# l2_fifo_p

l2_fifo_p/m1.png
Cells faint in the background.
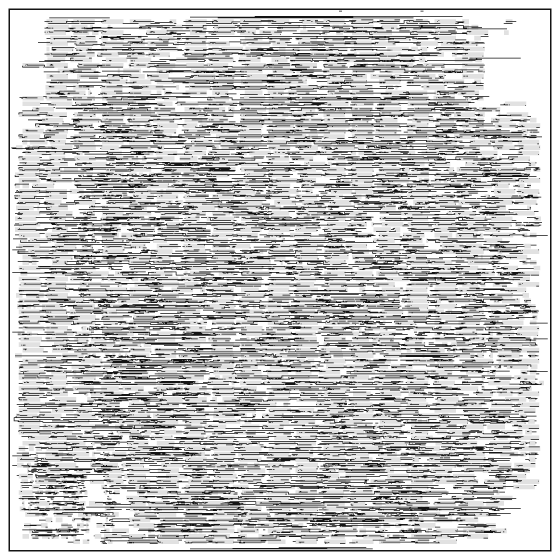

File: src/rtl/l2_fifo_pkg.sv
// Shared defaults and reset constants for the L2 parametrised FIFO.
// Latency: n/a (declarations only).
// Backpressure: n/a.
package l2_fifo_pkg;

    localparam int DEF_DW = 32;
    localparam int DEF_AW = 5;

    // The level counter must represent 0..DEPTH inclusive, hence one extra bit.
    function automatic int level_w(input int aw);
        return aw + 1;
    endfunction

    localparam logic RST_FLAG     = 1'b0;
    localparam logic RST_DOUT_BIT = 1'b0;

endpackage

File: src/rtl/l2_fifo_mem.sv
// DEPTH x DW register array: one synchronous write port, one asynchronous read port.
// Latency: write visible on the read port the cycle after we; read is combinational.
// Backpressure: none; the caller qualifies we.
module l2_fifo_mem #(
    parameter int DW = 32,
    parameter int AW = 5
) (
    input  logic          clk,
    input  logic          we,
    input  logic [AW-1:0] waddr,
    input  logic [DW-1:0] wdata,
    input  logic [AW-1:0] raddr,
    output logic [DW-1:0] rdata
);

    logic [DW-1:0] mem [2**AW];

    // Storage is deliberately not reset; the FIFO pointers define what is valid.
    always_ff @(posedge clk) begin
        if (we) begin
            mem[waddr] <= wdata;
        end
    end

    assign rdata = mem[raddr];

endmodule

File: src/rtl/l2_fifo_p.sv
// Parametrised single-clock FIFO with level, thresholds, sticky ovf/udf and optional FWFT read.
// Latency: FWFT=0 dout valid 1 cycle after an accepted rd; FWFT=1 head word visible 1 cycle after write.
// Backpressure: none; writes while full are dropped (ovf), reads while empty are ignored (udf).
module l2_fifo_p
    import l2_fifo_pkg::*;
#(
    parameter int DW    = DEF_DW,
    parameter int AW    = DEF_AW,
    parameter int AF_TH = 2**AW - 2,
    parameter int AE_TH = 2,
    parameter int FWFT  = 0
) (
    input  logic                  clk,
    input  logic                  rst,
    input  logic                  clr,
    input  logic                  wr,
    input  logic [DW-1:0]         din,
    input  logic                  rd,
    output logic [DW-1:0]         dout,
    output logic                  empty,
    output logic                  full,
    output logic [level_w(AW)-1:0] level,
    output logic                  almost_full,
    output logic                  almost_empty,
    output logic                  ovf,
    output logic                  udf
);

    localparam int              LW      = level_w(AW);
    localparam logic [LW-1:0]   DEPTH_L = LW'(2**AW);
    localparam logic [LW-1:0]   AF_L    = LW'(AF_TH);
    localparam logic [LW-1:0]   AE_L    = LW'(AE_TH);

    logic [AW-1:0] wr_ptr;
    logic [AW-1:0] rd_ptr;
    logic [LW-1:0] level_q;
    logic          ovf_q;
    logic          udf_q;
    logic          wa;
    logic          ra;
    logic          flush;
    logic [DW-1:0] head;

    // Everything below is a pure decode of the level register.
    assign empty        = (level_q == '0);
    assign full         = (level_q == DEPTH_L);
    assign almost_full  = (level_q >= AF_L);
    assign almost_empty = (level_q <= AE_L);
    assign level        = level_q;
    assign ovf          = ovf_q;
    assign udf          = udf_q;

    // rst and clr both override any traffic in the same cycle.
    assign flush = rst | clr;
    assign wa    = wr & ~full  & ~flush;
    assign ra    = rd & ~empty & ~flush;

    l2_fifo_mem #(
        .DW (DW),
        .AW (AW)
    ) u_mem (
        .clk   (clk),
        .we    (wa),
        .waddr (wr_ptr),
        .wdata (din),
        .raddr (rd_ptr),
        .rdata (head)
    );

    // Pointers, level counter and sticky error flags.
    always_ff @(posedge clk) begin
        if (flush) begin
            wr_ptr  <= '0;
            rd_ptr  <= '0;
            level_q <= '0;
            ovf_q   <= RST_FLAG;
            udf_q   <= RST_FLAG;
        end else begin
            if (wa) begin
                wr_ptr <= wr_ptr + AW'(1);
            end
            if (ra) begin
                rd_ptr <= rd_ptr + AW'(1);
            end
            unique case ({wa, ra})
                2'b10:   level_q <= level_q + LW'(1);
                2'b01:   level_q <= level_q - LW'(1);
                default: level_q <= level_q;
            endcase
            if (wr && full) begin
                ovf_q <= 1'b1;
            end
            if (rd && empty) begin
                udf_q <= 1'b1;
            end
        end
    end

    generate
        if (FWFT != 0) begin : g_fwft
            // Head word shown directly; forced to zero when nothing is stored.
            assign dout = empty ? '0 : head;
        end else begin : g_reg
            logic [DW-1:0] dout_q;

            // Registered read: capture the head word on each accepted pop, hold otherwise.
            always_ff @(posedge clk) begin
                if (flush) begin
                    dout_q <= {DW{RST_DOUT_BIT}};
                end else if (ra) begin
                    dout_q <= head;
                end
            end

            assign dout = dout_q;
        end
    endgenerate

endmodule

File: config.mk
export PLATFORM = sky130hd
export DESIGN_NAME = l2_fifo_p
export DESIGN_NICKNAME = d
export VERILOG_FILES = /design/src/rtl/l2_fifo_pkg.sv /design/src/rtl/l2_fifo_mem.sv /design/src/rtl/l2_fifo_p.sv
export SDC_FILE = /design/constraint.sdc
export NUM_CORES = 1
export LEC_CHECK = 0
export CAP_MARGIN = 40
export CELL_PAD_IN_SITES_DETAIL_PLACEMENT = 1
export CELL_PAD_IN_SITES_GLOBAL_PLACEMENT = 1
export CORE_MARGIN = 2
export CORE_UTILIZATION = 59
export DETAILED_ROUTE_END_ITERATION = 10
export PLACE_DENSITY_LB_ADDON = 0.12
export REMOVE_ABC_BUFFERS = 1
export SETUP_SLACK_MARGIN = 0.4
export SKIP_LAST_GASP = 1
export SLEW_MARGIN = 5
export SYNTH_ARGS = -nofsm -noshare
export SYNTH_HDL_FRONTEND = slang
export SYNTH_SLANG_ARGS = --single-unit
File: constraint.sdc
create_clock -name clk -period 9.7 [get_ports clk]
set_input_delay 2.91 -clock clk [delete_from_list [all_inputs] [get_ports clk]]
set_output_delay 2.91 -clock clk [all_outputs]
set_load 0.02 [all_outputs]
# perf_cnt_sampler

### src/rtl/perf_cnt_sampler_pkg.sv
// Shared types and constants for the performance counter sweep sampler.
// Sample bundle, FSM states and counter word address helper.
package perf_cnt_sampler_pkg;

  localparam int PERF_NCOUNTERS   = 5;
  localparam int PERF_NTHREADS    = 4;
  localparam int PERF_TID_W       = 2;
  localparam int PERF_AWIDTH      = 8;
  localparam int PERF_RETRY_LIMIT = 64;

  typedef enum logic [1:0] {
    IDLE,
    REQ_HI,
    REQ_LO,
    EMIT
  } perf_sampler_state_e;

  typedef struct packed {
    logic [PERF_TID_W-1:0] tid;
    logic [2:0]            cnt;
    logic [63:0]           value;
    logic [15:0]           seq;
    logic                  err;
  } perf_sample_t;

  // Counter c occupies word 2c (high half) and 2c+1 (low half).
  function automatic logic [PERF_AWIDTH-1:0] perf_word_addr(
    input logic [2:0] cnt,
    input logic       half
  );
    logic [PERF_AWIDTH-1:0] w;
    w = {{(PERF_AWIDTH-4){1'b0}}, cnt, half};
    return w << 2;
  endfunction

endpackage

### src/rtl/perf_cnt_sampler_timer.sv
// Sweep period timer: down-counter with reload on change or expiry.
// Emits a one-cycle trigger each time the count reaches zero.
module perf_cnt_sampler_timer (
  input  logic        clk_i,
  input  logic        rst_i,
  input  logic        enable_i,
  input  logic [31:0] period_i,
  output logic        trig_o
);

  logic [31:0] count_q, count_d;
  logic [31:0] period_q;

  // Next count: a new period restarts the countdown from scratch.
  always_comb begin
    count_d = count_q;
    trig_o  = 1'b0;
    if (period_i != period_q) begin
      count_d = period_i - 32'd1;
    end else if (enable_i && (period_i != 32'd0)) begin
      if (count_q == 32'd0) begin
        trig_o  = 1'b1;
        count_d = period_i - 32'd1;
      end else begin
        count_d = count_q - 32'd1;
      end
    end
  end

  // Count and last-seen period registers.
  always_ff @(posedge clk_i) begin
    if (rst_i) begin
      count_q  <= period_i - 32'd1;
      period_q <= period_i;
    end else begin
      count_q  <= count_d;
      period_q <= period_i;
    end
  end

endmodule

### src/rtl/perf_cnt_sampler.sv
// Sweeps every thread/counter through the counter io-bus read port
// and streams assembled 64-bit samples out on a valid/ready link.
module perf_cnt_sampler
  import perf_cnt_sampler_pkg::*;
#(
  parameter int RETRY_LIMIT = PERF_RETRY_LIMIT
) (
  input  logic                   clk_i,
  input  logic                   rst_i,
  input  logic                   enable_i,
  input  logic [31:0]            period_i,
  input  logic                   start_now_i,
  output logic                   pc_en_o,
  output logic [PERF_AWIDTH-1:0] pc_addr_o,
  output logic [PERF_TID_W-1:0]  pc_tid_o,
  input  logic [31:0]            pc_rdata_i,
  input  logic                   pc_retry_i,
  output logic                   smp_valid_o,
  input  logic                   smp_ready_i,
  output logic [PERF_TID_W-1:0]  smp_tid_o,
  output logic [2:0]             smp_cnt_o,
  output logic [63:0]            smp_value_o,
  output logic [15:0]            smp_seq_o,
  output logic                   smp_err_o,
  output logic                   busy_o,
  output logic                   overrun_o,
  input  logic                   clear_overrun_i
);

  localparam int RW = $clog2(RETRY_LIMIT + 1);
  localparam logic [RW-1:0] RLAST = RW'(RETRY_LIMIT - 1);
  localparam logic [2:0] CLAST = 3'(PERF_NCOUNTERS - 1);
  localparam logic [PERF_TID_W-1:0] TLAST =
    PERF_TID_W'(PERF_NTHREADS - 1);

  perf_sampler_state_e state_q, state_d;
  perf_sample_t        smp_q, smp_d;
  logic [RW-1:0]       retry_q, retry_d;
  logic                gap_q, gap_d;
  logic                ovr_q, ovr_d;
  logic                tmr_trig;
  logic                trig;
  logic                accept;
  logic                abandon;
  logic                pc_en;

  perf_cnt_sampler_timer u_timer (
    .clk_i    (clk_i),
    .rst_i    (rst_i),
    .enable_i (enable_i),
    .period_i (period_i),
    .trig_o   (tmr_trig)
  );

  assign trig    = tmr_trig | start_now_i;
  assign accept  = pc_en & ~pc_retry_i;
  assign abandon = pc_en & pc_retry_i & (retry_q == RLAST);

  // Sweep FSM: word requests, retry timeout, sample hand-off, cursors.
  always_comb begin
    state_d = state_q;
    smp_d   = smp_q;
    retry_d = retry_q;
    gap_d   = gap_q;
    ovr_d   = ovr_q;
    pc_en   = 1'b0;

    if (trig && (state_q != IDLE)) begin
      ovr_d = 1'b1;
    end else if (clear_overrun_i) begin
      ovr_d = 1'b0;
    end

    unique case (state_q)
      IDLE: begin
        if (trig) begin
          state_d   = REQ_HI;
          gap_d     = 1'b0;
          retry_d   = '0;
          smp_d.err = 1'b0;
        end
      end
      REQ_HI, REQ_LO: begin
        pc_en = ~gap_q;
        if (gap_q) begin
          gap_d = 1'b0;
        end else if (accept || abandon) begin
          retry_d   = '0;
          smp_d.err = smp_q.err | abandon;
          if (state_q == REQ_HI) begin
            smp_d.value[63:32] = accept ? pc_rdata_i : 32'd0;
            state_d = REQ_LO;
            gap_d   = 1'b1;
          end else begin
            smp_d.value[31:0] = accept ? pc_rdata_i : 32'd0;
            state_d = EMIT;
          end
        end else if (pc_retry_i) begin
          retry_d = retry_q + RW'(1);
        end
      end
      EMIT: begin
        if (smp_ready_i) begin
          smp_d.err = 1'b0;
          state_d   = REQ_HI;
          if (smp_q.cnt == CLAST) begin
            smp_d.cnt = 3'd0;
            if (smp_q.tid == TLAST) begin
              smp_d.tid = '0;
              smp_d.seq = smp_q.seq + 16'd1;
              state_d   = IDLE;
            end else begin
              smp_d.tid = smp_q.tid + PERF_TID_W'(1);
            end
          end else begin
            smp_d.cnt = smp_q.cnt + 3'd1;
          end
        end
      end
      default: state_d = IDLE;
    endcase
  end

  // State, sample buffer and sticky overrun registers.
  always_ff @(posedge clk_i) begin
    if (rst_i) begin
      state_q <= IDLE;
      smp_q   <= '0;
      retry_q <= '0;
      gap_q   <= 1'b0;
      ovr_q   <= 1'b0;
    end else begin
      state_q <= state_d;
      smp_q   <= smp_d;
      retry_q <= retry_d;
      gap_q   <= gap_d;
      ovr_q   <= ovr_d;
    end
  end

  assign pc_en_o     = pc_en;
  assign pc_addr_o   = perf_word_addr(smp_q.cnt, state_q == REQ_LO);
  assign pc_tid_o    = smp_q.tid;
  assign smp_valid_o = (state_q == EMIT);
  assign smp_tid_o   = smp_q.tid;
  assign smp_cnt_o   = smp_q.cnt;
  assign smp_value_o = smp_q.value;
  assign smp_seq_o   = smp_q.seq;
  assign smp_err_o   = smp_q.err;
  assign busy_o      = (state_q != IDLE);
  assign overrun_o   = ovr_q;

endmodule

### config.mk
export PLATFORM = sky130hd
export DESIGN_NAME = perf_cnt_sampler
export DESIGN_NICKNAME = d
export VERILOG_FILES = /design/src/rtl/perf_cnt_sampler_pkg.sv /design/src/rtl/perf_cnt_sampler_timer.sv /design/src/rtl/perf_cnt_sampler.sv
export SDC_FILE = /design/constraint.sdc
export NUM_CORES = 1
export LEC_CHECK = 0
export CORE_MARGIN = 8
export CORE_UTILIZATION = 29
export DETAILED_ROUTE_END_ITERATION = 8
export PLACE_DENSITY = 0.59
export SETUP_SLACK_MARGIN = 0.2
export SLEW_MARGIN = 40
export SYNTH_ARGS = -nofsm -noshare
export SYNTH_HDL_FRONTEND = slang
export SYNTH_SLANG_ARGS = --single-unit
### constraint.sdc
create_clock -name clk_i -period 3.3 [get_ports clk_i]
set_clock_uncertainty 0.05 [all_clocks]
set_input_delay 0.33 -clock clk_i [delete_from_list [all_inputs] [get_ports clk_i]]
set_output_delay 0.33 -clock clk_i [all_outputs]
set_load 0.01 [all_outputs]
# sdram_cmd_decoder

`src/rtl/sdram_pkg.sv`:
```
// Shared encodings for the SDRAM command decoder: bus commands, FSM states,
// error causes and the mode-register decode helpers.
package sdram_pkg;

  // {CS,RAS,CAS,WE}; any command with CS high is a deselect
  localparam logic [3:0] CMD_NOP       = 4'b0111;
  localparam logic [3:0] CMD_PRECHARGE = 4'b0010;
  localparam logic [3:0] CMD_AUTO_REF  = 4'b0001;
  localparam logic [3:0] CMD_MRSET     = 4'b0000;
  localparam logic [3:0] CMD_ACTIVE    = 4'b0011;
  localparam logic [3:0] CMD_READ      = 4'b0101;
  localparam logic [3:0] CMD_WRITE     = 4'b0100;

  typedef enum logic [2:0] {
    ST_WAIT_PWR = 3'd0,
    ST_WAIT_PRE = 3'd1,
    ST_WAIT_REF = 3'd2,
    ST_WAIT_MRS = 3'd3,
    ST_WAIT_MRD = 3'd4,
    ST_READY    = 3'd5,
    ST_ERROR    = 3'd6
  } state_t;

  typedef enum logic [2:0] {
    ERR_NONE        = 3'd0,
    ERR_EARLY_CMD   = 3'd1,
    ERR_A10_LOW     = 3'd2,
    ERR_ILLEGAL_CMD = 3'd3,
    ERR_TIMING      = 3'd4,
    ERR_SHORT_REF   = 3'd5,
    ERR_BAD_MODE    = 3'd6
  } err_t;

  function automatic logic is_nop(input logic [3:0] cmd);
    return cmd[3] || (cmd == CMD_NOP);
  endfunction

  function automatic logic mode_ok(input logic [11:0] addr);
    logic cas_ok;
    logic bl_ok;
    cas_ok = (addr[6:4] == 3'd2) || (addr[6:4] == 3'd3);
    bl_ok  = (addr[2] == 1'b0) || (addr[2:0] == 3'b111);
    return cas_ok && bl_ok && !addr[3];
  endfunction

  function automatic logic [3:0] burst_decode(input logic [2:0] code);
    case (code)
      3'b000:  return 4'd1;
      3'b001:  return 4'd2;
      3'b010:  return 4'd4;
      3'b011:  return 4'd8;
      default: return 4'd0;
    endcase
  endfunction

endpackage

```
`src/rtl/sdram_timer.sv`:
```
// Down-counting command-spacing timer; loaded with (T-1), frozen while hold is high.
module sdram_timer #(
  parameter int W = 3
) (
  input  logic         sclk,
  input  logic         s_rst,
  input  logic         load,
  input  logic         hold,
  input  logic [W-1:0] load_val,
  output logic         zero
);

  logic [W-1:0] count;

  always_ff @(posedge sclk or posedge s_rst) begin
    if (s_rst) begin
      count <= '0;
    end else if (load) begin
      count <= load_val;
    end else if (!hold && (count != '0)) begin
      count <= count - 1'b1;
    end
  end

  assign zero = (count == '0);

endmodule

```
`src/rtl/sdram_cmd_decoder.sv`:
```
// Watches the controller's SDRAM command bus, checks the power-up/init sequence
// and command spacing, and decodes the programmed mode register.
module sdram_cmd_decoder
  import sdram_pkg::*;
#(
  parameter int CNT_200US = 10000,
  parameter int T_RP      = 2,
  parameter int T_RFC     = 7,
  parameter int T_MRD     = 2,
  parameter int NUM_REF   = 2
) (
  input  logic        sclk,
  input  logic        s_rst,
  input  logic        sdram_cke,
  input  logic [3:0]  sdram_cmd,
  input  logic [11:0] sdram_addr,
  input  logic [1:0]  sdram_bank,
  output logic        init_done,
  output logic [11:0] mode_reg,
  output logic [2:0]  cas_lat,
  output logic [3:0]  burst_len,
  output logic [7:0]  ref_cnt,
  output logic        proto_err,
  output logic [2:0]  err_code,
  output logic [2:0]  state
);

  localparam int PW   = $clog2(CNT_200US + 1);
  localparam int TMAX = (T_RP > T_RFC) ? ((T_RP > T_MRD) ? T_RP : T_MRD)
                                       : ((T_RFC > T_MRD) ? T_RFC : T_MRD);
  localparam int TW   = (TMAX > 2) ? $clog2(TMAX) : 1;

  state_t          cur_state, next_state;
  err_t            fault;
  logic [PW-1:0]   pwr_cnt;
  logic [7:0]      init_refs;
  logic            pwr_inc, init_ref_inc, ref_inc, mode_load;
  logic            tmr_load, tmr_zero;
  logic [TW-1:0]   tmr_val;
  logic [1:0]      bank_unused;

  // Bank address plays no part in initialisation or mode decoding
  assign bank_unused = sdram_bank;

  sdram_timer #(.W(TW)) u_timer (
    .sclk     (sclk),
    .s_rst    (s_rst),
    .load     (tmr_load),
    .hold     (!sdram_cke),
    .load_val (tmr_val),
    .zero     (tmr_zero)
  );

  always_ff @(posedge sclk or posedge s_rst) begin
    if (s_rst) begin
      cur_state <= ST_WAIT_PWR;
      pwr_cnt   <= '0;
      init_refs <= '0;
      err_code  <= '0;
      mode_reg  <= '0;
      cas_lat   <= '0;
      burst_len <= '0;
      ref_cnt   <= '0;
      init_done <= 1'b0;
    end else begin
      cur_state <= next_state;
      init_done <= (cur_state == ST_READY) && (next_state == ST_READY);
      if (fault != ERR_NONE) err_code <= fault;
      if (pwr_inc) pwr_cnt <= pwr_cnt + 1'b1;
      if (init_ref_inc) init_refs <= init_refs + 1'b1;
      if (ref_inc && (ref_cnt != 8'hFF)) ref_cnt <= ref_cnt + 1'b1;
      if (mode_load) begin
        mode_reg  <= sdram_addr;
        cas_lat   <= sdram_addr[6:4];
        burst_len <= burst_decode(sdram_addr[2:0]);
      end
    end
  end

  // A violation always wins over whatever legal action the same command implied
  always_comb begin
    next_state   = cur_state;
    fault        = ERR_NONE;
    pwr_inc      = 1'b0;
    init_ref_inc = 1'b0;
    ref_inc      = 1'b0;
    mode_load    = 1'b0;
    tmr_load     = 1'b0;
    tmr_val      = '0;
    if (sdram_cke && (cur_state != ST_ERROR)) begin
      if (cur_state == ST_WAIT_PWR) begin
        if (!is_nop(sdram_cmd)) begin
          fault = ERR_EARLY_CMD;
        end else begin
          pwr_inc = 1'b1;
          if (pwr_cnt == PW'(CNT_200US - 1)) next_state = ST_WAIT_PRE;
        end
      end else if (!is_nop(sdram_cmd)) begin
        if (!tmr_zero) begin
          fault = ERR_TIMING;
        end else begin
          case (cur_state)
            ST_WAIT_PRE: begin
              if (sdram_cmd != CMD_PRECHARGE) fault = ERR_ILLEGAL_CMD;
              else if (!sdram_addr[10])       fault = ERR_A10_LOW;
              else begin
                tmr_load   = 1'b1;
                tmr_val    = TW'(T_RP - 1);
                next_state = ST_WAIT_REF;
              end
            end
            ST_WAIT_REF: begin
              if (sdram_cmd == CMD_AUTO_REF) begin
                init_ref_inc = 1'b1;
                tmr_load     = 1'b1;
                tmr_val      = TW'(T_RFC - 1);
                if (init_refs == 8'(NUM_REF - 1)) next_state = ST_WAIT_MRS;
              end else if (sdram_cmd == CMD_MRSET) begin
                fault = ERR_SHORT_REF;
              end else begin
                fault = ERR_ILLEGAL_CMD;
              end
            end
            ST_WAIT_MRS: begin
              if (sdram_cmd == CMD_AUTO_REF) begin
                tmr_load = 1'b1;
                tmr_val  = TW'(T_RFC - 1);
              end else if (sdram_cmd == CMD_MRSET) begin
                if (!mode_ok(sdram_addr)) fault = ERR_BAD_MODE;
                else begin
                  mode_load  = 1'b1;
                  tmr_load   = 1'b1;
                  tmr_val    = TW'(T_MRD - 1);
                  next_state = ST_WAIT_MRD;
                end
              end else begin
                fault = ERR_ILLEGAL_CMD;
              end
            end
            ST_WAIT_MRD, ST_READY: begin
              // Once tMRD has expired a command behaves exactly as in READY
              next_state = ST_READY;
              case (sdram_cmd)
                CMD_AUTO_REF: begin
                  ref_inc  = 1'b1;
                  tmr_load = 1'b1;
                  tmr_val  = TW'(T_RFC - 1);
                end
                CMD_PRECHARGE: begin
                  tmr_load = 1'b1;
                  tmr_val  = TW'(T_RP - 1);
                end
                CMD_MRSET: begin
                  if (!mode_ok(sdram_addr)) fault = ERR_BAD_MODE;
                  else begin
                    mode_load = 1'b1;
                    tmr_load  = 1'b1;
                    tmr_val   = TW'(T_MRD - 1);
                  end
                end
                default: ;
              endcase
            end
            default: ;
          endcase
        end
      end else if ((cur_state == ST_WAIT_MRD) && tmr_zero) begin
        next_state = ST_READY;
      end
      if (fault != ERR_NONE) next_state = ST_ERROR;
    end
  end

  always_comb begin
    state     = cur_state;
    proto_err = (cur_state == ST_ERROR);
  end

endmodule
```
`config.mk`:
```
export PLATFORM = sky130hd
export DESIGN_NAME = sdram_cmd_decoder
export DESIGN_NICKNAME = d
export VERILOG_FILES = /design/src/rtl/sdram_pkg.sv /design/src/rtl/sdram_timer.sv /design/src/rtl/sdram_cmd_decoder.sv
export SDC_FILE = /design/constraint.sdc
export NUM_CORES = 1
export LEC_CHECK = 0
export ABC_AREA = 1
export CAP_MARGIN = 0
export CORE_MARGIN = 2
export CORE_UTILIZATION = 35
export CTS_CLUSTER_DIAMETER = 30
export DETAILED_ROUTE_END_ITERATION = 7
export PLACE_DENSITY = 0.68
export SLEW_MARGIN = 30
export SYNTH_ARGS = -nofsm -noshare
export SYNTH_HDL_FRONTEND = slang
export SYNTH_HIERARCHICAL = 1
export SYNTH_SLANG_ARGS = --single-unit
```
`constraint.sdc`:
```
create_clock -name sclk -period 2.8 [get_ports sclk]
set_input_delay 0.28 -clock sclk [delete_from_list [all_inputs] [get_ports sclk]]
set_output_delay 0.28 -clock sclk [all_outputs]
set_load 0.05 [all_outputs]
```
l2_fifo_p/congestion_map.png
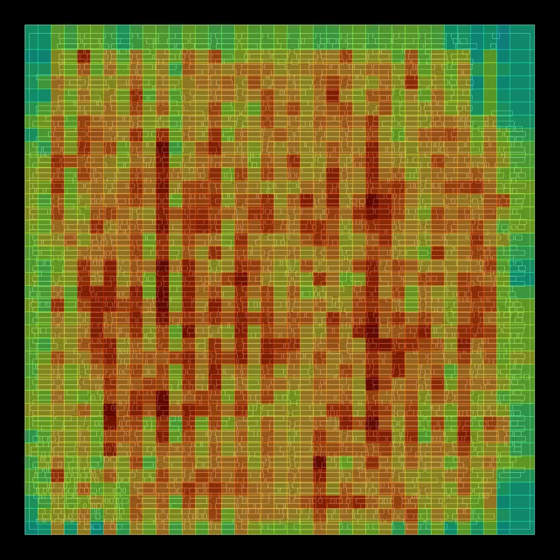
met1 Resource Use GR: 44.5%
wire per inst: 35.1 µm

About l2_fifo_p/m1.png:
The wires run mostly horizontal. The layer carries 43.6 mm of wire. The layer holds 39% of the routed length.
drt total wl: 112,000 µm
via count: 21,400

==> CHANGELOG.md, l2_fifo_p <==
### Metrics

- Number of remaining DRC errors: 0
- R2R Setup Slk: 5.71 ns
- Top layer in use: met4
- Worst-path clk slew: ~0.060 ns
- #MultiIn Comb: 815
- Tool warnings: 32
- Final worst slack: 3.99 ns
- Buffers, non-clock: 157
- CTS root buf: clkbuf_16
- Worst r2r dst: dout[19]$_SDFFE_PP0P_
- Drt first pass iters: 5
- Top Layout Cells: edfxtp_1, mux2i_1, mux4_2, clkbuf_16, a21oi_1
- Vias in the first global route: 22,500
- Synth top cells by count: edfxtp_1, mux2i_1, mux4_2
- Die W: ~270 µm
- Crit path DAT: between 6 and 7 ns
- Buffer share of cell area: 3.95%
- CP Buf/Inv Count: 3
- Worst slew pin tran: 0.972 ns
- FP Rows: about 96
- # Cells Yosys: 2,022
- Clk tree area frac: under 10%
- ANT cells: 0
- Status: complete, no violations
- Comb area share: 18.9%
- Fa+ha+maj area frac: 0.243%
- Dpl cells: 2,982
- Port Buffers: ~80
- Area figure in the yosys stat output: 41,200 µm²
- Most frequent logic cell in the layout: edfxtp_1
- DR iter-0 viols: 2,540
- Critical Path Start: clr
- Post-synth EDFFs: 1,024
-- l2_fifo_p: state kept, by name, indices dropped and copies added (netlist names) --
| signal | count |
|---|---|
| wr_ptr | 5 |
| ovf | 1 |
| u_mem.mem | 1024 |
| udf | 1 |
| rd_ptr | 5 |
| level | 6 |
| dout | 32 |
-- l2_fifo_p: power by group --
group	leakage (nW)	switching, mW	internal [mW]
Combinational	3.11	0.124	0.0385
Sequential	9.61	0.00353	5.08
Clock	1.75	1.76	2.46
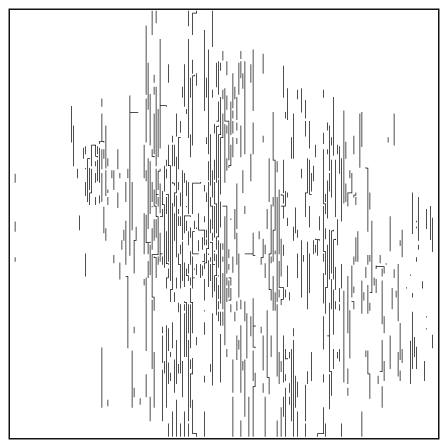
sdram_cmd_decoder/m2.png
375 nets have wire on it. The layer carries 3,270 µm of wire. The longest straight run is 36.4 µm. The layer holds 50% of the routed length.
via count: 2,569
met2 Usage GRT: 24.7%
drt total wl: 6600 µm

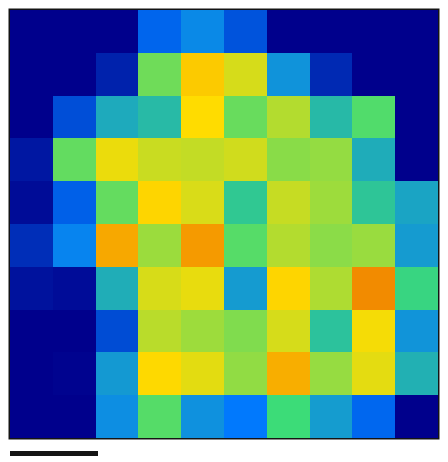
sdram_cmd_decoder/util_map.png
Bar = 20 µm. 10 x 10 tiles, from dark blue (low) to red (high), 0 to 100% covered.
21% of the tiles are nearly empty. The fullest tile reaches 84%. The densest ninth of the die: centre. The mean over all tiles is 39%.
Core ar.: 8590 µm²
fin util: 44.5%
Pre-Place Util: 35.7%

==> CHANGELOG.md, sdram_cmd_decoder <==
### Metrics

- Cycle use final: approximately four fifths
- ANT cells: 0
- MUX area fraction: 0.693%
- Total grt overflow: 0
- Antenna violations before repair: 0
- # Cells Yosys: 372
- Final cell count without fillers: 540
- Final Cell Area: 3820 µm²
- Tmin final: 2.24 ns
- Worst-Skew Late Latency: 0.32 ns
- Final TNS setup: 0 ns
- Resized Gates After CTS: 0
- Crit path DAT: 1.96 ns
- Finish-stage setup viols: 0
- Post-synthesis simple-gate area fraction: 32.0%
- Fa+ha+maj area frac: roughly 2.4%
- Area leader share: 45.7%
- GPL Wtd Cong: 0.840
- Crit path to: proto_err
- Worst hold slack: around 0.22 ns
- Dpl cells: approximately 530
- DIE AREA: 9530 µm²
- Area figure in the yosys stat output: 3070 µm²
- Number of remaining DRC errors: 0
- Req. time, crit path: 2.52 ns
- Status: complete, no violations
- Sink Count: around 56
- Compound Share, Synth: 4.77%
- Seq share, synth: 45.7%
- Die W: 97.6 µm
- Drt first pass iters: 4
- I/O Pins: 56
- Post-DRT Antenna Nets: 0
- Register bit total from synthesis: 56
- CP delay by family, top: buffers and inverters
- Top-count cell post-synth: nand2_1
- Most frequent logic cell in the layout: nand2_1
- Drt via density: 4.76
- Count of yosys warnings during synthesis: 6
- Comb gate area: 1430 µm²
- CTS Buf Count: 5
- Cell area leaders: dfrtp_1, nand2_1, inv_1, nand3_1, xor2_1
- Worst slew pin tran: ~0.52 ns
- Die height: 97.6 µm
- Register area: 1400 µm²
- Comb area share: between 30% and 40%
- Power Density: 561 nW/µm²
- Clk tree area frac: 2.49%
- Post-CTS Hold Fix Bufs: 0
- Slew headroom: 65.5%
- Post-synth EDFFs: 0
- Tot Pwr: roughly 2.1 mW
- Origin of the critical flop-to-flop path: u_timer/count[0]$_DFFE_PP0P_
- Max H-tree Level: 2
- Asr flop ratio synth: 100%
- Setup Buffers After CTS: 0
- Classification of the worst setup path: reg2out
- RSZ-0062 raised after global routing: no
- Vias in the first global route: 2,456
- Dpl ws: 0.540 ns
- Overall Global Routing Usage: 14.2%
- Top_reg_cell synth: dfrtp_1
- #MultiIn Comb: 256
- DR iter-0 viols: between 150 and 200
- Max Clock Freq: 447 MHz
- Largest fanout on the critical path: 8
- Inverters: 56
- Critical Path Source Type: flip-flop
## sdram_cmd_decoder: layer usage
| metal | part of all wire, % | track usage [%] | vias to the layer above |
|---|---|---|---|
| li1 | - | - | 1297 |
| met5 | 0 | 0 | - |
| met3 | 4.3 | 2.88 | 6 |
| met1 | 45 | 18.3 | 1205 |
| met4 | 1.0 | 3.31 | 0 |
| met2 | 50 | 24.7 | 61 |
## sdram_cmd_decoder: report_power, final
part           switching (mW)  internal [mW]
Sequential             0.0666          0.865
Clock                   0.284          0.183
Combinational           0.505          0.242
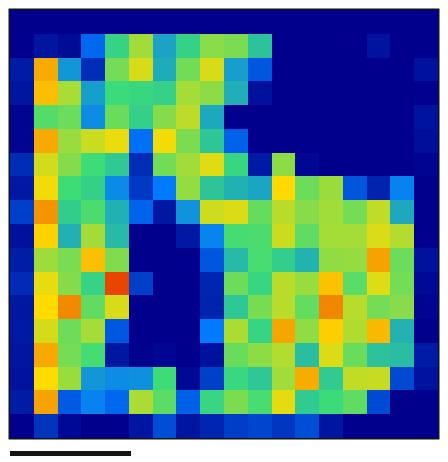
perf_cnt_sampler/util_map.png
Bar = 50 µm. 18 x 18 tiles, from dark blue (low) to red (high), 0 to 100% covered.
5.9% of the tiles are over 75% full. 29% of the tiles are nearly empty. The mean over all tiles is 32%. The emptiest ninth of the die: north-east. The fullest tile reaches 92%.
fin util: 40.9%
Core ar.: 25,300 µm²
Pre-Place Util: 29.6%

==> CHANGELOG.md, perf_cnt_sampler <==
### Metrics

- Flop share of the area: 34.3%
- Drt via density: 4.97
- Syn Inst Count: 750
- Tmin final: 2.89 ns
- Min-delay worst type: in2reg
- Hold path start: rst_i
- Seq share, synth: a little under half
- Flop count: 161
- Cycle use final: roughly 88%
- Met1 Resource Use GR: 18.6%
- Status: complete, no violations
- CP Capture Type: flip-flop
- #MultiIn Comb: about 530
- Dpl cell area: around 9700 µm²
- Sink Count: 161
- Post-CTS Hold Fix Bufs: 0
- Biggest consumer: sequential cells
- Met2 Usage GRT: 22.1%
- Dpl ws: 0.0775 ns
- Comb area share: 35.6%
- Worst slew pin tran: a little over 0.7 ns
- Comb pwr share: between 15 and 20%
- Share of cells above drive strength 1: 10.2%
## perf_cnt_sampler: cell families (layout without fill, tap and decap cells)
logic type               count (synthesis)  in the layout
AND/OR/NAND/NOR                        263            263
flip-flops                             161            161
AND-OR/OR-AND                          112            112
XOR/XNOR                               101            101
buffers and inverters                   63            257
multiplexers                            36             36
adder cells (fa/ha/maj)                 13             13
other                                    1              4
## perf_cnt_sampler: worst max-delay path, cell delays in order, from the launching register on
cell	delay, ns
edfxtp_1	0.49
or4_4	0.59
or3_4	0.42
or2_1	0.38
or4_4	0.45
xor2_1	0.17
mux2i_1	0.09

# unsigned_clz_divider

unsigned_clz_divider/m1.png
Cells faint in the background.
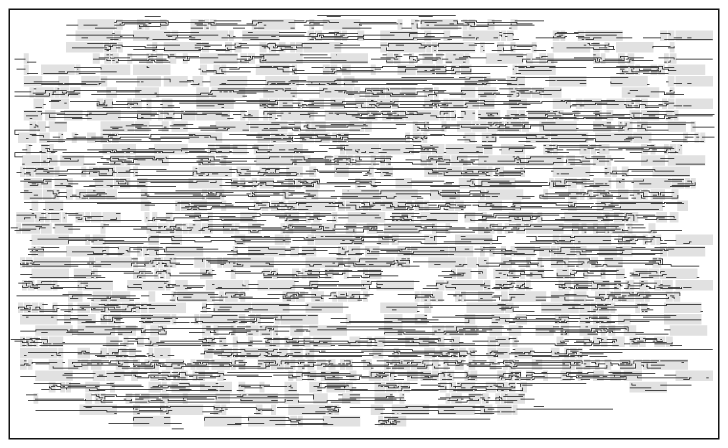

--- config.mk ---
export PLATFORM = sky130hd
export DESIGN_NAME = unsigned_clz_divider
export DESIGN_NICKNAME = d
export VERILOG_FILES = /design/src/rtl/unsigned_clz_divider.sv
export SDC_FILE = /design/constraint.sdc
export NUM_CORES = 1
export LEC_CHECK = 0
export ABC_CLOCK_PERIOD_IN_PS = 5900
export CAP_MARGIN = 25
export CORE_ASPECT_RATIO = 0.6
export CORE_UTILIZATION = 55
export DETAILED_ROUTE_END_ITERATION = 8
export DONT_BUFFER_PORTS = 1
export PLACE_DENSITY = 0.67
export SYNTH_ARGS = -nofsm -noshare
export SYNTH_HDL_FRONTEND = slang
export SYNTH_SLANG_ARGS = --single-unit
--- constraint.sdc ---
create_clock -name clk -period 5.9 [get_ports clk]
set_input_delay 1.18 -clock clk [delete_from_list [all_inputs] [get_ports clk]]
set_output_delay 1.18 -clock clk [all_outputs]
set_load 0.02 [all_outputs]
--- src/rtl/unsigned_clz_divider.sv ---
// Multi-cycle unsigned divider. The divisor is pre-aligned with the dividend
// using the caller-supplied leading-zero counts, so only the quotient bits that
// can actually be set are iterated (one restoring step per cycle).
module unsigned_clz_divider #(
    parameter int unsigned DATA_WIDTH = 32
) (
    input  logic                          clk,
    input  logic                          rst_n,
    input  logic                          start,
    input  logic [DATA_WIDTH-1:0]         dividend,
    input  logic [$clog2(DATA_WIDTH)-1:0] dividend_CLZ,
    input  logic [DATA_WIDTH-1:0]         divisor,
    input  logic [$clog2(DATA_WIDTH)-1:0] divisor_CLZ,
    input  logic                          divisor_is_zero,
    output logic [DATA_WIDTH-1:0]         quotient,
    output logic [DATA_WIDTH-1:0]         remainder,
    output logic                          done
);

    localparam int unsigned CLZ_W = $clog2(DATA_WIDTH);
    // One extra bit so an iteration count of DATA_WIDTH is representable.
    localparam int unsigned CNT_W = CLZ_W + 1;

    localparam logic STATE_IDLE = 1'b0;
    localparam logic STATE_RUN  = 1'b1;

    logic                  state_q, state_d;
    logic [CNT_W-1:0]      count_q, count_d;
    logic [DATA_WIDTH-1:0] quot_q, quot_d;
    logic [DATA_WIDTH-1:0] rem_q, rem_d;
    logic [DATA_WIDTH-1:0] div_q, div_d;
    logic                  done_q, done_d;
    logic [CLZ_W-1:0]      shift;

    // Only meaningful when divisor <= dividend, which guarantees a non-negative difference.
    assign shift = divisor_CLZ - dividend_CLZ;

    // Next-state: accept/short-circuit in IDLE, one restoring step per RUN cycle.
    always_comb begin
        state_d = state_q;
        count_d = count_q;
        quot_d  = quot_q;
        rem_d   = rem_q;
        div_d   = div_q;
        done_d  = 1'b0;
        case (state_q)
            STATE_IDLE: begin
                if (start) begin
                    if (divisor_is_zero) begin
                        quot_d = '1;
                        rem_d  = dividend;
                        done_d = 1'b1;
                    end else if (divisor > dividend) begin
                        quot_d = '0;
                        rem_d  = dividend;
                        done_d = 1'b1;
                    end else begin
                        quot_d  = '0;
                        rem_d   = dividend;
                        div_d   = divisor << shift;
                        count_d = {1'b0, shift} + {{CLZ_W{1'b0}}, 1'b1};
                        state_d = STATE_RUN;
                    end
                end
            end
            STATE_RUN: begin
                if (rem_q >= div_q) begin
                    rem_d  = rem_q - div_q;
                    quot_d = {quot_q[DATA_WIDTH-2:0], 1'b1};
                end else begin
                    quot_d = {quot_q[DATA_WIDTH-2:0], 1'b0};
                end
                div_d   = div_q >> 1;
                count_d = count_q - {{CLZ_W{1'b0}}, 1'b1};
                if (count_q == {{CLZ_W{1'b0}}, 1'b1}) begin
                    state_d = STATE_IDLE;
                    done_d  = 1'b1;
                end
            end
            default: state_d = STATE_IDLE;
        endcase
    end

    // State registers with asynchronous clear; reset aborts any operation silently.
    always_ff @(posedge clk or negedge rst_n) begin
        if (!rst_n) begin
            state_q <= STATE_IDLE;
            count_q <= '0;
            quot_q  <= '0;
            rem_q   <= '0;
            div_q   <= '0;
            done_q  <= 1'b0;
        end else begin
            state_q <= state_d;
            count_q <= count_d;
            quot_q  <= quot_d;
            rem_q   <= rem_d;
            div_q   <= div_d;
            done_q  <= done_d;
        end
    end

    assign quotient  = quot_q;
    assign remainder = rem_q;
    assign done      = done_q;

endmodule

# fetch_ctrl_flat

## config.mk

```make
export PLATFORM = sky130hd
export DESIGN_NAME = fetch_ctrl_flat
export DESIGN_NICKNAME = d
export VERILOG_FILES = /design/src/rtl/fetch_pkg.sv /design/src/rtl/fetch_ctrl_if.sv /design/src/rtl/fetch_lat_cnt.sv /design/src/rtl/fetch_ctrl.sv /design/src/flat_wrapper.sv
export SDC_FILE = /design/constraint.sdc
export NUM_CORES = 1
export LEC_CHECK = 0
export ABC_AREA = 1
export CAP_MARGIN = 10
export CORE_MARGIN = 1
export CORE_UTILIZATION = 38
export CTS_BUF_LIST = sky130_fd_sc_hd__clkbuf_4 sky130_fd_sc_hd__clkbuf_8
export DETAILED_ROUTE_END_ITERATION = 6
export GPL_TIMING_DRIVEN = 0
export PLACE_DENSITY_LB_ADDON = 0.12
export SLEW_MARGIN = 20
export SYNTH_ARGS = -nofsm -noshare
export SYNTH_HDL_FRONTEND = slang
export SYNTH_HIERARCHICAL = 1
export SYNTH_SLANG_ARGS = --single-unit
```

## constraint.sdc

```tcl
create_clock -name Clk -period 1.4 [get_ports Clk]
set_input_delay 0.28 -clock Clk [delete_from_list [all_inputs] [get_ports Clk]]
set_output_delay 0.28 -clock Clk [all_outputs]
set_load 0.005 [all_outputs]
```

## src/rtl/fetch_pkg.sv

```systemverilog
// Shared types and constants for the instruction-fetch sequencer.
package fetch_pkg;

    localparam int unsigned INSTR_W         = 32;
    localparam int unsigned ROM_LAT_DEFAULT = 1;

    localparam logic PC_SEL_SEQ = 1'b0;
    localparam logic PC_SEL_BR  = 1'b1;

    typedef enum logic [1:0] {
        StIdle,
        StWait,
        StValid,
        StHalted
    } fetch_state_e;

    // Counter width able to hold the value lat (at least one bit).
    function automatic int unsigned lat_cnt_w(input int unsigned lat);
        return (lat < 2) ? 1 : $clog2(lat + 1);
    endfunction

endpackage

```

## src/rtl/fetch_ctrl_if.sv

```systemverilog
// Fetch-sequencer bus: control inputs, decode handshake and IF-stage PC controls.
// Fetch_cnt (and CNT_W) exist only when FETCH_PERF_CNT_EN is defined.
interface fetch_ctrl_if
`ifdef FETCH_PERF_CNT_EN
    #(parameter int unsigned CNT_W = 16)
`endif
    ();

    logic                         Start;
    logic                         Halt;
    logic [fetch_pkg::INSTR_W-1:0] Instr_in;
    logic                         Instr_ready;
    logic                         Branch_taken;
    logic [fetch_pkg::INSTR_W-1:0] Instr_out;
    logic                         Instr_valid;
    logic                         PC_LdEn;
    logic                         PC_sel;
    logic                         Busy;
`ifdef FETCH_PERF_CNT_EN
    logic [CNT_W-1:0]             Fetch_cnt;
`endif

    // Environment side: ROM, decode and pipeline control.
    modport master (
        output Start, Halt, Instr_in, Instr_ready, Branch_taken,
        input  Instr_out, Instr_valid, PC_LdEn, PC_sel, Busy
`ifdef FETCH_PERF_CNT_EN
        , input Fetch_cnt
`endif
    );

    // Sequencer side.
    modport slave (
        input  Start, Halt, Instr_in, Instr_ready, Branch_taken,
        output Instr_out, Instr_valid, PC_LdEn, PC_sel, Busy
`ifdef FETCH_PERF_CNT_EN
        , output Fetch_cnt
`endif
    );

endinterface

```

## src/rtl/fetch_lat_cnt.sv

```systemverilog
// Loadable down-counter that times out the synchronous ROM read latency.
module fetch_lat_cnt
    import fetch_pkg::*;
#(
    parameter int unsigned ROM_LAT = ROM_LAT_DEFAULT
) (
    input  logic clk_i,
    input  logic rst_ni,
    input  logic load_i,
    input  logic dec_i,
    output logic last_o
);

    localparam int unsigned CntW = lat_cnt_w(ROM_LAT);
    localparam logic [CntW-1:0] LoadVal = CntW'(ROM_LAT);

    logic [CntW-1:0] cnt_q, cnt_d;

    always_comb begin
        cnt_d = cnt_q;
        if (load_i) begin
            cnt_d = LoadVal;
        end else if (dec_i && (cnt_q != '0)) begin
            cnt_d = cnt_q - CntW'(1);
        end
    end

    always_ff @(posedge clk_i or negedge rst_ni) begin
        if (!rst_ni) begin
            cnt_q <= '0;
        end else begin
            cnt_q <= cnt_d;
        end
    end

    assign last_o = (cnt_q == CntW'(1));

endmodule

```

## src/rtl/fetch_ctrl.sv

```systemverilog
// Instruction-fetch sequencer: one instruction in flight, PC advances on decode handshake.
// Optional retired-fetch counter enabled by FETCH_PERF_CNT_EN.
module fetch_ctrl
    import fetch_pkg::*;
#(
    parameter int unsigned ROM_LAT = ROM_LAT_DEFAULT
`ifdef FETCH_PERF_CNT_EN
    , parameter int unsigned CNT_W = 16
`endif
) (
    input  logic        Clk,
    input  logic        Reset,
    fetch_ctrl_if.slave bus
);

    fetch_state_e       state_q, state_d;
    logic [INSTR_W-1:0] ir_q, ir_d;
    logic               halt_pend_q, halt_pend_d;

    logic lat_load;
    logic lat_dec;
    logic lat_last;
    logic handshake;
    logic instr_valid;
    logic pc_ld_en;
    logic pc_sel;

    fetch_lat_cnt #(
        .ROM_LAT(ROM_LAT)
    ) u_lat_cnt (
        .clk_i (Clk),
        .rst_ni(Reset),
        .load_i(lat_load),
        .dec_i (lat_dec),
        .last_o(lat_last)
    );

    always_comb begin
        state_d     = state_q;
        ir_d        = ir_q;
        halt_pend_d = halt_pend_q;
        lat_load    = 1'b0;
        lat_dec     = 1'b0;
        handshake   = 1'b0;
        instr_valid = 1'b0;
        pc_ld_en    = 1'b0;
        pc_sel      = PC_SEL_SEQ;

        unique case (state_q)
            StIdle, StHalted: begin
                // A Halt arriving with Start lets exactly one instruction through.
                if (bus.Start) begin
                    state_d     = StWait;
                    lat_load    = 1'b1;
                    halt_pend_d = bus.Halt;
                end
            end
            StWait: begin
                lat_dec     = 1'b1;
                halt_pend_d = halt_pend_q | bus.Halt;
                if (lat_last) begin
                    ir_d    = bus.Instr_in;
                    state_d = StValid;
                end
            end
            StValid: begin
                instr_valid = 1'b1;
                if (bus.Instr_ready) begin
                    handshake = 1'b1;
                    pc_ld_en  = 1'b1;
                    pc_sel    = bus.Branch_taken ? PC_SEL_BR : PC_SEL_SEQ;
                    if (halt_pend_q | bus.Halt) begin
                        state_d     = StHalted;
                        halt_pend_d = 1'b0;
                    end else begin
                        state_d  = StWait;
                        lat_load = 1'b1;
                    end
                end else begin
                    halt_pend_d = halt_pend_q | bus.Halt;
                end
            end
            default: begin
                state_d = StIdle;
            end
        endcase
    end

    always_ff @(posedge Clk or negedge Reset) begin
        if (!Reset) begin
            state_q     <= StIdle;
            ir_q        <= '0;
            halt_pend_q <= 1'b0;
        end else begin
            state_q     <= state_d;
            ir_q        <= ir_d;
            halt_pend_q <= halt_pend_d;
        end
    end

    assign bus.Instr_out   = ir_q;
    assign bus.Instr_valid = instr_valid;
    assign bus.PC_LdEn     = pc_ld_en;
    assign bus.PC_sel      = pc_sel;
    assign bus.Busy        = (state_q == StWait) || (state_q == StValid);

`ifdef FETCH_PERF_CNT_EN
    logic [CNT_W-1:0] fetch_cnt_q, fetch_cnt_d;

    // Saturating: stays at all-ones until the next reset.
    assign fetch_cnt_d = (handshake && (fetch_cnt_q != '1)) ? fetch_cnt_q + CNT_W'(1)
                                                            : fetch_cnt_q;

    always_ff @(posedge Clk or negedge Reset) begin
        if (!Reset) begin
            fetch_cnt_q <= '0;
        end else begin
            fetch_cnt_q <= fetch_cnt_d;
        end
    end

    assign bus.Fetch_cnt = fetch_cnt_q;
`else
    logic unused_handshake;
    assign unused_handshake = handshake;
`endif

endmodule
```

## src/flat_wrapper.sv

```systemverilog
// flat-port wrapper written by rule: the top's interface ports become plain ports
module fetch_ctrl_flat import fetch_pkg::*;
#(
    parameter int unsigned ROM_LAT = ROM_LAT_DEFAULT

)
  (Clk, Reset, bus_Start, bus_Halt, bus_Instr_in, bus_Instr_ready, bus_Branch_taken, bus_Instr_out, bus_Instr_valid, bus_PC_LdEn, bus_PC_sel, bus_Busy);
  fetch_ctrl_if bus_i ();
  input  logic Clk;
  input  logic Reset;
  input wire logic [$bits(bus_i.Start)-1:0] bus_Start;
  input wire logic [$bits(bus_i.Halt)-1:0] bus_Halt;
  input wire logic [$bits(bus_i.Instr_in)-1:0] bus_Instr_in;
  input wire logic [$bits(bus_i.Instr_ready)-1:0] bus_Instr_ready;
  input wire logic [$bits(bus_i.Branch_taken)-1:0] bus_Branch_taken;
  output wire logic [$bits(bus_i.Instr_out)-1:0] bus_Instr_out;
  output wire logic [$bits(bus_i.Instr_valid)-1:0] bus_Instr_valid;
  output wire logic [$bits(bus_i.PC_LdEn)-1:0] bus_PC_LdEn;
  output wire logic [$bits(bus_i.PC_sel)-1:0] bus_PC_sel;
  output wire logic [$bits(bus_i.Busy)-1:0] bus_Busy;
  assign bus_i.Start = bus_Start;
  assign bus_i.Halt = bus_Halt;
  assign bus_i.Instr_in = bus_Instr_in;
  assign bus_i.Instr_ready = bus_Instr_ready;
  assign bus_i.Branch_taken = bus_Branch_taken;
  assign bus_Instr_out = bus_i.Instr_out;
  assign bus_Instr_valid = bus_i.Instr_valid;
  assign bus_PC_LdEn = bus_i.PC_LdEn;
  assign bus_PC_sel = bus_i.PC_sel;
  assign bus_Busy = bus_i.Busy;
  fetch_ctrl #(.ROM_LAT(ROM_LAT)) u_core (.Clk(Clk), .Reset(Reset), .bus(bus_i));
endmodule
```

# calc_seq_ctrl_flat

$ cat src/rtl/calc_seq_ctrl_if.sv
// Bundle between the calculator sequencer and its key/ALU/display neighbours.
// Latency: none, wires only.
// Backpressure: none; every strobe is a single-cycle, unacknowledged event.
interface calc_seq_ctrl_if #(
   parameter int OPW  = 7,
   parameter int RESW = 14
);
   logic            key_valid;
   logic [3:0]      key_code;
   logic            alu_start;
   logic [OPW-1:0]  alu_a;
   logic [OPW-1:0]  alu_b;
   logic [1:0]      alu_op;
   logic            alu_done;
   logic [RESW-1:0] alu_result;
   logic            alu_neg;
   logic            alu_err;
   logic [RESW-1:0] disp_val;
   logic            disp_neg;
   logic            disp_err;
   logic            disp_blank;
   logic            busy;
   logic [3:0]      state;

   // Sequencer side
   modport master (
      input  key_valid, key_code, alu_done, alu_result, alu_neg, alu_err,
      output alu_start, alu_a, alu_b, alu_op,
      output disp_val, disp_neg, disp_err, disp_blank, busy, state
   );

   // Keyboard / ALU / display side
   modport slave (
      output key_valid, key_code, alu_done, alu_result, alu_neg, alu_err,
      input  alu_start, alu_a, alu_b, alu_op,
      input  disp_val, disp_neg, disp_err, disp_blank, busy, state
   );
endinterface

$ cat src/rtl/calc_seq_ctrl.sv
// Calculator key sequencer: builds operand A, operator, operand B, launches the ALU, drives display regs.
// Latency: a key or alu_done sampled at an edge is reflected in all registered outputs after that edge.
// Backpressure: none; keys other than C are dropped while busy. CALC_CHAIN_EN lets an operator in DONE reuse the result.
module calc_seq_ctrl #(
   parameter int NUM_DIG = 2,
   parameter int OPW     = 7,
   parameter int RESW    = 14
) (
   input  logic            clk,
   input  logic            rst_n,
   calc_seq_ctrl_if.master ctl
);
   localparam int         ACC_W   = OPW + 4;
   localparam logic [1:0] CNT_MAX = 2'(NUM_DIG);
`ifdef CALC_CHAIN_EN
   localparam logic [RESW-1:0] MAX_OPND = RESW'((NUM_DIG == 1) ? 9 : ((NUM_DIG == 2) ? 99 : 999));
`endif

   typedef enum logic [3:0] {
      IDLE  = 4'd0,
      A_ENT = 4'd1,
      OP    = 4'd2,
      B_ENT = 4'd3,
      CALC  = 4'd4,
      DONE  = 4'd5,
      ERR   = 4'd6
   } state_e;

   state_e          state_q, state_d;
   logic [OPW-1:0]  a_q, a_d, b_q, b_d;
   logic [1:0]      op_q, op_d;
   logic [1:0]      cnt_q, cnt_d;
   logic            clr_pend_q, clr_pend_d;
   logic            start_q, start_d;
   logic [RESW-1:0] val_q, val_d;
   logic            neg_q, neg_d, err_q, err_d, blank_q, blank_d;

   logic            is_dig, is_op, is_eq, is_clr, do_clr;
   logic [1:0]      key_op;
   logic [OPW-1:0]  acc_a, acc_b, dig_v;

   assign is_dig = ctl.key_valid && (ctl.key_code <= 4'd9);
   assign is_op  = ctl.key_valid && (ctl.key_code >= 4'ha) && (ctl.key_code <= 4'hd);
   assign is_eq  = ctl.key_valid && (ctl.key_code == 4'he);
   assign is_clr = ctl.key_valid && (ctl.key_code == 4'hf);
   // a..d map to 0..3; subtracting 2 in two bits equals key_code - 4'ha for those codes
   assign key_op = ctl.key_code[1:0] - 2'd2;
   assign dig_v  = OPW'(ctl.key_code);
   // Widened multiply-add; the digit cap keeps the value inside OPW bits
   assign acc_a  = OPW'(({4'b0000, a_q} * ACC_W'(10)) + ACC_W'(ctl.key_code));
   assign acc_b  = OPW'(({4'b0000, b_q} * ACC_W'(10)) + ACC_W'(ctl.key_code));

   // Next-state and register updates for every key / completion event
   always_comb begin
      state_d    = state_q;
      a_d        = a_q;
      b_d        = b_q;
      op_d       = op_q;
      cnt_d      = cnt_q;
      clr_pend_d = clr_pend_q;
      start_d    = 1'b0;
      val_d      = val_q;
      neg_d      = neg_q;
      err_d      = err_q;
      blank_d    = blank_q;
      do_clr     = is_clr && (state_q != CALC);
      case (state_q)
         IDLE: if (is_dig) begin
            a_d     = dig_v;
            cnt_d   = 2'd1;
            val_d   = RESW'(ctl.key_code);
            blank_d = 1'b0;
            state_d = A_ENT;
         end
         A_ENT: begin
            if (is_dig && (cnt_q < CNT_MAX)) begin
               a_d   = acc_a;
               cnt_d = cnt_q + 2'd1;
               val_d = RESW'(acc_a);
            end else if (is_op) begin
               op_d    = key_op;
               state_d = OP;
            end
         end
         OP: begin
            if (is_dig) begin
               b_d     = dig_v;
               cnt_d   = 2'd1;
               val_d   = RESW'(ctl.key_code);
               state_d = B_ENT;
            end else if (is_op) begin
               op_d = key_op;
            end
         end
         B_ENT: begin
            if (is_dig && (cnt_q < CNT_MAX)) begin
               b_d   = acc_b;
               cnt_d = cnt_q + 2'd1;
               val_d = RESW'(acc_b);
            end else if (is_eq) begin
               start_d = 1'b1;
               state_d = CALC;
            end
         end
         CALC: begin
            if (is_clr) clr_pend_d = 1'b1;
            if (ctl.alu_done) begin
               clr_pend_d = 1'b0;
               if (clr_pend_q || is_clr) begin
                  do_clr = 1'b1;
               end else if (ctl.alu_err) begin
                  err_d   = 1'b1;
                  state_d = ERR;
               end else begin
                  val_d   = ctl.alu_result;
                  neg_d   = ctl.alu_neg;
                  state_d = DONE;
               end
            end
         end
         DONE: begin
            if (is_dig) begin
               a_d     = dig_v;
               cnt_d   = 2'd1;
               neg_d   = 1'b0;
               val_d   = RESW'(ctl.key_code);
               state_d = A_ENT;
            end
`ifdef CALC_CHAIN_EN
            else if (is_op && !neg_q && (val_q <= MAX_OPND)) begin
               a_d     = OPW'(val_q);
               op_d    = key_op;
               state_d = OP;
            end
`endif
         end
         ERR:     ;
         default: state_d = IDLE;
      endcase
      if (do_clr) begin
         state_d    = IDLE;
         a_d        = '0;
         b_d        = '0;
         op_d       = '0;
         cnt_d      = '0;
         clr_pend_d = 1'b0;
         val_d      = '0;
         neg_d      = 1'b0;
         err_d      = 1'b0;
         blank_d    = 1'b1;
      end
   end

   // State and output registers with asynchronous clear to the idle/blank display
   always_ff @(posedge clk or negedge rst_n) begin
      if (!rst_n) begin
         state_q    <= IDLE;
         a_q        <= '0;
         b_q        <= '0;
         op_q       <= '0;
         cnt_q      <= '0;
         clr_pend_q <= 1'b0;
         start_q    <= 1'b0;
         val_q      <= '0;
         neg_q      <= 1'b0;
         err_q      <= 1'b0;
         blank_q    <= 1'b1;
      end else begin
         state_q    <= state_d;
         a_q        <= a_d;
         b_q        <= b_d;
         op_q       <= op_d;
         cnt_q      <= cnt_d;
         clr_pend_q <= clr_pend_d;
         start_q    <= start_d;
         val_q      <= val_d;
         neg_q      <= neg_d;
         err_q      <= err_d;
         blank_q    <= blank_d;
      end
   end

   assign ctl.alu_start  = start_q;
   assign ctl.alu_a      = a_q;
   assign ctl.alu_b      = b_q;
   assign ctl.alu_op     = op_q;
   assign ctl.disp_val   = val_q;
   assign ctl.disp_neg   = neg_q;
   assign ctl.disp_err   = err_q;
   assign ctl.disp_blank = blank_q;
   assign ctl.busy       = (state_q == CALC);
   assign ctl.state      = state_q;
endmodule
$ cat src/flat_wrapper.sv
// flat-port wrapper written by rule: the top's interface ports become plain ports
module calc_seq_ctrl_flat 
#(
   parameter int NUM_DIG = 2,
   parameter int OPW     = 7,
   parameter int RESW    = 14
)
  (clk, rst_n, ctl_key_valid, ctl_key_code, ctl_alu_done, ctl_alu_result, ctl_alu_neg, ctl_alu_err, ctl_alu_start, ctl_alu_a, ctl_alu_b, ctl_alu_op, ctl_disp_val, ctl_disp_neg, ctl_disp_err, ctl_disp_blank, ctl_busy, ctl_state);
  calc_seq_ctrl_if #(.OPW(OPW), .RESW(RESW)) ctl_i ();
  input  logic clk;
  input  logic rst_n;
  input wire logic [$bits(ctl_i.key_valid)-1:0] ctl_key_valid;
  input wire logic [$bits(ctl_i.key_code)-1:0] ctl_key_code;
  input wire logic [$bits(ctl_i.alu_done)-1:0] ctl_alu_done;
  input wire logic [$bits(ctl_i.alu_result)-1:0] ctl_alu_result;
  input wire logic [$bits(ctl_i.alu_neg)-1:0] ctl_alu_neg;
  input wire logic [$bits(ctl_i.alu_err)-1:0] ctl_alu_err;
  output wire logic [$bits(ctl_i.alu_start)-1:0] ctl_alu_start;
  output wire logic [$bits(ctl_i.alu_a)-1:0] ctl_alu_a;
  output wire logic [$bits(ctl_i.alu_b)-1:0] ctl_alu_b;
  output wire logic [$bits(ctl_i.alu_op)-1:0] ctl_alu_op;
  output wire logic [$bits(ctl_i.disp_val)-1:0] ctl_disp_val;
  output wire logic [$bits(ctl_i.disp_neg)-1:0] ctl_disp_neg;
  output wire logic [$bits(ctl_i.disp_err)-1:0] ctl_disp_err;
  output wire logic [$bits(ctl_i.disp_blank)-1:0] ctl_disp_blank;
  output wire logic [$bits(ctl_i.busy)-1:0] ctl_busy;
  output wire logic [$bits(ctl_i.state)-1:0] ctl_state;
  assign ctl_i.key_valid = ctl_key_valid;
  assign ctl_i.key_code = ctl_key_code;
  assign ctl_i.alu_done = ctl_alu_done;
  assign ctl_i.alu_result = ctl_alu_result;
  assign ctl_i.alu_neg = ctl_alu_neg;
  assign ctl_i.alu_err = ctl_alu_err;
  assign ctl_alu_start = ctl_i.alu_start;
  assign ctl_alu_a = ctl_i.alu_a;
  assign ctl_alu_b = ctl_i.alu_b;
  assign ctl_alu_op = ctl_i.alu_op;
  assign ctl_disp_val = ctl_i.disp_val;
  assign ctl_disp_neg = ctl_i.disp_neg;
  assign ctl_disp_err = ctl_i.disp_err;
  assign ctl_disp_blank = ctl_i.disp_blank;
  assign ctl_busy = ctl_i.busy;
  assign ctl_state = ctl_i.state;
  calc_seq_ctrl #(.NUM_DIG(NUM_DIG), .OPW(OPW), .RESW(RESW)) u_core (.clk(clk), .rst_n(rst_n), .ctl(ctl_i));
endmodule
$ cat config.mk
export PLATFORM = sky130hd
export DESIGN_NAME = calc_seq_ctrl_flat
export DESIGN_NICKNAME = d
export VERILOG_FILES = /design/src/rtl/calc_seq_ctrl_if.sv /design/src/rtl/calc_seq_ctrl.sv /design/src/flat_wrapper.sv
export SDC_FILE = /design/constraint.sdc
export NUM_CORES = 1
export LEC_CHECK = 0
export CAP_MARGIN = 20
export CELL_PAD_IN_SITES_DETAIL_PLACEMENT = 1
export CELL_PAD_IN_SITES_GLOBAL_PLACEMENT = 1
export CORE_ASPECT_RATIO = 0.9
export CORE_MARGIN = 2
export CORE_UTILIZATION = 28
export CTS_CLUSTER_SIZE = 30
export DETAILED_ROUTE_END_ITERATION = 7
export DONT_BUFFER_PORTS = 1
export GPL_ROUTABILITY_DRIVEN = 0
export HOLD_SLACK_MARGIN = 0.06
export PLACE_DENSITY = 0.59
export SYNTH_ARGS = -nofsm -noshare
export SYNTH_HDL_FRONTEND = slang
export SYNTH_SLANG_ARGS = --single-unit
$ cat constraint.sdc
create_clock -name clk -period 3 [get_ports clk]
set_clock_uncertainty 0.1 [all_clocks]
set_input_delay 0.75 -clock clk [delete_from_list [all_inputs] [get_ports clk]]
set_output_delay 0.75 -clock clk [all_outputs]
set_load 0.02 [all_outputs]

## Gallery

Met2 routing.
panel A
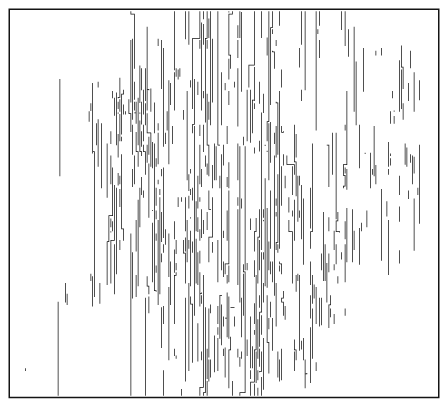
panel B
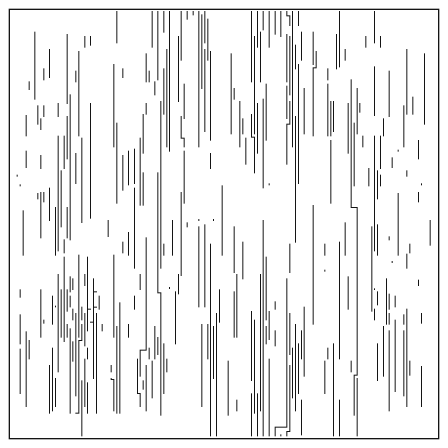
panel C
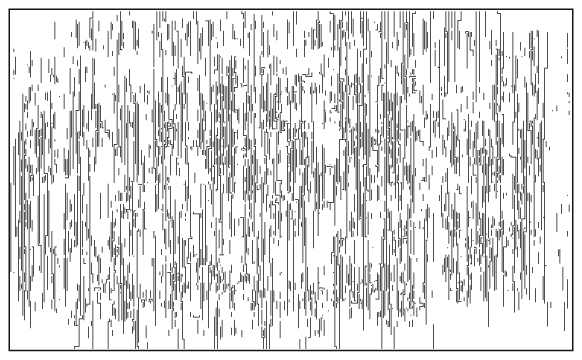
panel C: unsigned_clz_divider
panel A: calc_seq_ctrl_flat
panel B: fetch_ctrl_flat

Key to panel C:
The longest straight run is 75.1 µm. The layer carries 11,200 µm of wire. The wires run mostly vertical.

calc_seq_ctrl_flat/congestion_map.png
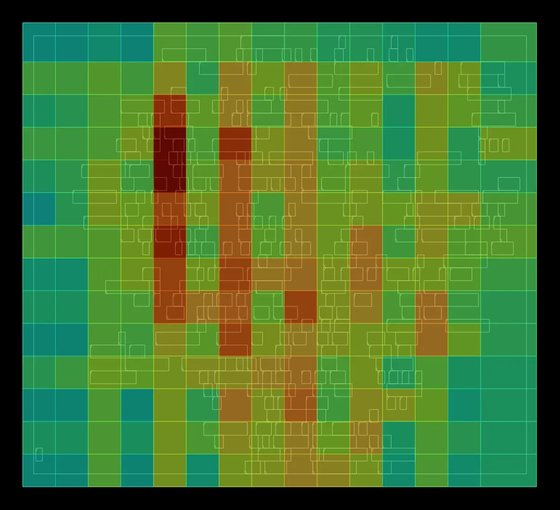
Overall Global Routing Usage: 15.8%
Top Usage Layer GRT: met2
wire per inst: 19.4 µm

==> CHANGELOG.md, calc_seq_ctrl_flat <==
### Metrics

- Post-synthesis simple-gate area fraction: 15.6%
- Worst hold slack: between 0.15 and 0.2 ns
- DR iter-0 viols: 116
- Die height: 98.0 µm
- Max FFs per register: 14
- Worst-Skew Late Latency: 0.30 ns
- Req. time, crit path: 3.15 ns
- Layout Nets: 333
- Leakage power: 1.24 nW
- Top layer in use: met4
- Flop pwr share: 33.7%
- Status: complete, no violations
- Top_reg_cell synth: dfrtp_1
- Drt total wl: roughly 8000 µm
- Die W: approximately 110 µm
- Met1 Resource Use GR: 20.3%
- Critical Path Source Type: flip-flop
- Met2 routed wirelength: between 3000 and 4000 µm
- Tot Pwr: 3.29 mW
- Power Density: 1100 nW/µm²
- Met2 Usage GRT: 25.6%
- Largest net degree at the start of global routing: 40
- Crit path to: u_core.ctl.disp_val[6]$_DFFE_PN0P_
- Resized Gates After CTS: 0
- Dpl cells: 409
- Asr flop ratio synth: 100%
- Origin of the critical flop-to-flop path: u_core.ctl.alu_b[3]$_DFFE_PN0P_
- Count of yosys warnings during synthesis: 0
- Switching power total: 1.61 mW
- CP max stage delay: a little over 0.5 ns
- Post-Syn Area per Cell: roughly 9.3 µm²
- Synthesized net count: 336
- Flop count: about 40
- CP delay by family, top: adder cells
- ANT cells: 0
- Global-route wire length before repair: 12,800 µm
- Biggest consumer: combinational logic
- Comb area share: 52.6%
- Worst slew pin tran: approximately 0.98 ns
- #MultiIn Comb: 221
- Setup Buffers After CTS: 0
calc_seq_ctrl_flat: cell usage after synthesis (4+ instances only):
cell type  number  area share, %
nand2b_1        4           0.91
o211ai_1        5            1.4
fa_1            4            2.9
buf_4           4            1.1
nand2_1        33            4.5
o21ai_0        29            5.3
nor2_1         10            1.4
nor2b_1         5            1.1
dfrtp_1        39             36
o21ai_1         5           0.91
clkbuf_1        5           0.68
inv_1          16            2.2
nand3_1        15            2.7
a31oi_1         4           0.91
ha_1           14            6.4
a21oi_1        15            2.7
o31ai_2         4            1.8
xor2_1          5            1.6
xnor2_1        11            3.5
mux2i_1         8            2.9
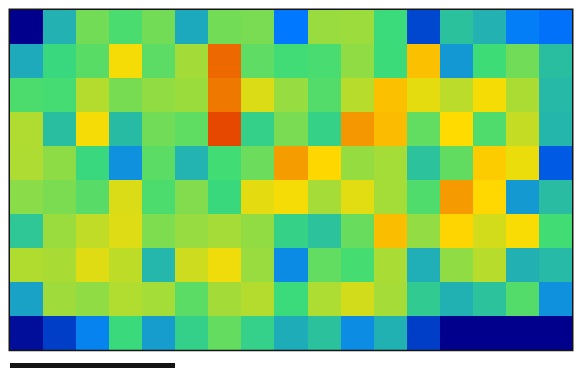
unsigned_clz_divider/util_map.png
Bar = 50 µm. 17 x 10 tiles, from dark blue (low) to red (high), 0 to 100% covered.
The mean over all tiles is 54%. The emptiest ninth of the die: south-east. 8.8% of the tiles are over 75% full.
Pre-Place Util: 56.8%
fin util: 58.9%
Core ar.: 16,400 µm²

## Picture notes: unsigned_clz_divider/m1.png
The layer carries 13,700 µm of wire. The longest straight run is 47.4 µm.
via count: 8,406
met1 Resource Use GR: 50.9%
drt total wl: 28,600 µm

==> CHANGELOG.md, unsigned_clz_divider <==
### Metrics

- R2R cell count: 9
- Worst r2r dst: remainder[20]$_DFFE_PN0P_
- Status: complete, no violations
- Fin. max-slew vios: 0
- Clock Skew: between 0.009 and 0.01 ns
- Slew headroom: 39.7%
- Critical path, cell by cell: inv_1, ha_1, nand4_1, or4_4, nor2_1, nand2_1, o2111a_1, nor2_4, o221ai_1
- Req. time, crit path: 6.10 ns
- Met3 usage: a little over a tenth
- Post-synthesis simple-gate area fraction: 15.4%
- Crit path DAT: 4.01 ns
- Top layer in use: met4
- Pint: 2.82 mW
- Comb gate area: 6040 µm²
- Crit path to: div_q[12]$_DFFE_PN0P_
- Leakage power: 4.30 nW
- Sink Count: around 100
- MUX area fraction: 11.5%
- Tot Pwr: 5.94 mW
- Vias in the first global route: 7,432
- Cell area leaders: dfrtp_1, ha_1, nand2_1, a21oi_1, mux4_2
- Sw frac: a little over half
- Total grt overflow: 0
- Filler cells: 1,526
- CP delay by family, top: simple AND/OR/NAND/NOR gates
- # Cells Yosys: 1,103
- Clk pwr: 0.584 mW
- Top Usage Layer GRT: met1
- Critical Path Source Type: input port
- Synthesized area: approximately 9300 µm²
- CTS root buf: clkbuf_16
- P&R area growth vs syn: 3.70%
- Die height: 103 µm
- TritonCTS clock tree: yes
- I/O Pins: roughly 140
- Final TNS setup: 0 ns
- Die W: 170 µm
- Yosys top cell by area: dfrtp_1
- Met2 Usage GRT: 44.0%
- Setup Buffers After CTS: 0
- Antenna violations before repair: 0
- Clock Tree Buf Depth: 2
- Tool warnings: 29
- Dpl cells: 1,274
- Wire per inst: between 20 and 25 µm
- Area figure in the yosys stat output: 9310 µm²
- Dpl ws: around 1.5 ns
- Biggest consumer: combinational logic
- Top_reg_cell synth: dfrtp_1
- Most frequent logic cell in the layout: nand2_1
- Maximum vdd drop: 0.000351 V
- Tmin final: ~3.8 ns
- Classification of the worst setup path: in2reg
- Met1 WL: 13,700 µm
- Main logic family: AND-OR/OR-AND gates
- CTS Buf Count: 9
- DPL Wire Length: 22,200 µm
- Switching power total: 3.12 mW
- Layout Nets: 1,209
- XOR/XNOR share of the synthesized area: between 3 and 4%
- FP Rows: 36
- Synth top cells by count: nand2_1, a21oi_1, dfrtp_1
- Area leader share: 28.0%
- Post-CTS Hold Fix Bufs: 0
[unsigned_clz_divider: per-stage QoR]
| stage | utilization (%) | cell area [µm²] |
|---|---|---|
| after floorplan | - | 9310 |
| after global placement | 57.1 | 9360 |
| after detailed placement | 57.1 | 9360 |
| after CTS | 58.7 | 9630 |
| after global routing | 58.9 | 9650 |
| final | 58.9 | 9650 |
[unsigned_clz_divider: cell type report]
class / count / area share (%)
multi-input cells: 840 / 62.6
flip-flops and latches: 104 / 27.0
inverters: 92 / 3.63
well taps: 228 / 2.96
clock buffers: 10 / 2.37
repair buffers: 11 / 0.985
clock inverters: 6 / 0.441
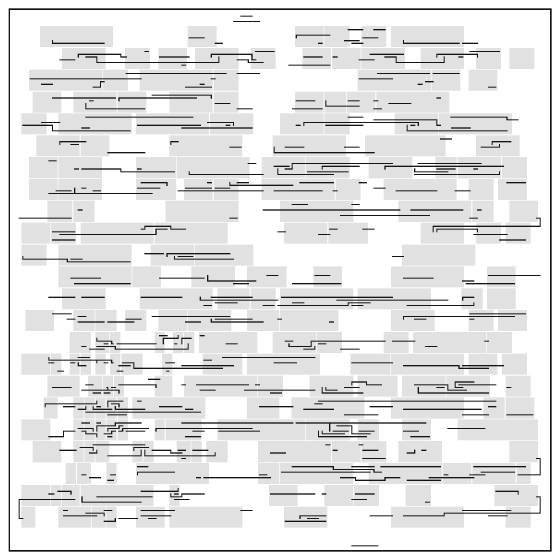
fetch_ctrl_flat/m1.png
Cells faint in the background.
217 nets have wire on it. The layer holds 40% of the routed length. The wires run mostly horizontal. The layer carries 1,530 µm of wire.
met1 Resource Use GR: 19.7%
drt total wl: 3840 µm
via count: 1,219

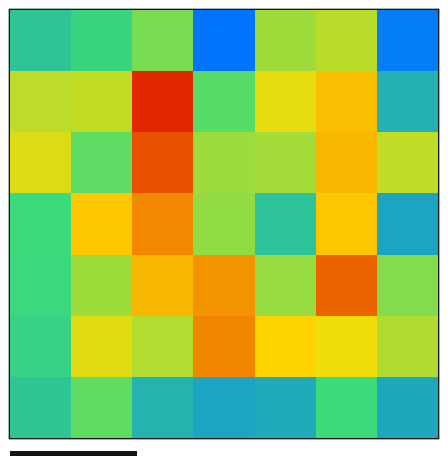
fetch_ctrl_flat/util_map.png
Bar = 20 µm. 7 x 7 tiles, from dark blue (low) to red (high), 0 to 100% covered.
The fullest tile reaches 96%. 25% of the tiles are over 75% full. The mean over all tiles is 61%.
Pre-Place Util: 40.1%
Core ar.: 4030 µm²
fin util: 69.9%

==> CHANGELOG.md, fetch_ctrl_flat <==
### Metrics

- Die height: approximately 67 µm
- Failing checks: setup timing
- Final worst slack: -0.0766 ns
- Antenna violations before repair: 0
- Drt via density: 4.51
- Register bit total from synthesis: 36
- Top Layout Cells: clkdlybuf4s50_1, dfrtp_1, dlygate4sd2_1, mux2_4, nand2_1
- Yosys top cell by area: dfrtp_1
- Slew headroom: 70.0%
- Worst-path clk slew: 0.07 ns
- CTS Buf Count: 5
- Comb pwr share: 53.7%
- #MultiIn Comb: 65
- Met3 usage: 6.08%
- RSZ-0062 raised after global routing: yes
- DIE AREA: 4520 µm²
- Maximum Capacitance Violations: 0
- Max H-tree Level: 2
- Post-Syn Area per Cell: 13.8 µm²
- CTS root buf: clkbuf_8
- Critical path depth: 6
- Status: finished with violations
- Sw frac: 28.7%
- Unique cell types: 12
- Tap Cells: 50
- Switching power total: around 1.8 mW
- Overall Global Routing Usage: between 15 and 20%
- Critical Path Start: u_core/state_q[1]$_DFFE_PN0P_
- R2R cell count: 6
- Wire per inst: 14.2 µm
- TritonCTS clock tree: yes
- Largest net degree at the start of global routing: 20
- Biggest consumer: combinational logic
- Dpl cell area: 2430 µm²
- Met2 routed wirelength: 2010 µm
- Finish-stage setup viols: 25
-- fetch_ctrl_flat: cell families after synthesis --
group	count (synthesis)	synth area share (%)
multiplexers	32	29.3
adder cells (fa/ha/maj)	3	2.32
AND-OR/OR-AND	4	1.24
AND/OR/NAND/NOR	26	6.35
buffers and inverters	16	5.11
flip-flops	36	55.7
-- fetch_ctrl_flat: cell usage after synthesis --
cell type / count
mux2_4: 30
mux2_2: 2
ha_1: 3
inv_1: 13
dfrtp_1: 36
nand2_2: 1
buf_6: 3
o21ai_0: 3
nand3_1: 2
a21oi_1: 1
nand2_1: 19
nor2_1: 4

# coin_encoder

coin_encoder/sizing.png
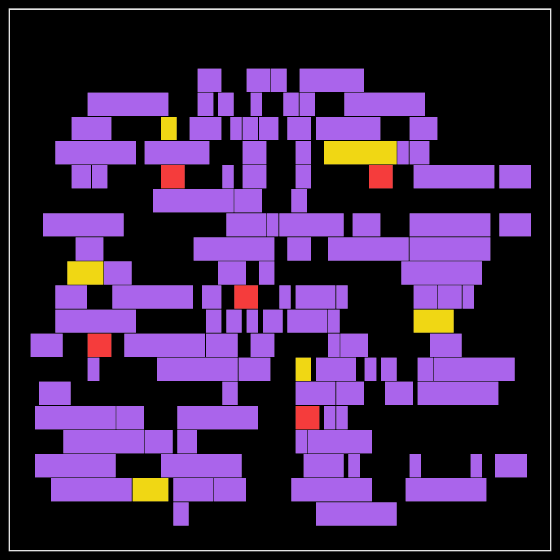

## config.mk

```make
export PLATFORM = sky130hd
export DESIGN_NAME = coin_encoder
export DESIGN_NICKNAME = d
export VERILOG_FILES = /design/src/rtl/vend_pkg.sv /design/src/rtl/coin_debounce.sv /design/src/rtl/coin_encoder.sv
export SDC_FILE = /design/constraint.sdc
export NUM_CORES = 1
export LEC_CHECK = 0
export CAP_MARGIN = 10
export CORE_MARGIN = 2
export CORE_UTILIZATION = 40
export CTS_CLUSTER_SIZE = 14
export DETAILED_ROUTE_END_ITERATION = 7
export GPL_TIMING_DRIVEN = 0
export HOLD_SLACK_MARGIN = 0.1
export PLACE_DENSITY_LB_ADDON = 0.08
export RECOVER_POWER = 25
export SETUP_SLACK_MARGIN = 0.15
export SLEW_MARGIN = 20
export SYNTH_ARGS = -nofsm -noshare
export SYNTH_HDL_FRONTEND = slang
export SYNTH_SLANG_ARGS = --single-unit
```

## constraint.sdc

```tcl
create_clock -name clk -period 4.4 [get_ports clk]
set_input_delay 1.1 -clock clk [delete_from_list [all_inputs] [get_ports clk]]
set_output_delay 1.1 -clock clk [all_outputs]
set_load 0.1 [all_outputs]
```

## src/rtl/vend_pkg.sv

```systemverilog
// Shared definitions for the coin acceptor front end and the vending FSM.
//   COIN5 / COIN10 : value carried on the j wire while i is high
//   emit_state_t   : states of the coin code emitter in coin_encoder
package vend_pkg;

    localparam logic COIN5  = 1'b0;
    localparam logic COIN10 = 1'b1;

    typedef enum logic [1:0] {
        IDLE = 2'd0,
        EMIT = 2'd1,
        GAP  = 2'd2
    } emit_state_t;

endpackage

```

## src/rtl/coin_debounce.sv

```systemverilog
// One coin-slot sensor channel: 2-flop synchronizer, debounce counter and
// rising-edge detect of the debounced level.
// Ports:
//   clk   in  clock
//   rst_n in  asynchronous active-low reset
//   raw   in  asynchronous sensor level
//   evt   out one-cycle pulse when the debounced level rises (registered)
module coin_debounce #(
    parameter int DEBOUNCE_CYCLES = 4
) (
    input  logic clk,
    input  logic rst_n,
    input  logic raw,
    output logic evt
);

    localparam int CW = (DEBOUNCE_CYCLES > 1) ? $clog2(DEBOUNCE_CYCLES) : 1;
    localparam logic [CW-1:0] CNT_LAST = CW'(DEBOUNCE_CYCLES - 1);

    logic          sync_p0;
    logic          sync_p1;
    logic          level;
    logic [CW-1:0] cnt;

    always_ff @(posedge clk or negedge rst_n) begin
        if (!rst_n) begin
            sync_p0 <= 1'b0;
            sync_p1 <= 1'b0;
            level   <= 1'b0;
            cnt     <= '0;
            evt     <= 1'b0;
        end else begin
            // synchronizer stages
            sync_p0 <= raw;
            sync_p1 <= sync_p0;
            evt     <= 1'b0;
            // Any sample matching the current level restarts the run, so only
            // an unbroken run of differing samples can flip the level.
            if (sync_p1 == level) begin
                cnt <= '0;
            end else if (cnt == CNT_LAST) begin
                level <= ~level;
                cnt   <= '0;
                evt   <= ~level;
            end else begin
                cnt <= cnt + 1'b1;
            end
        end
    end

endmodule

```

## src/rtl/coin_encoder.sv

```systemverilog
// Coin acceptor front end: debounces the 5-unit and 10-unit slot sensors,
// queues detected coins and replays each one as a single-cycle (i, j) code
// with forced idle spacing for the downstream vending FSM.
// Ports:
//   clk, rst_n            clock, asynchronous active-low reset
//   coin5_raw, coin10_raw raw asynchronous slot sensors
//   accept_en             1 = queue new coins, 0 = discard new coins
//   i, j                  coin strobe and coin value (j is 0 unless i is 1)
//   busy                  queue non-empty or emitter not idle
//   overflow              sticky, set when a coin was dropped on a full queue
module coin_encoder
    import vend_pkg::*;
#(
    parameter int DEBOUNCE_CYCLES = 4,
    parameter int GAP_CYCLES      = 1,
    parameter int FIFO_DEPTH      = 4
) (
    input  logic clk,
    input  logic rst_n,
    input  logic coin5_raw,
    input  logic coin10_raw,
    input  logic accept_en,
    output logic i,
    output logic j,
    output logic busy,
    output logic overflow
);

    localparam int AW = $clog2(FIFO_DEPTH);
    localparam int GW = (GAP_CYCLES > 1) ? $clog2(GAP_CYCLES) : 1;
    localparam logic [GW-1:0] GAP_LAST = GW'((GAP_CYCLES > 0) ? GAP_CYCLES - 1 : 0);
    localparam logic [AW:0]   DEPTH    = (AW+1)'(FIFO_DEPTH);

    logic evt5;
    logic evt10;

    coin_debounce #(.DEBOUNCE_CYCLES(DEBOUNCE_CYCLES)) u_deb5 (
        .clk   (clk),
        .rst_n (rst_n),
        .raw   (coin5_raw),
        .evt   (evt5)
    );

    coin_debounce #(.DEBOUNCE_CYCLES(DEBOUNCE_CYCLES)) u_deb10 (
        .clk   (clk),
        .rst_n (rst_n),
        .raw   (coin10_raw),
        .evt   (evt10)
    );

    logic [FIFO_DEPTH-1:0] mem;
    logic [AW-1:0]         rd_ptr;
    logic [AW-1:0]         wr_ptr;
    logic [AW-1:0]         wr_ptr_b;
    logic [AW:0]           count;
    logic [AW:0]           count_nx;
    logic [AW:0]           free_slots;
    logic [1:0]            n_push;
    logic                  first_coin;
    logic                  drop;
    logic                  acc5;
    logic                  acc10;
    logic                  can_pop;
    logic                  pop;
    emit_state_t           state;
    emit_state_t           state_nx;
    logic [GW-1:0]         gap_cnt;

    always_comb begin
        acc5  = evt5 & accept_en;
        acc10 = evt10 & accept_en;

        // The emitter can take a new coin from IDLE, or straight out of the
        // last spacing cycle so back-to-back coins run at 1+GAP_CYCLES.
        case (state)
            IDLE:    can_pop = 1'b1;
            EMIT:    can_pop = (GAP_CYCLES == 0);
            GAP:     can_pop = (gap_cnt == GAP_LAST);
            default: can_pop = 1'b0;
        endcase
        pop = can_pop && (count != '0);

        // A pop on this edge frees a slot for a push on the same edge.
        free_slots = DEPTH - count + {{AW{1'b0}}, pop};
        n_push     = 2'd0;
        drop       = 1'b0;
        if (acc5 && acc10) begin
            if (free_slots > (AW+1)'(1)) begin
                n_push = 2'd2;
            end else if (free_slots == (AW+1)'(1)) begin
                n_push = 2'd1;
                drop   = 1'b1;
            end else begin
                drop = 1'b1;
            end
        end else if (acc5 || acc10) begin
            if (free_slots != '0) begin
                n_push = 2'd1;
            end else begin
                drop = 1'b1;
            end
        end
        // When both arrive the 5-unit coin goes first; the second slot is
        // then always the 10-unit coin.
        first_coin = acc5 ? COIN5 : COIN10;
        wr_ptr_b   = wr_ptr + AW'(1);
        count_nx   = count + (AW+1)'(n_push) - (AW+1)'(pop);

        case (state)
            IDLE:    state_nx = pop ? EMIT : IDLE;
            EMIT:    state_nx = (GAP_CYCLES > 0) ? GAP : (pop ? EMIT : IDLE);
            GAP:     state_nx = (gap_cnt == GAP_LAST) ? (pop ? EMIT : IDLE) : GAP;
            default: state_nx = IDLE;
        endcase
    end

    // queue storage carries no reset; occupancy is tracked by count
    always_ff @(posedge clk) begin
        if (n_push != 2'd0) begin
            mem[wr_ptr] <= first_coin;
        end
        if (n_push == 2'd2) begin
            mem[wr_ptr_b] <= COIN10;
        end
    end

    always_ff @(posedge clk or negedge rst_n) begin
        if (!rst_n) begin
            state    <= IDLE;
            gap_cnt  <= '0;
            rd_ptr   <= '0;
            wr_ptr   <= '0;
            count    <= '0;
            i        <= 1'b0;
            j        <= 1'b0;
            busy     <= 1'b0;
            overflow <= 1'b0;
        end else begin
            state   <= state_nx;
            gap_cnt <= (state == GAP) ? gap_cnt + 1'b1 : '0;
            count   <= count_nx;
            wr_ptr  <= wr_ptr + AW'(n_push);
            if (pop) begin
                rd_ptr <= rd_ptr + AW'(1);
            end
            if (drop) begin
                overflow <= 1'b1;
            end
            i    <= pop;
            j    <= pop ? mem[rd_ptr] : 1'b0;
            busy <= (count_nx != '0) || (state_nx != IDLE);
        end
    end

endmodule
```

# uart_byte_fifo

[config.mk]
export PLATFORM = sky130hd
export DESIGN_NAME = uart_byte_fifo
export DESIGN_NICKNAME = d
export VERILOG_FILES = /design/src/rtl/uart_byte_fifo.sv
export SDC_FILE = /design/constraint.sdc
export NUM_CORES = 1
export LEC_CHECK = 0
export ABC_AREA = 1
export CORE_ASPECT_RATIO = 0.5
export CORE_MARGIN = 8
export CORE_UTILIZATION = 50
export DETAILED_ROUTE_END_ITERATION = 8
export GPL_ROUTABILITY_DRIVEN = 0
export MAX_ROUTING_LAYER = met4
export PLACE_DENSITY = 0.72
export SYNTH_ARGS = -nofsm -noshare
export SYNTH_HDL_FRONTEND = slang
export SYNTH_SLANG_ARGS = --single-unit
[constraint.sdc]
create_clock -name clock -period 1.95 [get_ports clock]
set_input_delay 0.39 -clock clock [delete_from_list [all_inputs] [get_ports clock]]
set_output_delay 0.39 -clock clock [all_outputs]
set_load 0.03 [all_outputs]
[src/rtl/uart_byte_fifo.sv]
// Byte FIFO between uart_rx and uart_tx: first-word-fall-through head, registered flags,
// sticky overflow and saturating drop counter for a producer that cannot be stalled.
module uart_byte_fifo #(
  parameter int unsigned DEPTH      = 16,
  parameter int unsigned DATA_WIDTH = 8
) (
  input  logic                          clock,
  input  logic                          reset,
  input  logic                          in_valid,
  output logic                          in_ready,
  input  logic [DATA_WIDTH-1:0]         in_data,
  output logic                          out_valid,
  input  logic                          out_ready,
  output logic [DATA_WIDTH-1:0]         out_data,
  output logic [$clog2(DEPTH):0]        level,
  output logic                          overflow,
  output logic [7:0]                    drop_count,
  input  logic                          clear_overflow
);

  localparam int unsigned AW = $clog2(DEPTH);
  localparam int unsigned PW = AW + 1;
  localparam int unsigned CW = 8;
  localparam logic [CW-1:0] CNT_MAX = '1;

  logic [DATA_WIDTH-1:0] mem_q [DEPTH];

  logic [PW-1:0]         wr_ptr_q, wr_ptr_d;
  logic [PW-1:0]         rd_ptr_q, rd_ptr_d;
  logic [PW-1:0]         level_q, level_d;
  logic                  in_ready_q, in_ready_d;
  logic                  out_valid_q, out_valid_d;
  logic [DATA_WIDTH-1:0] out_data_q, out_data_d;
  logic                  overflow_q, overflow_d;
  logic [CW-1:0]         drop_count_q, drop_count_d;

  logic                  push, pop, drop;
  logic                  empty_d, full_d;
  logic [AW-1:0]         wr_idx, rd_idx_d;

  // Pointer, flag and head-register next state; all flags come from registered pointers only
  always_comb begin
    push     = in_valid & in_ready_q;
    pop      = out_valid_q & out_ready;
    drop     = in_valid & ~in_ready_q;

    wr_ptr_d = wr_ptr_q + PW'(push);
    rd_ptr_d = rd_ptr_q + PW'(pop);
    wr_idx   = wr_ptr_q[AW-1:0];
    rd_idx_d = rd_ptr_d[AW-1:0];

    empty_d  = (wr_ptr_d == rd_ptr_d);
    full_d   = (wr_ptr_d[AW-1:0] == rd_idx_d) && (wr_ptr_d[AW] != rd_ptr_d[AW]);

    level_d     = wr_ptr_d - rd_ptr_d;
    in_ready_d  = ~full_d;
    out_valid_d = ~empty_d;

    // New head may be the byte being written this very edge
    out_data_d = out_data_q;
    if (!empty_d) begin
      if (push && (wr_idx == rd_idx_d)) begin
        out_data_d = in_data;
      end else begin
        out_data_d = mem_q[rd_idx_d];
      end
    end

    overflow_d   = overflow_q;
    drop_count_d = drop_count_q;
    if (drop) begin
      overflow_d   = 1'b1;
      if (clear_overflow) begin
        drop_count_d = CW'(1);
      end else if (drop_count_q != CNT_MAX) begin
        drop_count_d = drop_count_q + CW'(1);
      end
    end else if (clear_overflow) begin
      overflow_d   = 1'b0;
      drop_count_d = '0;
    end
  end

  always_ff @(posedge clock) begin
    if (reset) begin
      wr_ptr_q     <= '0;
      rd_ptr_q     <= '0;
      level_q      <= '0;
      in_ready_q   <= 1'b1;
      out_valid_q  <= 1'b0;
      out_data_q   <= '0;
      overflow_q   <= 1'b0;
      drop_count_q <= '0;
    end else begin
      wr_ptr_q     <= wr_ptr_d;
      rd_ptr_q     <= rd_ptr_d;
      level_q      <= level_d;
      in_ready_q   <= in_ready_d;
      out_valid_q  <= out_valid_d;
      out_data_q   <= out_data_d;
      overflow_q   <= overflow_d;
      drop_count_q <= drop_count_d;
    end
  end

  // Storage array carries no reset; validity is tracked by the pointers
  always_ff @(posedge clock) begin
    if (push) begin
      mem_q[wr_idx] <= in_data;
    end
  end

  assign in_ready   = in_ready_q;
  assign out_valid  = out_valid_q;
  assign out_data   = out_data_q;
  assign level      = level_q;
  assign overflow   = overflow_q;
  assign drop_count = drop_count_q;

endmodule

# sata_scrambler

--- src/rtl/test_tx.sv ---
// test_tx : test-pattern frame generator for the MAC transmit path.
//
// Emits back-to-back frames of scrambler data with sof/eof marking and
// valid/rdy flow control. The scrambler is reseeded only when a run starts
// from IDLE. Between frames of the same run it keeps running, so a checker
// that is seeded the same way stays aligned with this generator. A
// single-word corruption (bit 0 inverted) can be injected to exercise the
// checker's compare-error path.
//
// Ports
//   clk_i           clock
//   rst_i           asynchronous, active-high reset
//   start_i         level: run while high; on deassert finish the frame, then stop
//   frame_len_i     words per frame (0 treated as 1)
//   err_inject_i    pulse: invert bit 0 of the next accepted word
//   mac_tx_data_o   payload word
//   mac_tx_valid_o  word valid
//   mac_tx_sof_o    first word of frame
//   mac_tx_eof_o    last word of frame
//   mac_tx_rdy_i    sink accepts word when valid & rdy
//   busy_o          high in any state except IDLE
//   frame_done_o    1-cycle pulse the cycle after an eof word is accepted
//   frame_cnt_o     frames completed since reset (wraps)
//
// FSM states
//   state  | meaning
//   IDLE   | stopped, outputs quiet; start reseeds scrambler
//   INIT   | one cycle after reseed; latch frame length
//   TX     | presenting words; advance on each accepted word
//   GAP    | idle spacing between frames; decide next frame or stop

// sata_scrambler : 16-bit LFSR (x^16+x^15+x^13+x^4+1) that produces 32 bits
// per step. result_o is the word for the current state. en_i advances the
// state by 32 bits. sof_i reloads the seed.
//
// Ports
//   clk_i     clock
//   rst_i     asynchronous, active-high reset (state := seed)
//   sof_i     reload seed
//   en_i      advance one word
//   result_o  current 32-bit scrambler word
module sata_scrambler #(
  parameter logic [15:0] G_INIT_VAL = 16'h55AA
) (
  input  logic        clk_i,
  input  logic        rst_i,
  input  logic        sof_i,
  input  logic        en_i,
  output logic [31:0] result_o
);

  logic [15:0] lfsr_q;
  logic [15:0] lfsr_d;
  logic [15:0] lfsr_adv;
  logic [31:0] word;

  // Serial unrolling: each output bit is the LFSR MSB, then shift in feedback.
  always_comb begin
    lfsr_adv = lfsr_q;
    word     = '0;
    for (int i = 0; i < 32; i++) begin
      word[i]  = lfsr_adv[15];
      lfsr_adv = {lfsr_adv[14:0],
                  lfsr_adv[15] ^ lfsr_adv[14] ^ lfsr_adv[12] ^ lfsr_adv[3]};
    end
  end

  always_comb begin
    lfsr_d = lfsr_q;
    if (sof_i) begin
      lfsr_d = G_INIT_VAL;
    end else if (en_i) begin
      lfsr_d = lfsr_adv;
    end
  end

  always_ff @(posedge clk_i or posedge rst_i) begin
    if (rst_i) begin
      lfsr_q <= G_INIT_VAL;
    end else begin
      lfsr_q <= lfsr_d;
    end
  end

  assign result_o = word;

endmodule


--- config.mk ---
export PLATFORM = sky130hd
export DESIGN_NAME = sata_scrambler
export DESIGN_NICKNAME = d
export VERILOG_FILES = /design/src/rtl/test_tx.sv
export SDC_FILE = /design/constraint.sdc
export NUM_CORES = 1
export LEC_CHECK = 0
export CAP_MARGIN = 20
export CORE_ASPECT_RATIO = 0.7
export CORE_MARGIN = 2
export CORE_UTILIZATION = 30
export DETAILED_ROUTE_END_ITERATION = 7
export HOLD_SLACK_MARGIN = 0.12
export MAX_ROUTING_LAYER = met4
export SETUP_SLACK_MARGIN = 0.1
export SLEW_MARGIN = 20
export SYNTH_ARGS = -nofsm -noshare
export SYNTH_HDL_FRONTEND = slang
export SYNTH_SLANG_ARGS = --single-unit
--- constraint.sdc ---
create_clock -name clk_i -period 2.9 [get_ports clk_i]
set_clock_uncertainty 0.1 [all_clocks]
set_input_delay 0.435 -clock clk_i [delete_from_list [all_inputs] [get_ports clk_i]]
set_output_delay 0.435 -clock clk_i [all_outputs]
set_load 0.02 [all_outputs]
uart_byte_fifo/m4.png
Cells faint in the background.
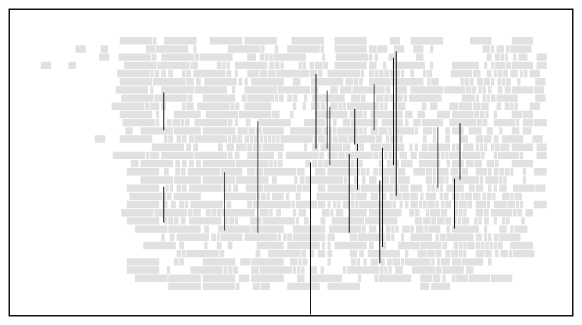
17 nets have wire on it. The layer carries 454 µm of wire.
drt total wl: 18,400 µm
via count: 5,655

==> CHANGELOG.md, uart_byte_fifo <==
### Metrics

- Worst slew pin tran: 0.433 ns
- Most frequent logic cell in the layout: edfxtp_1
- Synthesized area: approximately 7300 µm²
- Min-delay worst type: in2reg
- Post-synthesis simple-gate area fraction: 22.6%
- Crit path to: out_data[6]$_SDFFE_PP0N_
- Finish-stage setup viols: 0
- Clock Tree Buf Depth: 2
- Synth top cells by count: edfxtp_1, nand3_1, nand2_1
- Synthesized net count: about 740
- Hold path start: in_valid
- Vias in the first global route: 5,388
- Fa+ha+maj area frac: 0.687%
- Status: complete, no violations
- Sink Count: approximately 160
-- uart_byte_fifo: cell type report --
class | instances | area [µm²]
flip-flops and latches | 162 | 4530
diodes | 1 | 2.50
inverters | 110 | 423
clock buffers | 17 | 425
multi-input cells | 426 | 2320
fillers | 1052 | 5110
repair buffers | 119 | 1110
well taps | 198 | 248
clock inverters | 15 | 185
-- uart_byte_fifo: metal layers --
layer | global-route usage (%) | up-vias | wire length (µm)
met4 | 8.55 | 0 | 454
met3 | 5.33 | 43 | 1700
met2 | 31.3 | 261 | 8380
met1 | 25.5 | 2674 | 7870
li1 | - | 2677 | -
met5 | - | - | 0
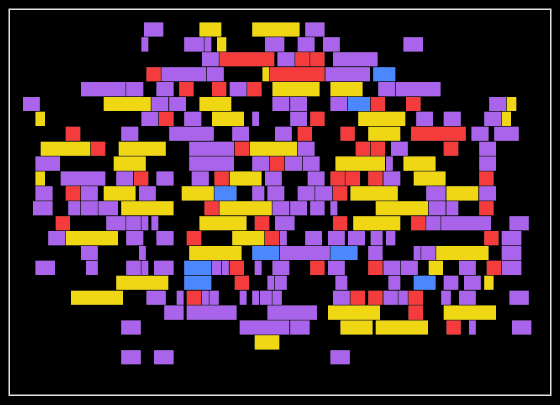
sata_scrambler/sizing.png
Purple is x1 and smaller, cells 148, share 59%. Blue is x6 and larger, cells 8, share 3.2%. Yellow is x2, cells 45, share 18%. Red is x3 and x4, cells 50, share 20%.
P&R area growth vs syn: 51.9%
final worst slack: 0.0780 ns

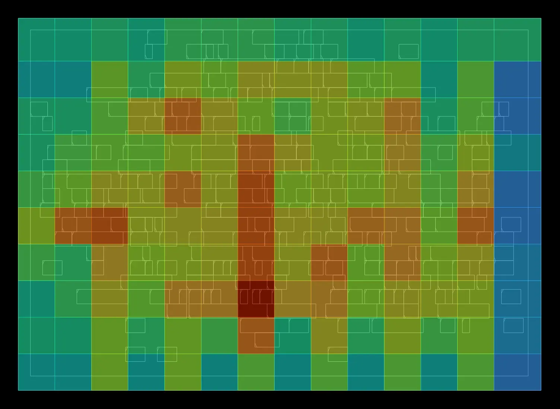
sata_scrambler/congestion_map.png
met1 Resource Use GR: 24.6%
met3 usage: 3.50%
met2 Usage GRT: 23.0%

==> CHANGELOG.md, sata_scrambler <==
### Metrics

- ANT cells: 0
- Synthesized area: 1880 µm²
- # Cells Yosys: 172
- Post-DRT Antenna Nets: 0
- Critical Path Start: lfsr_q[6]$_DFFE_PP0P_
- Status: complete, no violations
- Total grt overflow: 0
- Top_reg_cell synth: dfstp_2
- Final cell count without fillers: about 330
- DIE AREA: around 7000 µm²
- Final Hold Violating Endpoints: 0
- Top Layout Cells: buf_4, xnor2_1, clkdlybuf4s50_1, xor2_1, nor2_1
- Global-route wire length before repair: 8220 µm
- CTS root buf: clkbuf_8
-- sata_scrambler: kinds of logic (layout without fill, tap and decap cells) --
logic type      count (synthesis)  after routing
xor+xnor                       94             94
simple gates                   27             27
buf+inv                        18             97
compound gates                 16             16
flops                          16             16
mux                             1              1
-- sata_scrambler: synth_stat cells (3+ instances only) --
library cell and instances:
xnor2_1 53, xor2_1 18, xnor3_1 14, nor2_1 11, dfrtp_1 8, dfstp_2 8
inv_1 7, buf_2 6, a21oi_1 5, clkbuf_1 4, o21bai_1 4, xnor3_2 4
a211o_1 3, and3_1 3, nand2b_1 3, nor2b_1 3, xnor2_2 3
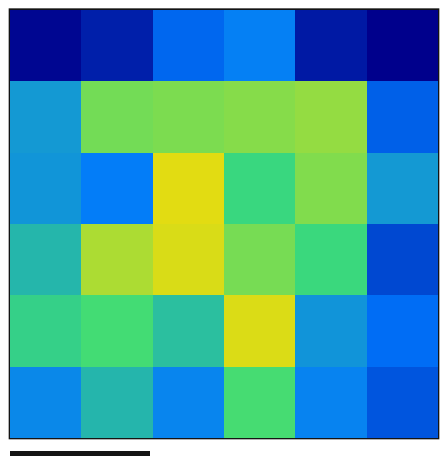
coin_encoder/util_map.png
Bar = 20 µm. 6 x 6 tiles, from dark blue (low) to red (high), 0 to 100% covered.
The densest ninth of the die: centre. The emptiest ninth of the die: north-east. 5.6% of the tiles are nearly empty. The mean over all tiles is 38%. The fullest tile reaches 71%.
fin util: 48.0%
Core ar.: 3080 µm²

About coin_encoder/sizing.png:
Yellow is x2, cells 6, share 4.9%. Red is x3 and x4, cells 5, share 4.1%. Purple is x1 and smaller, cells 112, share 91%.
Final Cell Area: 1480 µm²
P&R area growth vs syn: 13.9%
final worst slack: 0.714 ns
Buffers, non-clock: 9

==> CHANGELOG.md, coin_encoder <==
### Metrics

- Post-CTS Hold Fix Bufs: 0
- Clock Skew: a little under 0.007 ns
- Layout Nets: 136
- I/O Pins: 9
- Critical Path Source Type: flip-flop
- Count of yosys warnings during synthesis: 0
- Yosys top cell by area: dfrtp_1
- Biggest Area Class: registers
- Met2 Usage GRT: 22.1%
- Cell area leaders: dfrtp_1, ha_1, dfxtp_1, xnor2_1, nor3_1
- ANT cells: 0
- Met3 usage: 5.97%
- Top layer in use: met4
- Setup Buffers After CTS: 0
- Area leader share: between 50 and 60%
- Tap Cells: 44
- CP max stage delay: 0.43 ns
- Register bit total from synthesis: 30
- Sink Count: 30
- Pre-Place Util: 42.2%
- DIE AREA: between 3000 and 4000 µm²
- Syn Inst Count: 107
- Finish-stage setup viols: 0
- Post-synth EDFFs: 0
- Req. time, crit path: 4.62 ns
- Clk tree area frac: 3.47%
- Status: complete, no violations
- Fin. max-slew vios: 0
- Drt via density: around 4.9
- Max FFs per register: 4
- Dpl cells: approximately 160
- Max H-tree Level: 2
- Top Layout Cells: dfrtp_1, inv_1, nor3_1, xnor2_1, ha_1
- Register area: 731 µm²
- Largest Register: mem
- Wire per inst: roughly 11 µm
- Dpl ws: 0.587 ns
- Number of remaining DRC errors: 0
- Die height: 61.0 µm
- Worst slew pin tran: 1.35 ns
- Synth top cells by count: dfrtp_1, inv_1, ha_1, nor3_1, xnor2_1
- Overall Global Routing Usage: 13.5%
- Global-route wire length before repair: about 3500 µm
- Share of cells above drive strength 1: just under 9%
- CP Buf/Inv Count: 4
- Flop share of the area: 49.4%
- Synthesized area: 1300 µm²
[coin_encoder: final timing paths]
check | startpoint | endpoint | cells past startpoint
max in group asynchronous | rst_n | wr_ptr[0]$_DFF_PN0_ | 1
min in group asynchronous | rst_n | u_deb5.sync_p0$_DFF_PN0_ | 1
max reg2reg | count[2]$_DFF_PN0_ | busy$_DFF_PN0_ | 18
max | count[2]$_DFF_PN0_ | busy$_DFF_PN0_ | 18
min | u_deb10.sync_p0$_DFF_PN0_ | u_deb10.sync_p1$_DFF_PN0_ | 0
min reg2reg | u_deb10.sync_p0$_DFF_PN0_ | u_deb10.sync_p1$_DFF_PN0_ | 0

# axis_write_cmd

axis_write_cmd/m2.png
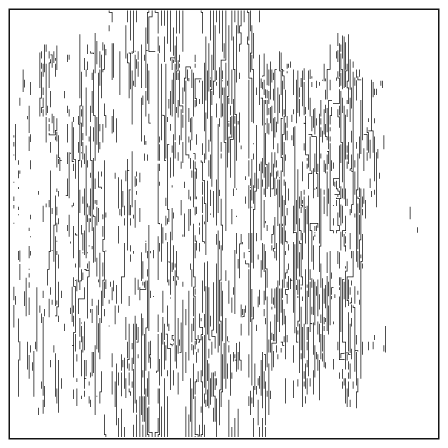

**src/rtl/axis_write_cmd.sv**
```systemverilog
// axis_write_cmd: command front-end for the stream-to-AXI write path.
//
// Accepts one (address, length) command, emits the ID / address / length
// words back-to-back on the config bus, then counts handshaked beats on the
// monitored stream and pulses done when the commanded length has been seen.
//
// Optional feature macro: AXIS_WRITE_CMD_TIMEOUT_EN
//   When defined, a TIMEOUT_WIDTH-bit stall watchdog runs in RUN and aborts
//   the command with a one-cycle error pulse if no beat is seen for
//   2^TIMEOUT_WIDTH consecutive RUN cycles. When undefined, error is tied low.
module axis_write_cmd #(
  parameter int unsigned CONFIG_ID     = 1,
  parameter int unsigned CONFIG_ADDR   = 23,
  parameter int unsigned CONFIG_DATA   = 24,
  parameter int unsigned CONFIG_AWIDTH = 5,
  parameter int unsigned CONFIG_DWIDTH = 32,
  parameter int unsigned TIMEOUT_WIDTH = 16
) (
  input  logic                     clk,
  input  logic                     rst,
  // Command channel
  input  logic [CONFIG_DWIDTH-1:0] cmd_address,
  input  logic [CONFIG_DWIDTH-1:0] cmd_length,
  input  logic                     cmd_valid,
  output logic                     cmd_ready,
  // Config bus (no back-pressure)
  output logic [CONFIG_AWIDTH-1:0] cfg_addr,
  output logic [CONFIG_DWIDTH-1:0] cfg_data,
  output logic                     cfg_valid,
  // Monitored data stream
  input  logic                     str_valid,
  input  logic                     str_ready,
  // Status
  output logic                     busy,
  output logic                     done,
  output logic                     error
);

  typedef enum logic [2:0] {
    StIdle,
    StId,
    StAddr,
    StLen,
    StRun
  } state_e;

  localparam logic [CONFIG_AWIDTH-1:0] CfgAddrId   = CONFIG_AWIDTH'(CONFIG_ADDR);
  localparam logic [CONFIG_AWIDTH-1:0] CfgAddrData = CONFIG_AWIDTH'(CONFIG_DATA);
  localparam logic [CONFIG_DWIDTH-1:0] CfgIdWord   = CONFIG_DWIDTH'(CONFIG_ID);
  localparam logic [CONFIG_DWIDTH-1:0] CountOne    = CONFIG_DWIDTH'(1);

  state_e                   state_q, state_d;
  logic [CONFIG_DWIDTH-1:0] address_q, address_d;
  logic [CONFIG_DWIDTH-1:0] length_q, length_d;
  logic [CONFIG_DWIDTH-1:0] count_q, count_d;

  logic [CONFIG_AWIDTH-1:0] cfg_addr_q, cfg_addr_d;
  logic [CONFIG_DWIDTH-1:0] cfg_data_q, cfg_data_d;
  logic                     cfg_valid_q, cfg_valid_d;
  logic                     busy_q, busy_d;
  logic                     done_q, done_d;

  logic cmd_fire;
  logic beat;

  // Ready is combinational so a new command can be taken in the done cycle.
  assign cmd_ready = ~rst & (state_q == StIdle);
  assign cmd_fire  = cmd_valid & cmd_ready;
  // Only beats seen while in RUN are counted.
  assign beat      = str_valid & str_ready & (state_q == StRun);

`ifdef AXIS_WRITE_CMD_TIMEOUT_EN
  logic [TIMEOUT_WIDTH-1:0] stall_q, stall_d;
  logic                     error_q, error_d;
  logic                     stall_expired;

  assign stall_expired = (stall_q == {TIMEOUT_WIDTH{1'b1}});
`else
  // Width only matters when the watchdog is built in.
  logic unused_timeout_width;
  assign unused_timeout_width = ^TIMEOUT_WIDTH;
`endif

  // Next-state logic: command capture, config sequencing and beat counting.
  always_comb begin
    state_d   = state_q;
    address_d = address_q;
    length_d  = length_q;
    count_d   = count_q;
    done_d    = 1'b0;
`ifdef AXIS_WRITE_CMD_TIMEOUT_EN
    stall_d   = stall_q;
    error_d   = 1'b0;
`endif

    case (state_q)
      StIdle: begin
        if (cmd_fire) begin
          address_d = cmd_address;
          length_d  = cmd_length;
          count_d   = '0;
`ifdef AXIS_WRITE_CMD_TIMEOUT_EN
          stall_d   = '0;
`endif
          // Zero-length commands complete at once without touching the bus.
          if (cmd_length != '0) begin
            state_d = StId;
          end else begin
            done_d = 1'b1;
          end
        end
      end
      StId:   state_d = StAddr;
      StAddr: state_d = StLen;
      StLen:  state_d = StRun;
      StRun: begin
        if (beat) begin
          count_d = count_q + CountOne;
`ifdef AXIS_WRITE_CMD_TIMEOUT_EN
          stall_d = '0;
`endif
          if (count_d == length_q) begin
            state_d = StIdle;
            done_d  = 1'b1;
          end
`ifdef AXIS_WRITE_CMD_TIMEOUT_EN
        end else if (stall_expired) begin
          state_d = StIdle;
          error_d = 1'b1;
        end else begin
          stall_d = stall_q + 1'b1;
`endif
        end
      end
      default: state_d = StIdle;
    endcase
  end

  // Output decode from the next state so the config bus is registered.
  always_comb begin
    cfg_valid_d = 1'b0;
    cfg_addr_d  = '0;
    cfg_data_d  = '0;
    busy_d      = (state_d != StIdle);

    case (state_d)
      StId: begin
        cfg_valid_d = 1'b1;
        cfg_addr_d  = CfgAddrId;
        cfg_data_d  = CfgIdWord;
      end
      StAddr: begin
        cfg_valid_d = 1'b1;
        cfg_addr_d  = CfgAddrData;
        cfg_data_d  = address_q;
      end
      StLen: begin
        cfg_valid_d = 1'b1;
        cfg_addr_d  = CfgAddrData;
        cfg_data_d  = length_q;
      end
      default: ;
    endcase
  end

  // State and output registers; reset discards any in-flight command.
  always_ff @(posedge clk) begin
    if (rst) begin
      state_q     <= StIdle;
      address_q   <= '0;
      length_q    <= '0;
      count_q     <= '0;
      cfg_valid_q <= 1'b0;
      cfg_addr_q  <= '0;
      cfg_data_q  <= '0;
      busy_q      <= 1'b0;
      done_q      <= 1'b0;
    end else begin
      state_q     <= state_d;
      address_q   <= address_d;
      length_q    <= length_d;
      count_q     <= count_d;
      cfg_valid_q <= cfg_valid_d;
      cfg_addr_q  <= cfg_addr_d;
      cfg_data_q  <= cfg_data_d;
      busy_q      <= busy_d;
      done_q      <= done_d;
    end
  end

`ifdef AXIS_WRITE_CMD_TIMEOUT_EN
  // Stall watchdog and its error pulse.
  always_ff @(posedge clk) begin
    if (rst) begin
      stall_q <= '0;
      error_q <= 1'b0;
    end else begin
      stall_q <= stall_d;
      error_q <= error_d;
    end
  end

  assign error = error_q;
`else
  assign error = 1'b0;
`endif

  assign cfg_valid = cfg_valid_q;
  assign cfg_addr  = cfg_addr_q;
  assign cfg_data  = cfg_data_q;
  assign busy      = busy_q;
  assign done      = done_q;

endmodule
```
**config.mk**
```make
export PLATFORM = sky130hd
export DESIGN_NAME = axis_write_cmd
export DESIGN_NICKNAME = d
export VERILOG_FILES = /design/src/rtl/axis_write_cmd.sv
export SDC_FILE = /design/constraint.sdc
export NUM_CORES = 1
export LEC_CHECK = 0
export CAP_MARGIN = 30
export CORE_MARGIN = 2
export CORE_UTILIZATION = 40
export CTS_CLUSTER_DIAMETER = 100
export DETAILED_ROUTE_END_ITERATION = 12
export GPL_ROUTABILITY_DRIVEN = 0
export SYNTH_ARGS = -nofsm -noshare
export SYNTH_HDL_FRONTEND = slang
export SYNTH_SLANG_ARGS = --single-unit
```
**constraint.sdc**
```tcl
create_clock -name clk -period 8.27 [get_ports clk]
set_clock_uncertainty 0.2 [all_clocks]
set_input_delay 1.2405 -clock clk [delete_from_list [all_inputs] [get_ports clk]]
set_output_delay 1.2405 -clock clk [all_outputs]
set_load 0.005 [all_outputs]
```
# prio_sel_gen

==> config.mk <==
export PLATFORM = sky130hd
export DESIGN_NAME = prio_sel_gen
export DESIGN_NICKNAME = d
export VERILOG_FILES = /design/src/rtl/prio_sel_gen.sv
export SDC_FILE = /design/constraint.sdc
export NUM_CORES = 1
export LEC_CHECK = 0
export CAP_MARGIN = 20
export CORE_MARGIN = 5
export CORE_UTILIZATION = 55
export CTS_CLUSTER_SIZE = 30
export DETAILED_ROUTE_END_ITERATION = 16
export HOLD_SLACK_MARGIN = 0.08
export MAX_ROUTING_LAYER = met4
export PLACE_DENSITY = 0.82
export SLEW_MARGIN = 20
export SYNTH_ARGS = -nofsm -noshare
export SYNTH_HDL_FRONTEND = slang
export SYNTH_SLANG_ARGS = --single-unit
==> constraint.sdc <==
create_clock -name clk -period 4.2 [get_ports clk]
set_clock_uncertainty 0.1 [all_clocks]
set_input_delay 0.84 -clock clk [delete_from_list [all_inputs] [get_ports clk]]
set_output_delay 0.84 -clock clk [all_outputs]
set_load 0.01 [all_outputs]
==> src/rtl/prio_sel_gen.sv <==
// prio_sel_gen: walks a 32-bit hit mask LSB-first, emitting one select index per cycle, then a done pulse with the hit count
module prio_sel_gen (
  input  logic        clk,
  input  logic        rst,
  input  logic        in_valid,
  output logic        in_ready,
  input  logic [31:0] in_mask,
  input  logic        out_ready,
  output logic        sel_valid,
  output logic [4:0]  sel,
  output logic        sel_last,
  output logic        done,
  output logic [5:0]  hit_count
);
  typedef enum logic {IDLE, SCAN} state_t;
  state_t      state, state_n;
  logic [31:0] mask_r, mask_n, src, rest;
  logic [5:0]  cnt_r, cnt_n, hit_n;
  logic [4:0]  sel_n;
  logic        sel_valid_n, sel_last_n, done_n, load, empty, step, fin, pick;
  function automatic logic [4:0] ffs(input logic [31:0] m);
    ffs = '0;
    for (int i = 31; i >= 0; i--) if (m[i]) ffs = 5'(i);
  endfunction
  assign in_ready = state == IDLE;
  always_comb begin
    load        = in_ready && in_valid;
    empty       = in_mask == '0;
    step        = state == SCAN && out_ready && !sel_last;
    fin         = state == SCAN && out_ready && sel_last;
    pick        = (load && !empty) || step;
    src         = load ? in_mask : mask_r;
    rest        = src & (src - 32'd1);
    sel_n       = pick ? ffs(src) : fin ? 5'd0 : sel;
    mask_n      = pick ? rest : mask_r;
    sel_last_n  = pick ? rest == '0 : fin ? 1'b0 : sel_last;
    cnt_n       = load ? 6'd1 : step ? cnt_r + 6'd1 : cnt_r;
    done_n      = (load && empty) || fin;
    hit_n       = load && empty ? 6'd0 : fin ? cnt_r : hit_count;
    sel_valid_n = pick || (sel_valid && !fin);
    state_n     = sel_valid_n ? SCAN : IDLE;
  end
  always_ff @(posedge clk) begin
    if (rst) begin
      state     <= IDLE;
      mask_r    <= '0;
      cnt_r     <= '0;
      sel_valid <= 1'b0;
      sel       <= '0;
      sel_last  <= 1'b0;
      done      <= 1'b0;
      hit_count <= '0;
    end else begin
      state     <= state_n;
      mask_r    <= mask_n;
      cnt_r     <= cnt_n;
      sel_valid <= sel_valid_n;
      sel       <= sel_n;
      sel_last  <= sel_last_n;
      done      <= done_n;
      hit_count <= hit_n;
    end
  end
endmodule


==> notes/layouts.md <==
Pictures saved along the way, in no particular order.

M4 wires.
Cells faint in the background.
(a)
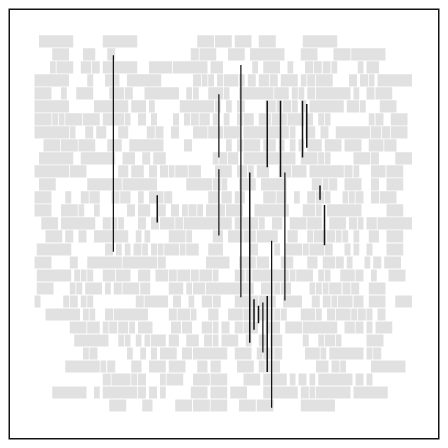
(b)
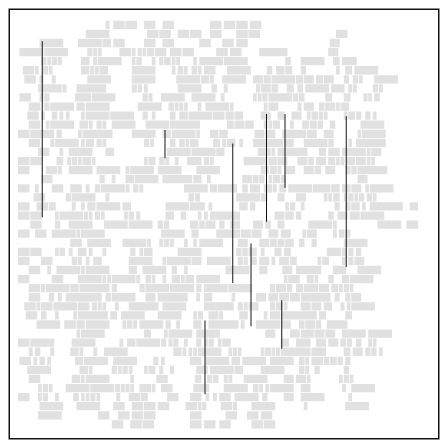
(a) is prio_sel_gen.
(b) is axis_write_cmd.

Key to (b):
The wires run mostly vertical. The layer carries 261 µm of wire.

prio_sel_gen/m1.png
Cells faint in the background.
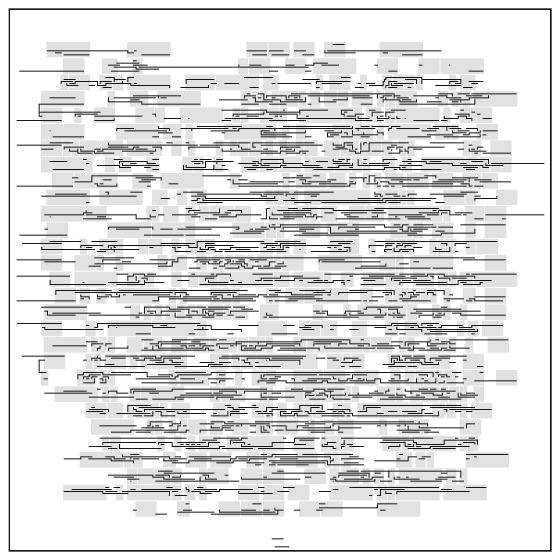
The layer carries 4,760 µm of wire. 532 nets have wire on it. The longest straight run is 49.2 µm. The wires run mostly horizontal.
met1 Resource Use GR: 39.2%
via count: 3,950
drt total wl: 11,100 µm

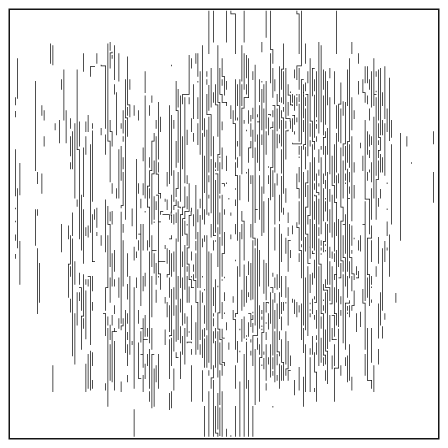
prio_sel_gen/m2.png
The layer holds 45% of the routed length. The layer carries 5,040 µm of wire. The wires run mostly vertical. 466 nets have wire on it. The longest straight run is 32.0 µm.
met2 Usage GRT: 44.1%

==> CHANGELOG.md, prio_sel_gen <==
### Metrics

- Status: complete, no violations
- Pint: about 0.88 mW
- Top Layout Cells: nand2_1, nor2_1, a21oi_1, dfxtp_1, clkdlybuf4s50_1
- Slowest CP cell: clkdlybuf4s50_1
- Area figure in the yosys stat output: 3480 µm²
- Fa+ha+maj area frac: less than 1%
- Yosys top cell by area: dfxtp_1
- Leakage power: approximately 1.6 nW
- Critical Path Start: in_valid
- Post-Syn Area per Cell: 7.19 µm²
- Die W: 89.5 µm
- Worst Hold Depth: 2
- ANT cells: 0
- Req. time, crit path: 4.35 ns
- Global-route wire length before repair: 17,800 µm
- Largest Register: mask_r
- Worst slew pin tran: around 0.65 ns
- Worst Hold End: sel[2]$_SDFFE_PP0P_
- CP Buf/Inv Count: 2
- TritonCTS clock tree: yes
- FP Rows: 29
- R2R cell count: 9
- Origin of the critical flop-to-flop path: sel_valid$_SDFF_PP0_
- CTS Buf Count: 5
- Critical Path Source Type: input port
- R2R Setup Slk: around 0.85 ns
- Number of remaining DRC errors: 0
- Max Clock Freq: 267 MHz
- Largest net degree at the start of global routing: 69
- CTS root buf: clkbuf_8
- Switching power total: 0.487 mW
- Cycle use final: 89.3%
- Worst-Skew Late Latency: 0.32 ns
- Resized Gates After CTS: 0
- Worst-path clk slew: 0.11 ns
- Asr flop ratio synth: 0%
- DR iter-0 viols: 484
- Seq share, synth: 29.3%
- Max H-tree Level: 2
- Final cell count without fillers: 608
- Overall Global Routing Usage: 29.2%
- Drt first pass iters: 6
- Finish-stage setup viols: 0
prio_sel_gen: metal layers:
layer  GRT usage (%)  up-vias  routed length, µm
met2            44.1      238               5040
met3            4.98       39                998
met1            39.2     1821               4760
met5               -        -                  0
li1                -     1852                  -
met4            9.88        0                313
prio_sel_gen: area by class of cell:
cell class | count | area (µm²)
clock inverter | 3 | 43.8
multi-input combinational | 397 | 2310
sequential | 51 | 1020
timing repair buffer | 67 | 641
tap | 77 | 96.3
inverter | 8 | 30.0
clock buffer | 5 | 68.8
fill | 576 | 2030
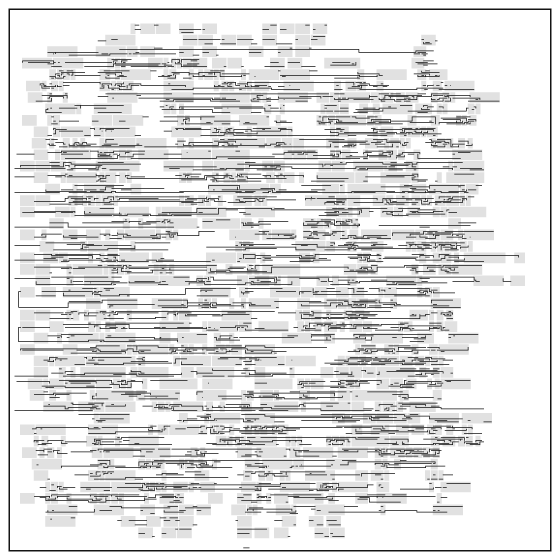
axis_write_cmd/m1.png
Cells faint in the background.
The wires run mostly horizontal. The layer holds 47% of the routed length. The longest straight run is 56.8 µm. 845 nets have wire on it.
drt total wl: 17,900 µm
via count: 5,757
met1 Resource Use GR: 31.1%

Notes on axis_write_cmd/m2.png above:
The layer carries 8,220 µm of wire. 738 nets have wire on it. The longest straight run is 39.8 µm. The layer holds 46% of the routed length.
met2 Usage GRT: 34.2%

==> CHANGELOG.md, axis_write_cmd <==
### Metrics

- XOR/XNOR share of the synthesized area: 7.20%
- Leakage power: between 2 and 3 nW
- Die height: 128 µm
- Final worst slack: 4.41 ns
- Post-synthesis simple-gate area fraction: between 20% and 30%
- Min-delay worst type: reg2reg
- Maximum Capacitance Violations: 0
- Pre-Place Util: 40.7%
- Fa+ha+maj area frac: 0.203%
- Status: complete, no violations
- Power Density: 209 nW/µm²
- Critical Path Source Type: input port
- I/O Pins: approximately 110
- Flop count: 136
- Worst Hold Depth: 2
- Post-synth EDFFs: 0
- Sw frac: between 20% and 30%
- Clock Tree Buf Depth: 2
- Clk pwr share: between 40 and 50%
- Final TNS setup: 0 ns
- Synthesized area: 6170 µm²
- TritonCTS clock tree: yes
- P_seq: 0.705 mW
- Synth top cells by count: nand2_1, dfxtp_1, a21oi_1
- Max H-tree Level: 4
- Max Clock Freq: 259 MHz
- Global-route wire length before repair: 28,700 µm
- Top-count cell post-synth: nand2_1
- CTS Buf Count: 17
-- axis_write_cmd: worst max-delay path: stages --
cell	delay (ns)
buf_4	0.13
nor4_1	0.42
clkdlybuf4s50_1	0.63
-- axis_write_cmd: final timing paths --
check	startpoint	end	slack [ns]
setup / recovery	rst	cmd_ready	4.41
hold / removal	address_q[2]$_SDFFE_PP0P_	address_q[2]$_SDFFE_PP0P_	0.25
setup reg to reg	count_q[0]$_SDFFE_PP0P_	done$_SDFF_PP0_	4.75
hold reg to reg	address_q[2]$_SDFFE_PP0P_	address_q[2]$_SDFFE_PP0P_	0.25

# mem_port_arbiter

<file path="config.mk">
export PLATFORM = sky130hd
export DESIGN_NAME = mem_port_arbiter
export DESIGN_NICKNAME = d
export VERILOG_FILES = /design/src/rtl/mem_arb_pkg.sv /design/src/rtl/rr_pick.sv /design/src/rtl/mem_port_arbiter.sv
export SDC_FILE = /design/constraint.sdc
export NUM_CORES = 1
export LEC_CHECK = 0
export CAP_MARGIN = 15
export CORE_AREA = 2 2 47 49
export DETAILED_ROUTE_END_ITERATION = 16
export DIE_AREA = 0 0 49 51
export GPL_TIMING_DRIVEN = 0
export PLACE_DENSITY = 0.73
export SLEW_MARGIN = 10
export SYNTH_ARGS = -nofsm -noshare
export SYNTH_HDL_FRONTEND = slang
export SYNTH_SLANG_ARGS = --single-unit
</file>
<file path="constraint.sdc">
create_clock -name i_clk -period 3.54 [get_ports i_clk]
set_input_delay 0.354 -clock i_clk [delete_from_list [all_inputs] [get_ports i_clk]]
set_output_delay 0.354 -clock i_clk [all_outputs]
set_load 0.02 [all_outputs]
</file>
<file path="src/rtl/mem_arb_pkg.sv">
// mem_arb_pkg: shared types and the round-robin step helper for the memory port arbiter
package mem_arb_pkg;
  localparam int NUM_REQ = 3;
  typedef enum logic {IDLE, BUSY} arb_state_t;
  typedef logic [1:0] req_idx_t;
  function automatic req_idx_t rr_next(input req_idx_t i);
    return i == 2'd2 ? 2'd0 : i + 2'd1;
  endfunction
endpackage

</file>
<file path="src/rtl/rr_pick.sv">
// rr_pick: combinational round-robin pick among three requesters starting at ptr
//   req [2:0] in  : request vector, bit k = requester k
//   ptr [1:0] in  : highest-priority requester index (0..2)
//   vld       out : any request present
//   win [1:0] out : winning requester index, meaningful only when vld
module rr_pick
  import mem_arb_pkg::*;
(
  input  logic [NUM_REQ-1:0] req,
  input  req_idx_t           ptr,
  output logic               vld,
  output req_idx_t           win
);
  logic [3:0] r;
  req_idx_t c1;
  req_idx_t c2;
  assign r = {1'b0, req};
  assign c1 = rr_next(ptr);
  assign c2 = rr_next(c1);
  assign vld = |req;
  assign win = r[ptr] ? ptr : r[c1] ? c1 : c2;
endmodule

</file>
<file path="src/rtl/mem_port_arbiter.sv">
// mem_port_arbiter: round-robin grant and watchdog sequencer for the shared 64-bit memory port
//   i_clk, i_arst         : clock, async active-low reset
//   i_req [2:0]           : level requests (0 icache refill, 1 dcache refill, 2 dcache write-back)
//   i_done                : one-cycle completion pulse from the port
//   i_timeout_clr         : clears the sticky timeout flag
//   o_grant [2:0]         : one-hot grant, zero when idle
//   o_mux_sel [1:0]       : encoded mux select, holds last grant while idle
//   o_start, o_busy       : first-cycle pulse and active-grant level
//   o_timeout             : sticky watchdog-release flag
module mem_port_arbiter
  import mem_arb_pkg::*;
#(
  parameter  int unsigned MAX_HOLD  = 1024,
  localparam int unsigned CNT_WIDTH = $clog2(MAX_HOLD + 1)
) (
  input  logic               i_clk,
  input  logic               i_arst,
  input  logic [NUM_REQ-1:0] i_req,
  input  logic               i_done,
  input  logic               i_timeout_clr,
  output logic [NUM_REQ-1:0] o_grant,
  output req_idx_t           o_mux_sel,
  output logic               o_start,
  output logic               o_busy,
  output logic               o_timeout
);
  arb_state_t state;
  req_idx_t ptr;
  req_idx_t win;
  logic vld;
  logic [CNT_WIDTH-1:0] cnt;
  rr_pick u_pick (.req(i_req), .ptr(ptr), .vld(vld), .win(win));
  assign o_busy = state == BUSY;
  assign o_grant = o_busy ? NUM_REQ'(1) << o_mux_sel : '0;
  always_ff @(posedge i_clk or negedge i_arst) begin
    if (!i_arst) begin
      state     <= IDLE;
      ptr       <= '0;
      cnt       <= '0;
      o_mux_sel <= '0;
      o_start   <= 1'b0;
      o_timeout <= 1'b0;
    end else begin
      o_start <= 1'b0;
      if (i_timeout_clr) o_timeout <= 1'b0;
      if (state == IDLE) begin
        if (vld) begin
          state     <= BUSY;
          o_mux_sel <= win;
          ptr       <= rr_next(win);
          cnt       <= '0;
          o_start   <= 1'b1;
        end
      end else if (i_done) begin
        state <= IDLE;
      end else if (cnt == CNT_WIDTH'(MAX_HOLD - 1)) begin
        // watchdog release; ordered after the clear so a same-cycle set wins
        state     <= IDLE;
        o_timeout <= 1'b1;
      end else begin
        cnt <= cnt + 1'b1;
      end
    end
  end
endmodule
</file>
# seg_scan_mux_flat

<file path="src/rtl/seg_pkg.sv">
// -----------------------------------------------------------------------------
// seg_pkg : shared types and constants for the seg_scan_mux display scanner
// Rev 1.0
// -----------------------------------------------------------------------------
`default_nettype none

package seg_pkg;

  typedef enum logic [0:0] {
    ST_BLANK = 1'b0,
    ST_DRIVE = 1'b1
  } seg_state_t;

  localparam int   SEG_DIGIT_W = 4;
  // Anodes are active-low: a 1 keeps the digit dark.
  localparam logic SEG_AN_OFF  = 1'b1;

  function automatic int seg_max(input int a, input int b);
    return (a > b) ? a : b;
  endfunction

endpackage

`default_nettype wire

</file>
<file path="src/rtl/seg_scan_mux_if.sv">
// -----------------------------------------------------------------------------
// seg_scan_mux_if : load/value/ack bus plus decoder and anode outputs
// Rev 1.0
// -----------------------------------------------------------------------------
`default_nettype none

interface seg_scan_mux_if #(
  parameter int NUM_DIGITS = 4
);
  import seg_pkg::*;

  logic                              load;
  logic [SEG_DIGIT_W*NUM_DIGITS-1:0] value;
  logic                              lz_blank;
  logic                              ack;
  logic                              frame_start;
  logic [SEG_DIGIT_W-1:0]            nibble;
  logic [NUM_DIGITS-1:0]             an;

  modport master (
    output load, value, lz_blank,
    input  ack, frame_start, nibble, an
  );

  modport slave (
    input  load, value, lz_blank,
    output ack, frame_start, nibble, an
  );

endinterface

`default_nettype wire

</file>
<file path="src/rtl/scan_timer.sv">
// -----------------------------------------------------------------------------
// scan_timer : loadable down-counter, tc_o flags the last cycle of a slot
// Rev 1.0
// -----------------------------------------------------------------------------
`default_nettype none

module scan_timer #(
  parameter int                CNT_W   = 3,
  parameter logic [CNT_W-1:0]  RST_VAL = '0
) (
  input  wire logic             clk,
  input  wire logic             rst_n,
  input  wire logic             load_i,
  input  wire logic [CNT_W-1:0] load_val_i,
  output logic                  tc_o
);

  logic [CNT_W-1:0] cnt_q, cnt_d;

  always_comb begin
    cnt_d = cnt_q;
    if (load_i) begin
      cnt_d = load_val_i;
    end else if (cnt_q != '0) begin
      cnt_d = cnt_q - CNT_W'(1);
    end
  end

  always_ff @(posedge clk or negedge rst_n) begin
    if (!rst_n) begin
      cnt_q <= RST_VAL;
    end else begin
      cnt_q <= cnt_d;
    end
  end

  // A count of 1 is the final cycle; 0 also counts so a zero load cannot stall.
  assign tc_o = (cnt_q <= CNT_W'(1));

endmodule

`default_nettype wire

</file>
<file path="src/rtl/seg_scan_mux.sv">
// -----------------------------------------------------------------------------
// seg_scan_mux : double-buffered, tear-free multiplexed hex display scanner
// Rev 1.0
// -----------------------------------------------------------------------------
`default_nettype none

module seg_scan_mux
  import seg_pkg::*;
#(
  parameter int NUM_DIGITS   = 4,
  parameter int DIV_CYCLES   = 50000,
  parameter int BLANK_CYCLES = 16
) (
  input  wire logic      clk,
  input  wire logic      rst_n,
  seg_scan_mux_if.slave  scan_if
);

  localparam int c_VAL_W = SEG_DIGIT_W * NUM_DIGITS;
  localparam int c_IDX_W = (NUM_DIGITS > 1) ? $clog2(NUM_DIGITS) : 1;
  localparam int c_CNT_W = $clog2(seg_max(DIV_CYCLES, BLANK_CYCLES) + 1);

  localparam logic [c_IDX_W-1:0] c_LAST_IDX  = c_IDX_W'(NUM_DIGITS - 1);
  localparam logic [c_CNT_W-1:0] c_DIV_LD    = c_CNT_W'(DIV_CYCLES);
  localparam logic [c_CNT_W-1:0] c_BLANK_LD  = c_CNT_W'(BLANK_CYCLES);
  // With blanking disabled the scan starts straight in the digit-0 drive slot.
  localparam seg_state_t         c_RST_STATE = (BLANK_CYCLES == 0) ? ST_DRIVE : ST_BLANK;
  localparam logic [c_CNT_W-1:0] c_RST_CNT   = (BLANK_CYCLES == 0) ? c_DIV_LD : c_BLANK_LD;

  seg_state_t             state_q, state_d;
  logic [c_IDX_W-1:0]     idx_q, idx_d;
  logic [c_VAL_W-1:0]     pending_q, pending_d;
  logic                   pend_valid_q, pend_valid_d;
  logic [c_VAL_W-1:0]     disp_q, disp_d;
  logic [NUM_DIGITS-1:0]  an_q, an_d;
  logic [SEG_DIGIT_W-1:0] nibble_q, nibble_d;
  logic                   ack_q, ack_d;
  logic                   frame_start_q, frame_start_d;

  logic                   tc;
  logic                   commit;
  logic [c_CNT_W-1:0]     tmr_val;
  logic [NUM_DIGITS-1:0]  lz_dark;

  scan_timer #(
    .CNT_W   (c_CNT_W),
    .RST_VAL (c_RST_CNT)
  ) u_scan_timer (
    .clk        (clk),
    .rst_n      (rst_n),
    .load_i     (tc),
    .load_val_i (tmr_val),
    .tc_o       (tc)
  );

  // Digit i>0 is dark when it and every more significant nibble are zero.
  for (genvar i = 0; i < NUM_DIGITS; i++) begin : g_lz
    if (i == 0) begin : g_first
      assign lz_dark[i] = 1'b0;
    end else begin : g_upper
      assign lz_dark[i] = scan_if.lz_blank && (disp_q[c_VAL_W-1:SEG_DIGIT_W*i] == '0);
    end
  end

  always_comb begin
    state_d       = state_q;
    idx_d         = idx_q;
    disp_d        = disp_q;
    pending_d     = pending_q;
    pend_valid_d  = pend_valid_q;
    ack_d         = 1'b0;
    frame_start_d = 1'b0;
    commit        = 1'b0;

    if (tc) begin
      if (state_q == ST_BLANK) begin
        state_d = ST_DRIVE;
      end else begin
        state_d = (BLANK_CYCLES == 0) ? ST_DRIVE : ST_BLANK;
        if (idx_q == c_LAST_IDX) begin
          idx_d         = '0;
          frame_start_d = 1'b1;
          commit        = pend_valid_q;
        end else begin
          idx_d = idx_q + c_IDX_W'(1);
        end
      end
    end

    if (commit) begin
      disp_d       = pending_q;
      pend_valid_d = 1'b0;
      ack_d        = 1'b1;
    end

    // A load on the commit cycle refills the buffer after the old value left it.
    if (scan_if.load) begin
      pending_d    = scan_if.value;
      pend_valid_d = 1'b1;
    end

    tmr_val  = (state_d == ST_DRIVE) ? c_DIV_LD : c_BLANK_LD;
    nibble_d = disp_d[SEG_DIGIT_W*idx_d +: SEG_DIGIT_W];
    an_d     = {NUM_DIGITS{SEG_AN_OFF}};
    if ((state_d == ST_DRIVE) && !lz_dark[idx_d]) begin
      an_d[idx_d] = ~SEG_AN_OFF;
    end
  end

  always_ff @(posedge clk or negedge rst_n) begin
    if (!rst_n) begin
      state_q       <= c_RST_STATE;
      idx_q         <= '0;
      pending_q     <= '0;
      pend_valid_q  <= 1'b0;
      disp_q        <= '0;
      an_q          <= {NUM_DIGITS{SEG_AN_OFF}};
      nibble_q      <= '0;
      ack_q         <= 1'b0;
      frame_start_q <= 1'b0;
    end else begin
      state_q       <= state_d;
      idx_q         <= idx_d;
      pending_q     <= pending_d;
      pend_valid_q  <= pend_valid_d;
      disp_q        <= disp_d;
      an_q          <= an_d;
      nibble_q      <= nibble_d;
      ack_q         <= ack_d;
      frame_start_q <= frame_start_d;
    end
  end

  assign scan_if.an          = an_q;
  assign scan_if.nibble      = nibble_q;
  assign scan_if.ack         = ack_q;
  assign scan_if.frame_start = frame_start_q;

endmodule

`default_nettype wire

</file>
<file path="src/flat_wrapper.sv">
// flat-port wrapper written by rule: the top's interface ports become plain ports
module seg_scan_mux_flat import seg_pkg::*;
#(
  parameter int NUM_DIGITS   = 4,
  parameter int DIV_CYCLES   = 50000,
  parameter int BLANK_CYCLES = 16
)
  (clk, rst_n, scan_if_load, scan_if_value, scan_if_lz_blank, scan_if_ack, scan_if_frame_start, scan_if_nibble, scan_if_an);
  seg_scan_mux_if #(.NUM_DIGITS(NUM_DIGITS)) scan_if_i ();
  input  wire logic clk;
  input  wire logic rst_n;
  input wire logic [$bits(scan_if_i.load)-1:0] scan_if_load;
  input wire logic [$bits(scan_if_i.value)-1:0] scan_if_value;
  input wire logic [$bits(scan_if_i.lz_blank)-1:0] scan_if_lz_blank;
  output wire logic [$bits(scan_if_i.ack)-1:0] scan_if_ack;
  output wire logic [$bits(scan_if_i.frame_start)-1:0] scan_if_frame_start;
  output wire logic [$bits(scan_if_i.nibble)-1:0] scan_if_nibble;
  output wire logic [$bits(scan_if_i.an)-1:0] scan_if_an;
  assign scan_if_i.load = scan_if_load;
  assign scan_if_i.value = scan_if_value;
  assign scan_if_i.lz_blank = scan_if_lz_blank;
  assign scan_if_ack = scan_if_i.ack;
  assign scan_if_frame_start = scan_if_i.frame_start;
  assign scan_if_nibble = scan_if_i.nibble;
  assign scan_if_an = scan_if_i.an;
  seg_scan_mux #(.NUM_DIGITS(NUM_DIGITS), .DIV_CYCLES(DIV_CYCLES), .BLANK_CYCLES(BLANK_CYCLES)) u_core (.clk(clk), .rst_n(rst_n), .scan_if(scan_if_i));
endmodule
</file>
<file path="config.mk">
export PLATFORM = sky130hd
export DESIGN_NAME = seg_scan_mux_flat
export DESIGN_NICKNAME = d
export VERILOG_FILES = /design/src/rtl/seg_pkg.sv /design/src/rtl/seg_scan_mux_if.sv /design/src/rtl/scan_timer.sv /design/src/rtl/seg_scan_mux.sv /design/src/flat_wrapper.sv
export SDC_FILE = /design/constraint.sdc
export NUM_CORES = 1
export LEC_CHECK = 0
export ABC_AREA = 1
export CORE_MARGIN = 2
export CORE_UTILIZATION = 50
export DETAILED_ROUTE_END_ITERATION = 8
export HOLD_SLACK_MARGIN = 0.08
export PLACE_DENSITY = 0.74
export SLEW_MARGIN = 20
export SYNTH_ARGS = -nofsm -noshare
export SYNTH_HDL_FRONTEND = slang
export SYNTH_SLANG_ARGS = --single-unit
</file>
<file path="constraint.sdc">
create_clock -name clk -period 1.8 [get_ports clk]
set_input_delay 0.36 -clock clk [delete_from_list [all_inputs] [get_ports clk]]
set_output_delay 0.36 -clock clk [all_outputs]
set_load 0.01 [all_outputs]
</file>
mem_port_arbiter/util_map.png
Bar = 10 µm. 10 x 10 tiles, from dark blue (low) to red (high), 0 to 100% covered.
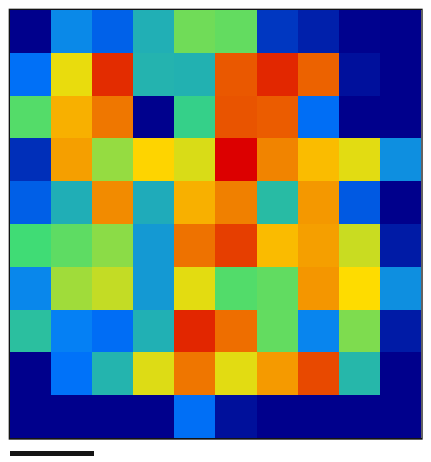
27% of the tiles are over 75% full. The densest ninth of the die: centre. The mean over all tiles is 46%.
Pre-Place Util: 46.6%
fin util: 56.9%
Core ar.: 2060 µm²

==> CHANGELOG.md, mem_port_arbiter <==
### Metrics

- Status: complete, no violations
- Sw frac: 37.6%
- Worst hold slack: 0.519 ns
- P_seq: 0.292 mW
- Synth top cells by count: dfrtp_1, nor2_1, a21oi_1, inv_1, o21ai_0
- CP Buf/Inv Count: 2
- Critical Path Start: o_busy$_DFF_PN0_
- Max H-tree Level: 1
- Cycle use final: 57.9%
- Port Buffers: 14
- Slowest CP cell: clkdlybuf4s50_1
- Clock Tree Buf Depth: 2
- Post-Syn Area per Cell: between 9 and 10 µm²
- Fin. max-slew vios: 0
- GPL Wtd Cong: 0.882
- CP delay by family, top: buffers and inverters
- Drt via density: 5.99
- Seq share, synth: 46.8%
- RSZ-0062 raised after global routing: no
- Tap Cells: 28
- Main logic family: simple AND/OR/NAND/NOR gates
- Resized Gates After CTS: 0
- Origin of the critical flop-to-flop path: cnt[0]$_DFFE_PN0P_
- Clock Skew: approximately 0.0020 ns
- Worst-Skew Late Latency: 0.29 ns
- R2R cell count: 6
- Maximum vdd drop: 0.000341 V
- Die height: 51 µm
- Critical path, cell by cell: buf_4, nor3b_1, clkdlybuf4s50_1
- Worst r2r dst: cnt[7]$_DFFE_PN0P_
-- mem_port_arbiter: kinds of logic (layout without fill, tap and decap cells) --
kind of cell | after synthesis | in the layout
AND-OR/OR-AND | 30 | 30
AND/OR/NAND/NOR | 37 | 37
XOR/XNOR | 1 | 1
flip-flops | 18 | 18
buffers and inverters | 11 | 29
adder cells (fa/ha/maj) | 1 | 1
-- mem_port_arbiter: per-layer routing --
layer	global-route usage (%)	up-vias	share of wire (%)
li1	-	403	-
met1	20.5	434	45
met2	33.3	21	50
met3	4.39	4	4.0
met4	10.0	0	1.0
met5	0	-	0
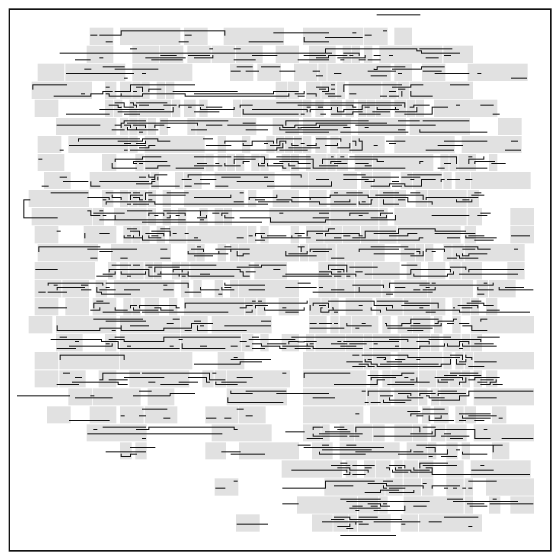
seg_scan_mux_flat/m1.png
Cells faint in the background.
The longest straight run is 40.9 µm. The wires run mostly horizontal. The layer carries 3,210 µm of wire. The layer holds 42% of the routed length.
via count: 2,555
met1 Resource Use GR: 26.8%

==> CHANGELOG.md, seg_scan_mux_flat <==
### Metrics

- Status: complete, no violations
- Seq share, synth: 51.9%
- Origin of the critical flop-to-flop path: u_core.u_scan_timer.cnt_q[4]$_DFFE_PN1P_
- MUX area fraction: 6.00%
- CLK BUF: 11
- Dpl cell area: 3480 µm²
- Dpl cells: 435
- Leakage power: 2.00 nW
- ANT cells: 0
- Clock Tree Buf Depth: 2
- Pre-Place Util: 51.3%
- DR iter-0 viols: 119
- Post-DRT Antenna Nets: 0
- Die W: 81.5 µm
- Tool warnings: 30
- CP Buf/Inv Count: 2
- Biggest Area Class: registers
- Tap Cells: 75
- Hold path start: u_core.disp_q[3]$_DFF_PN0_
- Top_reg_cell synth: dfrtp_1
- Final worst slack: 0.00406 ns
- Pint: 2.33 mW
- Core ar.: 5850 µm²
- Tmin final: 1.80 ns
- CP Capture Type: flip-flop
- FP Rows: 28
- Critical path, cell by cell: nor2_4, nand2_4, nor2_4, nand2_4, nand2_8, clkbuf_16, nor3b_4, buf_6, nor4_1
- Synthesized net count: about 350
- Area leader share: 47.5%
- P_seq: about 1.5 mW
- Maximum Capacitance Violations: 0
==> seg_scan_mux_flat: placed cells by master (no fill, tap or decap), types with 5 or more instances in the layout <==
cell type        netlist  final
a21oi_1                5      5
buf_4                  0     34
clkbuf_8               0     10
clkdlybuf4s50_1        0     27
dfrtp_1               57     52
dfrtp_2                0      5
dfstp_2                5      5
inv_1                 16     12
inv_2                  3      6
mux2_2                16     16
nand2_1               95     91
nand2_2                6      7
nand2_4                5      6
nand3_1               29     26
nand4_1                7      7
nor2_1                27     23
nor2_2                 4      5
nor2_4                 2      5
nor3_1                 7      7
o21ai_0                8      8
xnor2_1                6      6

## Gallery

Congestion heat map.
image #1
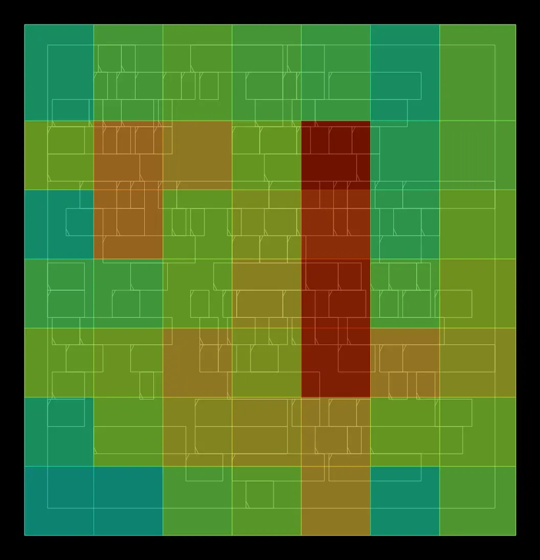
image #2
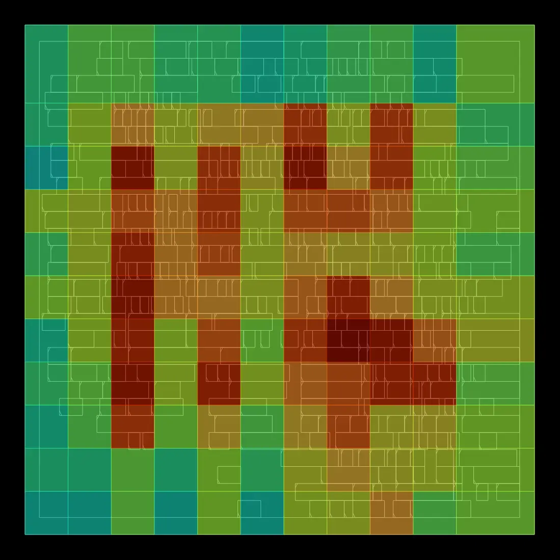
For seg_scan_mux_flat, see image #2.
For mem_port_arbiter, see image #1.
The one with the highest utilization is image #2.


# if_fetch_stage

File: config.mk
export PLATFORM = sky130hd
export DESIGN_NAME = if_fetch_stage
export DESIGN_NICKNAME = d
export VERILOG_FILES = /design/src/rtl/if_fetch_stage_pkg.sv /design/src/rtl/if_fetch_stage_pc_gen.sv /design/src/rtl/if_fetch_stage.sv
export SDC_FILE = /design/constraint.sdc
export NUM_CORES = 1
export LEC_CHECK = 0
export ABC_AREA = 1
export ABC_CLOCK_PERIOD_IN_PS = 6150
export CAP_MARGIN = 0
export CORE_ASPECT_RATIO = 0.5
export CORE_MARGIN = 4
export CORE_UTILIZATION = 43
export CTS_CLUSTER_DIAMETER = 80
export DETAILED_ROUTE_END_ITERATION = 8
export PLACE_DENSITY_LB_ADDON = 0.15
export SYNTH_ARGS = -nofsm -noshare
export SYNTH_HDL_FRONTEND = slang
export SYNTH_SLANG_ARGS = --single-unit
File: constraint.sdc
create_clock -name clk -period 6.15 [get_ports clk]
set_clock_uncertainty 0.2 [all_clocks]
set_input_delay 1.845 -clock clk [delete_from_list [all_inputs] [get_ports clk]]
set_output_delay 1.845 -clock clk [all_outputs]
set_load 0.01 [all_outputs]
File: src/rtl/if_fetch_stage_pkg.sv
// Shared defines for the IF stage: bus widths, stall-vector bit positions,
// chip-enable levels and the PC-source selector used by the PC generator.
package if_fetch_stage_pkg;

   localparam int          InstAddrBus = 32;
   localparam int          InstBus     = 32;
   localparam logic [31:0] ZeroWord    = 32'h0000_0000;

   // Bit positions inside the 6-bit ctrl stall vector.
   localparam int StallPc = 0;
   localparam int StallIf = 1;
   localparam int StallId = 2;

   localparam logic ChipEnable  = 1'b1;
   localparam logic ChipDisable = 1'b0;

   typedef logic [InstAddrBus-1:0] inst_addr_t;
   typedef logic [InstBus-1:0]     inst_t;

   // Which source the PC register takes on the coming edge, in priority order.
   typedef enum logic [2:0] {
      PC_SEL_RESET  = 3'd0,
      PC_SEL_FLUSH  = 3'd1,
      PC_SEL_STALL  = 3'd2,
      PC_SEL_BRANCH = 3'd3,
      PC_SEL_SEQ    = 3'd4
   } pc_sel_e;

   // A redirect is any edge where the PC leaves the sequential stream.
   function automatic logic is_redirect(input pc_sel_e sel);
      return (sel == PC_SEL_FLUSH) || (sel == PC_SEL_BRANCH);
   endfunction

endpackage

File: src/rtl/if_fetch_stage_pc_gen.sv
// PC register and ROM chip enable. The PC is held at RESET_PC while ce is
// low, so the first fetch after reset is from RESET_PC. pc_sel exposes the
// selected PC source for debug/checker binding.
module if_fetch_stage_pc_gen
   import if_fetch_stage_pkg::*;
#(
   parameter logic [31:0] RESET_PC = 32'h0000_0000,
   parameter logic [31:0] PC_STEP  = 32'd4
)
(
   input  logic       clk,
   input  logic       rst,
   input  logic       stall_pc,
   input  logic       flush,
   input  inst_addr_t new_pc,
   input  logic       branch_flag,
   input  inst_addr_t branch_target,
   output inst_addr_t pc,
   output logic       ce,
   output pc_sel_e    pc_sel,
   output logic       redirect
);

   inst_addr_t pc_next;

   // Chip enable rises on the first edge out of reset and then stays high.
   always_ff @(posedge clk or posedge rst) begin
      if (rst) ce <= ChipDisable;
      else     ce <= ChipEnable;
   end

   // Next-PC selection: disabled > flush > stall > branch > sequential.
   // A branch seen under a PC stall is simply not taken; ID keeps presenting
   // it, so it is taken on the first unstalled edge.
   always_comb begin
      pc_sel  = PC_SEL_SEQ;
      pc_next = pc + PC_STEP;
      if (ce == ChipDisable) begin
         pc_sel  = PC_SEL_RESET;
         pc_next = RESET_PC;
      end else if (flush) begin
         pc_sel  = PC_SEL_FLUSH;
         pc_next = new_pc;
      end else if (stall_pc) begin
         pc_sel  = PC_SEL_STALL;
         pc_next = pc;
      end else if (branch_flag) begin
         pc_sel  = PC_SEL_BRANCH;
         pc_next = branch_target;
      end
   end

   // PC register update.
   always_ff @(posedge clk or posedge rst) begin
      if (rst) pc <= RESET_PC;
      else     pc <= pc_next;
   end

   assign redirect = is_redirect(pc_sel);

endmodule

File: src/rtl/if_fetch_stage.sv
// Instruction-fetch front end: PC generation, IF/ID pipeline register and
// fetch/redirect counters. The instruction fetched when a branch resolves is
// the delay slot and is passed to ID untouched.
// Optional macro IF_FETCH_ALIGN_CHECK_EN: flags misaligned fetch addresses on
// id_excp_adel and replaces the instruction with zero.
// Stall/flush semantics: stall[1] with stall[2] low inserts a bubble into
// IF/ID; stall[1] with stall[2] high holds IF/ID; flush overrides both.
module if_fetch_stage
   import if_fetch_stage_pkg::*;
#(
   parameter logic [31:0] RESET_PC = 32'h0000_0000,
   parameter logic [31:0] PC_STEP  = 32'd4
)
(
   input  logic        clk,
   input  logic        rst,
   input  logic [5:0]  stall,
   input  logic        flush,
   input  logic [31:0] new_pc,
   input  logic        branch_flag_i,
   input  logic [31:0] branch_target_address_i,
   input  logic [31:0] inst_i,
   output logic [31:0] pc,
   output logic        ce,
   output logic [31:0] id_pc,
   output logic [31:0] id_inst,
   output logic [31:0] fetch_cnt,
   output logic [31:0] redirect_cnt,
   output logic        id_excp_adel
);

   pc_sel_e pc_sel;
   logic    redirect;
   logic    if_bubble;
   logic    if_load;
   logic    fetch_real;
   inst_t   load_inst;
   logic    load_adel;
   logic    unused_stall;

   // Upper stall bits belong to later stages and are not used here.
   assign unused_stall = ^{stall[5:3], pc_sel};

   if_fetch_stage_pc_gen #(
      .RESET_PC (RESET_PC),
      .PC_STEP  (PC_STEP)
   ) u_pc_gen (
      .clk           (clk),
      .rst           (rst),
      .stall_pc      (stall[StallPc]),
      .flush         (flush),
      .new_pc        (new_pc),
      .branch_flag   (branch_flag_i),
      .branch_target (branch_target_address_i),
      .pc            (pc),
      .ce            (ce),
      .pc_sel        (pc_sel),
      .redirect      (redirect)
   );

   assign if_bubble  = flush || (stall[StallIf] && !stall[StallId]);
   assign if_load    = !flush && !stall[StallIf];
   assign fetch_real = if_load && (ce == ChipEnable);

`ifdef IF_FETCH_ALIGN_CHECK_EN
   // A fetch from a non-word address delivers a zero word plus an ADEL flag.
   always_comb begin
      load_adel = (pc[1:0] != 2'b00);
      load_inst = load_adel ? ZeroWord : inst_i;
   end
`else
   // Without the alignment check the ROM word passes straight through.
   always_comb begin
      load_adel = 1'b0;
      load_inst = inst_i;
   end
`endif

   // IF/ID pipeline register: bubble, load or hold.
   always_ff @(posedge clk or posedge rst) begin
      if (rst) begin
         id_pc   <= ZeroWord;
         id_inst <= ZeroWord;
      end else if (if_bubble) begin
         id_pc   <= ZeroWord;
         id_inst <= ZeroWord;
      end else if (if_load) begin
         if (ce == ChipEnable) begin
            id_pc   <= pc;
            id_inst <= load_inst;
         end else begin
            id_pc   <= ZeroWord;
            id_inst <= ZeroWord;
         end
      end
   end

`ifdef IF_FETCH_ALIGN_CHECK_EN
   // ADEL flag travels with the IF/ID contents; bubbles clear it.
   always_ff @(posedge clk or posedge rst) begin
      if (rst)             id_excp_adel <= 1'b0;
      else if (if_bubble)  id_excp_adel <= 1'b0;
      else if (fetch_real) id_excp_adel <= load_adel;
      else if (if_load)    id_excp_adel <= 1'b0;
   end
`else
   assign id_excp_adel = 1'b0;
   logic unused_adel;
   assign unused_adel = load_adel;
`endif

   // Fetch counter: real instructions accepted into IF/ID.
   always_ff @(posedge clk or posedge rst) begin
      if (rst)             fetch_cnt <= '0;
      else if (fetch_real) fetch_cnt <= fetch_cnt + 32'd1;
   end

   // Redirect counter: edges where the PC took a flush or branch target.
   always_ff @(posedge clk or posedge rst) begin
      if (rst)           redirect_cnt <= '0;
      else if (redirect) redirect_cnt <= redirect_cnt + 32'd1;
   end

endmodule
# if_id_issue_ctrl

## config.mk

```make
export PLATFORM = sky130hd
export DESIGN_NAME = if_id_issue_ctrl
export DESIGN_NICKNAME = d
export VERILOG_FILES = /design/src/rtl/if_id_issue_ctrl.sv
export SDC_FILE = /design/constraint.sdc
export NUM_CORES = 1
export LEC_CHECK = 0
export CORE_MARGIN = 5
export CORE_UTILIZATION = 43
export DETAILED_ROUTE_END_ITERATION = 10
export GPL_TIMING_DRIVEN = 0
export MAX_ROUTING_LAYER = met4
export PLACE_DENSITY = 0.95
export SYNTH_ARGS = -nofsm -noshare
export SYNTH_HDL_FRONTEND = slang
export SYNTH_SLANG_ARGS = --single-unit
```

## constraint.sdc

```tcl
create_clock -name clk -period 3.2 [get_ports clk]
set_input_delay 0.32 -clock clk [delete_from_list [all_inputs] [get_ports clk]]
set_output_delay 0.32 -clock clk [all_outputs]
set_load 0.02 [all_outputs]
```

## src/rtl/if_id_issue_ctrl.sv

```systemverilog
// Presents the two instructions of an IF/ID fetch pair to a single-issue decode stage, one per cycle.
// It also drives the IF/ID stall and flush inputs and keeps the issue and backpressure counters.
module if_id_issue_ctrl #(
    parameter int PC_STEP = 4,
    parameter int CNT_W   = 32
) (
    input  logic             clk,
    input  logic             rst,
    input  logic             id_inst_en,
    input  logic             id_inst2_vld,
    input  logic [31:0]      id_pc,
    input  logic [31:0]      id_inst1,
    input  logic [31:0]      id_inst2,
    input  logic             redirect,
    input  logic             dec_ready,
    input  logic             cnt_clr,
    output logic             ifid_stall,
    output logic             ifid_flush,
    output logic             dec_valid,
    output logic [31:0]      dec_inst,
    output logic [31:0]      dec_pc,
    output logic             dec_slot,
    output logic [CNT_W-1:0] issue_cnt,
    output logic [CNT_W-1:0] bp_cnt
);

    typedef enum logic {
        S0 = 1'b0,
        S1 = 1'b1
    } state_e;

    localparam logic [31:0] PC_STEP_W = 32'(PC_STEP);

    state_e           state_q, state_d;
    logic [CNT_W-1:0] issue_cnt_q, issue_cnt_d;
    logic [CNT_W-1:0] bp_cnt_q, bp_cnt_d;

    always_comb begin
        // NOTE: every signal written here gets a default first, so no path can leave one unassigned and infer a latch.
        state_d    = state_q;
        dec_valid  = 1'b0;
        ifid_stall = 1'b0;
        dec_slot   = 1'b0;
        dec_inst   = id_inst1;
        dec_pc     = id_pc;

        unique case (state_q)
            S0: begin
                dec_valid  = id_inst_en;
                ifid_stall = id_inst_en & (~dec_ready | id_inst2_vld);
                state_d    = (id_inst_en & dec_ready & id_inst2_vld) ? S1 : S0;
            end
            S1: begin
                dec_inst   = id_inst2;
                dec_pc     = id_pc + PC_STEP_W;
                dec_slot   = 1'b1;
                dec_valid  = id_inst_en;
                ifid_stall = id_inst_en & ~dec_ready;
                state_d    = (dec_ready | ~id_inst_en) ? S0 : S1;
            end
            default: state_d = S0;
        endcase

        // A redirect kills whatever is presented, so nothing can transfer in that cycle.
        if (redirect) begin
            dec_valid  = 1'b0;
            ifid_stall = 1'b0;
            state_d    = S0;
        end

        if (!rst) begin
            dec_valid  = 1'b0;
            ifid_stall = 1'b0;
        end
    end

    assign ifid_flush = redirect & rst;

    always_comb begin
        issue_cnt_d = issue_cnt_q + CNT_W'(dec_valid & dec_ready);
        bp_cnt_d    = bp_cnt_q + CNT_W'(dec_valid & ~dec_ready);
        if (cnt_clr) begin
            issue_cnt_d = '0;
            bp_cnt_d    = '0;
        end
    end

    always_ff @(posedge clk or negedge rst) begin
        // NOTE: non-blocking assignments make every flop sample pre-edge values, independent of statement order.
        if (!rst) begin
            state_q     <= S0;
            issue_cnt_q <= '0;
            bp_cnt_q    <= '0;
        end else begin
            state_q     <= state_d;
            issue_cnt_q <= issue_cnt_d;
            bp_cnt_q    <= bp_cnt_d;
        end
    end

    assign issue_cnt = issue_cnt_q;
    assign bp_cnt    = bp_cnt_q;

endmodule
```

if_id_issue_ctrl/m4.png
Cells faint in the background.
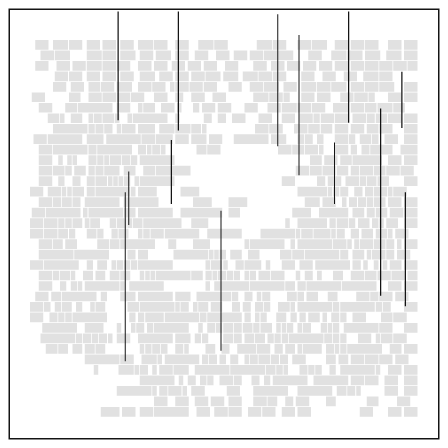
The layer carries 374 µm of wire. 13 nets have wire on it. The longest straight run is 48.3 µm.
drt total wl: 17,400 µm
via count: 4,909

==> CHANGELOG.md, if_id_issue_ctrl <==
### Metrics

- Status: complete, no violations
- Inverters: 7
- Top_reg_cell synth: dfrtp_1
- CP max stage delay: 0.67 ns
- Critical Path Start: id_pc[2]
- Final TNS setup: 0 ns
- Biggest consumer: sequential cells
- Final worst slack: 0.0941 ns
- Maximum Capacitance Violations: 0
- Slew headroom: 38.2%
- Post-synth EDFFs: 0
- Clock Tree Buf Depth: 2
- Flop pwr share: around two fifths
- DPL Wire Length: around 14,000 µm
- P_seq: 0.824 mW
- Register bit total from synthesis: 65
- Largest fanout on the critical path: 4
- Largest net degree at the start of global routing: a little under 70
- Compound Share, Synth: 8.63%
- Tot Pwr: 1.96 mW
- Critical path, cell by cell: clkdlybuf4s50_1, ha_1, nand2_1, nor4_4, buf_4, nand3_1, xnor2_1, clkdlybuf4s50_1
- Worst-Skew Late Latency: 0.34 ns
- Final cell count without fillers: between 800 and 900
- Min-delay worst type: in2async
- Core ar.: 9860 µm²
- Buffers, non-clock: approximately 260
- Biggest Area Class: combinational gates
- Fin. max-slew vios: 0
- Die height: approximately 110 µm
- Met1 WL: 6830 µm
- Leakage power: 2.69 nW
- Clk tree area frac: 2.68%
- Max H-tree Level: 3
- FP Rows: 36
- Wire per inst: 20.0 µm
- Buffer share of cell area: 34.7%
- Top layer in use: met4
- Count of yosys warnings during synthesis: 0
- GPL Wtd Cong: between 0.9 and 1
- Tmin final: 3.11 ns
- Worst slew pin tran: 0.924 ns
- Switching power total: 0.533 mW
- Antenna violations before repair: 0
- Clk pwr: 0.695 mW
- R2R cell count: 7
- DIE AREA: 12,300 µm²
- Clk pwr share: 35.4%
- Maximum vdd drop: 0.000297 V
- CTS Buf Count: 9
- Total grt overflow: 0
- Tap Cells: 133
- Drt first pass iters: 5
- Crit path DAT: ~2.8 ns
- Final Hold Violating Endpoints: 0
- Post-Syn Area per Cell: 9.11 µm²
- Comb gate area: between 2000 and 3000 µm²
- Fa+ha+maj area frac: 1.42%
- Worst hold slack: 0.354 ns
- Clock Skew: roughly 0.012 ns
- Comb area share: 37.3%
- Die W: ~110 µm
- Critical path depth: 8
- Port Buffers: 232
- CLK BUF: 10
- P&R area growth vs syn: 63.9%
- Slowest CP cell: clkdlybuf4s50_1
- Syn Inst Count: 482
- Dpl cells: 847
- Global-route wire length before repair: 27,200 µm
-- if_id_issue_ctrl: timing repair --
item	CTS	global route
pin swaps	1	3
endpoints found under the setup margin	15	47
hold endpoints to repair	0	2
hold buffers	0	4
gates resized	5	7
setup buffers	0	2
-- if_id_issue_ctrl: cell usage after synthesis (all sizes together) (2+ instances only) --
library cell,n
nand3b,2
xnor2,37
nand3,33
nor2b,7
xor2,17
o21ai,12
dfrtp,65
nor4,13
buf,12
nand4,31
ha,5
o31ai,18
nor2,38
nand2,34
clkbuf,9
and2,7
a21oi,33
or3,15
inv,7
mux2,39
and3,8
nor3,3
and4,8
or4,23
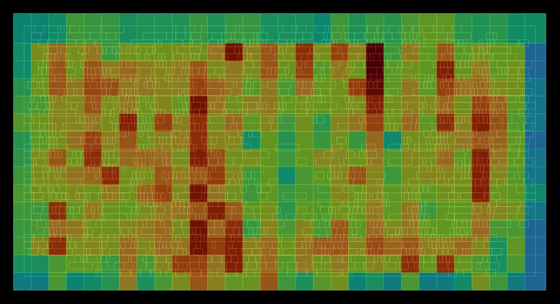
if_fetch_stage/congestion_map.png
Top Usage Layer GRT: met2
Overall Global Routing Usage: 23.3%

==> CHANGELOG.md, if_fetch_stage <==
### Metrics

- Status: complete, no violations
- Max H-tree Level: 4
- I/O Pins: between 200 and 300
- Slowest CP cell: nand2_1
- Top layer in use: met4
- Top_reg_cell synth: dfrtp_1
- GPL Wtd Cong: 0.974
- Final cell count without fillers: roughly 1,700
- Area figure in the yosys stat output: 8630 µm²
- Sink Count: 161
- Critical path depth: 10
- Crit path DAT: between 4 and 5 ns
- Req. time, crit path: 6.32 ns
- CTS root buf: clkbuf_16
- XOR/XNOR share of the synthesized area: 5.38%
- MUX area fraction: 0%
- Finish-stage setup viols: 0
- FP Rows: 36
- Dpl cells: around 1,700
if_fetch_stage: layout make-up:
class,count,area (µm²),area share (%)
timing repair buffer,269,2690,22.1
tap,266,333,2.73
inverter,168,637,5.23
clock inverter,11,208,1.71
clock buffer,21,460,3.78
multi-input combinational,804,3820,31.4
sequential,161,4030,33.1
if_fetch_stage: routing by layer:
layer,up-vias,GRT usage [%]
met3,46,4.43
met4,0,8.62
met2,203,39.4
met5,-,0
li1,4152,-
met1,3952,30.2
if_fetch_stage: report_power, final:
group	internal, mW	switching (mW)
clock	0.780	0.438
sequential	1.13	0.0901
combinational	0.249	0.249
total	2.16	0.777

==> screenshots <==
Met2 routing.
shot_01.png
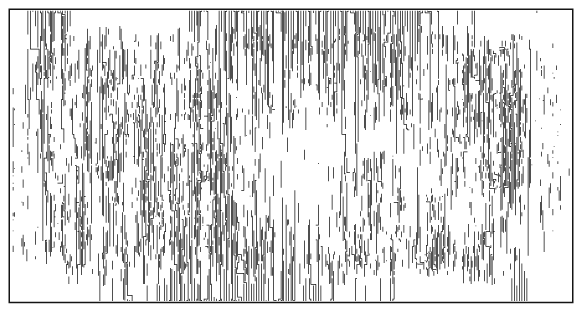
shot_02.png
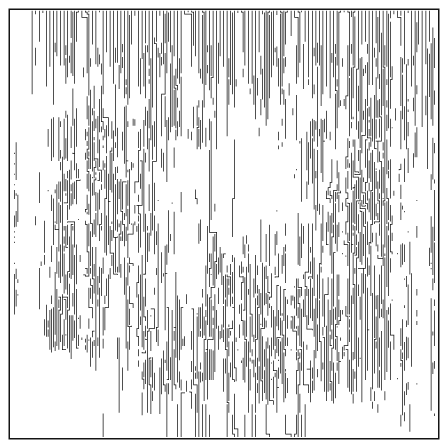
For if_fetch_stage, see shot_01.png.
For if_id_issue_ctrl, see shot_02.png.

Key to shot_02.png:
The wires run mostly vertical. The layer holds 51% of the routed length. The longest straight run is 35.8 µm. The layer carries 8,940 µm of wire. 763 nets have wire on it.


# hex_char_streamer

hex_char_streamer/util_map.png
Bar = 20 µm. 11 x 12 tiles, from dark blue (low) to red (high), 0 to 100% covered.
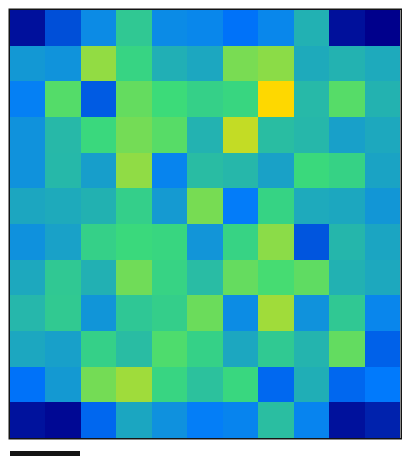

`src/rtl/hex_stream_pkg.sv`:
```
// Shared types and helpers for the hex character streamer: FSM state encoding,
// the carriage-return code and the nibble-to-ASCII conversion.
package hex_stream_pkg;

  typedef enum logic [1:0] {
    IDLE = 2'd0,
    EMIT = 2'd1,
    GAP  = 2'd2,
    EOL  = 2'd3
  } state_t;

  localparam logic [7:0] ASCII_CR = 8'h0D;

  // Uppercase hex digit: 0-9 -> '0'..'9', 10-15 -> 'A'..'F'.
  function automatic logic [7:0] nibble_to_ascii(input logic [3:0] n);
    if (n < 4'd10) return 8'h30 + {4'h0, n};
    else           return 8'h41 + {4'h0, n - 4'd10};
  endfunction

endpackage

```
`src/rtl/hex_char_streamer.sv`:
```
// Streams one accepted word as uppercase ASCII hex characters, MS nibble first,
// paced by GAP_CYCLES idle cycles. Define HEX_STREAM_EOL_EN to append 0x0D per word.
module hex_char_streamer
  import hex_stream_pkg::*;
#(
  parameter int WORD_W     = 64,
  parameter int GAP_CYCLES = 4
) (
  input  logic              clock,
  input  logic              reset,
  input  logic              in_valid,
  output logic              in_ready,
  input  logic [WORD_W-1:0] in_word,
  output logic              write_en,
  output logic [7:0]        data,
  output logic              busy,
  output state_t            fsm_state
);

  localparam int NIBBLES = WORD_W / 4;
  localparam int NW      = $clog2(NIBBLES + 1);
  localparam int GW      = (GAP_CYCLES > 0) ? $clog2(GAP_CYCLES + 1) : 1;

  localparam logic [NW-1:0] NIB_LOAD = NW'(NIBBLES);
  localparam logic [GW-1:0] GAP_LOAD = GW'((GAP_CYCLES > 0) ? GAP_CYCLES - 1 : 0);

  state_t            state;
  logic [WORD_W-1:0] shift_reg;
  logic [WORD_W-1:0] shift_next;
  logic [NW-1:0]     nib_cnt;
  logic [NW-1:0]     nib_next;
  logic [GW-1:0]     gap_cnt;

  // Handshake: a word transfers on a rising edge where in_valid && in_ready;
  // in_ready is high only in IDLE, so in_valid while busy is simply not taken.
  assign in_ready   = (state == IDLE);
  assign busy       = !in_ready;
  assign fsm_state  = state;
  assign shift_next = shift_reg << 4;
  assign nib_next   = nib_cnt - NW'(1);

  // write_en/data are registered on the transition into a strobing state, so
  // they are valid in exactly the cycle the FSM sits in EMIT or EOL.
  always_ff @(posedge clock or negedge reset) begin
    if (!reset) begin
      state     <= IDLE;
      shift_reg <= '0;
      nib_cnt   <= '0;
      gap_cnt   <= '0;
      write_en  <= 1'b0;
      data      <= 8'h00;
    end else begin
      case (state)
        IDLE: begin
          write_en <= 1'b0;
          if (in_valid) begin
            shift_reg <= in_word;
            nib_cnt   <= NIB_LOAD;
            write_en  <= 1'b1;
            data      <= nibble_to_ascii(in_word[WORD_W-1 -: 4]);
            state     <= EMIT;
          end
        end
        EMIT: begin
          shift_reg <= shift_next;
          nib_cnt   <= nib_next;
          if (nib_next != '0) begin
            if (GAP_CYCLES == 0) begin
              data <= nibble_to_ascii(shift_next[WORD_W-1 -: 4]);
            end else begin
              write_en <= 1'b0;
              gap_cnt  <= GAP_LOAD;
              state    <= GAP;
            end
          end else begin
`ifdef HEX_STREAM_EOL_EN
            if (GAP_CYCLES == 0) begin
              data  <= ASCII_CR;
              state <= EOL;
            end else begin
              write_en <= 1'b0;
              gap_cnt  <= GAP_LOAD;
              state    <= GAP;
            end
`else
            write_en <= 1'b0;
            state    <= IDLE;
`endif
          end
        end
        GAP: begin
          if (gap_cnt == '0) begin
            write_en <= 1'b1;
`ifdef HEX_STREAM_EOL_EN
            if (nib_cnt == '0) begin
              data  <= ASCII_CR;
              state <= EOL;
            end else begin
              data  <= nibble_to_ascii(shift_reg[WORD_W-1 -: 4]);
              state <= EMIT;
            end
`else
            data  <= nibble_to_ascii(shift_reg[WORD_W-1 -: 4]);
            state <= EMIT;
`endif
          end else begin
            gap_cnt <= gap_cnt - GW'(1);
          end
        end
`ifdef HEX_STREAM_EOL_EN
        EOL: begin
          write_en <= 1'b0;
          state    <= IDLE;
        end
`endif
        default: begin
          write_en <= 1'b0;
          state    <= IDLE;
        end
      endcase
    end
  end

endmodule

```
`config.mk`:
```
export PLATFORM = sky130hd
export DESIGN_NAME = hex_char_streamer
export DESIGN_NICKNAME = d
export VERILOG_FILES = /design/src/rtl/hex_stream_pkg.sv /design/src/rtl/hex_char_streamer.sv
export SDC_FILE = /design/constraint.sdc
export NUM_CORES = 1
export LEC_CHECK = 0
export CAP_MARGIN = 20
export CELL_PAD_IN_SITES_DETAIL_PLACEMENT = 2
export CELL_PAD_IN_SITES_GLOBAL_PLACEMENT = 2
export CORE_ASPECT_RATIO = 1.1
export CORE_MARGIN = 2
export CORE_UTILIZATION = 32
export CTS_CLUSTER_SIZE = 24
export DETAILED_ROUTE_END_ITERATION = 8
export PLACE_DENSITY_LB_ADDON = 0.08
export SLEW_MARGIN = 20
export SYNTH_ARGS = -nofsm -noshare
export SYNTH_HDL_FRONTEND = slang
export SYNTH_SLANG_ARGS = --single-unit
```
`constraint.sdc`:
```
create_clock -name clock -period 2 [get_ports clock]
set_clock_uncertainty 0.1 [all_clocks]
set_input_delay 0.3 -clock clock [delete_from_list [all_inputs] [get_ports clock]]
set_output_delay 0.3 -clock clock [all_outputs]
set_load 0.01 [all_outputs]
```
# gray_sync_decoder

**config.mk**
```make
export PLATFORM = sky130hd
export DESIGN_NAME = gray_sync_decoder
export DESIGN_NICKNAME = d
export VERILOG_FILES = /design/src/rtl/gray_sync_decoder.sv
export SDC_FILE = /design/constraint.sdc
export NUM_CORES = 1
export LEC_CHECK = 0
export CORE_MARGIN = 2
export CORE_UTILIZATION = 45
export DETAILED_ROUTE_END_ITERATION = 7
export PLACE_DENSITY_LB_ADDON = 0.2
export SYNTH_ARGS = -nofsm -noshare
export SYNTH_HDL_FRONTEND = slang
export SYNTH_SLANG_ARGS = --single-unit
```
**constraint.sdc**
```tcl
create_clock -name clk -period 1.8 [get_ports clk]
set_clock_uncertainty 0.05 [all_clocks]
set_input_delay 0.36 -clock clk [delete_from_list [all_inputs] [get_ports clk]]
set_output_delay 0.36 -clock clk [all_outputs]
set_load 0.02 [all_outputs]
```
**src/rtl/gray_sync_decoder.sv**
```systemverilog
// Receive-side Gray pointer synchronizer/decoder for the async FIFO: sync chain, Gray->binary
// decode, registered pointer distance, change pulse. GRAY_SYNC_DECODER_CHECK_EN adds the sticky GrayErr.
module gray_sync_decoder #(
   parameter int ADDR_WIDTH  = 5,
   parameter int SYNC_STAGES = 2
) (
   input  logic                clk,
   input  logic                rst_n,
   input  logic [ADDR_WIDTH:0] GrayIn,
   input  logic [ADDR_WIDTH:0] LocalBin,
   input  logic                ErrClr,
   output logic [ADDR_WIDTH:0] BinaryVal,
   output logic [ADDR_WIDTH:0] PtrDiff,
   output logic                Changed,
   output logic                GrayErr
);

   localparam int PW = ADDR_WIDTH + 1;

   function automatic logic [PW-1:0] gray2bin(input logic [PW-1:0] g);
      logic [PW-1:0] b;
      b[PW-1] = g[PW-1];
      for (int i = PW - 2; i >= 0; i--) begin
         b[i] = b[i+1] ^ g[i];
      end
      return b;
   endfunction

   function automatic int popcount(input logic [PW-1:0] v);
      int n;
      n = 0;
      for (int i = 0; i < PW; i++) begin
         n = n + int'(v[i]);
      end
      return n;
   endfunction

   logic [PW-1:0] sync_q [SYNC_STAGES];
   logic [PW-1:0] sync_d [SYNC_STAGES];
   logic [PW-1:0] gray_last;
   logic [PW-1:0] prev_gray_p1_q, prev_gray_p1_d;
   logic [PW-1:0] bin_p1_q, bin_p1_d;
   logic          changed_p1_q, changed_p1_d;
   logic [PW-1:0] ptr_diff_p2_q, ptr_diff_p2_d;

   always_comb begin
      sync_d[0] = GrayIn;
      for (int i = 1; i < SYNC_STAGES; i++) begin
         sync_d[i] = sync_q[i-1];
      end
      gray_last = sync_q[SYNC_STAGES-1];
      // decode stage
      prev_gray_p1_d = gray_last;
      bin_p1_d       = gray2bin(gray_last);
      changed_p1_d   = (gray_last != prev_gray_p1_q);
      // distance stage; modular subtraction handles the wrap bit
      ptr_diff_p2_d  = LocalBin - bin_p1_q;
   end

   always_ff @(posedge clk or negedge rst_n) begin
      if (!rst_n) begin
         for (int i = 0; i < SYNC_STAGES; i++) begin
            sync_q[i] <= '0;
         end
         prev_gray_p1_q <= '0;
         bin_p1_q       <= '0;
         changed_p1_q   <= 1'b0;
         ptr_diff_p2_q  <= '0;
      end else begin
         for (int i = 0; i < SYNC_STAGES; i++) begin
            sync_q[i] <= sync_d[i];
         end
         prev_gray_p1_q <= prev_gray_p1_d;
         bin_p1_q       <= bin_p1_d;
         changed_p1_q   <= changed_p1_d;
         ptr_diff_p2_q  <= ptr_diff_p2_d;
      end
   end

`ifdef GRAY_SYNC_DECODER_CHECK_EN
   logic err_q, err_d;
   logic violation;

   // a set in the same cycle as ErrClr takes priority
   always_comb begin
      violation = (popcount(gray_last ^ prev_gray_p1_q) > 1);
      err_d     = err_q;
      if (violation) begin
         err_d = 1'b1;
      end else if (ErrClr) begin
         err_d = 1'b0;
      end
   end

   always_ff @(posedge clk or negedge rst_n) begin
      if (!rst_n) begin
         err_q <= 1'b0;
      end else begin
         err_q <= err_d;
      end
   end

   assign GrayErr = err_q;
`else
   logic unused_err_clr;
   assign unused_err_clr = ErrClr;
   assign GrayErr        = 1'b0;
`endif

   assign BinaryVal = bin_p1_q;
   assign PtrDiff   = ptr_diff_p2_q;
   assign Changed   = changed_p1_q;

endmodule

```
# mac_accumulate_stage_flat

**config.mk**
```make
export PLATFORM = sky130hd
export DESIGN_NAME = mac_accumulate_stage_flat
export DESIGN_NICKNAME = d
export VERILOG_FILES = /design/src/rtl/mac_accumulate_stage_pkg.sv /design/src/rtl/mac_accumulate_stage_if.sv /design/src/rtl/mac_accumulate_stage_adder.sv /design/src/rtl/mac_accumulate_stage.sv /design/src/flat_wrapper.sv
export SDC_FILE = /design/constraint.sdc
export NUM_CORES = 1
export LEC_CHECK = 0
export CORE_AREA = 5 5 103 105
export CTS_BUF_LIST = sky130_fd_sc_hd__clkbuf_16
export CTS_CLUSTER_DIAMETER = 100
export DETAILED_ROUTE_END_ITERATION = 10
export DIE_AREA = 0 0 108 110
export PLACE_DENSITY = 0.85
export SLEW_MARGIN = 15
export SYNTH_ARGS = -nofsm -noshare
export SYNTH_HDL_FRONTEND = slang
export SYNTH_SLANG_ARGS = --single-unit
export TNS_END_PERCENT = 10
```
**constraint.sdc**
```tcl
create_clock -name clk -period 7.3 [get_ports clk]
set_input_delay 1.095 -clock clk [delete_from_list [all_inputs] [get_ports clk]]
set_output_delay 1.095 -clock clk [all_outputs]
set_load 0.1 [all_outputs]
```
**src/rtl/mac_accumulate_stage_pkg.sv**
```systemverilog
// Shared constants, cfg encodings and FSM states
// for the MAC accumulate stage.
package mac_accumulate_stage_pkg;

   localparam int MAC_CONF_WIDTH = 2;
   localparam int MAC_MIN_WIDTH  = 8;
   localparam int MAC_INT_WIDTH  = 5 * MAC_MIN_WIDTH;
   localparam int LEN_WIDTH      = 8;

   localparam logic [MAC_CONF_WIDTH-1:0] CFG_SINGLE = 2'b00;
   localparam logic [MAC_CONF_WIDTH-1:0] CFG_DUAL   = 2'b01;
   localparam logic [MAC_CONF_WIDTH-1:0] CFG_QUAD   = 2'b10;

   localparam int W_SINGLE = 2 * MAC_MIN_WIDTH + 4;
   localparam int W_DUAL   = 4 * MAC_MIN_WIDTH;
   localparam int W_QUAD   = 5 * MAC_MIN_WIDTH;

   typedef enum logic [1:0] {
      IDLE = 2'd0,
      ACC  = 2'd1,
      HOLD = 2'd2
   } state_t;

   // Reserved cfg 11 falls through to the full quad width.
   function automatic logic [MAC_INT_WIDTH-1:0] mode_mask(
      input logic [MAC_CONF_WIDTH-1:0] c
   );
      logic [MAC_INT_WIDTH-1:0] m;
      m = {MAC_INT_WIDTH{1'b1}};
      case (c)
         CFG_SINGLE: m = m >> (MAC_INT_WIDTH - W_SINGLE);
         CFG_DUAL:   m = m >> (MAC_INT_WIDTH - W_DUAL);
         default:    m = m >> (MAC_INT_WIDTH - W_QUAD);
      endcase
      return m;
   endfunction

endpackage

```
**src/rtl/mac_accumulate_stage_if.sv**
```systemverilog
// Product-in / result-out handshake bundle
// of the MAC accumulate stage.
interface mac_accumulate_stage_if;
   import mac_accumulate_stage_pkg::*;

   logic                     in_valid;
   logic                     in_ready;
   logic [MAC_INT_WIDTH-1:0] prod;
   logic                     out_valid;
   logic                     out_ready;
   logic [MAC_INT_WIDTH-1:0] acc_out;
   logic                     ovf;

   modport master (
      output in_valid, prod, out_ready,
      input  in_ready, out_valid, acc_out, ovf
   );

   modport slave (
      input  in_valid, prod, out_ready,
      output in_ready, out_valid, acc_out, ovf
   );

endinterface

```
**src/rtl/mac_accumulate_stage_adder.sv**
```systemverilog
// Mode-width masked add with carry or
// signed-overflow detection.
module mac_acc_adder
   import mac_accumulate_stage_pkg::*;
(
   input  logic [MAC_INT_WIDTH-1:0]  i_acc,
   input  logic [MAC_INT_WIDTH-1:0]  i_prod,
   input  logic [MAC_CONF_WIDTH-1:0] i_cfg,
   output logic [MAC_INT_WIDTH-1:0]  o_sum,
   output logic                      o_ovf
);

   logic [MAC_INT_WIDTH-1:0] w_mask;
   logic [MAC_INT_WIDTH-1:0] w_a;
   logic [MAC_INT_WIDTH-1:0] w_b;
   logic [MAC_INT_WIDTH:0]   w_full;

   assign w_mask = mode_mask(i_cfg);
   assign w_a    = i_acc & w_mask;
   assign w_b    = i_prod & w_mask;
   assign w_full = {1'b0, w_a} + {1'b0, w_b};
   assign o_sum  = w_full[MAC_INT_WIDTH-1:0] & w_mask;

   always_comb begin
      o_ovf = 1'b0;
      unique case (1'b1)
         (i_cfg == CFG_SINGLE): o_ovf = w_full[W_SINGLE];
         (i_cfg == CFG_DUAL):   o_ovf = w_full[W_DUAL];
         i_cfg[1]:
            o_ovf = (w_a[W_QUAD-1] == w_b[W_QUAD-1]) &&
                    (o_sum[W_QUAD-1] != w_a[W_QUAD-1]);
      endcase
   end

endmodule

```
**src/rtl/mac_accumulate_stage.sv**
```systemverilog
// Accumulates len products into a mode-width
// dot product and hands it out over valid/ready.
module mac_accumulate_stage
   import mac_accumulate_stage_pkg::*;
(
   input  logic                      clk,
   input  logic                      rst,
   input  logic                      en,
   input  logic [MAC_CONF_WIDTH-1:0] cfg,
   input  logic [LEN_WIDTH-1:0]      len,
   mac_accumulate_stage_if.slave     bus
);

   state_t                    r_state;
   logic [MAC_INT_WIDTH-1:0]  r_acc;
   logic [LEN_WIDTH-1:0]      r_cnt;
   logic [LEN_WIDTH-1:0]      r_len_q;
   logic [MAC_CONF_WIDTH-1:0] r_cfg_q;
   logic                      r_ovf;

   logic                      w_accept;
   logic [LEN_WIDTH-1:0]      w_len_eff;
   logic [LEN_WIDTH-1:0]      w_cnt_nxt;
   logic [MAC_INT_WIDTH-1:0]  w_first;
   logic [MAC_INT_WIDTH-1:0]  w_sum;
   logic                      w_add_ovf;

   assign bus.in_ready  = en & (r_state != HOLD);
   assign bus.out_valid = (r_state == HOLD);
   assign bus.acc_out   = r_acc;
   assign bus.ovf       = r_ovf;

   assign w_accept  = bus.in_valid & bus.in_ready;
   assign w_len_eff = (len == '0) ? LEN_WIDTH'(1) : len;
   assign w_cnt_nxt = r_cnt + LEN_WIDTH'(1);
   // The first product uses the live cfg, later ones the latched cfg.
   assign w_first   = bus.prod & mode_mask(cfg);

   mac_acc_adder u_adder (
      .i_acc  (r_acc),
      .i_prod (bus.prod),
      .i_cfg  (r_cfg_q),
      .o_sum  (w_sum),
      .o_ovf  (w_add_ovf)
   );

   always_ff @(posedge clk) begin
      if (rst) begin
         r_state <= IDLE;
         r_acc   <= '0;
         r_cnt   <= '0;
         r_len_q <= '0;
         r_cfg_q <= CFG_SINGLE;
         r_ovf   <= 1'b0;
      end else begin
         case (r_state)
            IDLE: begin
               if (w_accept) begin
                  r_cfg_q <= cfg;
                  r_len_q <= w_len_eff;
                  r_acc   <= w_first;
                  r_cnt   <= LEN_WIDTH'(1);
                  r_ovf   <= 1'b0;
                  r_state <= (w_len_eff == LEN_WIDTH'(1)) ? HOLD : ACC;
               end
            end
            ACC: begin
               if (w_accept) begin
                  r_acc <= w_sum;
                  r_cnt <= w_cnt_nxt;
                  r_ovf <= r_ovf | w_add_ovf;
                  if (w_cnt_nxt == r_len_q) r_state <= HOLD;
               end
            end
            HOLD: begin
               if (bus.out_ready) r_state <= IDLE;
            end
            default: r_state <= IDLE;
         endcase
      end
   end

endmodule

```
**src/flat_wrapper.sv**
```systemverilog
// flat-port wrapper written by rule: the top's interface ports become plain ports
module mac_accumulate_stage_flat import mac_accumulate_stage_pkg::*;
  (clk, rst, en, cfg, len, bus_in_valid, bus_prod, bus_out_ready, bus_in_ready, bus_out_valid, bus_acc_out, bus_ovf);
  mac_accumulate_stage_if bus_i ();
  input  logic clk;
  input  logic rst;
  input  logic en;
  input  logic [MAC_CONF_WIDTH-1:0] cfg;
  input  logic [LEN_WIDTH-1:0] len;
  input wire logic [$bits(bus_i.in_valid)-1:0] bus_in_valid;
  input wire logic [$bits(bus_i.prod)-1:0] bus_prod;
  input wire logic [$bits(bus_i.out_ready)-1:0] bus_out_ready;
  output wire logic [$bits(bus_i.in_ready)-1:0] bus_in_ready;
  output wire logic [$bits(bus_i.out_valid)-1:0] bus_out_valid;
  output wire logic [$bits(bus_i.acc_out)-1:0] bus_acc_out;
  output wire logic [$bits(bus_i.ovf)-1:0] bus_ovf;
  assign bus_i.in_valid = bus_in_valid;
  assign bus_i.prod = bus_prod;
  assign bus_i.out_ready = bus_out_ready;
  assign bus_in_ready = bus_i.in_ready;
  assign bus_out_valid = bus_i.out_valid;
  assign bus_acc_out = bus_i.acc_out;
  assign bus_ovf = bus_i.ovf;
  mac_accumulate_stage u_core (.clk(clk), .rst(rst), .en(en), .cfg(cfg), .len(len), .bus(bus_i));
endmodule
```
gray_sync_decoder/m1.png
Cells faint in the background.
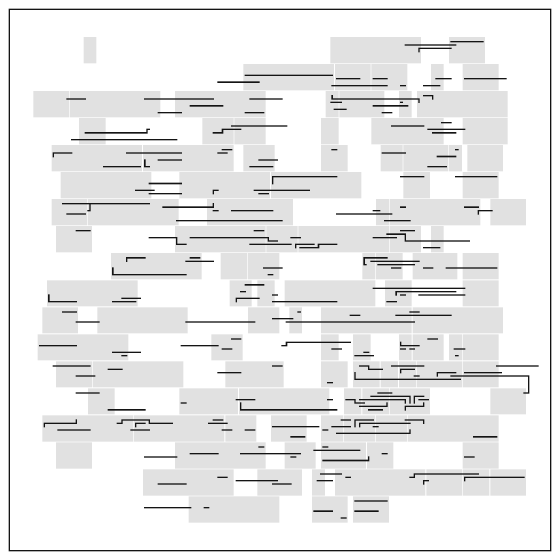
The longest straight run is 12.9 µm. The layer carries 601 µm of wire. 109 nets have wire on it. The wires run mostly horizontal.
drt total wl: 1580 µm
via count: 658
met1 Resource Use GR: 12.9%

==> CHANGELOG.md, gray_sync_decoder <==
### Metrics

- Switching power total: 0.503 mW
- Comb pwr share: 30.9%
- Die height: approximately 54 µm
- MUX area fraction: 0%
- DR iter-0 viols: 3
- Clk tree area frac: under 10%
- Clk pwr share: 20.8%
- Largest net degree at the start of global routing: 31
- Tmin final: 1.69 ns
- Hold path start: sync_d[5]$_DFF_PN0_
- Post-DRT Antenna Nets: 0
- Die W: 54.4 µm
- Min-delay worst type: reg2reg
- Flop count: 30
- Critical path, cell by cell: clkdlybuf4s50_1
- # Cells Yosys: approximately 80
- Biggest Area Class: registers
- RSZ-0062 raised after global routing: no
- Top layer in use: met4
- Pint: 1.19 mW
- Max Clock Freq: 592 MHz
- Crit path DAT: 1.28 ns
- Filler cells: 213
- Maximum Capacitance Violations: 0
- Drt first pass iters: 3
- Register bit total from synthesis: 30
- Setup Buffers After CTS: 0
- Dpl cells: between 100 and 150
- Largest fanout on the critical path: 2
- Status: complete, no violations
- Comb gate area: 338 µm²
- Comb area share: 22.4%
- Power Density: roughly 1100 nW/µm²
- Top Usage Layer GRT: met2
- Classification of the worst setup path: reg2out
- Slowest CP cell: clkdlybuf4s50_1
- Global-route wire length before repair: approximately 2500 µm
- Dpl ws: -0.232 ns
- Share of cells above drive strength 1: 12.4%
- Total grt overflow: 0
- Post-CTS Hold Fix Bufs: 0
- Met2 Usage GRT: a little over a fifth
- Layout Nets: roughly 130
- Fin util: 61.9%
- Compound Share, Synth: under 10%
- Worst hold slack: 0.302 ns
- #MultiIn Comb: 36
- DPL Wire Length: roughly 1200 µm
- Synthesized net count: 99
- CLK BUF: 5
- Final cell count without fillers: 143
- P_seq: 0.817 mW
- Finish-stage setup viols: 0
- I/O Pins: 29
- Port Buffers: 26
- Unique cell types: 24
- Synthesized area: 1140 µm²
- R2R cell count: 6
- Overall Global Routing Usage: a little over an eighth
- FP Rows: 18
- Fin. max-slew vios: 0
- TritonCTS clock tree: yes
- Tap Cells: 30
- Top_reg_cell synth: dfrtp_1
gray_sync_decoder: worst register-to-register path: cells and delay by family, from the launching register on:
kind	cells	cell delay [ns]
AND-OR/OR-AND	3	0.64
flip-flops	1	0.41
adder cells (fa/ha/maj)	1	0.26
AND/OR/NAND/NOR	1	0.13
buffers and inverters	1	0.07
gray_sync_decoder: sequential cells by signal, indices dropped and copies added (netlist names):
signal	flops
BinaryVal	6
Changed	1
PtrDiff	6
gray_last	6
prev_gray_p1_q	5
sync_d	6
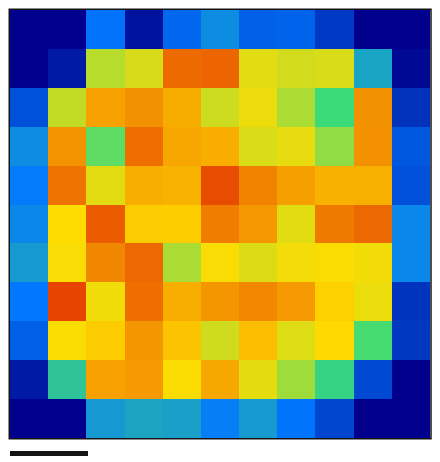
mac_accumulate_stage_flat/util_map.png
Bar = 20 µm. 11 x 11 tiles, from dark blue (low) to red (high), 0 to 100% covered.
The densest ninth of the die: centre. The mean over all tiles is 55%. 36% of the tiles are over 75% full. The fullest tile reaches 92%. 9.1% of the tiles are nearly empty.
fin util: 69.9%
Core ar.: 9550 µm²
Pre-Place Util: 56.3%

==> CHANGELOG.md, mac_accumulate_stage_flat <==
### Metrics

- Worst hold slack: 0.469 ns
- ANT cells: 0
- Top Usage Layer GRT: met2
- Inverters: 10
- Register bit total from synthesis: 61
- CLK BUF: 9
- Comb gate area: 3930 µm²
- Met3 routed WL: about 1300 µm
- Met2 Usage GRT: 44.1%
- Sink Count: 61
- Synthesized net count: 800
- CP Capture Type: flip-flop
- Largest net degree at the start of global routing: 68
- CP delay by family, top: AND-OR/OR-AND gates
- Via count: 5,764
- Critical Path Source Type: input port
- Final Cell Area: 6680 µm²
- Setup Buffers After CTS: 0
- Met1 Resource Use GR: 32.8%
- CTS Buf Count: 9
- Worst-Skew Late Latency: 0.33 ns
- Status: complete, no violations
- Layout Nets: 875
- Yosys top cell by area: dfxtp_1
- Worst slew pin tran: 0.993 ns
- Seq share, synth: 22.7%
## mac_accumulate_stage_flat: kinds of logic (layout without fill, tap and decap cells)
group / after synthesis / after routing / synth area share (%)
buf+inv: 48 / 128 / 4.19
xor+xnor: 38 / 38 / 6.19
mux: 5 / 5 / 0.955
fa+ha+maj: 41 / 41 / 9.69
simple gates: 286 / 286 / 27.4
compound gates: 225 / 225 / 28.9
flops: 61 / 61 / 22.7
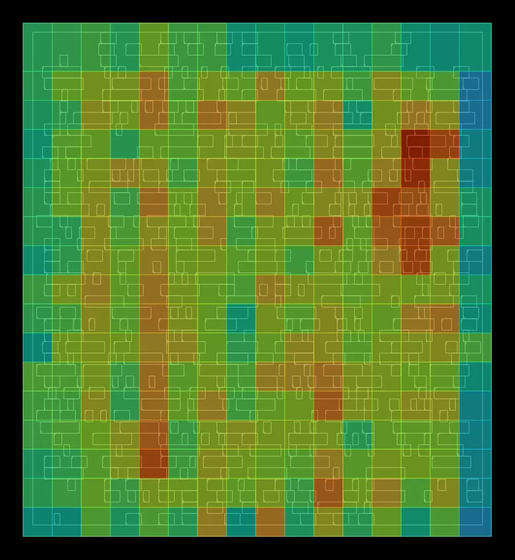
hex_char_streamer/congestion_map.png
Top Usage Layer GRT: met2
fin util: 43.8%
Overall Global Routing Usage: 16.8%
met3 usage: 2.64%

## Picture notes: hex_char_streamer/util_map.png
0.80% of the tiles are over 75% full. The fullest tile reaches 75%. The mean over all tiles is 39%.
Core ar.: 12,500 µm²
Pre-Place Util: 32.4%

==> CHANGELOG.md, hex_char_streamer <==
### Metrics

- Count of yosys warnings during synthesis: 0
- Req. time, crit path: around 1.6 ns
- Power Density: 657 nW/µm²
- Wire per inst: between 15 and 20 µm
- Tool warnings: 28
- Sink Count: 82
- Crit path DAT: about 1.5 ns
- Share of cells above drive strength 1: 10.7%
- Critical path depth: 2
- Pint: 2.83 mW
- Vias in the first global route: about 3,600
- Area figure in the yosys stat output: 4040 µm²
- Port Buffers: 78
- Post-synthesis simple-gate area fraction: 12.1%
- Layout Nets: roughly 570
- Most frequent logic cell in the layout: dfrtp_1
- Clk tree area frac: 5.59%
- CP delay by family, top: buffers and inverters
- Final worst slack: between 0.1 and 0.15 ns
- CTS root buf: clkbuf_16
- Buffer share of cell area: 19.4%
- Worst r2r dst: shift_reg[56]$_DFFE_PN0P_
- Fa+ha+maj area frac: 2.48%
- Clock Tree Buf Depth: 2
- Syn Inst Count: between 400 and 500
- Status: complete, no violations
- Slowest CP cell: clkdlybuf4s50_1
- DIE AREA: 13,500 µm²
- Main logic family: multiplexers
- Biggest consumer: the clock network
- Min-delay worst type: in2async
- Largest net degree at the start of global routing: 60
- Biggest Area Class: registers
- Register bit total from synthesis: 82
- Finish-stage setup viols: 0
- Area leader share: 50.8%
- Register area: 2050 µm²
- Post-DRT Antenna Nets: 0
- Met1 Resource Use GR: between 20% and 30%
- Critical Path Source Type: flip-flop
- Classification of the worst setup path: reg2out
- Tmin final: 1.89 ns
- Drt total wl: roughly 11,000 µm
- Top_reg_cell synth: dfrtp_1
- Worst hold slack: about 0.29 ns
- Yosys top cell by area: dfrtp_1
- Synth top cells by count: dfrtp_1, nand2_1, mux2i_1
- Number of remaining DRC errors: 0
- CTS Buf Count: 9
- Top-count cell post-synth: dfrtp_1
- Compound Share, Synth: 12.3%
- Global-route wire length before repair: 18,100 µm
- I/O Pins: 80
- Max Clock Freq: 530 MHz
- Filler cells: approximately 1,300
- Post-synth EDFFs: 0
- Cell area leaders: dfrtp_1, mux2i_1, nand2_1, o21ai_1, o21ai_0
- Critical path, cell by cell: nor2_2, clkdlybuf4s50_1
- Buffers, non-clock: 102
- Synthesized net count: about 480
- Worst-path clk slew: 0.06 ns
- Flop count: just over 80
- Drt via density: just under 5
- Cycle use final: 94.3%
- Inverters: 13
- # Cells Yosys: 402
- Final Cell Area: around 5500 µm²
- Maximum Capacitance Violations: 0
hex_char_streamer: per-layer routing:
metal	vias up	share of wire, %
met5	-	0
met4	0	1.8
met3	13	2.9
met2	56	50
met1	1607	45
li1	1548	-
hex_char_streamer: kinds of logic after synthesis:
logic type | count (synthesis)
mux | 62
simple gates | 114
buf+inv | 38
other cells | 1
flops | 82
xor+xnor | 8
compound gates | 89
fa+ha+maj | 8

# outer_bits_iter

outer_bits_iter/m1.png
Cells faint in the background.
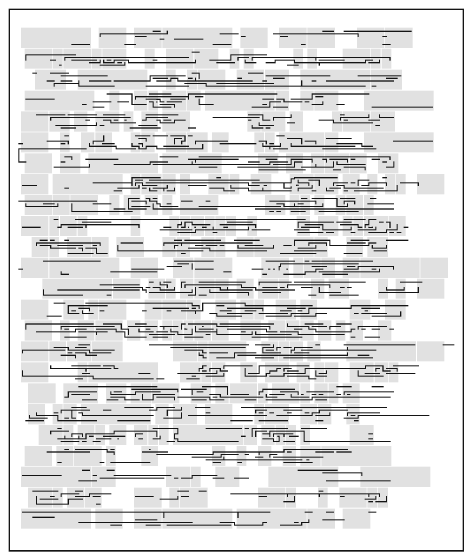

[src/rtl/outer_bits_pkg.sv]
// outer_bits_pkg: shared walk-direction and FSM state types for the outer-bit iterator
package outer_bits_pkg;
    typedef enum logic {DIR_LSB = 1'b0, DIR_MSB = 1'b1} dir_e;
    typedef enum logic {ST_IDLE = 1'b0, ST_BUSY = 1'b1} state_e;
endpackage

[src/rtl/outer_bits_comb.sv]
// outer_bits_comb: leftmost/rightmost set bit of a word as one-hot and index
module outer_bits_comb #(
    parameter int WIDTH = 16,
    parameter int IDX_W = $clog2(WIDTH)
) (
    input  logic [WIDTH-1:0] data,
    output logic [WIDTH-1:0] left_bit,
    output logic [WIDTH-1:0] right_bit,
    output logic [IDX_W-1:0] left_idx,
    output logic [IDX_W-1:0] right_idx,
    output logic             any
);
    always_comb begin
        left_idx = '0;
        right_idx = '0;
        for (int i = 0; i < WIDTH; i++) if (data[i]) left_idx = IDX_W'(i);
        for (int i = WIDTH - 1; i >= 0; i--) if (data[i]) right_idx = IDX_W'(i);
    end
    assign any = |data;
    // Two's-complement trick isolates the lowest set bit.
    assign right_bit = data & (~data + WIDTH'(1));
    assign left_bit = any ? (WIDTH'(1) << left_idx) : '0;
endmodule

[src/rtl/outer_bits_iter.sv]
// outer_bits_iter: streams each set bit of an accepted word as one beat, LSB- or MSB-first
module outer_bits_iter
    import outer_bits_pkg::*;
#(
    parameter int WIDTH = 16,
    parameter int IDX_W = $clog2(WIDTH),
    parameter int CNT_W = $clog2(WIDTH + 1)
) (
    input  logic             clk_i,
    input  logic             rst_i,
    input  logic             data_val_i,
    input  logic [WIDTH-1:0] data_i,
    input  logic             data_dir_i,
    output logic             data_ready_o,
    output logic             data_val_o,
    input  logic             data_ready_i,
    output logic [WIDTH-1:0] data_bit_o,
    output logic [IDX_W-1:0] data_idx_o,
    output logic [CNT_W-1:0] data_num_o,
    output logic             data_last_o,
    output logic             data_empty_o
);
    state_e           state;
    dir_e             dir;
    logic [WIDTH-1:0] rem;
    logic [CNT_W-1:0] num;
    logic [WIDTH-1:0] left_bit, right_bit, sel_bit;
    logic [IDX_W-1:0] left_idx, right_idx, sel_idx;
    logic             any, single, accept, beat_done;

    outer_bits_comb #(.WIDTH(WIDTH), .IDX_W(IDX_W)) u_comb (
        .data      (rem),
        .left_bit  (left_bit),
        .right_bit (right_bit),
        .left_idx  (left_idx),
        .right_idx (right_idx),
        .any       (any)
    );

    assign sel_bit = (dir == DIR_MSB) ? left_bit : right_bit;
    assign sel_idx = (dir == DIR_MSB) ? left_idx : right_idx;
    // At most one bit left means this beat finishes the word (also covers the empty word).
    assign single = (rem & (rem - WIDTH'(1))) == '0;

    assign data_val_o   = state == ST_BUSY;
    assign data_bit_o   = data_val_o ? sel_bit : '0;
    assign data_idx_o   = data_val_o ? sel_idx : '0;
    assign data_num_o   = data_val_o ? num : '0;
    assign data_last_o  = data_val_o & single;
    assign data_empty_o = data_val_o & ~any;
    assign data_ready_o = (state == ST_IDLE) | (data_val_o & data_ready_i & data_last_o);

    assign accept    = data_val_i & data_ready_o;
    assign beat_done = data_val_o & data_ready_i;

    always_ff @(posedge clk_i or posedge rst_i) begin
        if (rst_i) begin
            state <= ST_IDLE;
            dir <= DIR_LSB;
            rem <= '0;
            num <= '0;
        end else if (accept) begin
            state <= ST_BUSY;
            dir <= dir_e'(data_dir_i);
            rem <= data_i;
            num <= '0;
        end else if (beat_done) begin
            rem <= rem & ~sel_bit;
            num <= num + CNT_W'(1);
            if (data_last_o) state <= ST_IDLE;
        end
    end
endmodule

[config.mk]
export PLATFORM = sky130hd
export DESIGN_NAME = outer_bits_iter
export DESIGN_NICKNAME = d
export VERILOG_FILES = /design/src/rtl/outer_bits_pkg.sv /design/src/rtl/outer_bits_comb.sv /design/src/rtl/outer_bits_iter.sv
export SDC_FILE = /design/constraint.sdc
export NUM_CORES = 1
export LEC_CHECK = 0
export CAP_MARGIN = 10
export CORE_ASPECT_RATIO = 1.2
export CORE_UTILIZATION = 54
export CTS_CLUSTER_SIZE = 28
export DETAILED_ROUTE_END_ITERATION = 7
export PLACE_DENSITY = 0.86
export SLEW_MARGIN = 20
export SYNTH_ARGS = -nofsm -noshare
export SYNTH_HDL_FRONTEND = slang
export SYNTH_SLANG_ARGS = --single-unit
[constraint.sdc]
create_clock -name clk_i -period 5.75 [get_ports clk_i]
set_input_delay 1.15 -clock clk_i [delete_from_list [all_inputs] [get_ports clk_i]]
set_output_delay 1.15 -clock clk_i [all_outputs]
set_load 0.05 [all_outputs]
# fp_mul_seq

$ cat config.mk
export PLATFORM = sky130hd
export DESIGN_NAME = fp_mul_seq
export DESIGN_NICKNAME = d
export VERILOG_FILES = /design/src/rtl/fp_mul_seq.sv
export SDC_FILE = /design/constraint.sdc
export NUM_CORES = 1
export LEC_CHECK = 0
export CORE_ASPECT_RATIO = 1.25
export CORE_MARGIN = 10
export CORE_UTILIZATION = 45
export CTS_BUF_LIST = sky130_fd_sc_hd__clkbuf_16
export DETAILED_ROUTE_END_ITERATION = 6
export GPL_ROUTABILITY_DRIVEN = 1
export GPL_TIMING_DRIVEN = 0
export PLACE_DENSITY_LB_ADDON = 0.05
export SLEW_MARGIN = 20
export SYNTH_ARGS = -nofsm -noshare
export SYNTH_HDL_FRONTEND = slang
export SYNTH_SLANG_ARGS = --single-unit
$ cat constraint.sdc
create_clock -name clk -period 7.1 [get_ports clk]
set_input_delay 1.065 -clock clk [delete_from_list [all_inputs] [get_ports clk]]
set_output_delay 1.065 -clock clk [all_outputs]
set_load 0.03 [all_outputs]
$ cat src/rtl/fp_mul_seq.sv
`default_nettype none
// ============================================================================
//  Module      : fp_mul_seq
//  Description : Sequential IEEE-754 binary multiplier. Radix-2 shift-add
//                mantissa datapath (one bit per cycle), five rounding modes,
//                flush-to-zero on inputs and outputs, valid/ready handshakes.
//  Revision    : 1.0 - initial release
// ============================================================================
module fp_mul_seq #(
    parameter int EXP_W = 8,
    parameter int FRC_W = 23
) (
    input  logic                 clk,
    input  logic                 rst_n,
    input  logic                 in_valid,
    output logic                 in_ready,
    input  logic [EXP_W+FRC_W:0] fp_X,
    input  logic [EXP_W+FRC_W:0] fp_Y,
    input  logic [2:0]           r_mode,
    output logic                 out_valid,
    input  logic                 out_ready,
    output logic [EXP_W+FRC_W:0] fp_Z,
    output logic                 ovrf,
    output logic                 udrf,
    output logic                 nv
);

    localparam int c_man_w = FRC_W + 1;
    localparam int c_prd_w = 2 * c_man_w;
    localparam int c_ez_w  = EXP_W + 2;
    localparam int c_cnt_w = $clog2(c_man_w + 1);

    localparam logic [c_ez_w-1:0]      c_bias   = c_ez_w'((1 << (EXP_W - 1)) - 1);
    localparam logic [c_ez_w-1:0]      c_ez_inf = c_ez_w'((1 << EXP_W) - 1);
    localparam logic [EXP_W+FRC_W:0]   c_qnan   = {1'b0, {EXP_W{1'b1}}, 1'b1, {(FRC_W-1){1'b0}}};

    localparam logic [2:0] c_rtz = 3'b001;
    localparam logic [2:0] c_rdn = 3'b010;
    localparam logic [2:0] c_rup = 3'b011;
    localparam logic [2:0] c_rmm = 3'b100;

    localparam logic [1:0] c_st_idle = 2'd0;
    localparam logic [1:0] c_st_mult = 2'd1;
    localparam logic [1:0] c_st_norm = 2'd2;
    localparam logic [1:0] c_st_done = 2'd3;

    logic [1:0]         r_state;
    logic [c_cnt_w-1:0] r_cnt;
    logic [c_prd_w-1:0] r_acc;
    logic [c_prd_w-1:0] r_mcand;
    logic [c_man_w-1:0] r_mplier;
    logic [EXP_W-1:0]   r_ex;
    logic [EXP_W-1:0]   r_ey;
    logic               r_sz;
    logic [2:0]         r_rmode;

    // operand field split and classification at the input port
    logic [EXP_W-1:0] w_ex, w_ey;
    logic [FRC_W-1:0] w_fx, w_fy;
    logic             w_sx, w_sy;
    logic             w_x_zero, w_y_zero, w_x_emax, w_y_emax;
    logic             w_x_nan, w_y_nan, w_x_snan, w_y_snan, w_x_inf, w_y_inf;
    logic             w_special;

    assign w_sx      = fp_X[EXP_W+FRC_W];
    assign w_sy      = fp_Y[EXP_W+FRC_W];
    assign w_ex      = fp_X[EXP_W+FRC_W-1:FRC_W];
    assign w_ey      = fp_Y[EXP_W+FRC_W-1:FRC_W];
    assign w_fx      = fp_X[FRC_W-1:0];
    assign w_fy      = fp_Y[FRC_W-1:0];
    assign w_x_zero  = (w_ex == '0);
    assign w_y_zero  = (w_ey == '0);
    assign w_x_emax  = &w_ex;
    assign w_y_emax  = &w_ey;
    assign w_x_nan   = w_x_emax && (w_fx != '0);
    assign w_y_nan   = w_y_emax && (w_fy != '0);
    assign w_x_snan  = w_x_nan && !w_fx[FRC_W-1];
    assign w_y_snan  = w_y_nan && !w_fy[FRC_W-1];
    assign w_x_inf   = w_x_emax && (w_fx == '0);
    assign w_y_inf   = w_y_emax && (w_fy == '0);
    assign w_special = w_x_emax | w_y_emax | w_x_zero | w_y_zero;

    logic [EXP_W+FRC_W:0] w_sp_z;
    logic                 w_sp_nv;

    // result for special operands, ordered NaN > Inf*0 > Inf > zero
    always_comb begin
        w_sp_z  = {w_sx ^ w_sy, {(EXP_W+FRC_W){1'b0}}};
        w_sp_nv = 1'b0;
        if (w_x_nan || w_y_nan) begin
            w_sp_z  = c_qnan;
            w_sp_nv = w_x_snan | w_y_snan;
        end else if ((w_x_inf && w_y_zero) || (w_x_zero && w_y_inf)) begin
            w_sp_z  = c_qnan;
            w_sp_nv = 1'b1;
        end else if (w_x_inf || w_y_inf) begin
            w_sp_z = {w_sx ^ w_sy, {EXP_W{1'b1}}, {FRC_W{1'b0}}};
        end
    end

    // normalise / round datapath fed by the finished product
    logic                 w_top, w_g, w_s, w_l, w_inc, w_unf, w_ovf;
    logic [c_prd_w-1:0]   w_pn;
    logic [c_man_w-1:0]   w_mant;
    logic [c_man_w:0]     w_mr;
    logic [FRC_W-1:0]     w_frac;
    logic [c_ez_w-1:0]    w_ez0, w_ez1, w_ez2;
    logic [EXP_W+FRC_W:0] w_nz, w_inf, w_max;

    assign w_ez0  = {2'b00, r_ex} + {2'b00, r_ey} - c_bias;
    assign w_top  = r_acc[c_prd_w-1];
    assign w_ez1  = w_ez0 + {{(c_ez_w-1){1'b0}}, w_top};
    assign w_pn   = w_top ? r_acc : (r_acc << 1);
    assign w_mant = w_pn[c_prd_w-1 -: c_man_w];
    assign w_g    = w_pn[c_man_w-1];
    assign w_s    = |w_pn[c_man_w-2:0];
    assign w_l    = w_mant[0];

    // rounding increment selected by the captured mode
    always_comb begin
        w_inc = w_g & (w_s | w_l);
        case (r_rmode)
            c_rtz:   w_inc = 1'b0;
            c_rdn:   w_inc = (w_g | w_s) & r_sz;
            c_rup:   w_inc = (w_g | w_s) & ~r_sz;
            c_rmm:   w_inc = w_g;
            default: w_inc = w_g & (w_s | w_l);
        endcase
    end

    assign w_mr   = {1'b0, w_mant} + {{c_man_w{1'b0}}, w_inc};
    // a carry out of rounding leaves 1.000..0 one position higher
    assign w_frac = w_mr[c_man_w] ? w_mr[FRC_W:1] : w_mr[FRC_W-1:0];
    assign w_ez2  = w_ez1 + {{(c_ez_w-1){1'b0}}, w_mr[c_man_w]};
    // underflow is judged before rounding; ez is two's complement
    assign w_unf  = w_ez1[c_ez_w-1] || (w_ez1 == '0);
    assign w_ovf  = !w_unf && (w_ez2 >= c_ez_inf);
    assign w_inf  = {r_sz, {EXP_W{1'b1}}, {FRC_W{1'b0}}};
    assign w_max  = {r_sz, {(EXP_W-1){1'b1}}, 1'b0, {FRC_W{1'b1}}};

    // pack the normal-path result, saturating per rounding direction
    always_comb begin
        w_nz = {r_sz, w_ez2[EXP_W-1:0], w_frac};
        if (w_unf) begin
            w_nz = {r_sz, {(EXP_W+FRC_W){1'b0}}};
        end else if (w_ovf) begin
            case (r_rmode)
                c_rtz:   w_nz = w_max;
                c_rdn:   w_nz = r_sz ? w_inf : w_max;
                c_rup:   w_nz = r_sz ? w_max : w_inf;
                default: w_nz = w_inf;
            endcase
        end
    end

    assign in_ready = (r_state == c_st_idle);

    // control FSM, shift-add datapath and registered outputs
    always_ff @(posedge clk) begin
        if (!rst_n) begin
            r_state   <= c_st_idle;
            r_cnt     <= '0;
            r_acc     <= '0;
            r_mcand   <= '0;
            r_mplier  <= '0;
            r_ex      <= '0;
            r_ey      <= '0;
            r_sz      <= 1'b0;
            r_rmode   <= 3'b000;
            out_valid <= 1'b0;
            fp_Z      <= '0;
            ovrf      <= 1'b0;
            udrf      <= 1'b0;
            nv        <= 1'b0;
        end else begin
            case (r_state)
                c_st_idle: begin
                    if (in_valid) begin
                        r_ex    <= w_ex;
                        r_ey    <= w_ey;
                        r_sz    <= w_sx ^ w_sy;
                        r_rmode <= r_mode;
                        if (w_special) begin
                            r_state   <= c_st_done;
                            out_valid <= 1'b1;
                            fp_Z      <= w_sp_z;
                            nv        <= w_sp_nv;
                            ovrf      <= 1'b0;
                            udrf      <= 1'b0;
                        end else begin
                            r_state  <= c_st_mult;
                            r_cnt    <= c_cnt_w'(c_man_w);
                            r_acc    <= '0;
                            r_mcand  <= {{c_man_w{1'b0}}, 1'b1, w_fx};
                            r_mplier <= {1'b1, w_fy};
                        end
                    end
                end
                c_st_mult: begin
                    if (r_mplier[0]) begin
                        r_acc <= r_acc + r_mcand;
                    end
                    r_mcand  <= r_mcand << 1;
                    r_mplier <= r_mplier >> 1;
                    r_cnt    <= r_cnt - 1'b1;
                    if (r_cnt == c_cnt_w'(1)) begin
                        r_state <= c_st_norm;
                    end
                end
                c_st_norm: begin
                    r_state   <= c_st_done;
                    out_valid <= 1'b1;
                    fp_Z      <= w_nz;
                    ovrf      <= w_ovf;
                    udrf      <= w_unf;
                    nv        <= 1'b0;
                end
                c_st_done: begin
                    if (out_ready) begin
                        out_valid <= 1'b0;
                        r_state   <= c_st_idle;
                    end
                end
                default: r_state <= c_st_idle;
            endcase
        end
    end

endmodule
`default_nettype wire
# sp_ram_pipelined

--- config.mk ---
export PLATFORM = sky130hd
export DESIGN_NAME = sp_ram_pipelined
export DESIGN_NICKNAME = d
export VERILOG_FILES = /design/src/rtl/sp_ram_pkg.sv /design/src/rtl/sp_ram_core.sv /design/src/rtl/sp_ram_pipelined.sv
export SDC_FILE = /design/constraint.sdc
export NUM_CORES = 1
export LEC_CHECK = 0
export ABC_AREA = 1
export ABC_CLOCK_PERIOD_IN_PS = 2500
export CAP_MARGIN = 20
export CORE_ASPECT_RATIO = 0.8
export CORE_MARGIN = 2
export CORE_UTILIZATION = 63
export DETAILED_ROUTE_END_ITERATION = 8
export PLACE_DENSITY = 0.8
export SLEW_MARGIN = 20
export SYNTH_ARGS = -nofsm -noshare
export SYNTH_HDL_FRONTEND = slang
export SYNTH_SLANG_ARGS = --single-unit
--- constraint.sdc ---
create_clock -name clk -period 2.5 [get_ports clk]
set_input_delay 0.25 -clock clk [delete_from_list [all_inputs] [get_ports clk]]
set_output_delay 0.25 -clock clk [all_outputs]
set_load 0.005 [all_outputs]
--- src/rtl/sp_ram_pkg.sv ---
// Shared types and constants for the pipelined single-port RAM.
package sp_ram_pkg;

  typedef enum logic {
    CLEAR = 1'b0,
    RUN   = 1'b1
  } state_t;

  localparam int RDW_OLD = 0;
  localparam int RDW_NEW = 1;

endpackage

--- src/rtl/sp_ram_core.sv ---
// Storage array with one synchronous port; rdata only updates on an accepted request.
module sp_ram_core
  import sp_ram_pkg::*;
#(
  parameter int DATA_W   = 8,
  parameter int ADDR_W   = 6,
  parameter int DEPTH    = 64,
  parameter int RDW_MODE = RDW_OLD
) (
  input  logic              clk,
  input  logic              rst,
  input  logic              en,
  input  logic              zero,
  input  logic              we,
  input  logic [ADDR_W-1:0] addr,
  input  logic [DATA_W-1:0] wdata,
  output logic [DATA_W-1:0] rdata
);

  logic [DATA_W-1:0] mem [DEPTH];

  always_ff @(posedge clk) begin
    if (we) mem[addr] <= wdata;
  end

  // Out-of-range requests return zero; rdata holds between requests so q can follow it directly.
  always_ff @(posedge clk or posedge rst) begin
    if (rst)
      rdata <= '0;
    else if (en) begin
      if (zero)
        rdata <= '0;
      else if (RDW_MODE == RDW_NEW && we)
        rdata <= wdata;
      else
        rdata <= mem[addr];
    end
  end

endmodule

--- src/rtl/sp_ram_pipelined.sv ---
// Single-port RAM with valid/ready request port, clear sequencer and optional output register.
module sp_ram_pipelined
  import sp_ram_pkg::*;
#(
  parameter int                DATA_W    = 8,
  parameter int                ADDR_W    = 6,
  parameter int                DEPTH     = 64,
  parameter int                OUT_REG   = 1,
  parameter int                RDW_MODE  = RDW_OLD,
  parameter logic [DATA_W-1:0] CLEAR_VAL = '0
) (
  input  logic              clk,
  input  logic              rst,
  input  logic              clear,
  input  logic              req_valid,
  output logic              req_ready,
  input  logic              we,
  input  logic [ADDR_W-1:0] addr,
  input  logic [DATA_W-1:0] data,
  output logic              rsp_valid,
  output logic              rsp_err,
  output logic [DATA_W-1:0] q,
  output logic              busy
);

  localparam int STAGES = 1 + OUT_REG;

  state_t            state, state_nxt;
  logic [ADDR_W-1:0] clr_cnt, clr_cnt_nxt;
  logic              accept, in_range;
  logic              mem_we;
  logic [ADDR_W-1:0] mem_addr;
  logic [DATA_W-1:0] mem_wdata, core_rdata;
  logic [STAGES:0]   vld_pipe, err_pipe;
  logic [STAGES:1]   vld_q, err_q;

  always_ff @(posedge clk or posedge rst) begin
    if (rst) begin
      state   <= CLEAR;
      clr_cnt <= '0;
    end else begin
      state   <= state_nxt;
      clr_cnt <= clr_cnt_nxt;
    end
  end

  always_comb begin
    state_nxt   = state;
    clr_cnt_nxt = clr_cnt;
    busy        = 1'b0;
    req_ready   = 1'b0;
    case (state)
      CLEAR: begin
        busy        = 1'b1;
        clr_cnt_nxt = clr_cnt + ADDR_W'(1);
        if (clr_cnt == ADDR_W'(DEPTH - 1)) begin
          state_nxt   = RUN;
          clr_cnt_nxt = '0;
        end
      end
      RUN: begin
        // clear takes priority over a request in the same cycle
        req_ready = !clear;
        if (clear) begin
          state_nxt   = CLEAR;
          clr_cnt_nxt = '0;
        end
      end
      default: state_nxt = CLEAR;
    endcase
  end

  assign accept    = req_valid && req_ready;
  assign in_range  = {1'b0, addr} < (ADDR_W + 1)'(DEPTH);
  assign mem_we    = busy || (accept && we && in_range);
  assign mem_addr  = busy ? clr_cnt : addr;
  assign mem_wdata = busy ? CLEAR_VAL : data;

  sp_ram_core #(
    .DATA_W  (DATA_W),
    .ADDR_W  (ADDR_W),
    .DEPTH   (DEPTH),
    .RDW_MODE(RDW_MODE)
  ) u_core (
    .clk  (clk),
    .rst  (rst),
    .en   (accept),
    .zero (!in_range),
    .we   (mem_we),
    .addr (mem_addr),
    .wdata(mem_wdata),
    .rdata(core_rdata)
  );

  // Stage 0 is the acceptance cycle; the response leaves at stage STAGES.
  assign vld_pipe = {vld_q, accept};
  assign err_pipe = {err_q, accept && !in_range};

  always_ff @(posedge clk or posedge rst) begin
    if (rst) begin
      vld_q <= '0;
      err_q <= '0;
    end else begin
      vld_q <= vld_pipe[STAGES-1:0];
      err_q <= err_pipe[STAGES-1:0];
    end
  end

  assign rsp_valid = vld_pipe[STAGES];
  assign rsp_err   = vld_pipe[STAGES] && err_pipe[STAGES];

  generate
    if (OUT_REG != 0) begin : g_oreg
      logic [DATA_W-1:0] q_reg;
      always_ff @(posedge clk or posedge rst) begin
        if (rst)
          q_reg <= '0;
        else if (vld_pipe[1])
          q_reg <= core_rdata;
      end
      assign q = q_reg;
    end else begin : g_noreg
      assign q = core_rdata;
    end
  endgenerate

endmodule
# bmult_6x6_pipe

===== src/rtl/bmult_pkg.sv =====
// Shared types, constants and helpers for the 6x6 radix-4 Booth multiplier.
// Pure declarations: no latency, no flow control.
// Nothing here holds state, so there is no backpressure.
package bmult_pkg;

    localparam int BM_WIDTH  = 6;
    localparam int BM_PWIDTH = 12;
    localparam int BM_NPP    = 4;
    localparam int BM_ROWW   = 10;

    // Constant bit 8 cancels the leading-one sign-extension prefixes of all rows, modulo 2^12.
    localparam int BM_SEXT_BIT = 8;

    typedef struct packed {
        logic neg;
        logic one;
        logic two;
    } booth_digit_t;

    typedef logic [BM_ROWW-1:0] pp_row_t;

    // Radix-4 recoding of the window {b[2i+1], b[2i], b[2i-1]}.
    function automatic booth_digit_t booth_decode(input logic [2:0] w);
        booth_digit_t d;
        d.neg = w[2];
        d.one = w[1] ^ w[0];
        d.two = (w[2] & ~w[1] & ~w[0]) | (~w[2] & w[1] & w[0]);
        return d;
    endfunction

    function automatic logic maj(input logic x, input logic y, input logic z);
        return (x & y) | (x & z) | (y & z);
    endfunction

endpackage


===== src/rtl/bmult_booth_pp.sv =====
// One Booth partial-product row: the multiplicand times a digit in {-2..+2}, sign-extension prefix included.
// Latency 0: purely combinational.
// No backpressure: it consumes its inputs every cycle.
module bmult_booth_pp
    import bmult_pkg::*;
(
    input  logic [2:0]          window,
    input  logic [BM_WIDTH-1:0] a,
    output pp_row_t             row,
    output logic                neg
);

    booth_digit_t dig;
    logic [7:0]   mag;
    logic [7:0]   pp;

    assign dig = booth_decode(window);

    always_comb begin
        mag = '0;
        if (dig.one) begin
            mag = {2'b00, a};
        end else if (dig.two) begin
            mag = {1'b0, a, 1'b0};
        end
        // Ones' complement here; the +1 is injected into the tree at this row's LSB.
        pp = dig.neg ? ~mag : mag;
    end

    // The sign of pp is exactly dig.neg, because mag never exceeds 126.
    assign row = {1'b1, ~dig.neg, pp};
    assign neg = dig.neg;

endmodule


===== src/rtl/bmult_6x6_pipe.sv =====
// Unsigned 6x6 multiplier: Booth rows, 4:2 and 3:2 compression, then a CPA into the registered product P.
// Latency is 1 clock, or 2 when BMULT_INPUT_REG_EN adds the operand registers.
// No backpressure: it accepts one operand pair every cycle.
module bmult_6x6_pipe
    import bmult_pkg::*;
#(
    parameter int WIDTH  = 6,
    parameter int PWIDTH = 12
) (
    input  logic              clk,
    input  logic              rst_n,
    input  logic [WIDTH-1:0]  A,
    input  logic [WIDTH-1:0]  B,
    output logic [PWIDTH-1:0] P
);

    typedef logic [BM_PWIDTH+3:0] wide_t;

    logic [BM_WIDTH-1:0] op_a;
    logic [BM_WIDTH-1:0] op_b;

`ifdef BMULT_INPUT_REG_EN
    always_ff @(posedge clk or negedge rst_n) begin
        if (!rst_n) begin
            op_a <= '0;
            op_b <= '0;
        end else begin
            op_a <= A;
            op_b <= B;
        end
    end
`else
    assign op_a = A;
    assign op_b = B;
`endif

    // Zero-extend B to 8 bits and append the implicit b[-1] = 0.
    logic [2*BM_NPP:0]   b_ext;
    pp_row_t             rows [BM_NPP];
    logic [BM_NPP-1:0]   negs;

    assign b_ext = {2'b00, op_b, 1'b0};

    for (genvar i = 0; i < BM_NPP; i++) begin : g_pp
        bmult_booth_pp u_pp (
            .window (b_ext[2*i+2 : 2*i]),
            .a      (op_a),
            .row    (rows[i]),
            .neg    (negs[i])
        );
    end

    logic [BM_PWIDTH-1:0] pp_op [BM_NPP];
    logic [BM_PWIDTH-1:0] inj;

    // Rows are weighted by 4^i. Bits at and above 2^12 fall away because the result is taken modulo 2^12.
    always_comb begin
        for (int i = 0; i < BM_NPP; i++) begin
            pp_op[i] = BM_PWIDTH'(wide_t'(rows[i]) << (2 * i));
        end
    end

    always_comb begin
        inj = '0;
        inj[BM_SEXT_BIT] = 1'b1;
        for (int i = 0; i < BM_NPP; i++) begin
            inj[2*i] = negs[i];
        end
    end

    logic [BM_PWIDTH-1:0] s42, c42;

    // Bit-level 4:2 compressor row; the lateral carry cy ripples only a single bit position.
    always_comb begin
        logic cy;
        logic t;
        cy  = 1'b0;
        t   = 1'b0;
        s42 = '0;
        c42 = '0;
        for (int i = 0; i < BM_PWIDTH; i++) begin
            t      = pp_op[0][i] ^ pp_op[1][i] ^ pp_op[2][i];
            s42[i] = t ^ pp_op[3][i] ^ cy;
            c42[i] = maj(t, pp_op[3][i], cy);
            cy     = maj(pp_op[0][i], pp_op[1][i], pp_op[2][i]);
        end
    end

    logic [BM_PWIDTH-1:0] c42_sh, s32, c32, prod;

    assign c42_sh = c42 << 1;

    // The 3:2 stage folds in the negate +1s and the sign-extension constant.
    assign s32  = s42 ^ c42_sh ^ inj;
    assign c32  = (s42 & c42_sh) | (s42 & inj) | (c42_sh & inj);
    assign prod = s32 + (c32 << 1);

    always_ff @(posedge clk or negedge rst_n) begin
        if (!rst_n) begin
            P <= '0;
        end else begin
            P <= prod;
        end
    end

endmodule


===== config.mk =====
export PLATFORM = sky130hd
export DESIGN_NAME = bmult_6x6_pipe
export DESIGN_NICKNAME = d
export VERILOG_FILES = /design/src/rtl/bmult_pkg.sv /design/src/rtl/bmult_booth_pp.sv /design/src/rtl/bmult_6x6_pipe.sv
export SDC_FILE = /design/constraint.sdc
export NUM_CORES = 1
export LEC_CHECK = 0
export ABC_AREA = 1
export CORE_MARGIN = 5
export CORE_UTILIZATION = 40
export DETAILED_ROUTE_END_ITERATION = 8
export SYNTH_ARGS = -nofsm -noshare
export SYNTH_HDL_FRONTEND = slang
export SYNTH_SLANG_ARGS = --single-unit

===== constraint.sdc =====
create_clock -name clk -period 0.8 [get_ports clk]
set_clock_uncertainty 0.1 [all_clocks]
set_input_delay 0.16 -clock clk [delete_from_list [all_inputs] [get_ports clk]]
set_output_delay 0.16 -clock clk [all_outputs]
set_load 0.01 [all_outputs]


==> layout pictures side by side <==
M1 wires.
Cells faint in the background.
picture 1
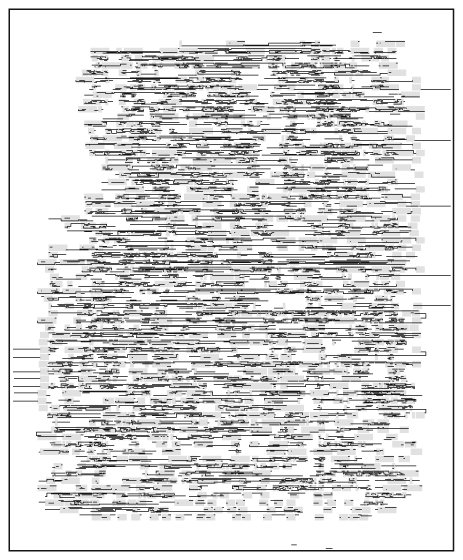
picture 2
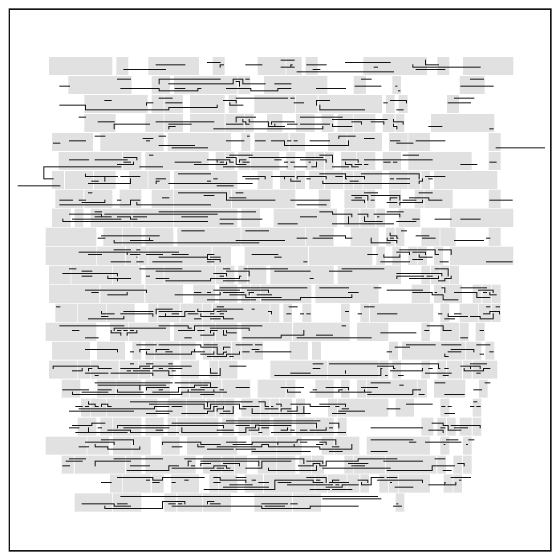
picture 3
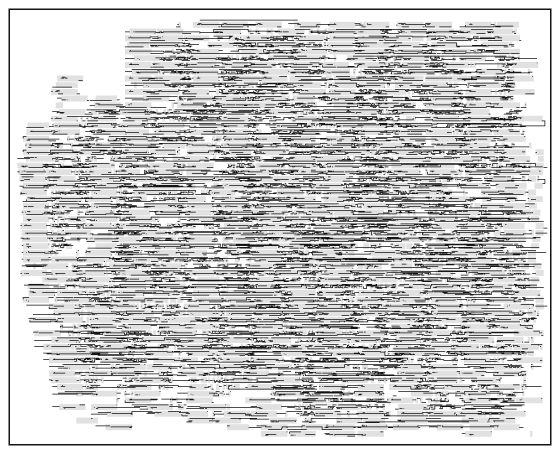
- sp_ram_pipelined = picture 3
- bmult_6x6_pipe = picture 2
- fp_mul_seq = picture 1

bmult_6x6_pipe/congestion_map.png
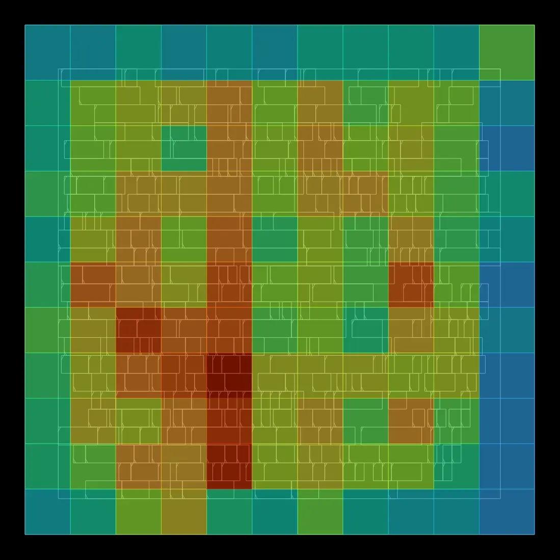
wire per inst: 13.9 µm
Top Usage Layer GRT: met2

==> CHANGELOG.md, bmult_6x6_pipe <==
### Metrics

- Flop share of the area: 9.20%
- Top-count cell post-synth: nand2_1
- Worst-path clk slew: 0.05 ns
- Port Buffers: 25
- Post-synthesis simple-gate area fraction: between 20% and 30%
- Setup Buffers After CTS: 10
- Tmin final: 2.90 ns
- #MultiIn Comb: 196
- Final Cell Area: 3260 µm²
- Filler cells: 308
- Met3 routed WL: ~200 µm
- Post-synth EDFFs: 0
- P&R area growth vs syn: 79.6%
- Vias in the first global route: 1,923
- DPL Wire Length: ~3800 µm
- Failing checks: setup timing
- Via count: roughly 2,000
- Clock Tree Buf Depth: 2
- Inverters: roughly 46
- Top layer in use: met4
- Count of yosys warnings during synthesis: 0
- Dpl cell area: 2710 µm²
- Final TNS setup: -19.88 ns
- Layout Nets: 394
- CTS Buf Count: 3
- Total grt overflow: 0
- Met2 Usage GRT: 29.7%
- Crit path DAT: 2.93 ns
- Clk tree area frac: 1.69%
- Fa+ha+maj area frac: 28.7%
- Max H-tree Level: 1
- Max Clock Freq: about 350 MHz
- Resized Gates After CTS: 173
- GPL Wtd Cong: 0.842
- Met1 Resource Use GR: approximately 22%
- Final worst slack: -2.10 ns
- Critical path depth: 17
- Die height: 77.4 µm
- Dpl ws: -2.89 ns
- Status: finished with violations
- Register area: roughly 300 µm²
- Seq share, synth: 16.5%
- Synthesized area: 1820 µm²
- CP delay by family, top: adder cells
- Area figure in the yosys stat output: 1820 µm²
- Overall Global Routing Usage: between 10% and 20%
- Post-DRT Antenna Nets: 0
- Compound Share, Synth: 12.5%
- Core ar.: 4380 µm²
- Post-Syn Area per Cell: about 7 µm²
- Biggest Area Class: combinational gates
- Finish-stage setup viols: 24
- Comb area share: 57.6%
-- bmult_6x6_pipe: worst max-delay path by stage --
stage          startpoint               to  slack [ns]
2_1_floorplan        B[3]  P[10]$_DFF_PN0_       -2.08
5_1_grt              B[1]  P[10]$_DFF_PN0_       -2.22
3_5_place_dp         B[1]  P[11]$_DFF_PN0_       -2.89
4_1_cts              B[3]  P[11]$_DFF_PN0_       -2.08
3_3_place_gp         B[1]  P[11]$_DFF_PN0_       -2.84
6_report             A[5]  P[10]$_DFF_PN0_       -2.10
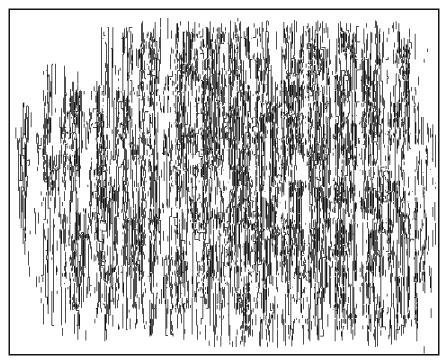
sp_ram_pipelined/m2.png
The longest straight run is 62.6 µm. The layer carries 26.7 mm of wire. 1,875 nets have wire on it. The layer holds 45% of the routed length. The wires run mostly vertical.
met2 Usage GRT: 47.2%
via count: 16,600
drt total wl: 59,100 µm

==> CHANGELOG.md, sp_ram_pipelined <==
### Metrics

- Met3 usage: around 6.7%
- Origin of the critical flop-to-flop path: state$_DFF_PP0_
- Tool warnings: 26
- Post-synth EDFFs: just over 500
- Seq share, synth: 68.7%
- Worst-Skew Late Latency: between 0.5 and 0.6 ns
- Asr flop ratio synth: 4.66%
- GPL Wtd Cong: roughly 0.94
- Main logic family: simple AND/OR/NAND/NOR gates
- Status: complete, no violations
- Yosys top cell by area: edfxtp_1
- Slowest CP cell: dfrtp_1
- Total grt overflow: 0
- Synth top cells by count: nand2_1, edfxtp_1, inv_1
- Share of cells above drive strength 1: 11.8%
- Post-Syn Area per Cell: 10.4 µm²
- Largest net degree at the start of global routing: about 65
- Critical Path Source Type: flip-flop
- Vias in the first global route: around 16,000
- Req. time, crit path: around 3.0 ns
- Met1 Resource Use GR: ~45%
- Maximum Capacitance Violations: 0
- Clk tree area frac: between 5 and 6%
- Pre-Place Util: 64.4%
- Clock Skew: between 0.015 and 0.02 ns
- Unique cell types: 27
- #MultiIn Comb: 1,123
- Finish-stage setup viols: 0
- CP max stage delay: 0.43 ns
- Top Layout Cells: nand2_1, edfxtp_1, inv_1, nand3_1, buf_4
- Post-CTS Hold Fix Bufs: 0
- Max FFs per register: 512
- Cycle use final: 98.7%
- Sink Count: 537
- R2R Setup Slk: roughly 0.033 ns
- Dpl ws: -0.397 ns
- Min-delay worst type: in2async
- Buffers, non-clock: 202
- Buffer share of cell area: 7.03%
- R2R cell count: 14
- Max H-tree Level: 2
- DR iter-0 viols: roughly 2,600
- Port Buffers: 29
- Resized Gates After CTS: 7
- Flop share of the area: 59.3%
- Tmin final: 2.47 ns
- Area leader share: 66.0%
- Top_reg_cell synth: edfxtp_1
- Final TNS setup: 0 ns
- Cell area leaders: edfxtp_1, nand2_1, inv_1, nand3_1, dfrtp_1
- Area figure in the yosys stat output: 23,300 µm²
sp_ram_pipelined: layer usage:
| layer | part of all wire, % | vias up | wire length, µm |
|---|---|---|---|
| met3 | 12 | 150 | 7280 |
| met5 | 0 | - | 0 |
| met2 | 45 | 1121 | 26700 |
| met4 | 3.4 | 0 | 2020 |
| li1 | - | 7487 | - |
| met1 | 39 | 7840 | 23100 |
sp_ram_pipelined: per-stage QoR:
stage	instances	area (µm²)
5_1_grt	2912	27000
4_1_cts	2907	26900
3_3_place_gp	2814	25300
2_1_floorplan	2231	23300
3_5_place_dp	2814	25300
6_report	2913	27000
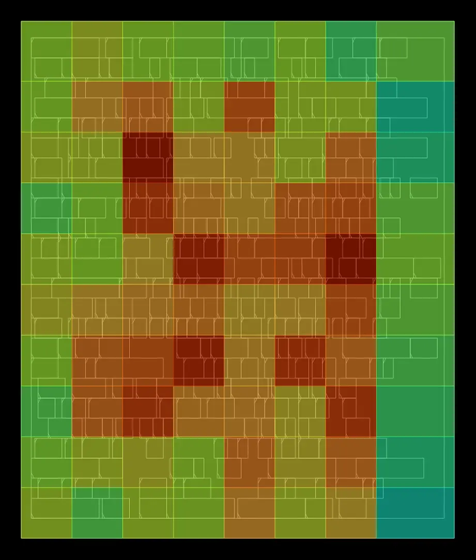
outer_bits_iter/congestion_map.png
Overall Global Routing Usage: 31.7%
fin util: 69.8%
met1 Resource Use GR: 43.6%
Top Usage Layer GRT: met2

About outer_bits_iter/m1.png:
The layer carries 2,480 µm of wire. The layer holds 42% of the routed length. The longest straight run is 32.2 µm.
via count: 2,238
drt total wl: 5930 µm

==> CHANGELOG.md, outer_bits_iter <==
### Metrics

- Flop count: 23
- Comb area share: 52.5%
- Post-CTS Hold Fix Bufs: 0
- Filler cells: around 330
- Synthesized area: 2100 µm²
- Share of cells above drive strength 1: under 10%
- Drt via density: about 6.2
- #MultiIn Comb: about 230
- Top_reg_cell synth: dfrtp_1
- Tmin final: 4.44 ns
- Number of remaining DRC errors: 0
- Drt first pass iters: 5
- Worst slew pin tran: approximately 0.94 ns
- ANT cells: 0
- Resized Gates After CTS: 0
- P&R area growth vs syn: 21.9%
- Met2 Usage GRT: 51.3%
- CTS Buf Count: 3
- Dpl cell area: around 2500 µm²
- Biggest Area Class: combinational gates
- GPL Wtd Cong: a little over 0.9
- Comb gate area: 1340 µm²
- Max H-tree Level: 1
- Die height: 70.3 µm
- # Cells Yosys: 282
- Sink Count: 23
- Die W: 58.9 µm
- Top-count cell post-synth: nand2_1
- CP delay by family, top: simple AND/OR/NAND/NOR gates
- Final worst slack: 1.31 ns
- Vias in the first global route: roughly 2,200
- Clock Skew: 0.0112 ns
- Classification of the worst setup path: reg2out
- Pre-Place Util: 57.2%
- Asr flop ratio synth: 100%
- Status: complete, no violations
- Met2 routed wirelength: approximately 3000 µm
- RSZ-0062 raised after global routing: no
- Post-synth EDFFs: 0
- CTS root buf: clkbuf_8
- Slowest CP cell: clkdlybuf4s50_1
- Finish-stage setup viols: 0
- DR iter-0 viols: 140
- CP Capture Type: output pin
- CP max stage delay: approximately 0.85 ns
==> outer_bits_iter: sequential cells by signal, summed over array words and instances, names as in the netlist <==
register,cells
rem,16
dir,1
num,5
data_val_o,1
==> outer_bits_iter: logic make-up after synthesis <==
logic type	count (synthesis)	synth area share, %
fa+ha+maj	1	0.597
simple gates	126	30.1
flops	23	27.4
buf+inv	34	8.53
xor+xnor	3	1.25
compound gates	91	30.0
mux	4	2.09
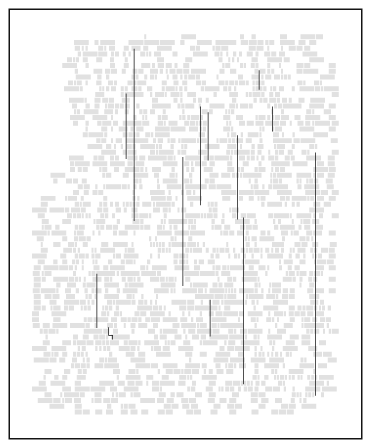
fp_mul_seq/m4.png
Cells faint in the background.
The wires run mostly vertical. The layer carries 542 µm of wire. The longest straight run is 114 µm. 8 nets have wire on it. The layer holds 1.5% of the routed length.
via count: 11,200
drt total wl: 36,100 µm

==> CHANGELOG.md, fp_mul_seq <==
### Metrics

- Compound Share, Synth: between 20% and 30%
- Final Hold Violating Endpoints: 0
- I/O Pins: between 100 and 150
- CP Capture Type: flip-flop
- Status: complete, no violations
- Hold path start: r_ey[0]$_SDFFE_PN0P_
- Unique cell types: 87
- Layout Nets: ~1,700
- Slowest CP cell: dfxtp_1
- Biggest Area Class: combinational gates
- CP Buf/Inv Count: 7
- Largest fanout on the critical path: 28
- Register area: 3660 µm²
- Critical Path Source Type: flip-flop
- Area leader share: 30.9%
==> fp_mul_seq: flip-flops by register name, summed over array words and instances (netlist names) <==
name	flops
nv	1
r_ex	8
ovrf	1
r_cnt	5
r_ey	8
fp_Z	32
out_valid	1
r_rmode	3
r_state	2
r_mcand	48
udrf	1
r_acc	48
r_mplier	24
r_sz	1

# alus

alus/m2.png
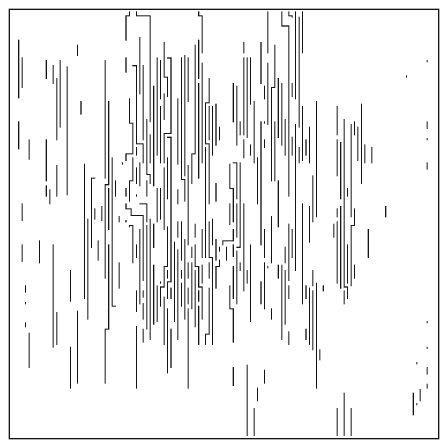

[config.mk]
export PLATFORM = sky130hd
export DESIGN_NAME = alus
export DESIGN_NICKNAME = d
export VERILOG_FILES = /design/src/rtl/alus.sv
export SDC_FILE = /design/constraint.sdc
export NUM_CORES = 1
export LEC_CHECK = 0
export CORE_UTILIZATION = 50
export DETAILED_ROUTE_END_ITERATION = 8
export GPL_ROUTABILITY_DRIVEN = 0
export HOLD_SLACK_MARGIN = 0.1
export PLACE_DENSITY = 0.83
export SLEW_MARGIN = 25
export SYNTH_ARGS = -nofsm -noshare
export SYNTH_HDL_FRONTEND = slang
export SYNTH_SLANG_ARGS = --single-unit
[constraint.sdc]
create_clock -name clk -period 3.4 [get_ports clk]
set_clock_uncertainty 0.1 [all_clocks]
set_input_delay 1.02 -clock clk [delete_from_list [all_inputs] [get_ports clk]]
set_output_delay 1.02 -clock clk [all_outputs]
set_load 0.02 [all_outputs]
[src/rtl/alus.sv]
// rtl/alus.sv - registered 3-bit ALU/shift unit with a 6-bit result and invalid-op LED blink
// Optional feature macro: ALUS_LED_BLINK_EN (leds blink on invalid ops; tied to 0 when undefined).
module alus #(
    parameter INPUT_PRIORITY = "A",
    parameter FULL_ADDER     = "ON"
) (
    input  logic        clk,
    input  logic        rst,
    input  logic        cin,
    input  logic        serial_in,
    input  logic [2:0]  A,
    input  logic [2:0]  B,
    input  logic [2:0]  opcode,
    input  logic        red_op_A,
    input  logic        red_op_B,
    input  logic        bypass_A,
    input  logic        bypass_B,
    input  logic        direction,
    output logic [15:0] leds,
    output logic [5:0]  out
);
    localparam bit PRIO_B  = (INPUT_PRIORITY == "B");
    localparam bit USE_CIN = (FULL_ADDER == "ON");

    logic [2:0] a_r, b_r, op_r;
    logic       cin_r, sin_r, red_a_r, red_b_r, byp_a_r, byp_b_r, dir_r;

    always_ff @(posedge clk or posedge rst) begin
        if (rst) begin
            a_r     <= '0;
            b_r     <= '0;
            op_r    <= '0;
            cin_r   <= 1'b0;
            sin_r   <= 1'b0;
            red_a_r <= 1'b0;
            red_b_r <= 1'b0;
            byp_a_r <= 1'b0;
            byp_b_r <= 1'b0;
            dir_r   <= 1'b0;
        end else begin
            a_r     <= A;
            b_r     <= B;
            op_r    <= opcode;
            cin_r   <= cin;
            sin_r   <= serial_in;
            red_a_r <= red_op_A;
            red_b_r <= red_op_B;
            byp_a_r <= bypass_A;
            byp_b_r <= bypass_B;
            dir_r   <= direction;
        end
    end

    logic       red_any, invalid, red_use_b, byp_use_b;
    logic [2:0] red_opnd, byp_opnd;
    logic [3:0] sum;
    logic [5:0] next_out;

    always_comb begin
        red_any   = red_a_r | red_b_r;
        invalid   = (op_r >= 3'd6) || (red_any && (op_r >= 3'd2) && (op_r <= 3'd5));
        // With both flags set the priority parameter decides which operand is used
        red_use_b = (red_a_r && red_b_r) ? PRIO_B : red_b_r;
        byp_use_b = (byp_a_r && byp_b_r) ? PRIO_B : byp_b_r;
        red_opnd  = red_use_b ? b_r : a_r;
        byp_opnd  = byp_use_b ? b_r : a_r;
        sum       = {1'b0, a_r} + {1'b0, b_r} + {3'b000, cin_r & USE_CIN};
        next_out  = '0;
        if (byp_a_r || byp_b_r) begin
            next_out = {3'b000, byp_opnd};
        end else if (!invalid) begin
            case (op_r)
                3'd0: next_out = red_any ? {5'b0, &red_opnd} : {3'b000, a_r & b_r};
                3'd1: next_out = red_any ? {5'b0, ^red_opnd} : {3'b000, a_r ^ b_r};
                3'd2: next_out = {2'b00, sum};
                3'd3: next_out = {3'b000, a_r} * {3'b000, b_r};
                3'd4: next_out = dir_r ? {out[4:0], sin_r} : {sin_r, out[5:1]};
                3'd5: next_out = dir_r ? {out[4:0], out[5]} : {out[0], out[5:1]};
                default: next_out = '0;
            endcase
        end
    end

    always_ff @(posedge clk or posedge rst) begin
        if (rst) begin
            out <= '0;
        end else begin
            out <= next_out;
        end
    end

`ifdef ALUS_LED_BLINK_EN
    always_ff @(posedge clk or posedge rst) begin
        if (rst) begin
            leds <= '0;
        end else if (invalid) begin
            leds <= ~leds;
        end else begin
            leds <= '0;
        end
    end
`else
    assign leds = '0;
`endif

endmodule

# ptw_arbiter

### config.mk
export PLATFORM = sky130hd
export DESIGN_NAME = ptw_arbiter
export DESIGN_NICKNAME = d
export VERILOG_FILES = /design/src/rtl/mmu_pkg.sv /design/src/rtl/ptw_arbiter.sv
export SDC_FILE = /design/constraint.sdc
export NUM_CORES = 1
export LEC_CHECK = 0
export CAP_MARGIN = 10
export CORE_AREA = 2 2 150 152
export DETAILED_ROUTE_END_ITERATION = 12
export DIE_AREA = 0 0 152 154
export GPL_ROUTABILITY_DRIVEN = 0
export GPL_TIMING_DRIVEN = 0
export PLACE_DENSITY = 0.53
export SLEW_MARGIN = 25
export SYNTH_ARGS = -nofsm -noshare
export SYNTH_HDL_FRONTEND = slang
export SYNTH_SLANG_ARGS = --single-unit
### constraint.sdc
create_clock -name clk -period 1.8 [get_ports clk]
set_input_delay 0.18 -clock clk [delete_from_list [all_inputs] [get_ports clk]]
set_output_delay 0.18 -clock clk [all_outputs]
set_load 0.02 [all_outputs]
### src/rtl/mmu_pkg.sv
// Shared MMU definitions: page-table-walk arbiter states, requester identities
// and the Sv32/Sv39 PTE permission bit positions.
package mmu_pkg;

    typedef enum logic [1:0] {
        PTW_IDLE  = 2'd0,
        PTW_ISSUE = 2'd1,
        PTW_WAIT  = 2'd2,
        PTW_RESP  = 2'd3
    } ptw_state_e;

    localparam logic OWNER_I = 1'b1;
    localparam logic OWNER_D = 1'b0;

    localparam int PTE_V = 0;
    localparam int PTE_R = 1;
    localparam int PTE_W = 2;
    localparam int PTE_X = 3;
    localparam int PTE_U = 4;
    localparam int PTE_G = 5;
    localparam int PTE_A = 6;
    localparam int PTE_D = 7;
    localparam int PTE_BITS = 8;

endpackage

### src/rtl/ptw_arbiter.sv
// Arbitrates I-TLB and D-TLB miss requests onto a single page-table walker,
// one walk at a time, and routes fills/responses back to the requesting TLB.
module ptw_arbiter
    import mmu_pkg::*;
#(
    parameter int XLEN       = 32,
    parameter int STARVE_MAX = 4
) (
    input  logic                clk,
    input  logic                reset_n,

    input  logic                itlb_req_valid,
    input  logic [XLEN-1:0]     itlb_req_vaddr,
    input  logic                dtlb_req_valid,
    input  logic [XLEN-1:0]     dtlb_req_vaddr,
    input  logic                dtlb_req_is_store,

    output logic                itlb_resp_ready,
    output logic                dtlb_resp_ready,
    output logic                itlb_resp_fault,
    output logic                dtlb_resp_fault,
    output logic                itlb_resp_retry,
    output logic                dtlb_resp_retry,
    output logic [XLEN-1:0]     resp_fault_vaddr,

    output logic                itlb_upd_valid,
    output logic                dtlb_upd_valid,
    output logic [XLEN-1:0]     upd_vpn,
    output logic [XLEN-1:0]     upd_ppn,
    output logic [XLEN-1:0]     upd_level,
    output logic [PTE_BITS-1:0] upd_pte,

    output logic                ptw_req_valid,
    output logic [XLEN-1:0]     ptw_req_vaddr,
    output logic                ptw_req_is_store,
    output logic                ptw_req_is_fetch,

    input  logic                ptw_req_ready,
    input  logic                ptw_req_page_fault,
    input  logic [XLEN-1:0]     ptw_req_fault_vaddr,
    input  logic                ptw_result_valid,
    input  logic [XLEN-1:0]     ptw_result_vpn,
    input  logic [XLEN-1:0]     ptw_result_ppn,
    input  logic [PTE_BITS-1:0] ptw_result_pte,
    input  logic [XLEN-1:0]     ptw_result_level,

    input  logic                flush
);

    localparam int SW = $clog2(STARVE_MAX + 1);
    localparam logic [SW-1:0] STARVE_TOP = SW'(STARVE_MAX);

    ptw_state_e    state_q;
    logic          owner_q;
    logic [XLEN-1:0] vaddr_q;
    logic          is_store_q;
    logic          is_fetch_q;
    logic          req_valid_q;
    logic [SW-1:0] starve_q;
    logic [SW-1:0] starve_d;
    logic          cancel_q;
    logic          resp_i_q;
    logic          resp_d_q;
    logic          fault_q;
    logic          retry_q;
    logic [XLEN-1:0] fault_vaddr_q;

    logic          grant_owner;
    logic          walk_done;
    logic          cancel_now;
    logic          fill;

    // D-TLB has priority; the I-TLB wins only when alone or once it has
    // watched STARVE_MAX consecutive D grants go past it.
    function automatic logic pick_owner(input logic i_v, input logic d_v,
                                        input logic [SW-1:0] cnt);
        return (i_v && (!d_v || cnt == STARVE_TOP)) ? OWNER_I : OWNER_D;
    endfunction

    assign grant_owner = pick_owner(itlb_req_valid, dtlb_req_valid, starve_q);

    always_comb begin
        starve_d = '0;
        if (grant_owner == OWNER_D && itlb_req_valid) begin
            starve_d = (starve_q == STARVE_TOP) ? starve_q : starve_q + 1'b1;
        end
    end

    // A flush landing in the same cycle as walk completion still cancels it.
    assign walk_done  = (state_q == PTW_WAIT) && ptw_req_ready;
    assign cancel_now = cancel_q || flush;
    assign fill       = walk_done && ptw_result_valid && !cancel_now;

    always_ff @(posedge clk or negedge reset_n) begin
        if (!reset_n) begin
            state_q       <= PTW_IDLE;
            owner_q       <= OWNER_D;
            vaddr_q       <= '0;
            is_store_q    <= 1'b0;
            is_fetch_q    <= 1'b0;
            req_valid_q   <= 1'b0;
            starve_q      <= '0;
            cancel_q      <= 1'b0;
            resp_i_q      <= 1'b0;
            resp_d_q      <= 1'b0;
            fault_q       <= 1'b0;
            retry_q       <= 1'b0;
            fault_vaddr_q <= '0;
        end else begin
            req_valid_q   <= 1'b0;
            resp_i_q      <= 1'b0;
            resp_d_q      <= 1'b0;
            fault_q       <= 1'b0;
            retry_q       <= 1'b0;
            fault_vaddr_q <= '0;
            case (state_q)
                PTW_IDLE: begin
                    if (itlb_req_valid || dtlb_req_valid) begin
                        owner_q     <= grant_owner;
                        vaddr_q     <= (grant_owner == OWNER_I) ? itlb_req_vaddr : dtlb_req_vaddr;
                        is_store_q  <= (grant_owner == OWNER_D) && dtlb_req_is_store;
                        is_fetch_q  <= (grant_owner == OWNER_I);
                        starve_q    <= starve_d;
                        req_valid_q <= 1'b1;
                        state_q     <= PTW_ISSUE;
                    end
                end
                PTW_ISSUE: begin
                    if (flush) begin
                        cancel_q <= 1'b1;
                    end
                    state_q <= PTW_WAIT;
                end
                PTW_WAIT: begin
                    if (flush) begin
                        cancel_q <= 1'b1;
                    end
                    if (ptw_req_ready) begin
                        resp_i_q      <= (owner_q == OWNER_I);
                        resp_d_q      <= (owner_q == OWNER_D);
                        fault_q       <= ptw_req_page_fault && !cancel_now;
                        retry_q       <= cancel_now;
                        fault_vaddr_q <= (ptw_req_page_fault && !cancel_now) ? ptw_req_fault_vaddr : '0;
                        state_q       <= PTW_RESP;
                    end
                end
                PTW_RESP: begin
                    cancel_q <= 1'b0;
                    state_q  <= PTW_IDLE;
                end
                default: state_q <= PTW_IDLE;
            endcase
        end
    end

    assign ptw_req_valid    = req_valid_q;
    assign ptw_req_vaddr    = vaddr_q;
    assign ptw_req_is_store = is_store_q;
    assign ptw_req_is_fetch = is_fetch_q;

    assign itlb_resp_ready  = resp_i_q;
    assign dtlb_resp_ready  = resp_d_q;
    assign itlb_resp_fault  = resp_i_q && fault_q;
    assign dtlb_resp_fault  = resp_d_q && fault_q;
    assign itlb_resp_retry  = resp_i_q && retry_q;
    assign dtlb_resp_retry  = resp_d_q && retry_q;
    assign resp_fault_vaddr = fault_vaddr_q;

    assign itlb_upd_valid   = fill && (owner_q == OWNER_I);
    assign dtlb_upd_valid   = fill && (owner_q == OWNER_D);
    assign upd_vpn          = fill ? ptw_result_vpn   : '0;
    assign upd_ppn          = fill ? ptw_result_ppn   : '0;
    assign upd_level        = fill ? ptw_result_level : '0;
    assign upd_pte          = fill ? ptw_result_pte   : '0;

endmodule

# freq_meter

### config.mk
export PLATFORM = sky130hd
export DESIGN_NAME = freq_meter
export DESIGN_NICKNAME = d
export VERILOG_FILES = /design/src/rtl/freq_meter.sv
export SDC_FILE = /design/constraint.sdc
export NUM_CORES = 1
export LEC_CHECK = 0
export CELL_PAD_IN_SITES_DETAIL_PLACEMENT = 1
export CELL_PAD_IN_SITES_GLOBAL_PLACEMENT = 1
export CORE_MARGIN = 2
export CORE_UTILIZATION = 47
export CTS_CLUSTER_DIAMETER = 150
export DETAILED_ROUTE_END_ITERATION = 12
export PLACE_DENSITY = 0.8
export SETUP_SLACK_MARGIN = 0.05
export SYNTH_ARGS = -nofsm -noshare
export SYNTH_HDL_FRONTEND = slang
export SYNTH_SLANG_ARGS = --single-unit
export TNS_END_PERCENT = 50
### constraint.sdc
create_clock -name clk_100mhz -period 3.21 [get_ports clk_100mhz]
set_input_delay 0.321 -clock clk_100mhz [delete_from_list [all_inputs] [get_ports clk_100mhz]]
set_output_delay 0.321 -clock clk_100mhz [all_outputs]
set_load 0.02 [all_outputs]
### src/rtl/freq_meter.sv
// Gated edge counter: counts synchronized rising edges of sig_in over GATE_CYCLES clocks.
// Optional FREQ_METER_HOLD_EN adds a hold input that suppresses publishing.
module freq_meter #(
    parameter int GATE_CYCLES = 100_000_000,
    parameter int CNT_W       = 27
) (
    input  logic             clk_100mhz,
    input  logic             rst,
    input  logic             sig_in,
`ifdef FREQ_METER_HOLD_EN
    input  logic             hold,
`endif
    output logic [CNT_W-1:0] freq_count,
    output logic             ovf,
    output logic             valid
);

    localparam int GW = (GATE_CYCLES > 1) ? $clog2(GATE_CYCLES) : 1;
    localparam logic [GW-1:0] G_LAST = GW'(GATE_CYCLES - 1);

    typedef enum logic {
        WARMUP  = 1'b0,
        MEASURE = 1'b1
    } state_t;

    function automatic logic [CNT_W-1:0] sat_inc(input logic [CNT_W-1:0] v, input logic inc);
        if (inc && !(&v)) sat_inc = v + CNT_W'(1);
        else              sat_inc = v;
    endfunction

    function automatic logic sat_hit(input logic [CNT_W-1:0] v, input logic inc);
        sat_hit = inc && (&v);
    endfunction

    logic             s1, s2, s3;
    logic             edge_p;
    logic [GW-1:0]    gcnt;
    logic             end_win;
    logic [CNT_W-1:0] ecnt;
    logic             sat;
    logic [CNT_W-1:0] result;
    logic             result_ovf;
    logic             hold_act;
    logic             publish;
    state_t           state, state_nxt;

`ifdef FREQ_METER_HOLD_EN
    assign hold_act = hold;
`else
    assign hold_act = 1'b0;
`endif

    // Synchronizer stage: s1/s2 resolve metastability, s3 delays for edge detect
    always_ff @(posedge clk_100mhz) begin
        if (rst) begin
            s1 <= 1'b0;
            s2 <= 1'b0;
            s3 <= 1'b0;
        end else begin
            s1 <= sig_in;
            s2 <= s1;
            s3 <= s2;
        end
    end

    assign edge_p  = s2 & ~s3;
    assign end_win = (gcnt == G_LAST);

    always_ff @(posedge clk_100mhz) begin
        if (rst || end_win) gcnt <= '0;
        else                gcnt <= gcnt + GW'(1);
    end

    // Counting stage: the end-of-window edge is folded into result, not into ecnt
    always_ff @(posedge clk_100mhz) begin
        if (rst || end_win) begin
            ecnt <= '0;
            sat  <= 1'b0;
        end else begin
            ecnt <= sat_inc(ecnt, edge_p);
            sat  <= sat | sat_hit(ecnt, edge_p);
        end
    end

    assign result     = sat_inc(ecnt, edge_p);
    assign result_ovf = sat | sat_hit(ecnt, edge_p);

    always_ff @(posedge clk_100mhz) begin
        if (rst) state <= WARMUP;
        else     state <= state_nxt;
    end

    always_comb begin
        state_nxt = state;
        if (state == WARMUP && end_win) state_nxt = MEASURE;
    end

    always_comb begin
        publish = (state == MEASURE) && end_win && !hold_act;
    end

    // Output stage: count, overflow and strobe are registered together
    always_ff @(posedge clk_100mhz) begin
        if (rst) begin
            freq_count <= '0;
            ovf        <= 1'b0;
            valid      <= 1'b0;
        end else begin
            valid <= publish;
            if (publish) begin
                freq_count <= result;
                ovf        <= result_ovf;
            end
        end
    end

endmodule

alus/congestion_map.png
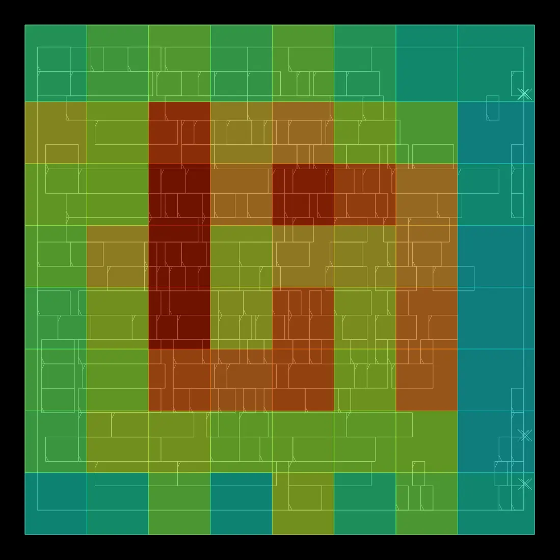
met1 Resource Use GR: 24.4%
wire per inst: 14.5 µm
Top Usage Layer GRT: met2
fin util: 61.5%
Overall Global Routing Usage: 19.8%

About alus/m2.png:
The longest straight run is 22.6 µm. The layer holds 53% of the routed length. 170 nets have wire on it. The layer carries 1,520 µm of wire.
via count: 1,107
met2 Usage GRT: 34.7%
drt total wl: 2860 µm

==> CHANGELOG.md, alus <==
### Metrics

- Drt via density: 5.62
- Clock Tree Buf Depth: 2
- # Cells Yosys: about 150
- Largest net degree at the start of global routing: 23
- Cycle use final: 73.3%
- CP max stage delay: 0.64 ns
- Met1 WL: 1140 µm
- Met3 usage: approximately 2.1%
- Tot Pwr: 0.633 mW
- CP Buf/Inv Count: 1
- Worst Hold End: out[2]$_DFF_PP0_
- Biggest Area Class: combinational gates
- Post-DRT Antenna Nets: 0
- Port Buffers: 23
- Comb. pwr: 0.135 mW
- P_seq: approximately 0.3 mW
- Worst-Skew Late Latency: 0.32 ns
- Unique cell types: 44
- Leakage power: 0.774 nW
- Syn Inst Count: 146
- TritonCTS clock tree: yes
- Number of remaining DRC errors: 8
- Met3 routed WL: between 100 and 150 µm
- Main logic family: AND-OR/OR-AND gates
- Min-delay worst type: reg2reg
- Failing checks: DRC
- Yosys top cell by area: dfrtp_1
- Clk pwr: 0.199 mW
- Fin. max-slew vios: 0
- Tmin final: 2.49 ns
- Comb pwr share: a little over a fifth
- Tap Cells: 31
- Largest fanout on the critical path: 3
- Synth top cells by count: dfrtp_1, buf_4, ha_1
- Final cell count without fillers: 197
- Slew headroom: 47.6%
- Flop count: 22
- Register area: 551 µm²
- Compound Share, Synth: 15.6%
- FP Rows: 19
- Pre-Place Util: between 50% and 60%
- Count of yosys warnings during synthesis: 0
- R2R cell count: 8
- Flop share of the area: 31.9%
- Synthesized area: 1510 µm²
- Register bit total from synthesis: 22
- Worst Hold Depth: 2
- Clk tree area frac: 3.05%
- Power Density: 367 nW/µm²
- Post-Syn Area per Cell: 10.3 µm²
- Drt first pass iters: 6
- Status: finished with violations
- Die W: 56.9 µm
- Top layer in use: met4
- Share of cells above drive strength 1: 8.43%
- Area figure in the yosys stat output: 1510 µm²
- Critical path depth: 1
- Worst slew pin tran: 0.785 ns
- Final Cell Area: 1730 µm²
- Tool warnings: 27
- Die height: around 57 µm
- CLK BUF: 3
- Req. time, crit path: 2.28 ns
- DIE AREA: around 3200 µm²
- Max H-tree Level: 1
- Switching power total: 0.174 mW
- Dpl ws: 0.944 ns
-- alus: placed cells by master (no fill, tap or decap), drive strengths merged, types with 3 or more instances in the layout --
cell	netlist	routed
nor3	3	3
o21ai	4	4
fa	3	3
and2	5	5
clkdlybuf4s50	0	23
dfrtp	22	22
conb	1	16
inv	5	5
nor2b	5	5
mux2i	6	6
nand2	9	9
clkbuf	1	3
nor2	10	10
a21oi	4	4
nand2b	3	3
a211oi	4	4
xnor2	4	4
ha	11	11
-- alus: sequential cells by signal, summed over array words and instances (netlist names), 3 cells and up --
register and cells:
b_r 3, out 6, op_r 3, a_r 3
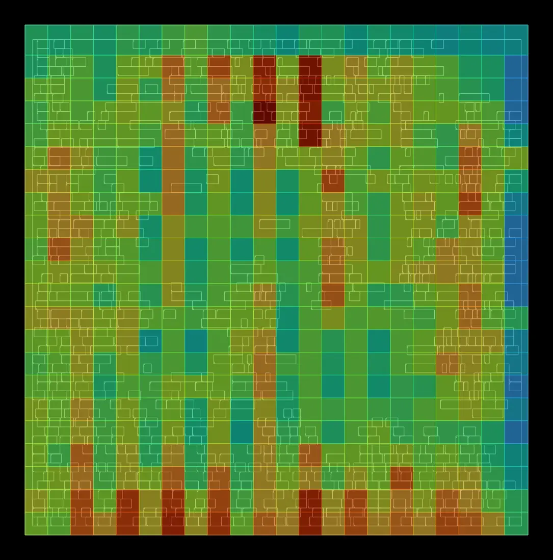
ptw_arbiter/congestion_map.png
Overall Global Routing Usage: 16.3%
met3 usage: 6.99%
fin util: 43.0%
met2 Usage GRT: 27.8%

==> CHANGELOG.md, ptw_arbiter <==
### Metrics

- Pre-Place Util: a little under a fifth
- Post-synth EDFFs: 0
- Met1 WL: 7920 µm
- Vias in the first global route: 4,843
- Critical Path Source Type: flip-flop
- Flop pwr share: between 20% and 30%
- Post-CTS Hold Fix Bufs: 1
- Global-route wire length before repair: 29,400 µm
- Crit path DAT: 1.97 ns
- P&R area growth vs syn: 132%
- Synthesized area: 4020 µm²
- Finish-stage setup viols: roughly 110
- Dpl ws: -1.13 ns
- Compound Share, Synth: 8.58%
- CP Capture Type: output pin
- Status: finished with violations
- Post-synthesis simple-gate area fraction: 36.2%
- Biggest Area Class: buffers
- Top_reg_cell synth: dfrtp_1
- Area figure in the yosys stat output: 4020 µm²
- Critical path, cell by cell: inv_2, ha_4, nand2_4, nor4b_4, buf_6, buf_12, clkbuf_16, and2_4, buf_6
- DPL Wire Length: 15,300 µm
- Switching power total: 2.98 mW
- Final worst slack: -0.349 ns
- Synthesized net count: 638
- Maximum Capacitance Violations: 0
- Failing checks: setup timing
- Clk pwr: approximately 2.0 mW
- Inverters: 5
## ptw_arbiter: path summary, 6_finish.rpt
check	slack, ns	endpoint	cells after the start
max	-0.35	upd_ppn[11]	9
min	0.24	ptw_req_vaddr[1]$_DFFE_PN0P_	3
max reg2reg	0.06	resp_fault_vaddr[10]$_DFF_PN0_	10
min reg2reg	0.49	ptw_req_vaddr[31]$_DFFE_PN0P_	2
max in group asynchronous	0.92	resp_fault_vaddr[17]$_DFF_PN0_	3
min in group asynchronous	0.30	ptw_req_vaddr[19]$_DFFE_PN0P_	2
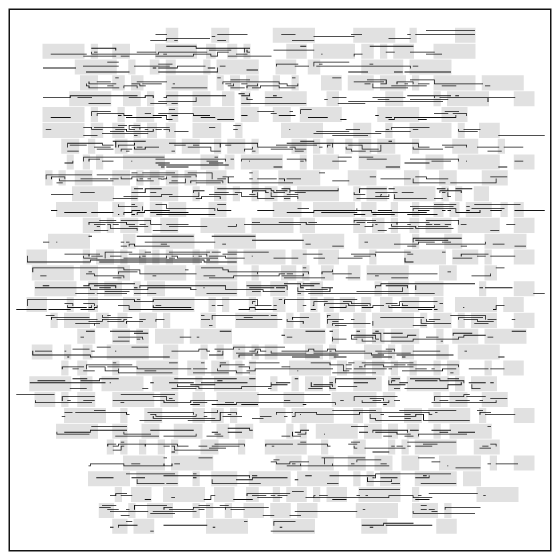
freq_meter/m1.png
Cells faint in the background.
The layer holds 45% of the routed length. The layer carries 3,780 µm of wire. The wires run mostly horizontal. 404 nets have wire on it.
drt total wl: 8440 µm
via count: 2,917
met1 Resource Use GR: 26.2%

==> CHANGELOG.md, freq_meter <==
### Metrics

- Status: complete, no violations
- Area leader share: 47.6%
- Slew headroom: approximately 38%
- Worst hold slack: 0.445 ns
- I/O Pins: 32
- Area figure in the yosys stat output: 3700 µm²
- Met2 Usage GRT: a little over a third
- Tool warnings: 26
- Critical Path Source Type: flip-flop
- Post-CTS Hold Fix Bufs: 0
- Max Clock Freq: 409 MHz
- Comb. pwr: 0.0385 mW
- Critical path depth: 6
- ANT cells: 0
- Flop share of the area: between 40% and 50%
- Clock Tree Buf Depth: 2
- CP Buf/Inv Count: 0
- Cell area leaders: dfxtp_1, nor2_1, a211oi_2, xor2_1, xnor2_1
- Largest net degree at the start of global routing: 36
- Switching power total: roughly 0.46 mW
- RSZ-0062 raised after global routing: no
- Worst Hold Depth: 1
- Worst slew pin tran: between 0.9 and 1 ns
- Top-count cell post-synth: nor2_1
- Crit path DAT: 2.68 ns
- Worst-path clk slew: 0.10 ns
- TritonCTS clock tree: yes
- Die height: about 90 µm
- Synthesized net count: roughly 410
- Share of cells above drive strength 1: 11.0%
- GPL Wtd Cong: 0.821
- Min-delay worst type: reg2reg
- Setup Buffers After CTS: 0
- CP Capture Type: flip-flop
- Count of yosys warnings during synthesis: 0
- Clk pwr share: 38.5%
- Seq share, synth: 47.6%
- Finish-stage setup viols: 0
- Pre-Place Util: 48.2%
- Sink Count: 88
- Critical path, cell by cell: nand4_1, nor4_1, nand3_1, and3_1, xnor2_1, a211oi_2
- Biggest Area Class: combinational gates
- Biggest consumer: sequential cells
- Critical Path Start: ecnt[18]$_SDFF_PP0_
- DPL Wire Length: between 5000 and 6000 µm
- Synth top cells by count: nor2_1, dfxtp_1, xor2_1
- Comb gate area: 1810 µm²
- Yosys top cell by area: dfxtp_1
- Power Density: around 440 nW/µm²
- Maximum vdd drop: 0.000227 V
- Top Usage Layer GRT: met2
- Post-DRT Antenna Nets: 0
- Overall Global Routing Usage: 21.2%
- Resized Gates After CTS: 0
- Core ar.: 7690 µm²
- R2R cell count: 6
- Met3 usage: 4.96%
- Drt first pass iters: 4
- Tot Pwr: 1.85 mW
- Max H-tree Level: 3
- Post-synthesis simple-gate area fraction: 27.0%
- Synthesized area: 3700 µm²
- Hold path start: s1$_SDFF_PP0_
[freq_meter: metrics by stage]
step | setup slack (ns) | utilization (%) | instances | area, µm²
floorplan | 1.31 | - | 403 | 3700
global placement | 0.829 | 53.1 | 521 | 4080
detailed placement | 0.778 | 53.1 | 521 | 4080
CTS | 0.767 | 55.4 | 537 | 4260
global route | 0.487 | 55.4 | 537 | 4260
finish | 0.764 | 55.4 | 537 | 4260
[freq_meter: registers in the layout, indices dropped and copies added, names as in the netlist]
name	cells
sat	1
s2	1
gcnt	27
ecnt	27
s1	1
ovf	1
freq_count	27
valid	1
state	1
s3	1

==> layout pictures side by side <==
Cell area per tile.
Plate I
Bar = 50 µm. 15 x 15 tiles, from dark blue (low) to red (high), 0 to 100% covered.
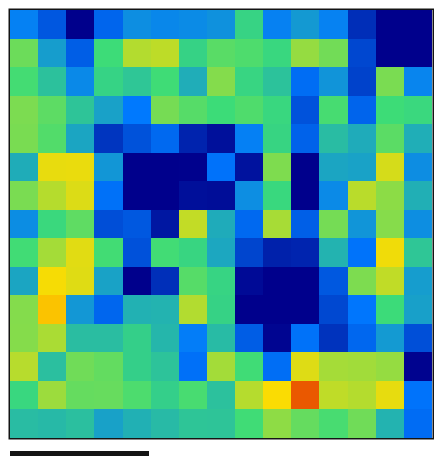
Plate II
Bar = 20 µm. 9 x 9 tiles, from dark blue (low) to red (high), 0 to 100% covered.
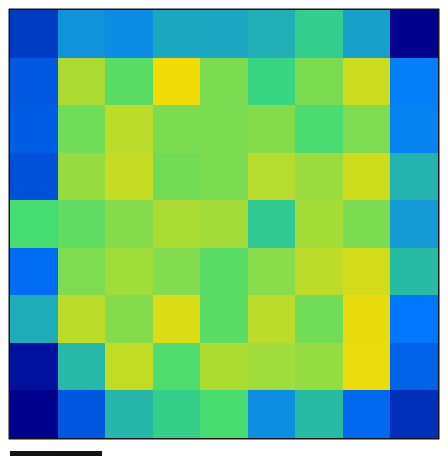
Plate III
Bar = 20 µm. 11 x 11 tiles, from dark blue (low) to red (high), 0 to 100% covered.
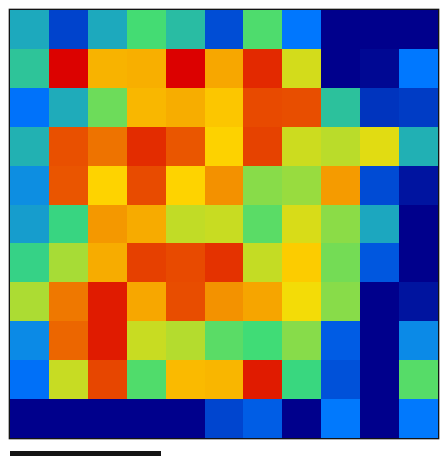
For alus, see Plate III.
For ptw_arbiter, see Plate I.
For freq_meter, see Plate II.



==> layout pictures side by side <==
Cell area per tile.
(a)
Bar = 20 µm. 11 x 10 tiles, from dark blue (low) to red (high), 0 to 100% covered.
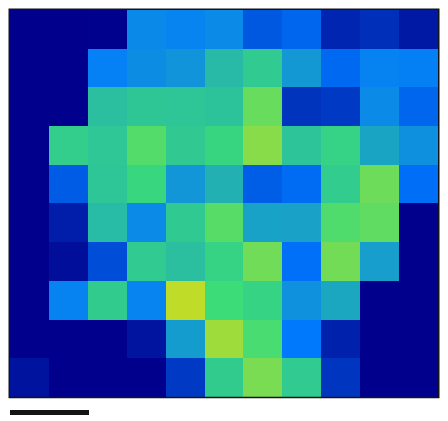
(b)
Bar = 50 µm. 19 x 10 tiles, from dark blue (low) to red (high), 0 to 100% covered.
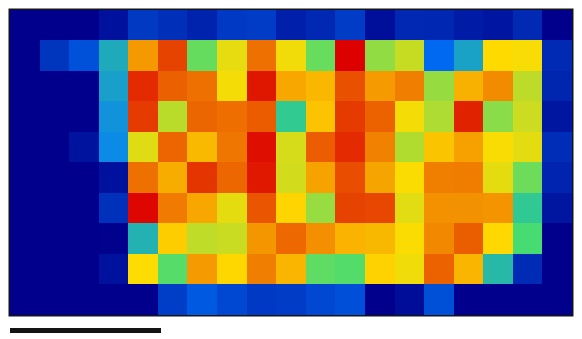
(c)
Bar = 50 µm. 21 x 11 tiles, from dark blue (low) to red (high), 0 to 100% covered.
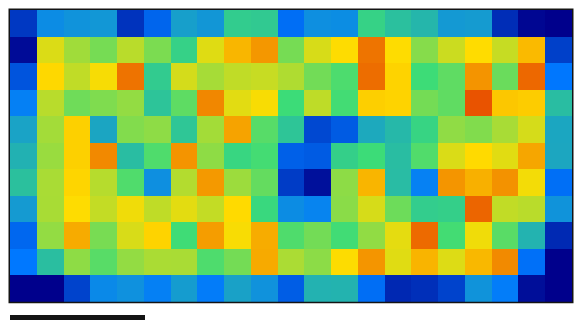
(d)
Bar = 50 µm. 17 x 20 tiles, from dark blue (low) to red (high), 0 to 100% covered.
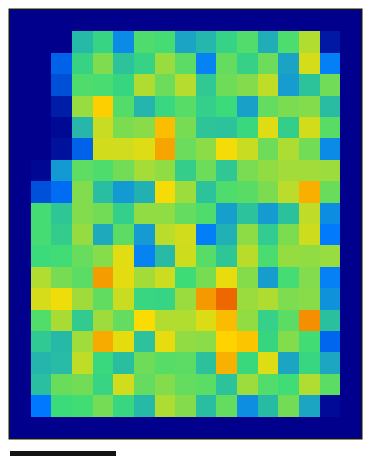
(e)
Bar = 20 µm. 11 x 11 tiles, from dark blue (low) to red (high), 0 to 100% covered.
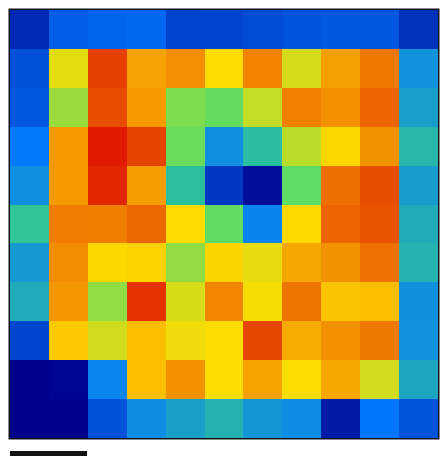
(f)
Bar = 20 µm. 10 x 7 tiles, from dark blue (low) to red (high), 0 to 100% covered.
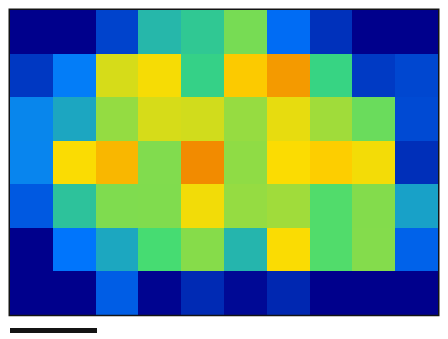
- (d) = fp_mul_seq
- (f) = sata_scrambler
- (e) = if_id_issue_ctrl
- (c) = if_fetch_stage
- (b) = uart_byte_fifo
- (a) = calc_seq_ctrl_flat
The one with the lowest utilization is (a).
The one with the largest die is (d).


==> gallery <==
Cell sizes after repair.
shot_01.png
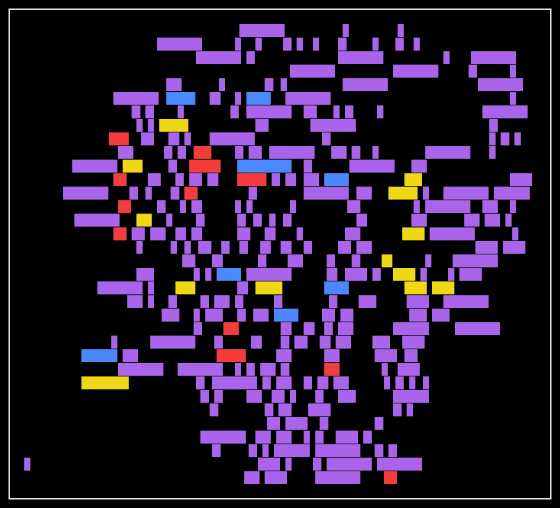
shot_02.png
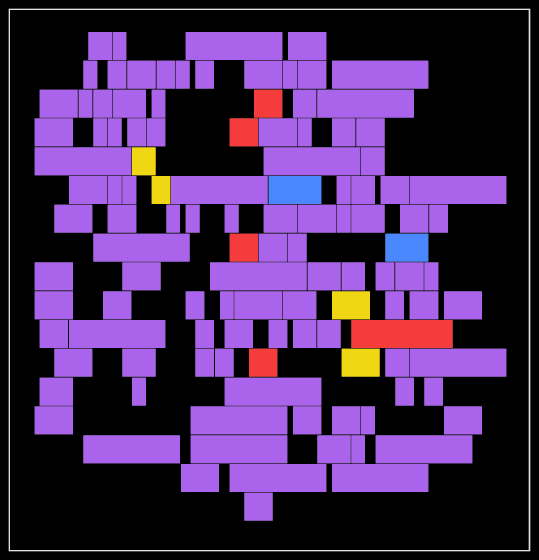
shot_03.png
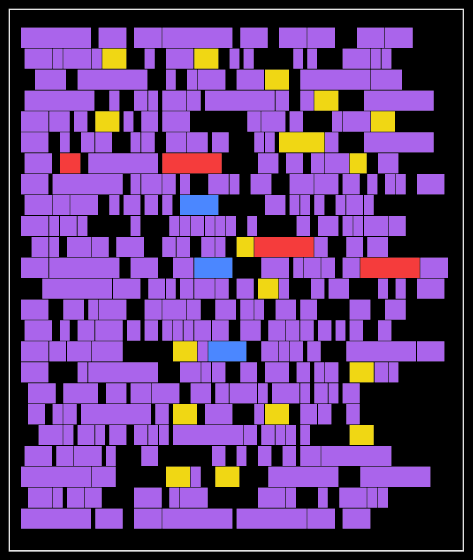
shot_04.png
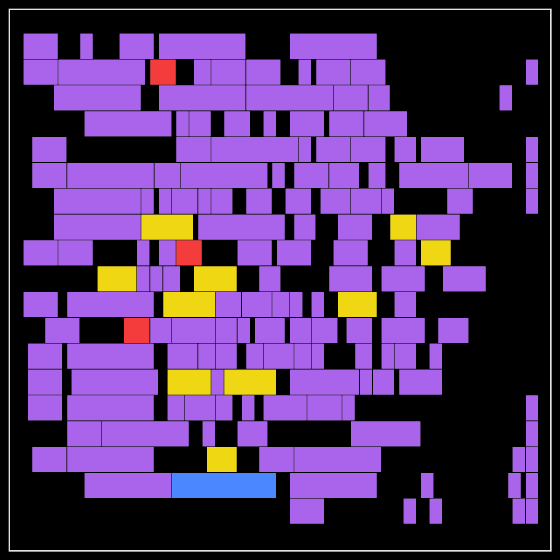
shot_05.png
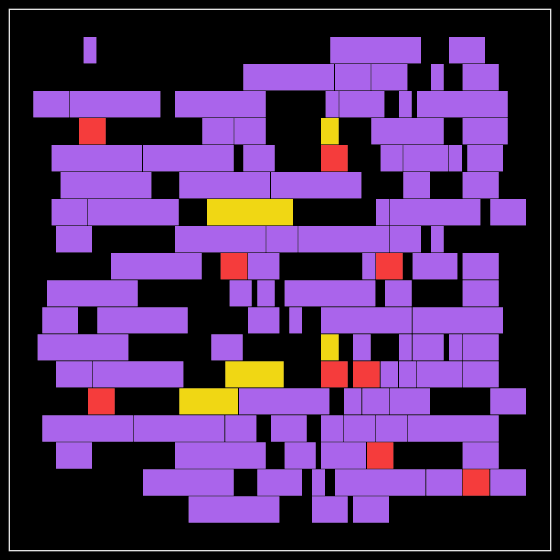
shot_06.png
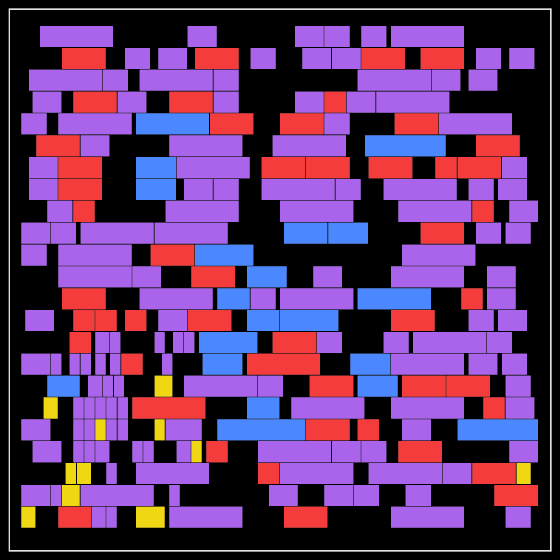
shot_04.png -> alus
shot_06.png -> fetch_ctrl_flat
shot_01.png -> calc_seq_ctrl_flat
shot_03.png -> outer_bits_iter
shot_02.png -> mem_port_arbiter
shot_05.png -> gray_sync_decoder
- most cells: shot_01.png

Power and IR drop assume default switching activity.
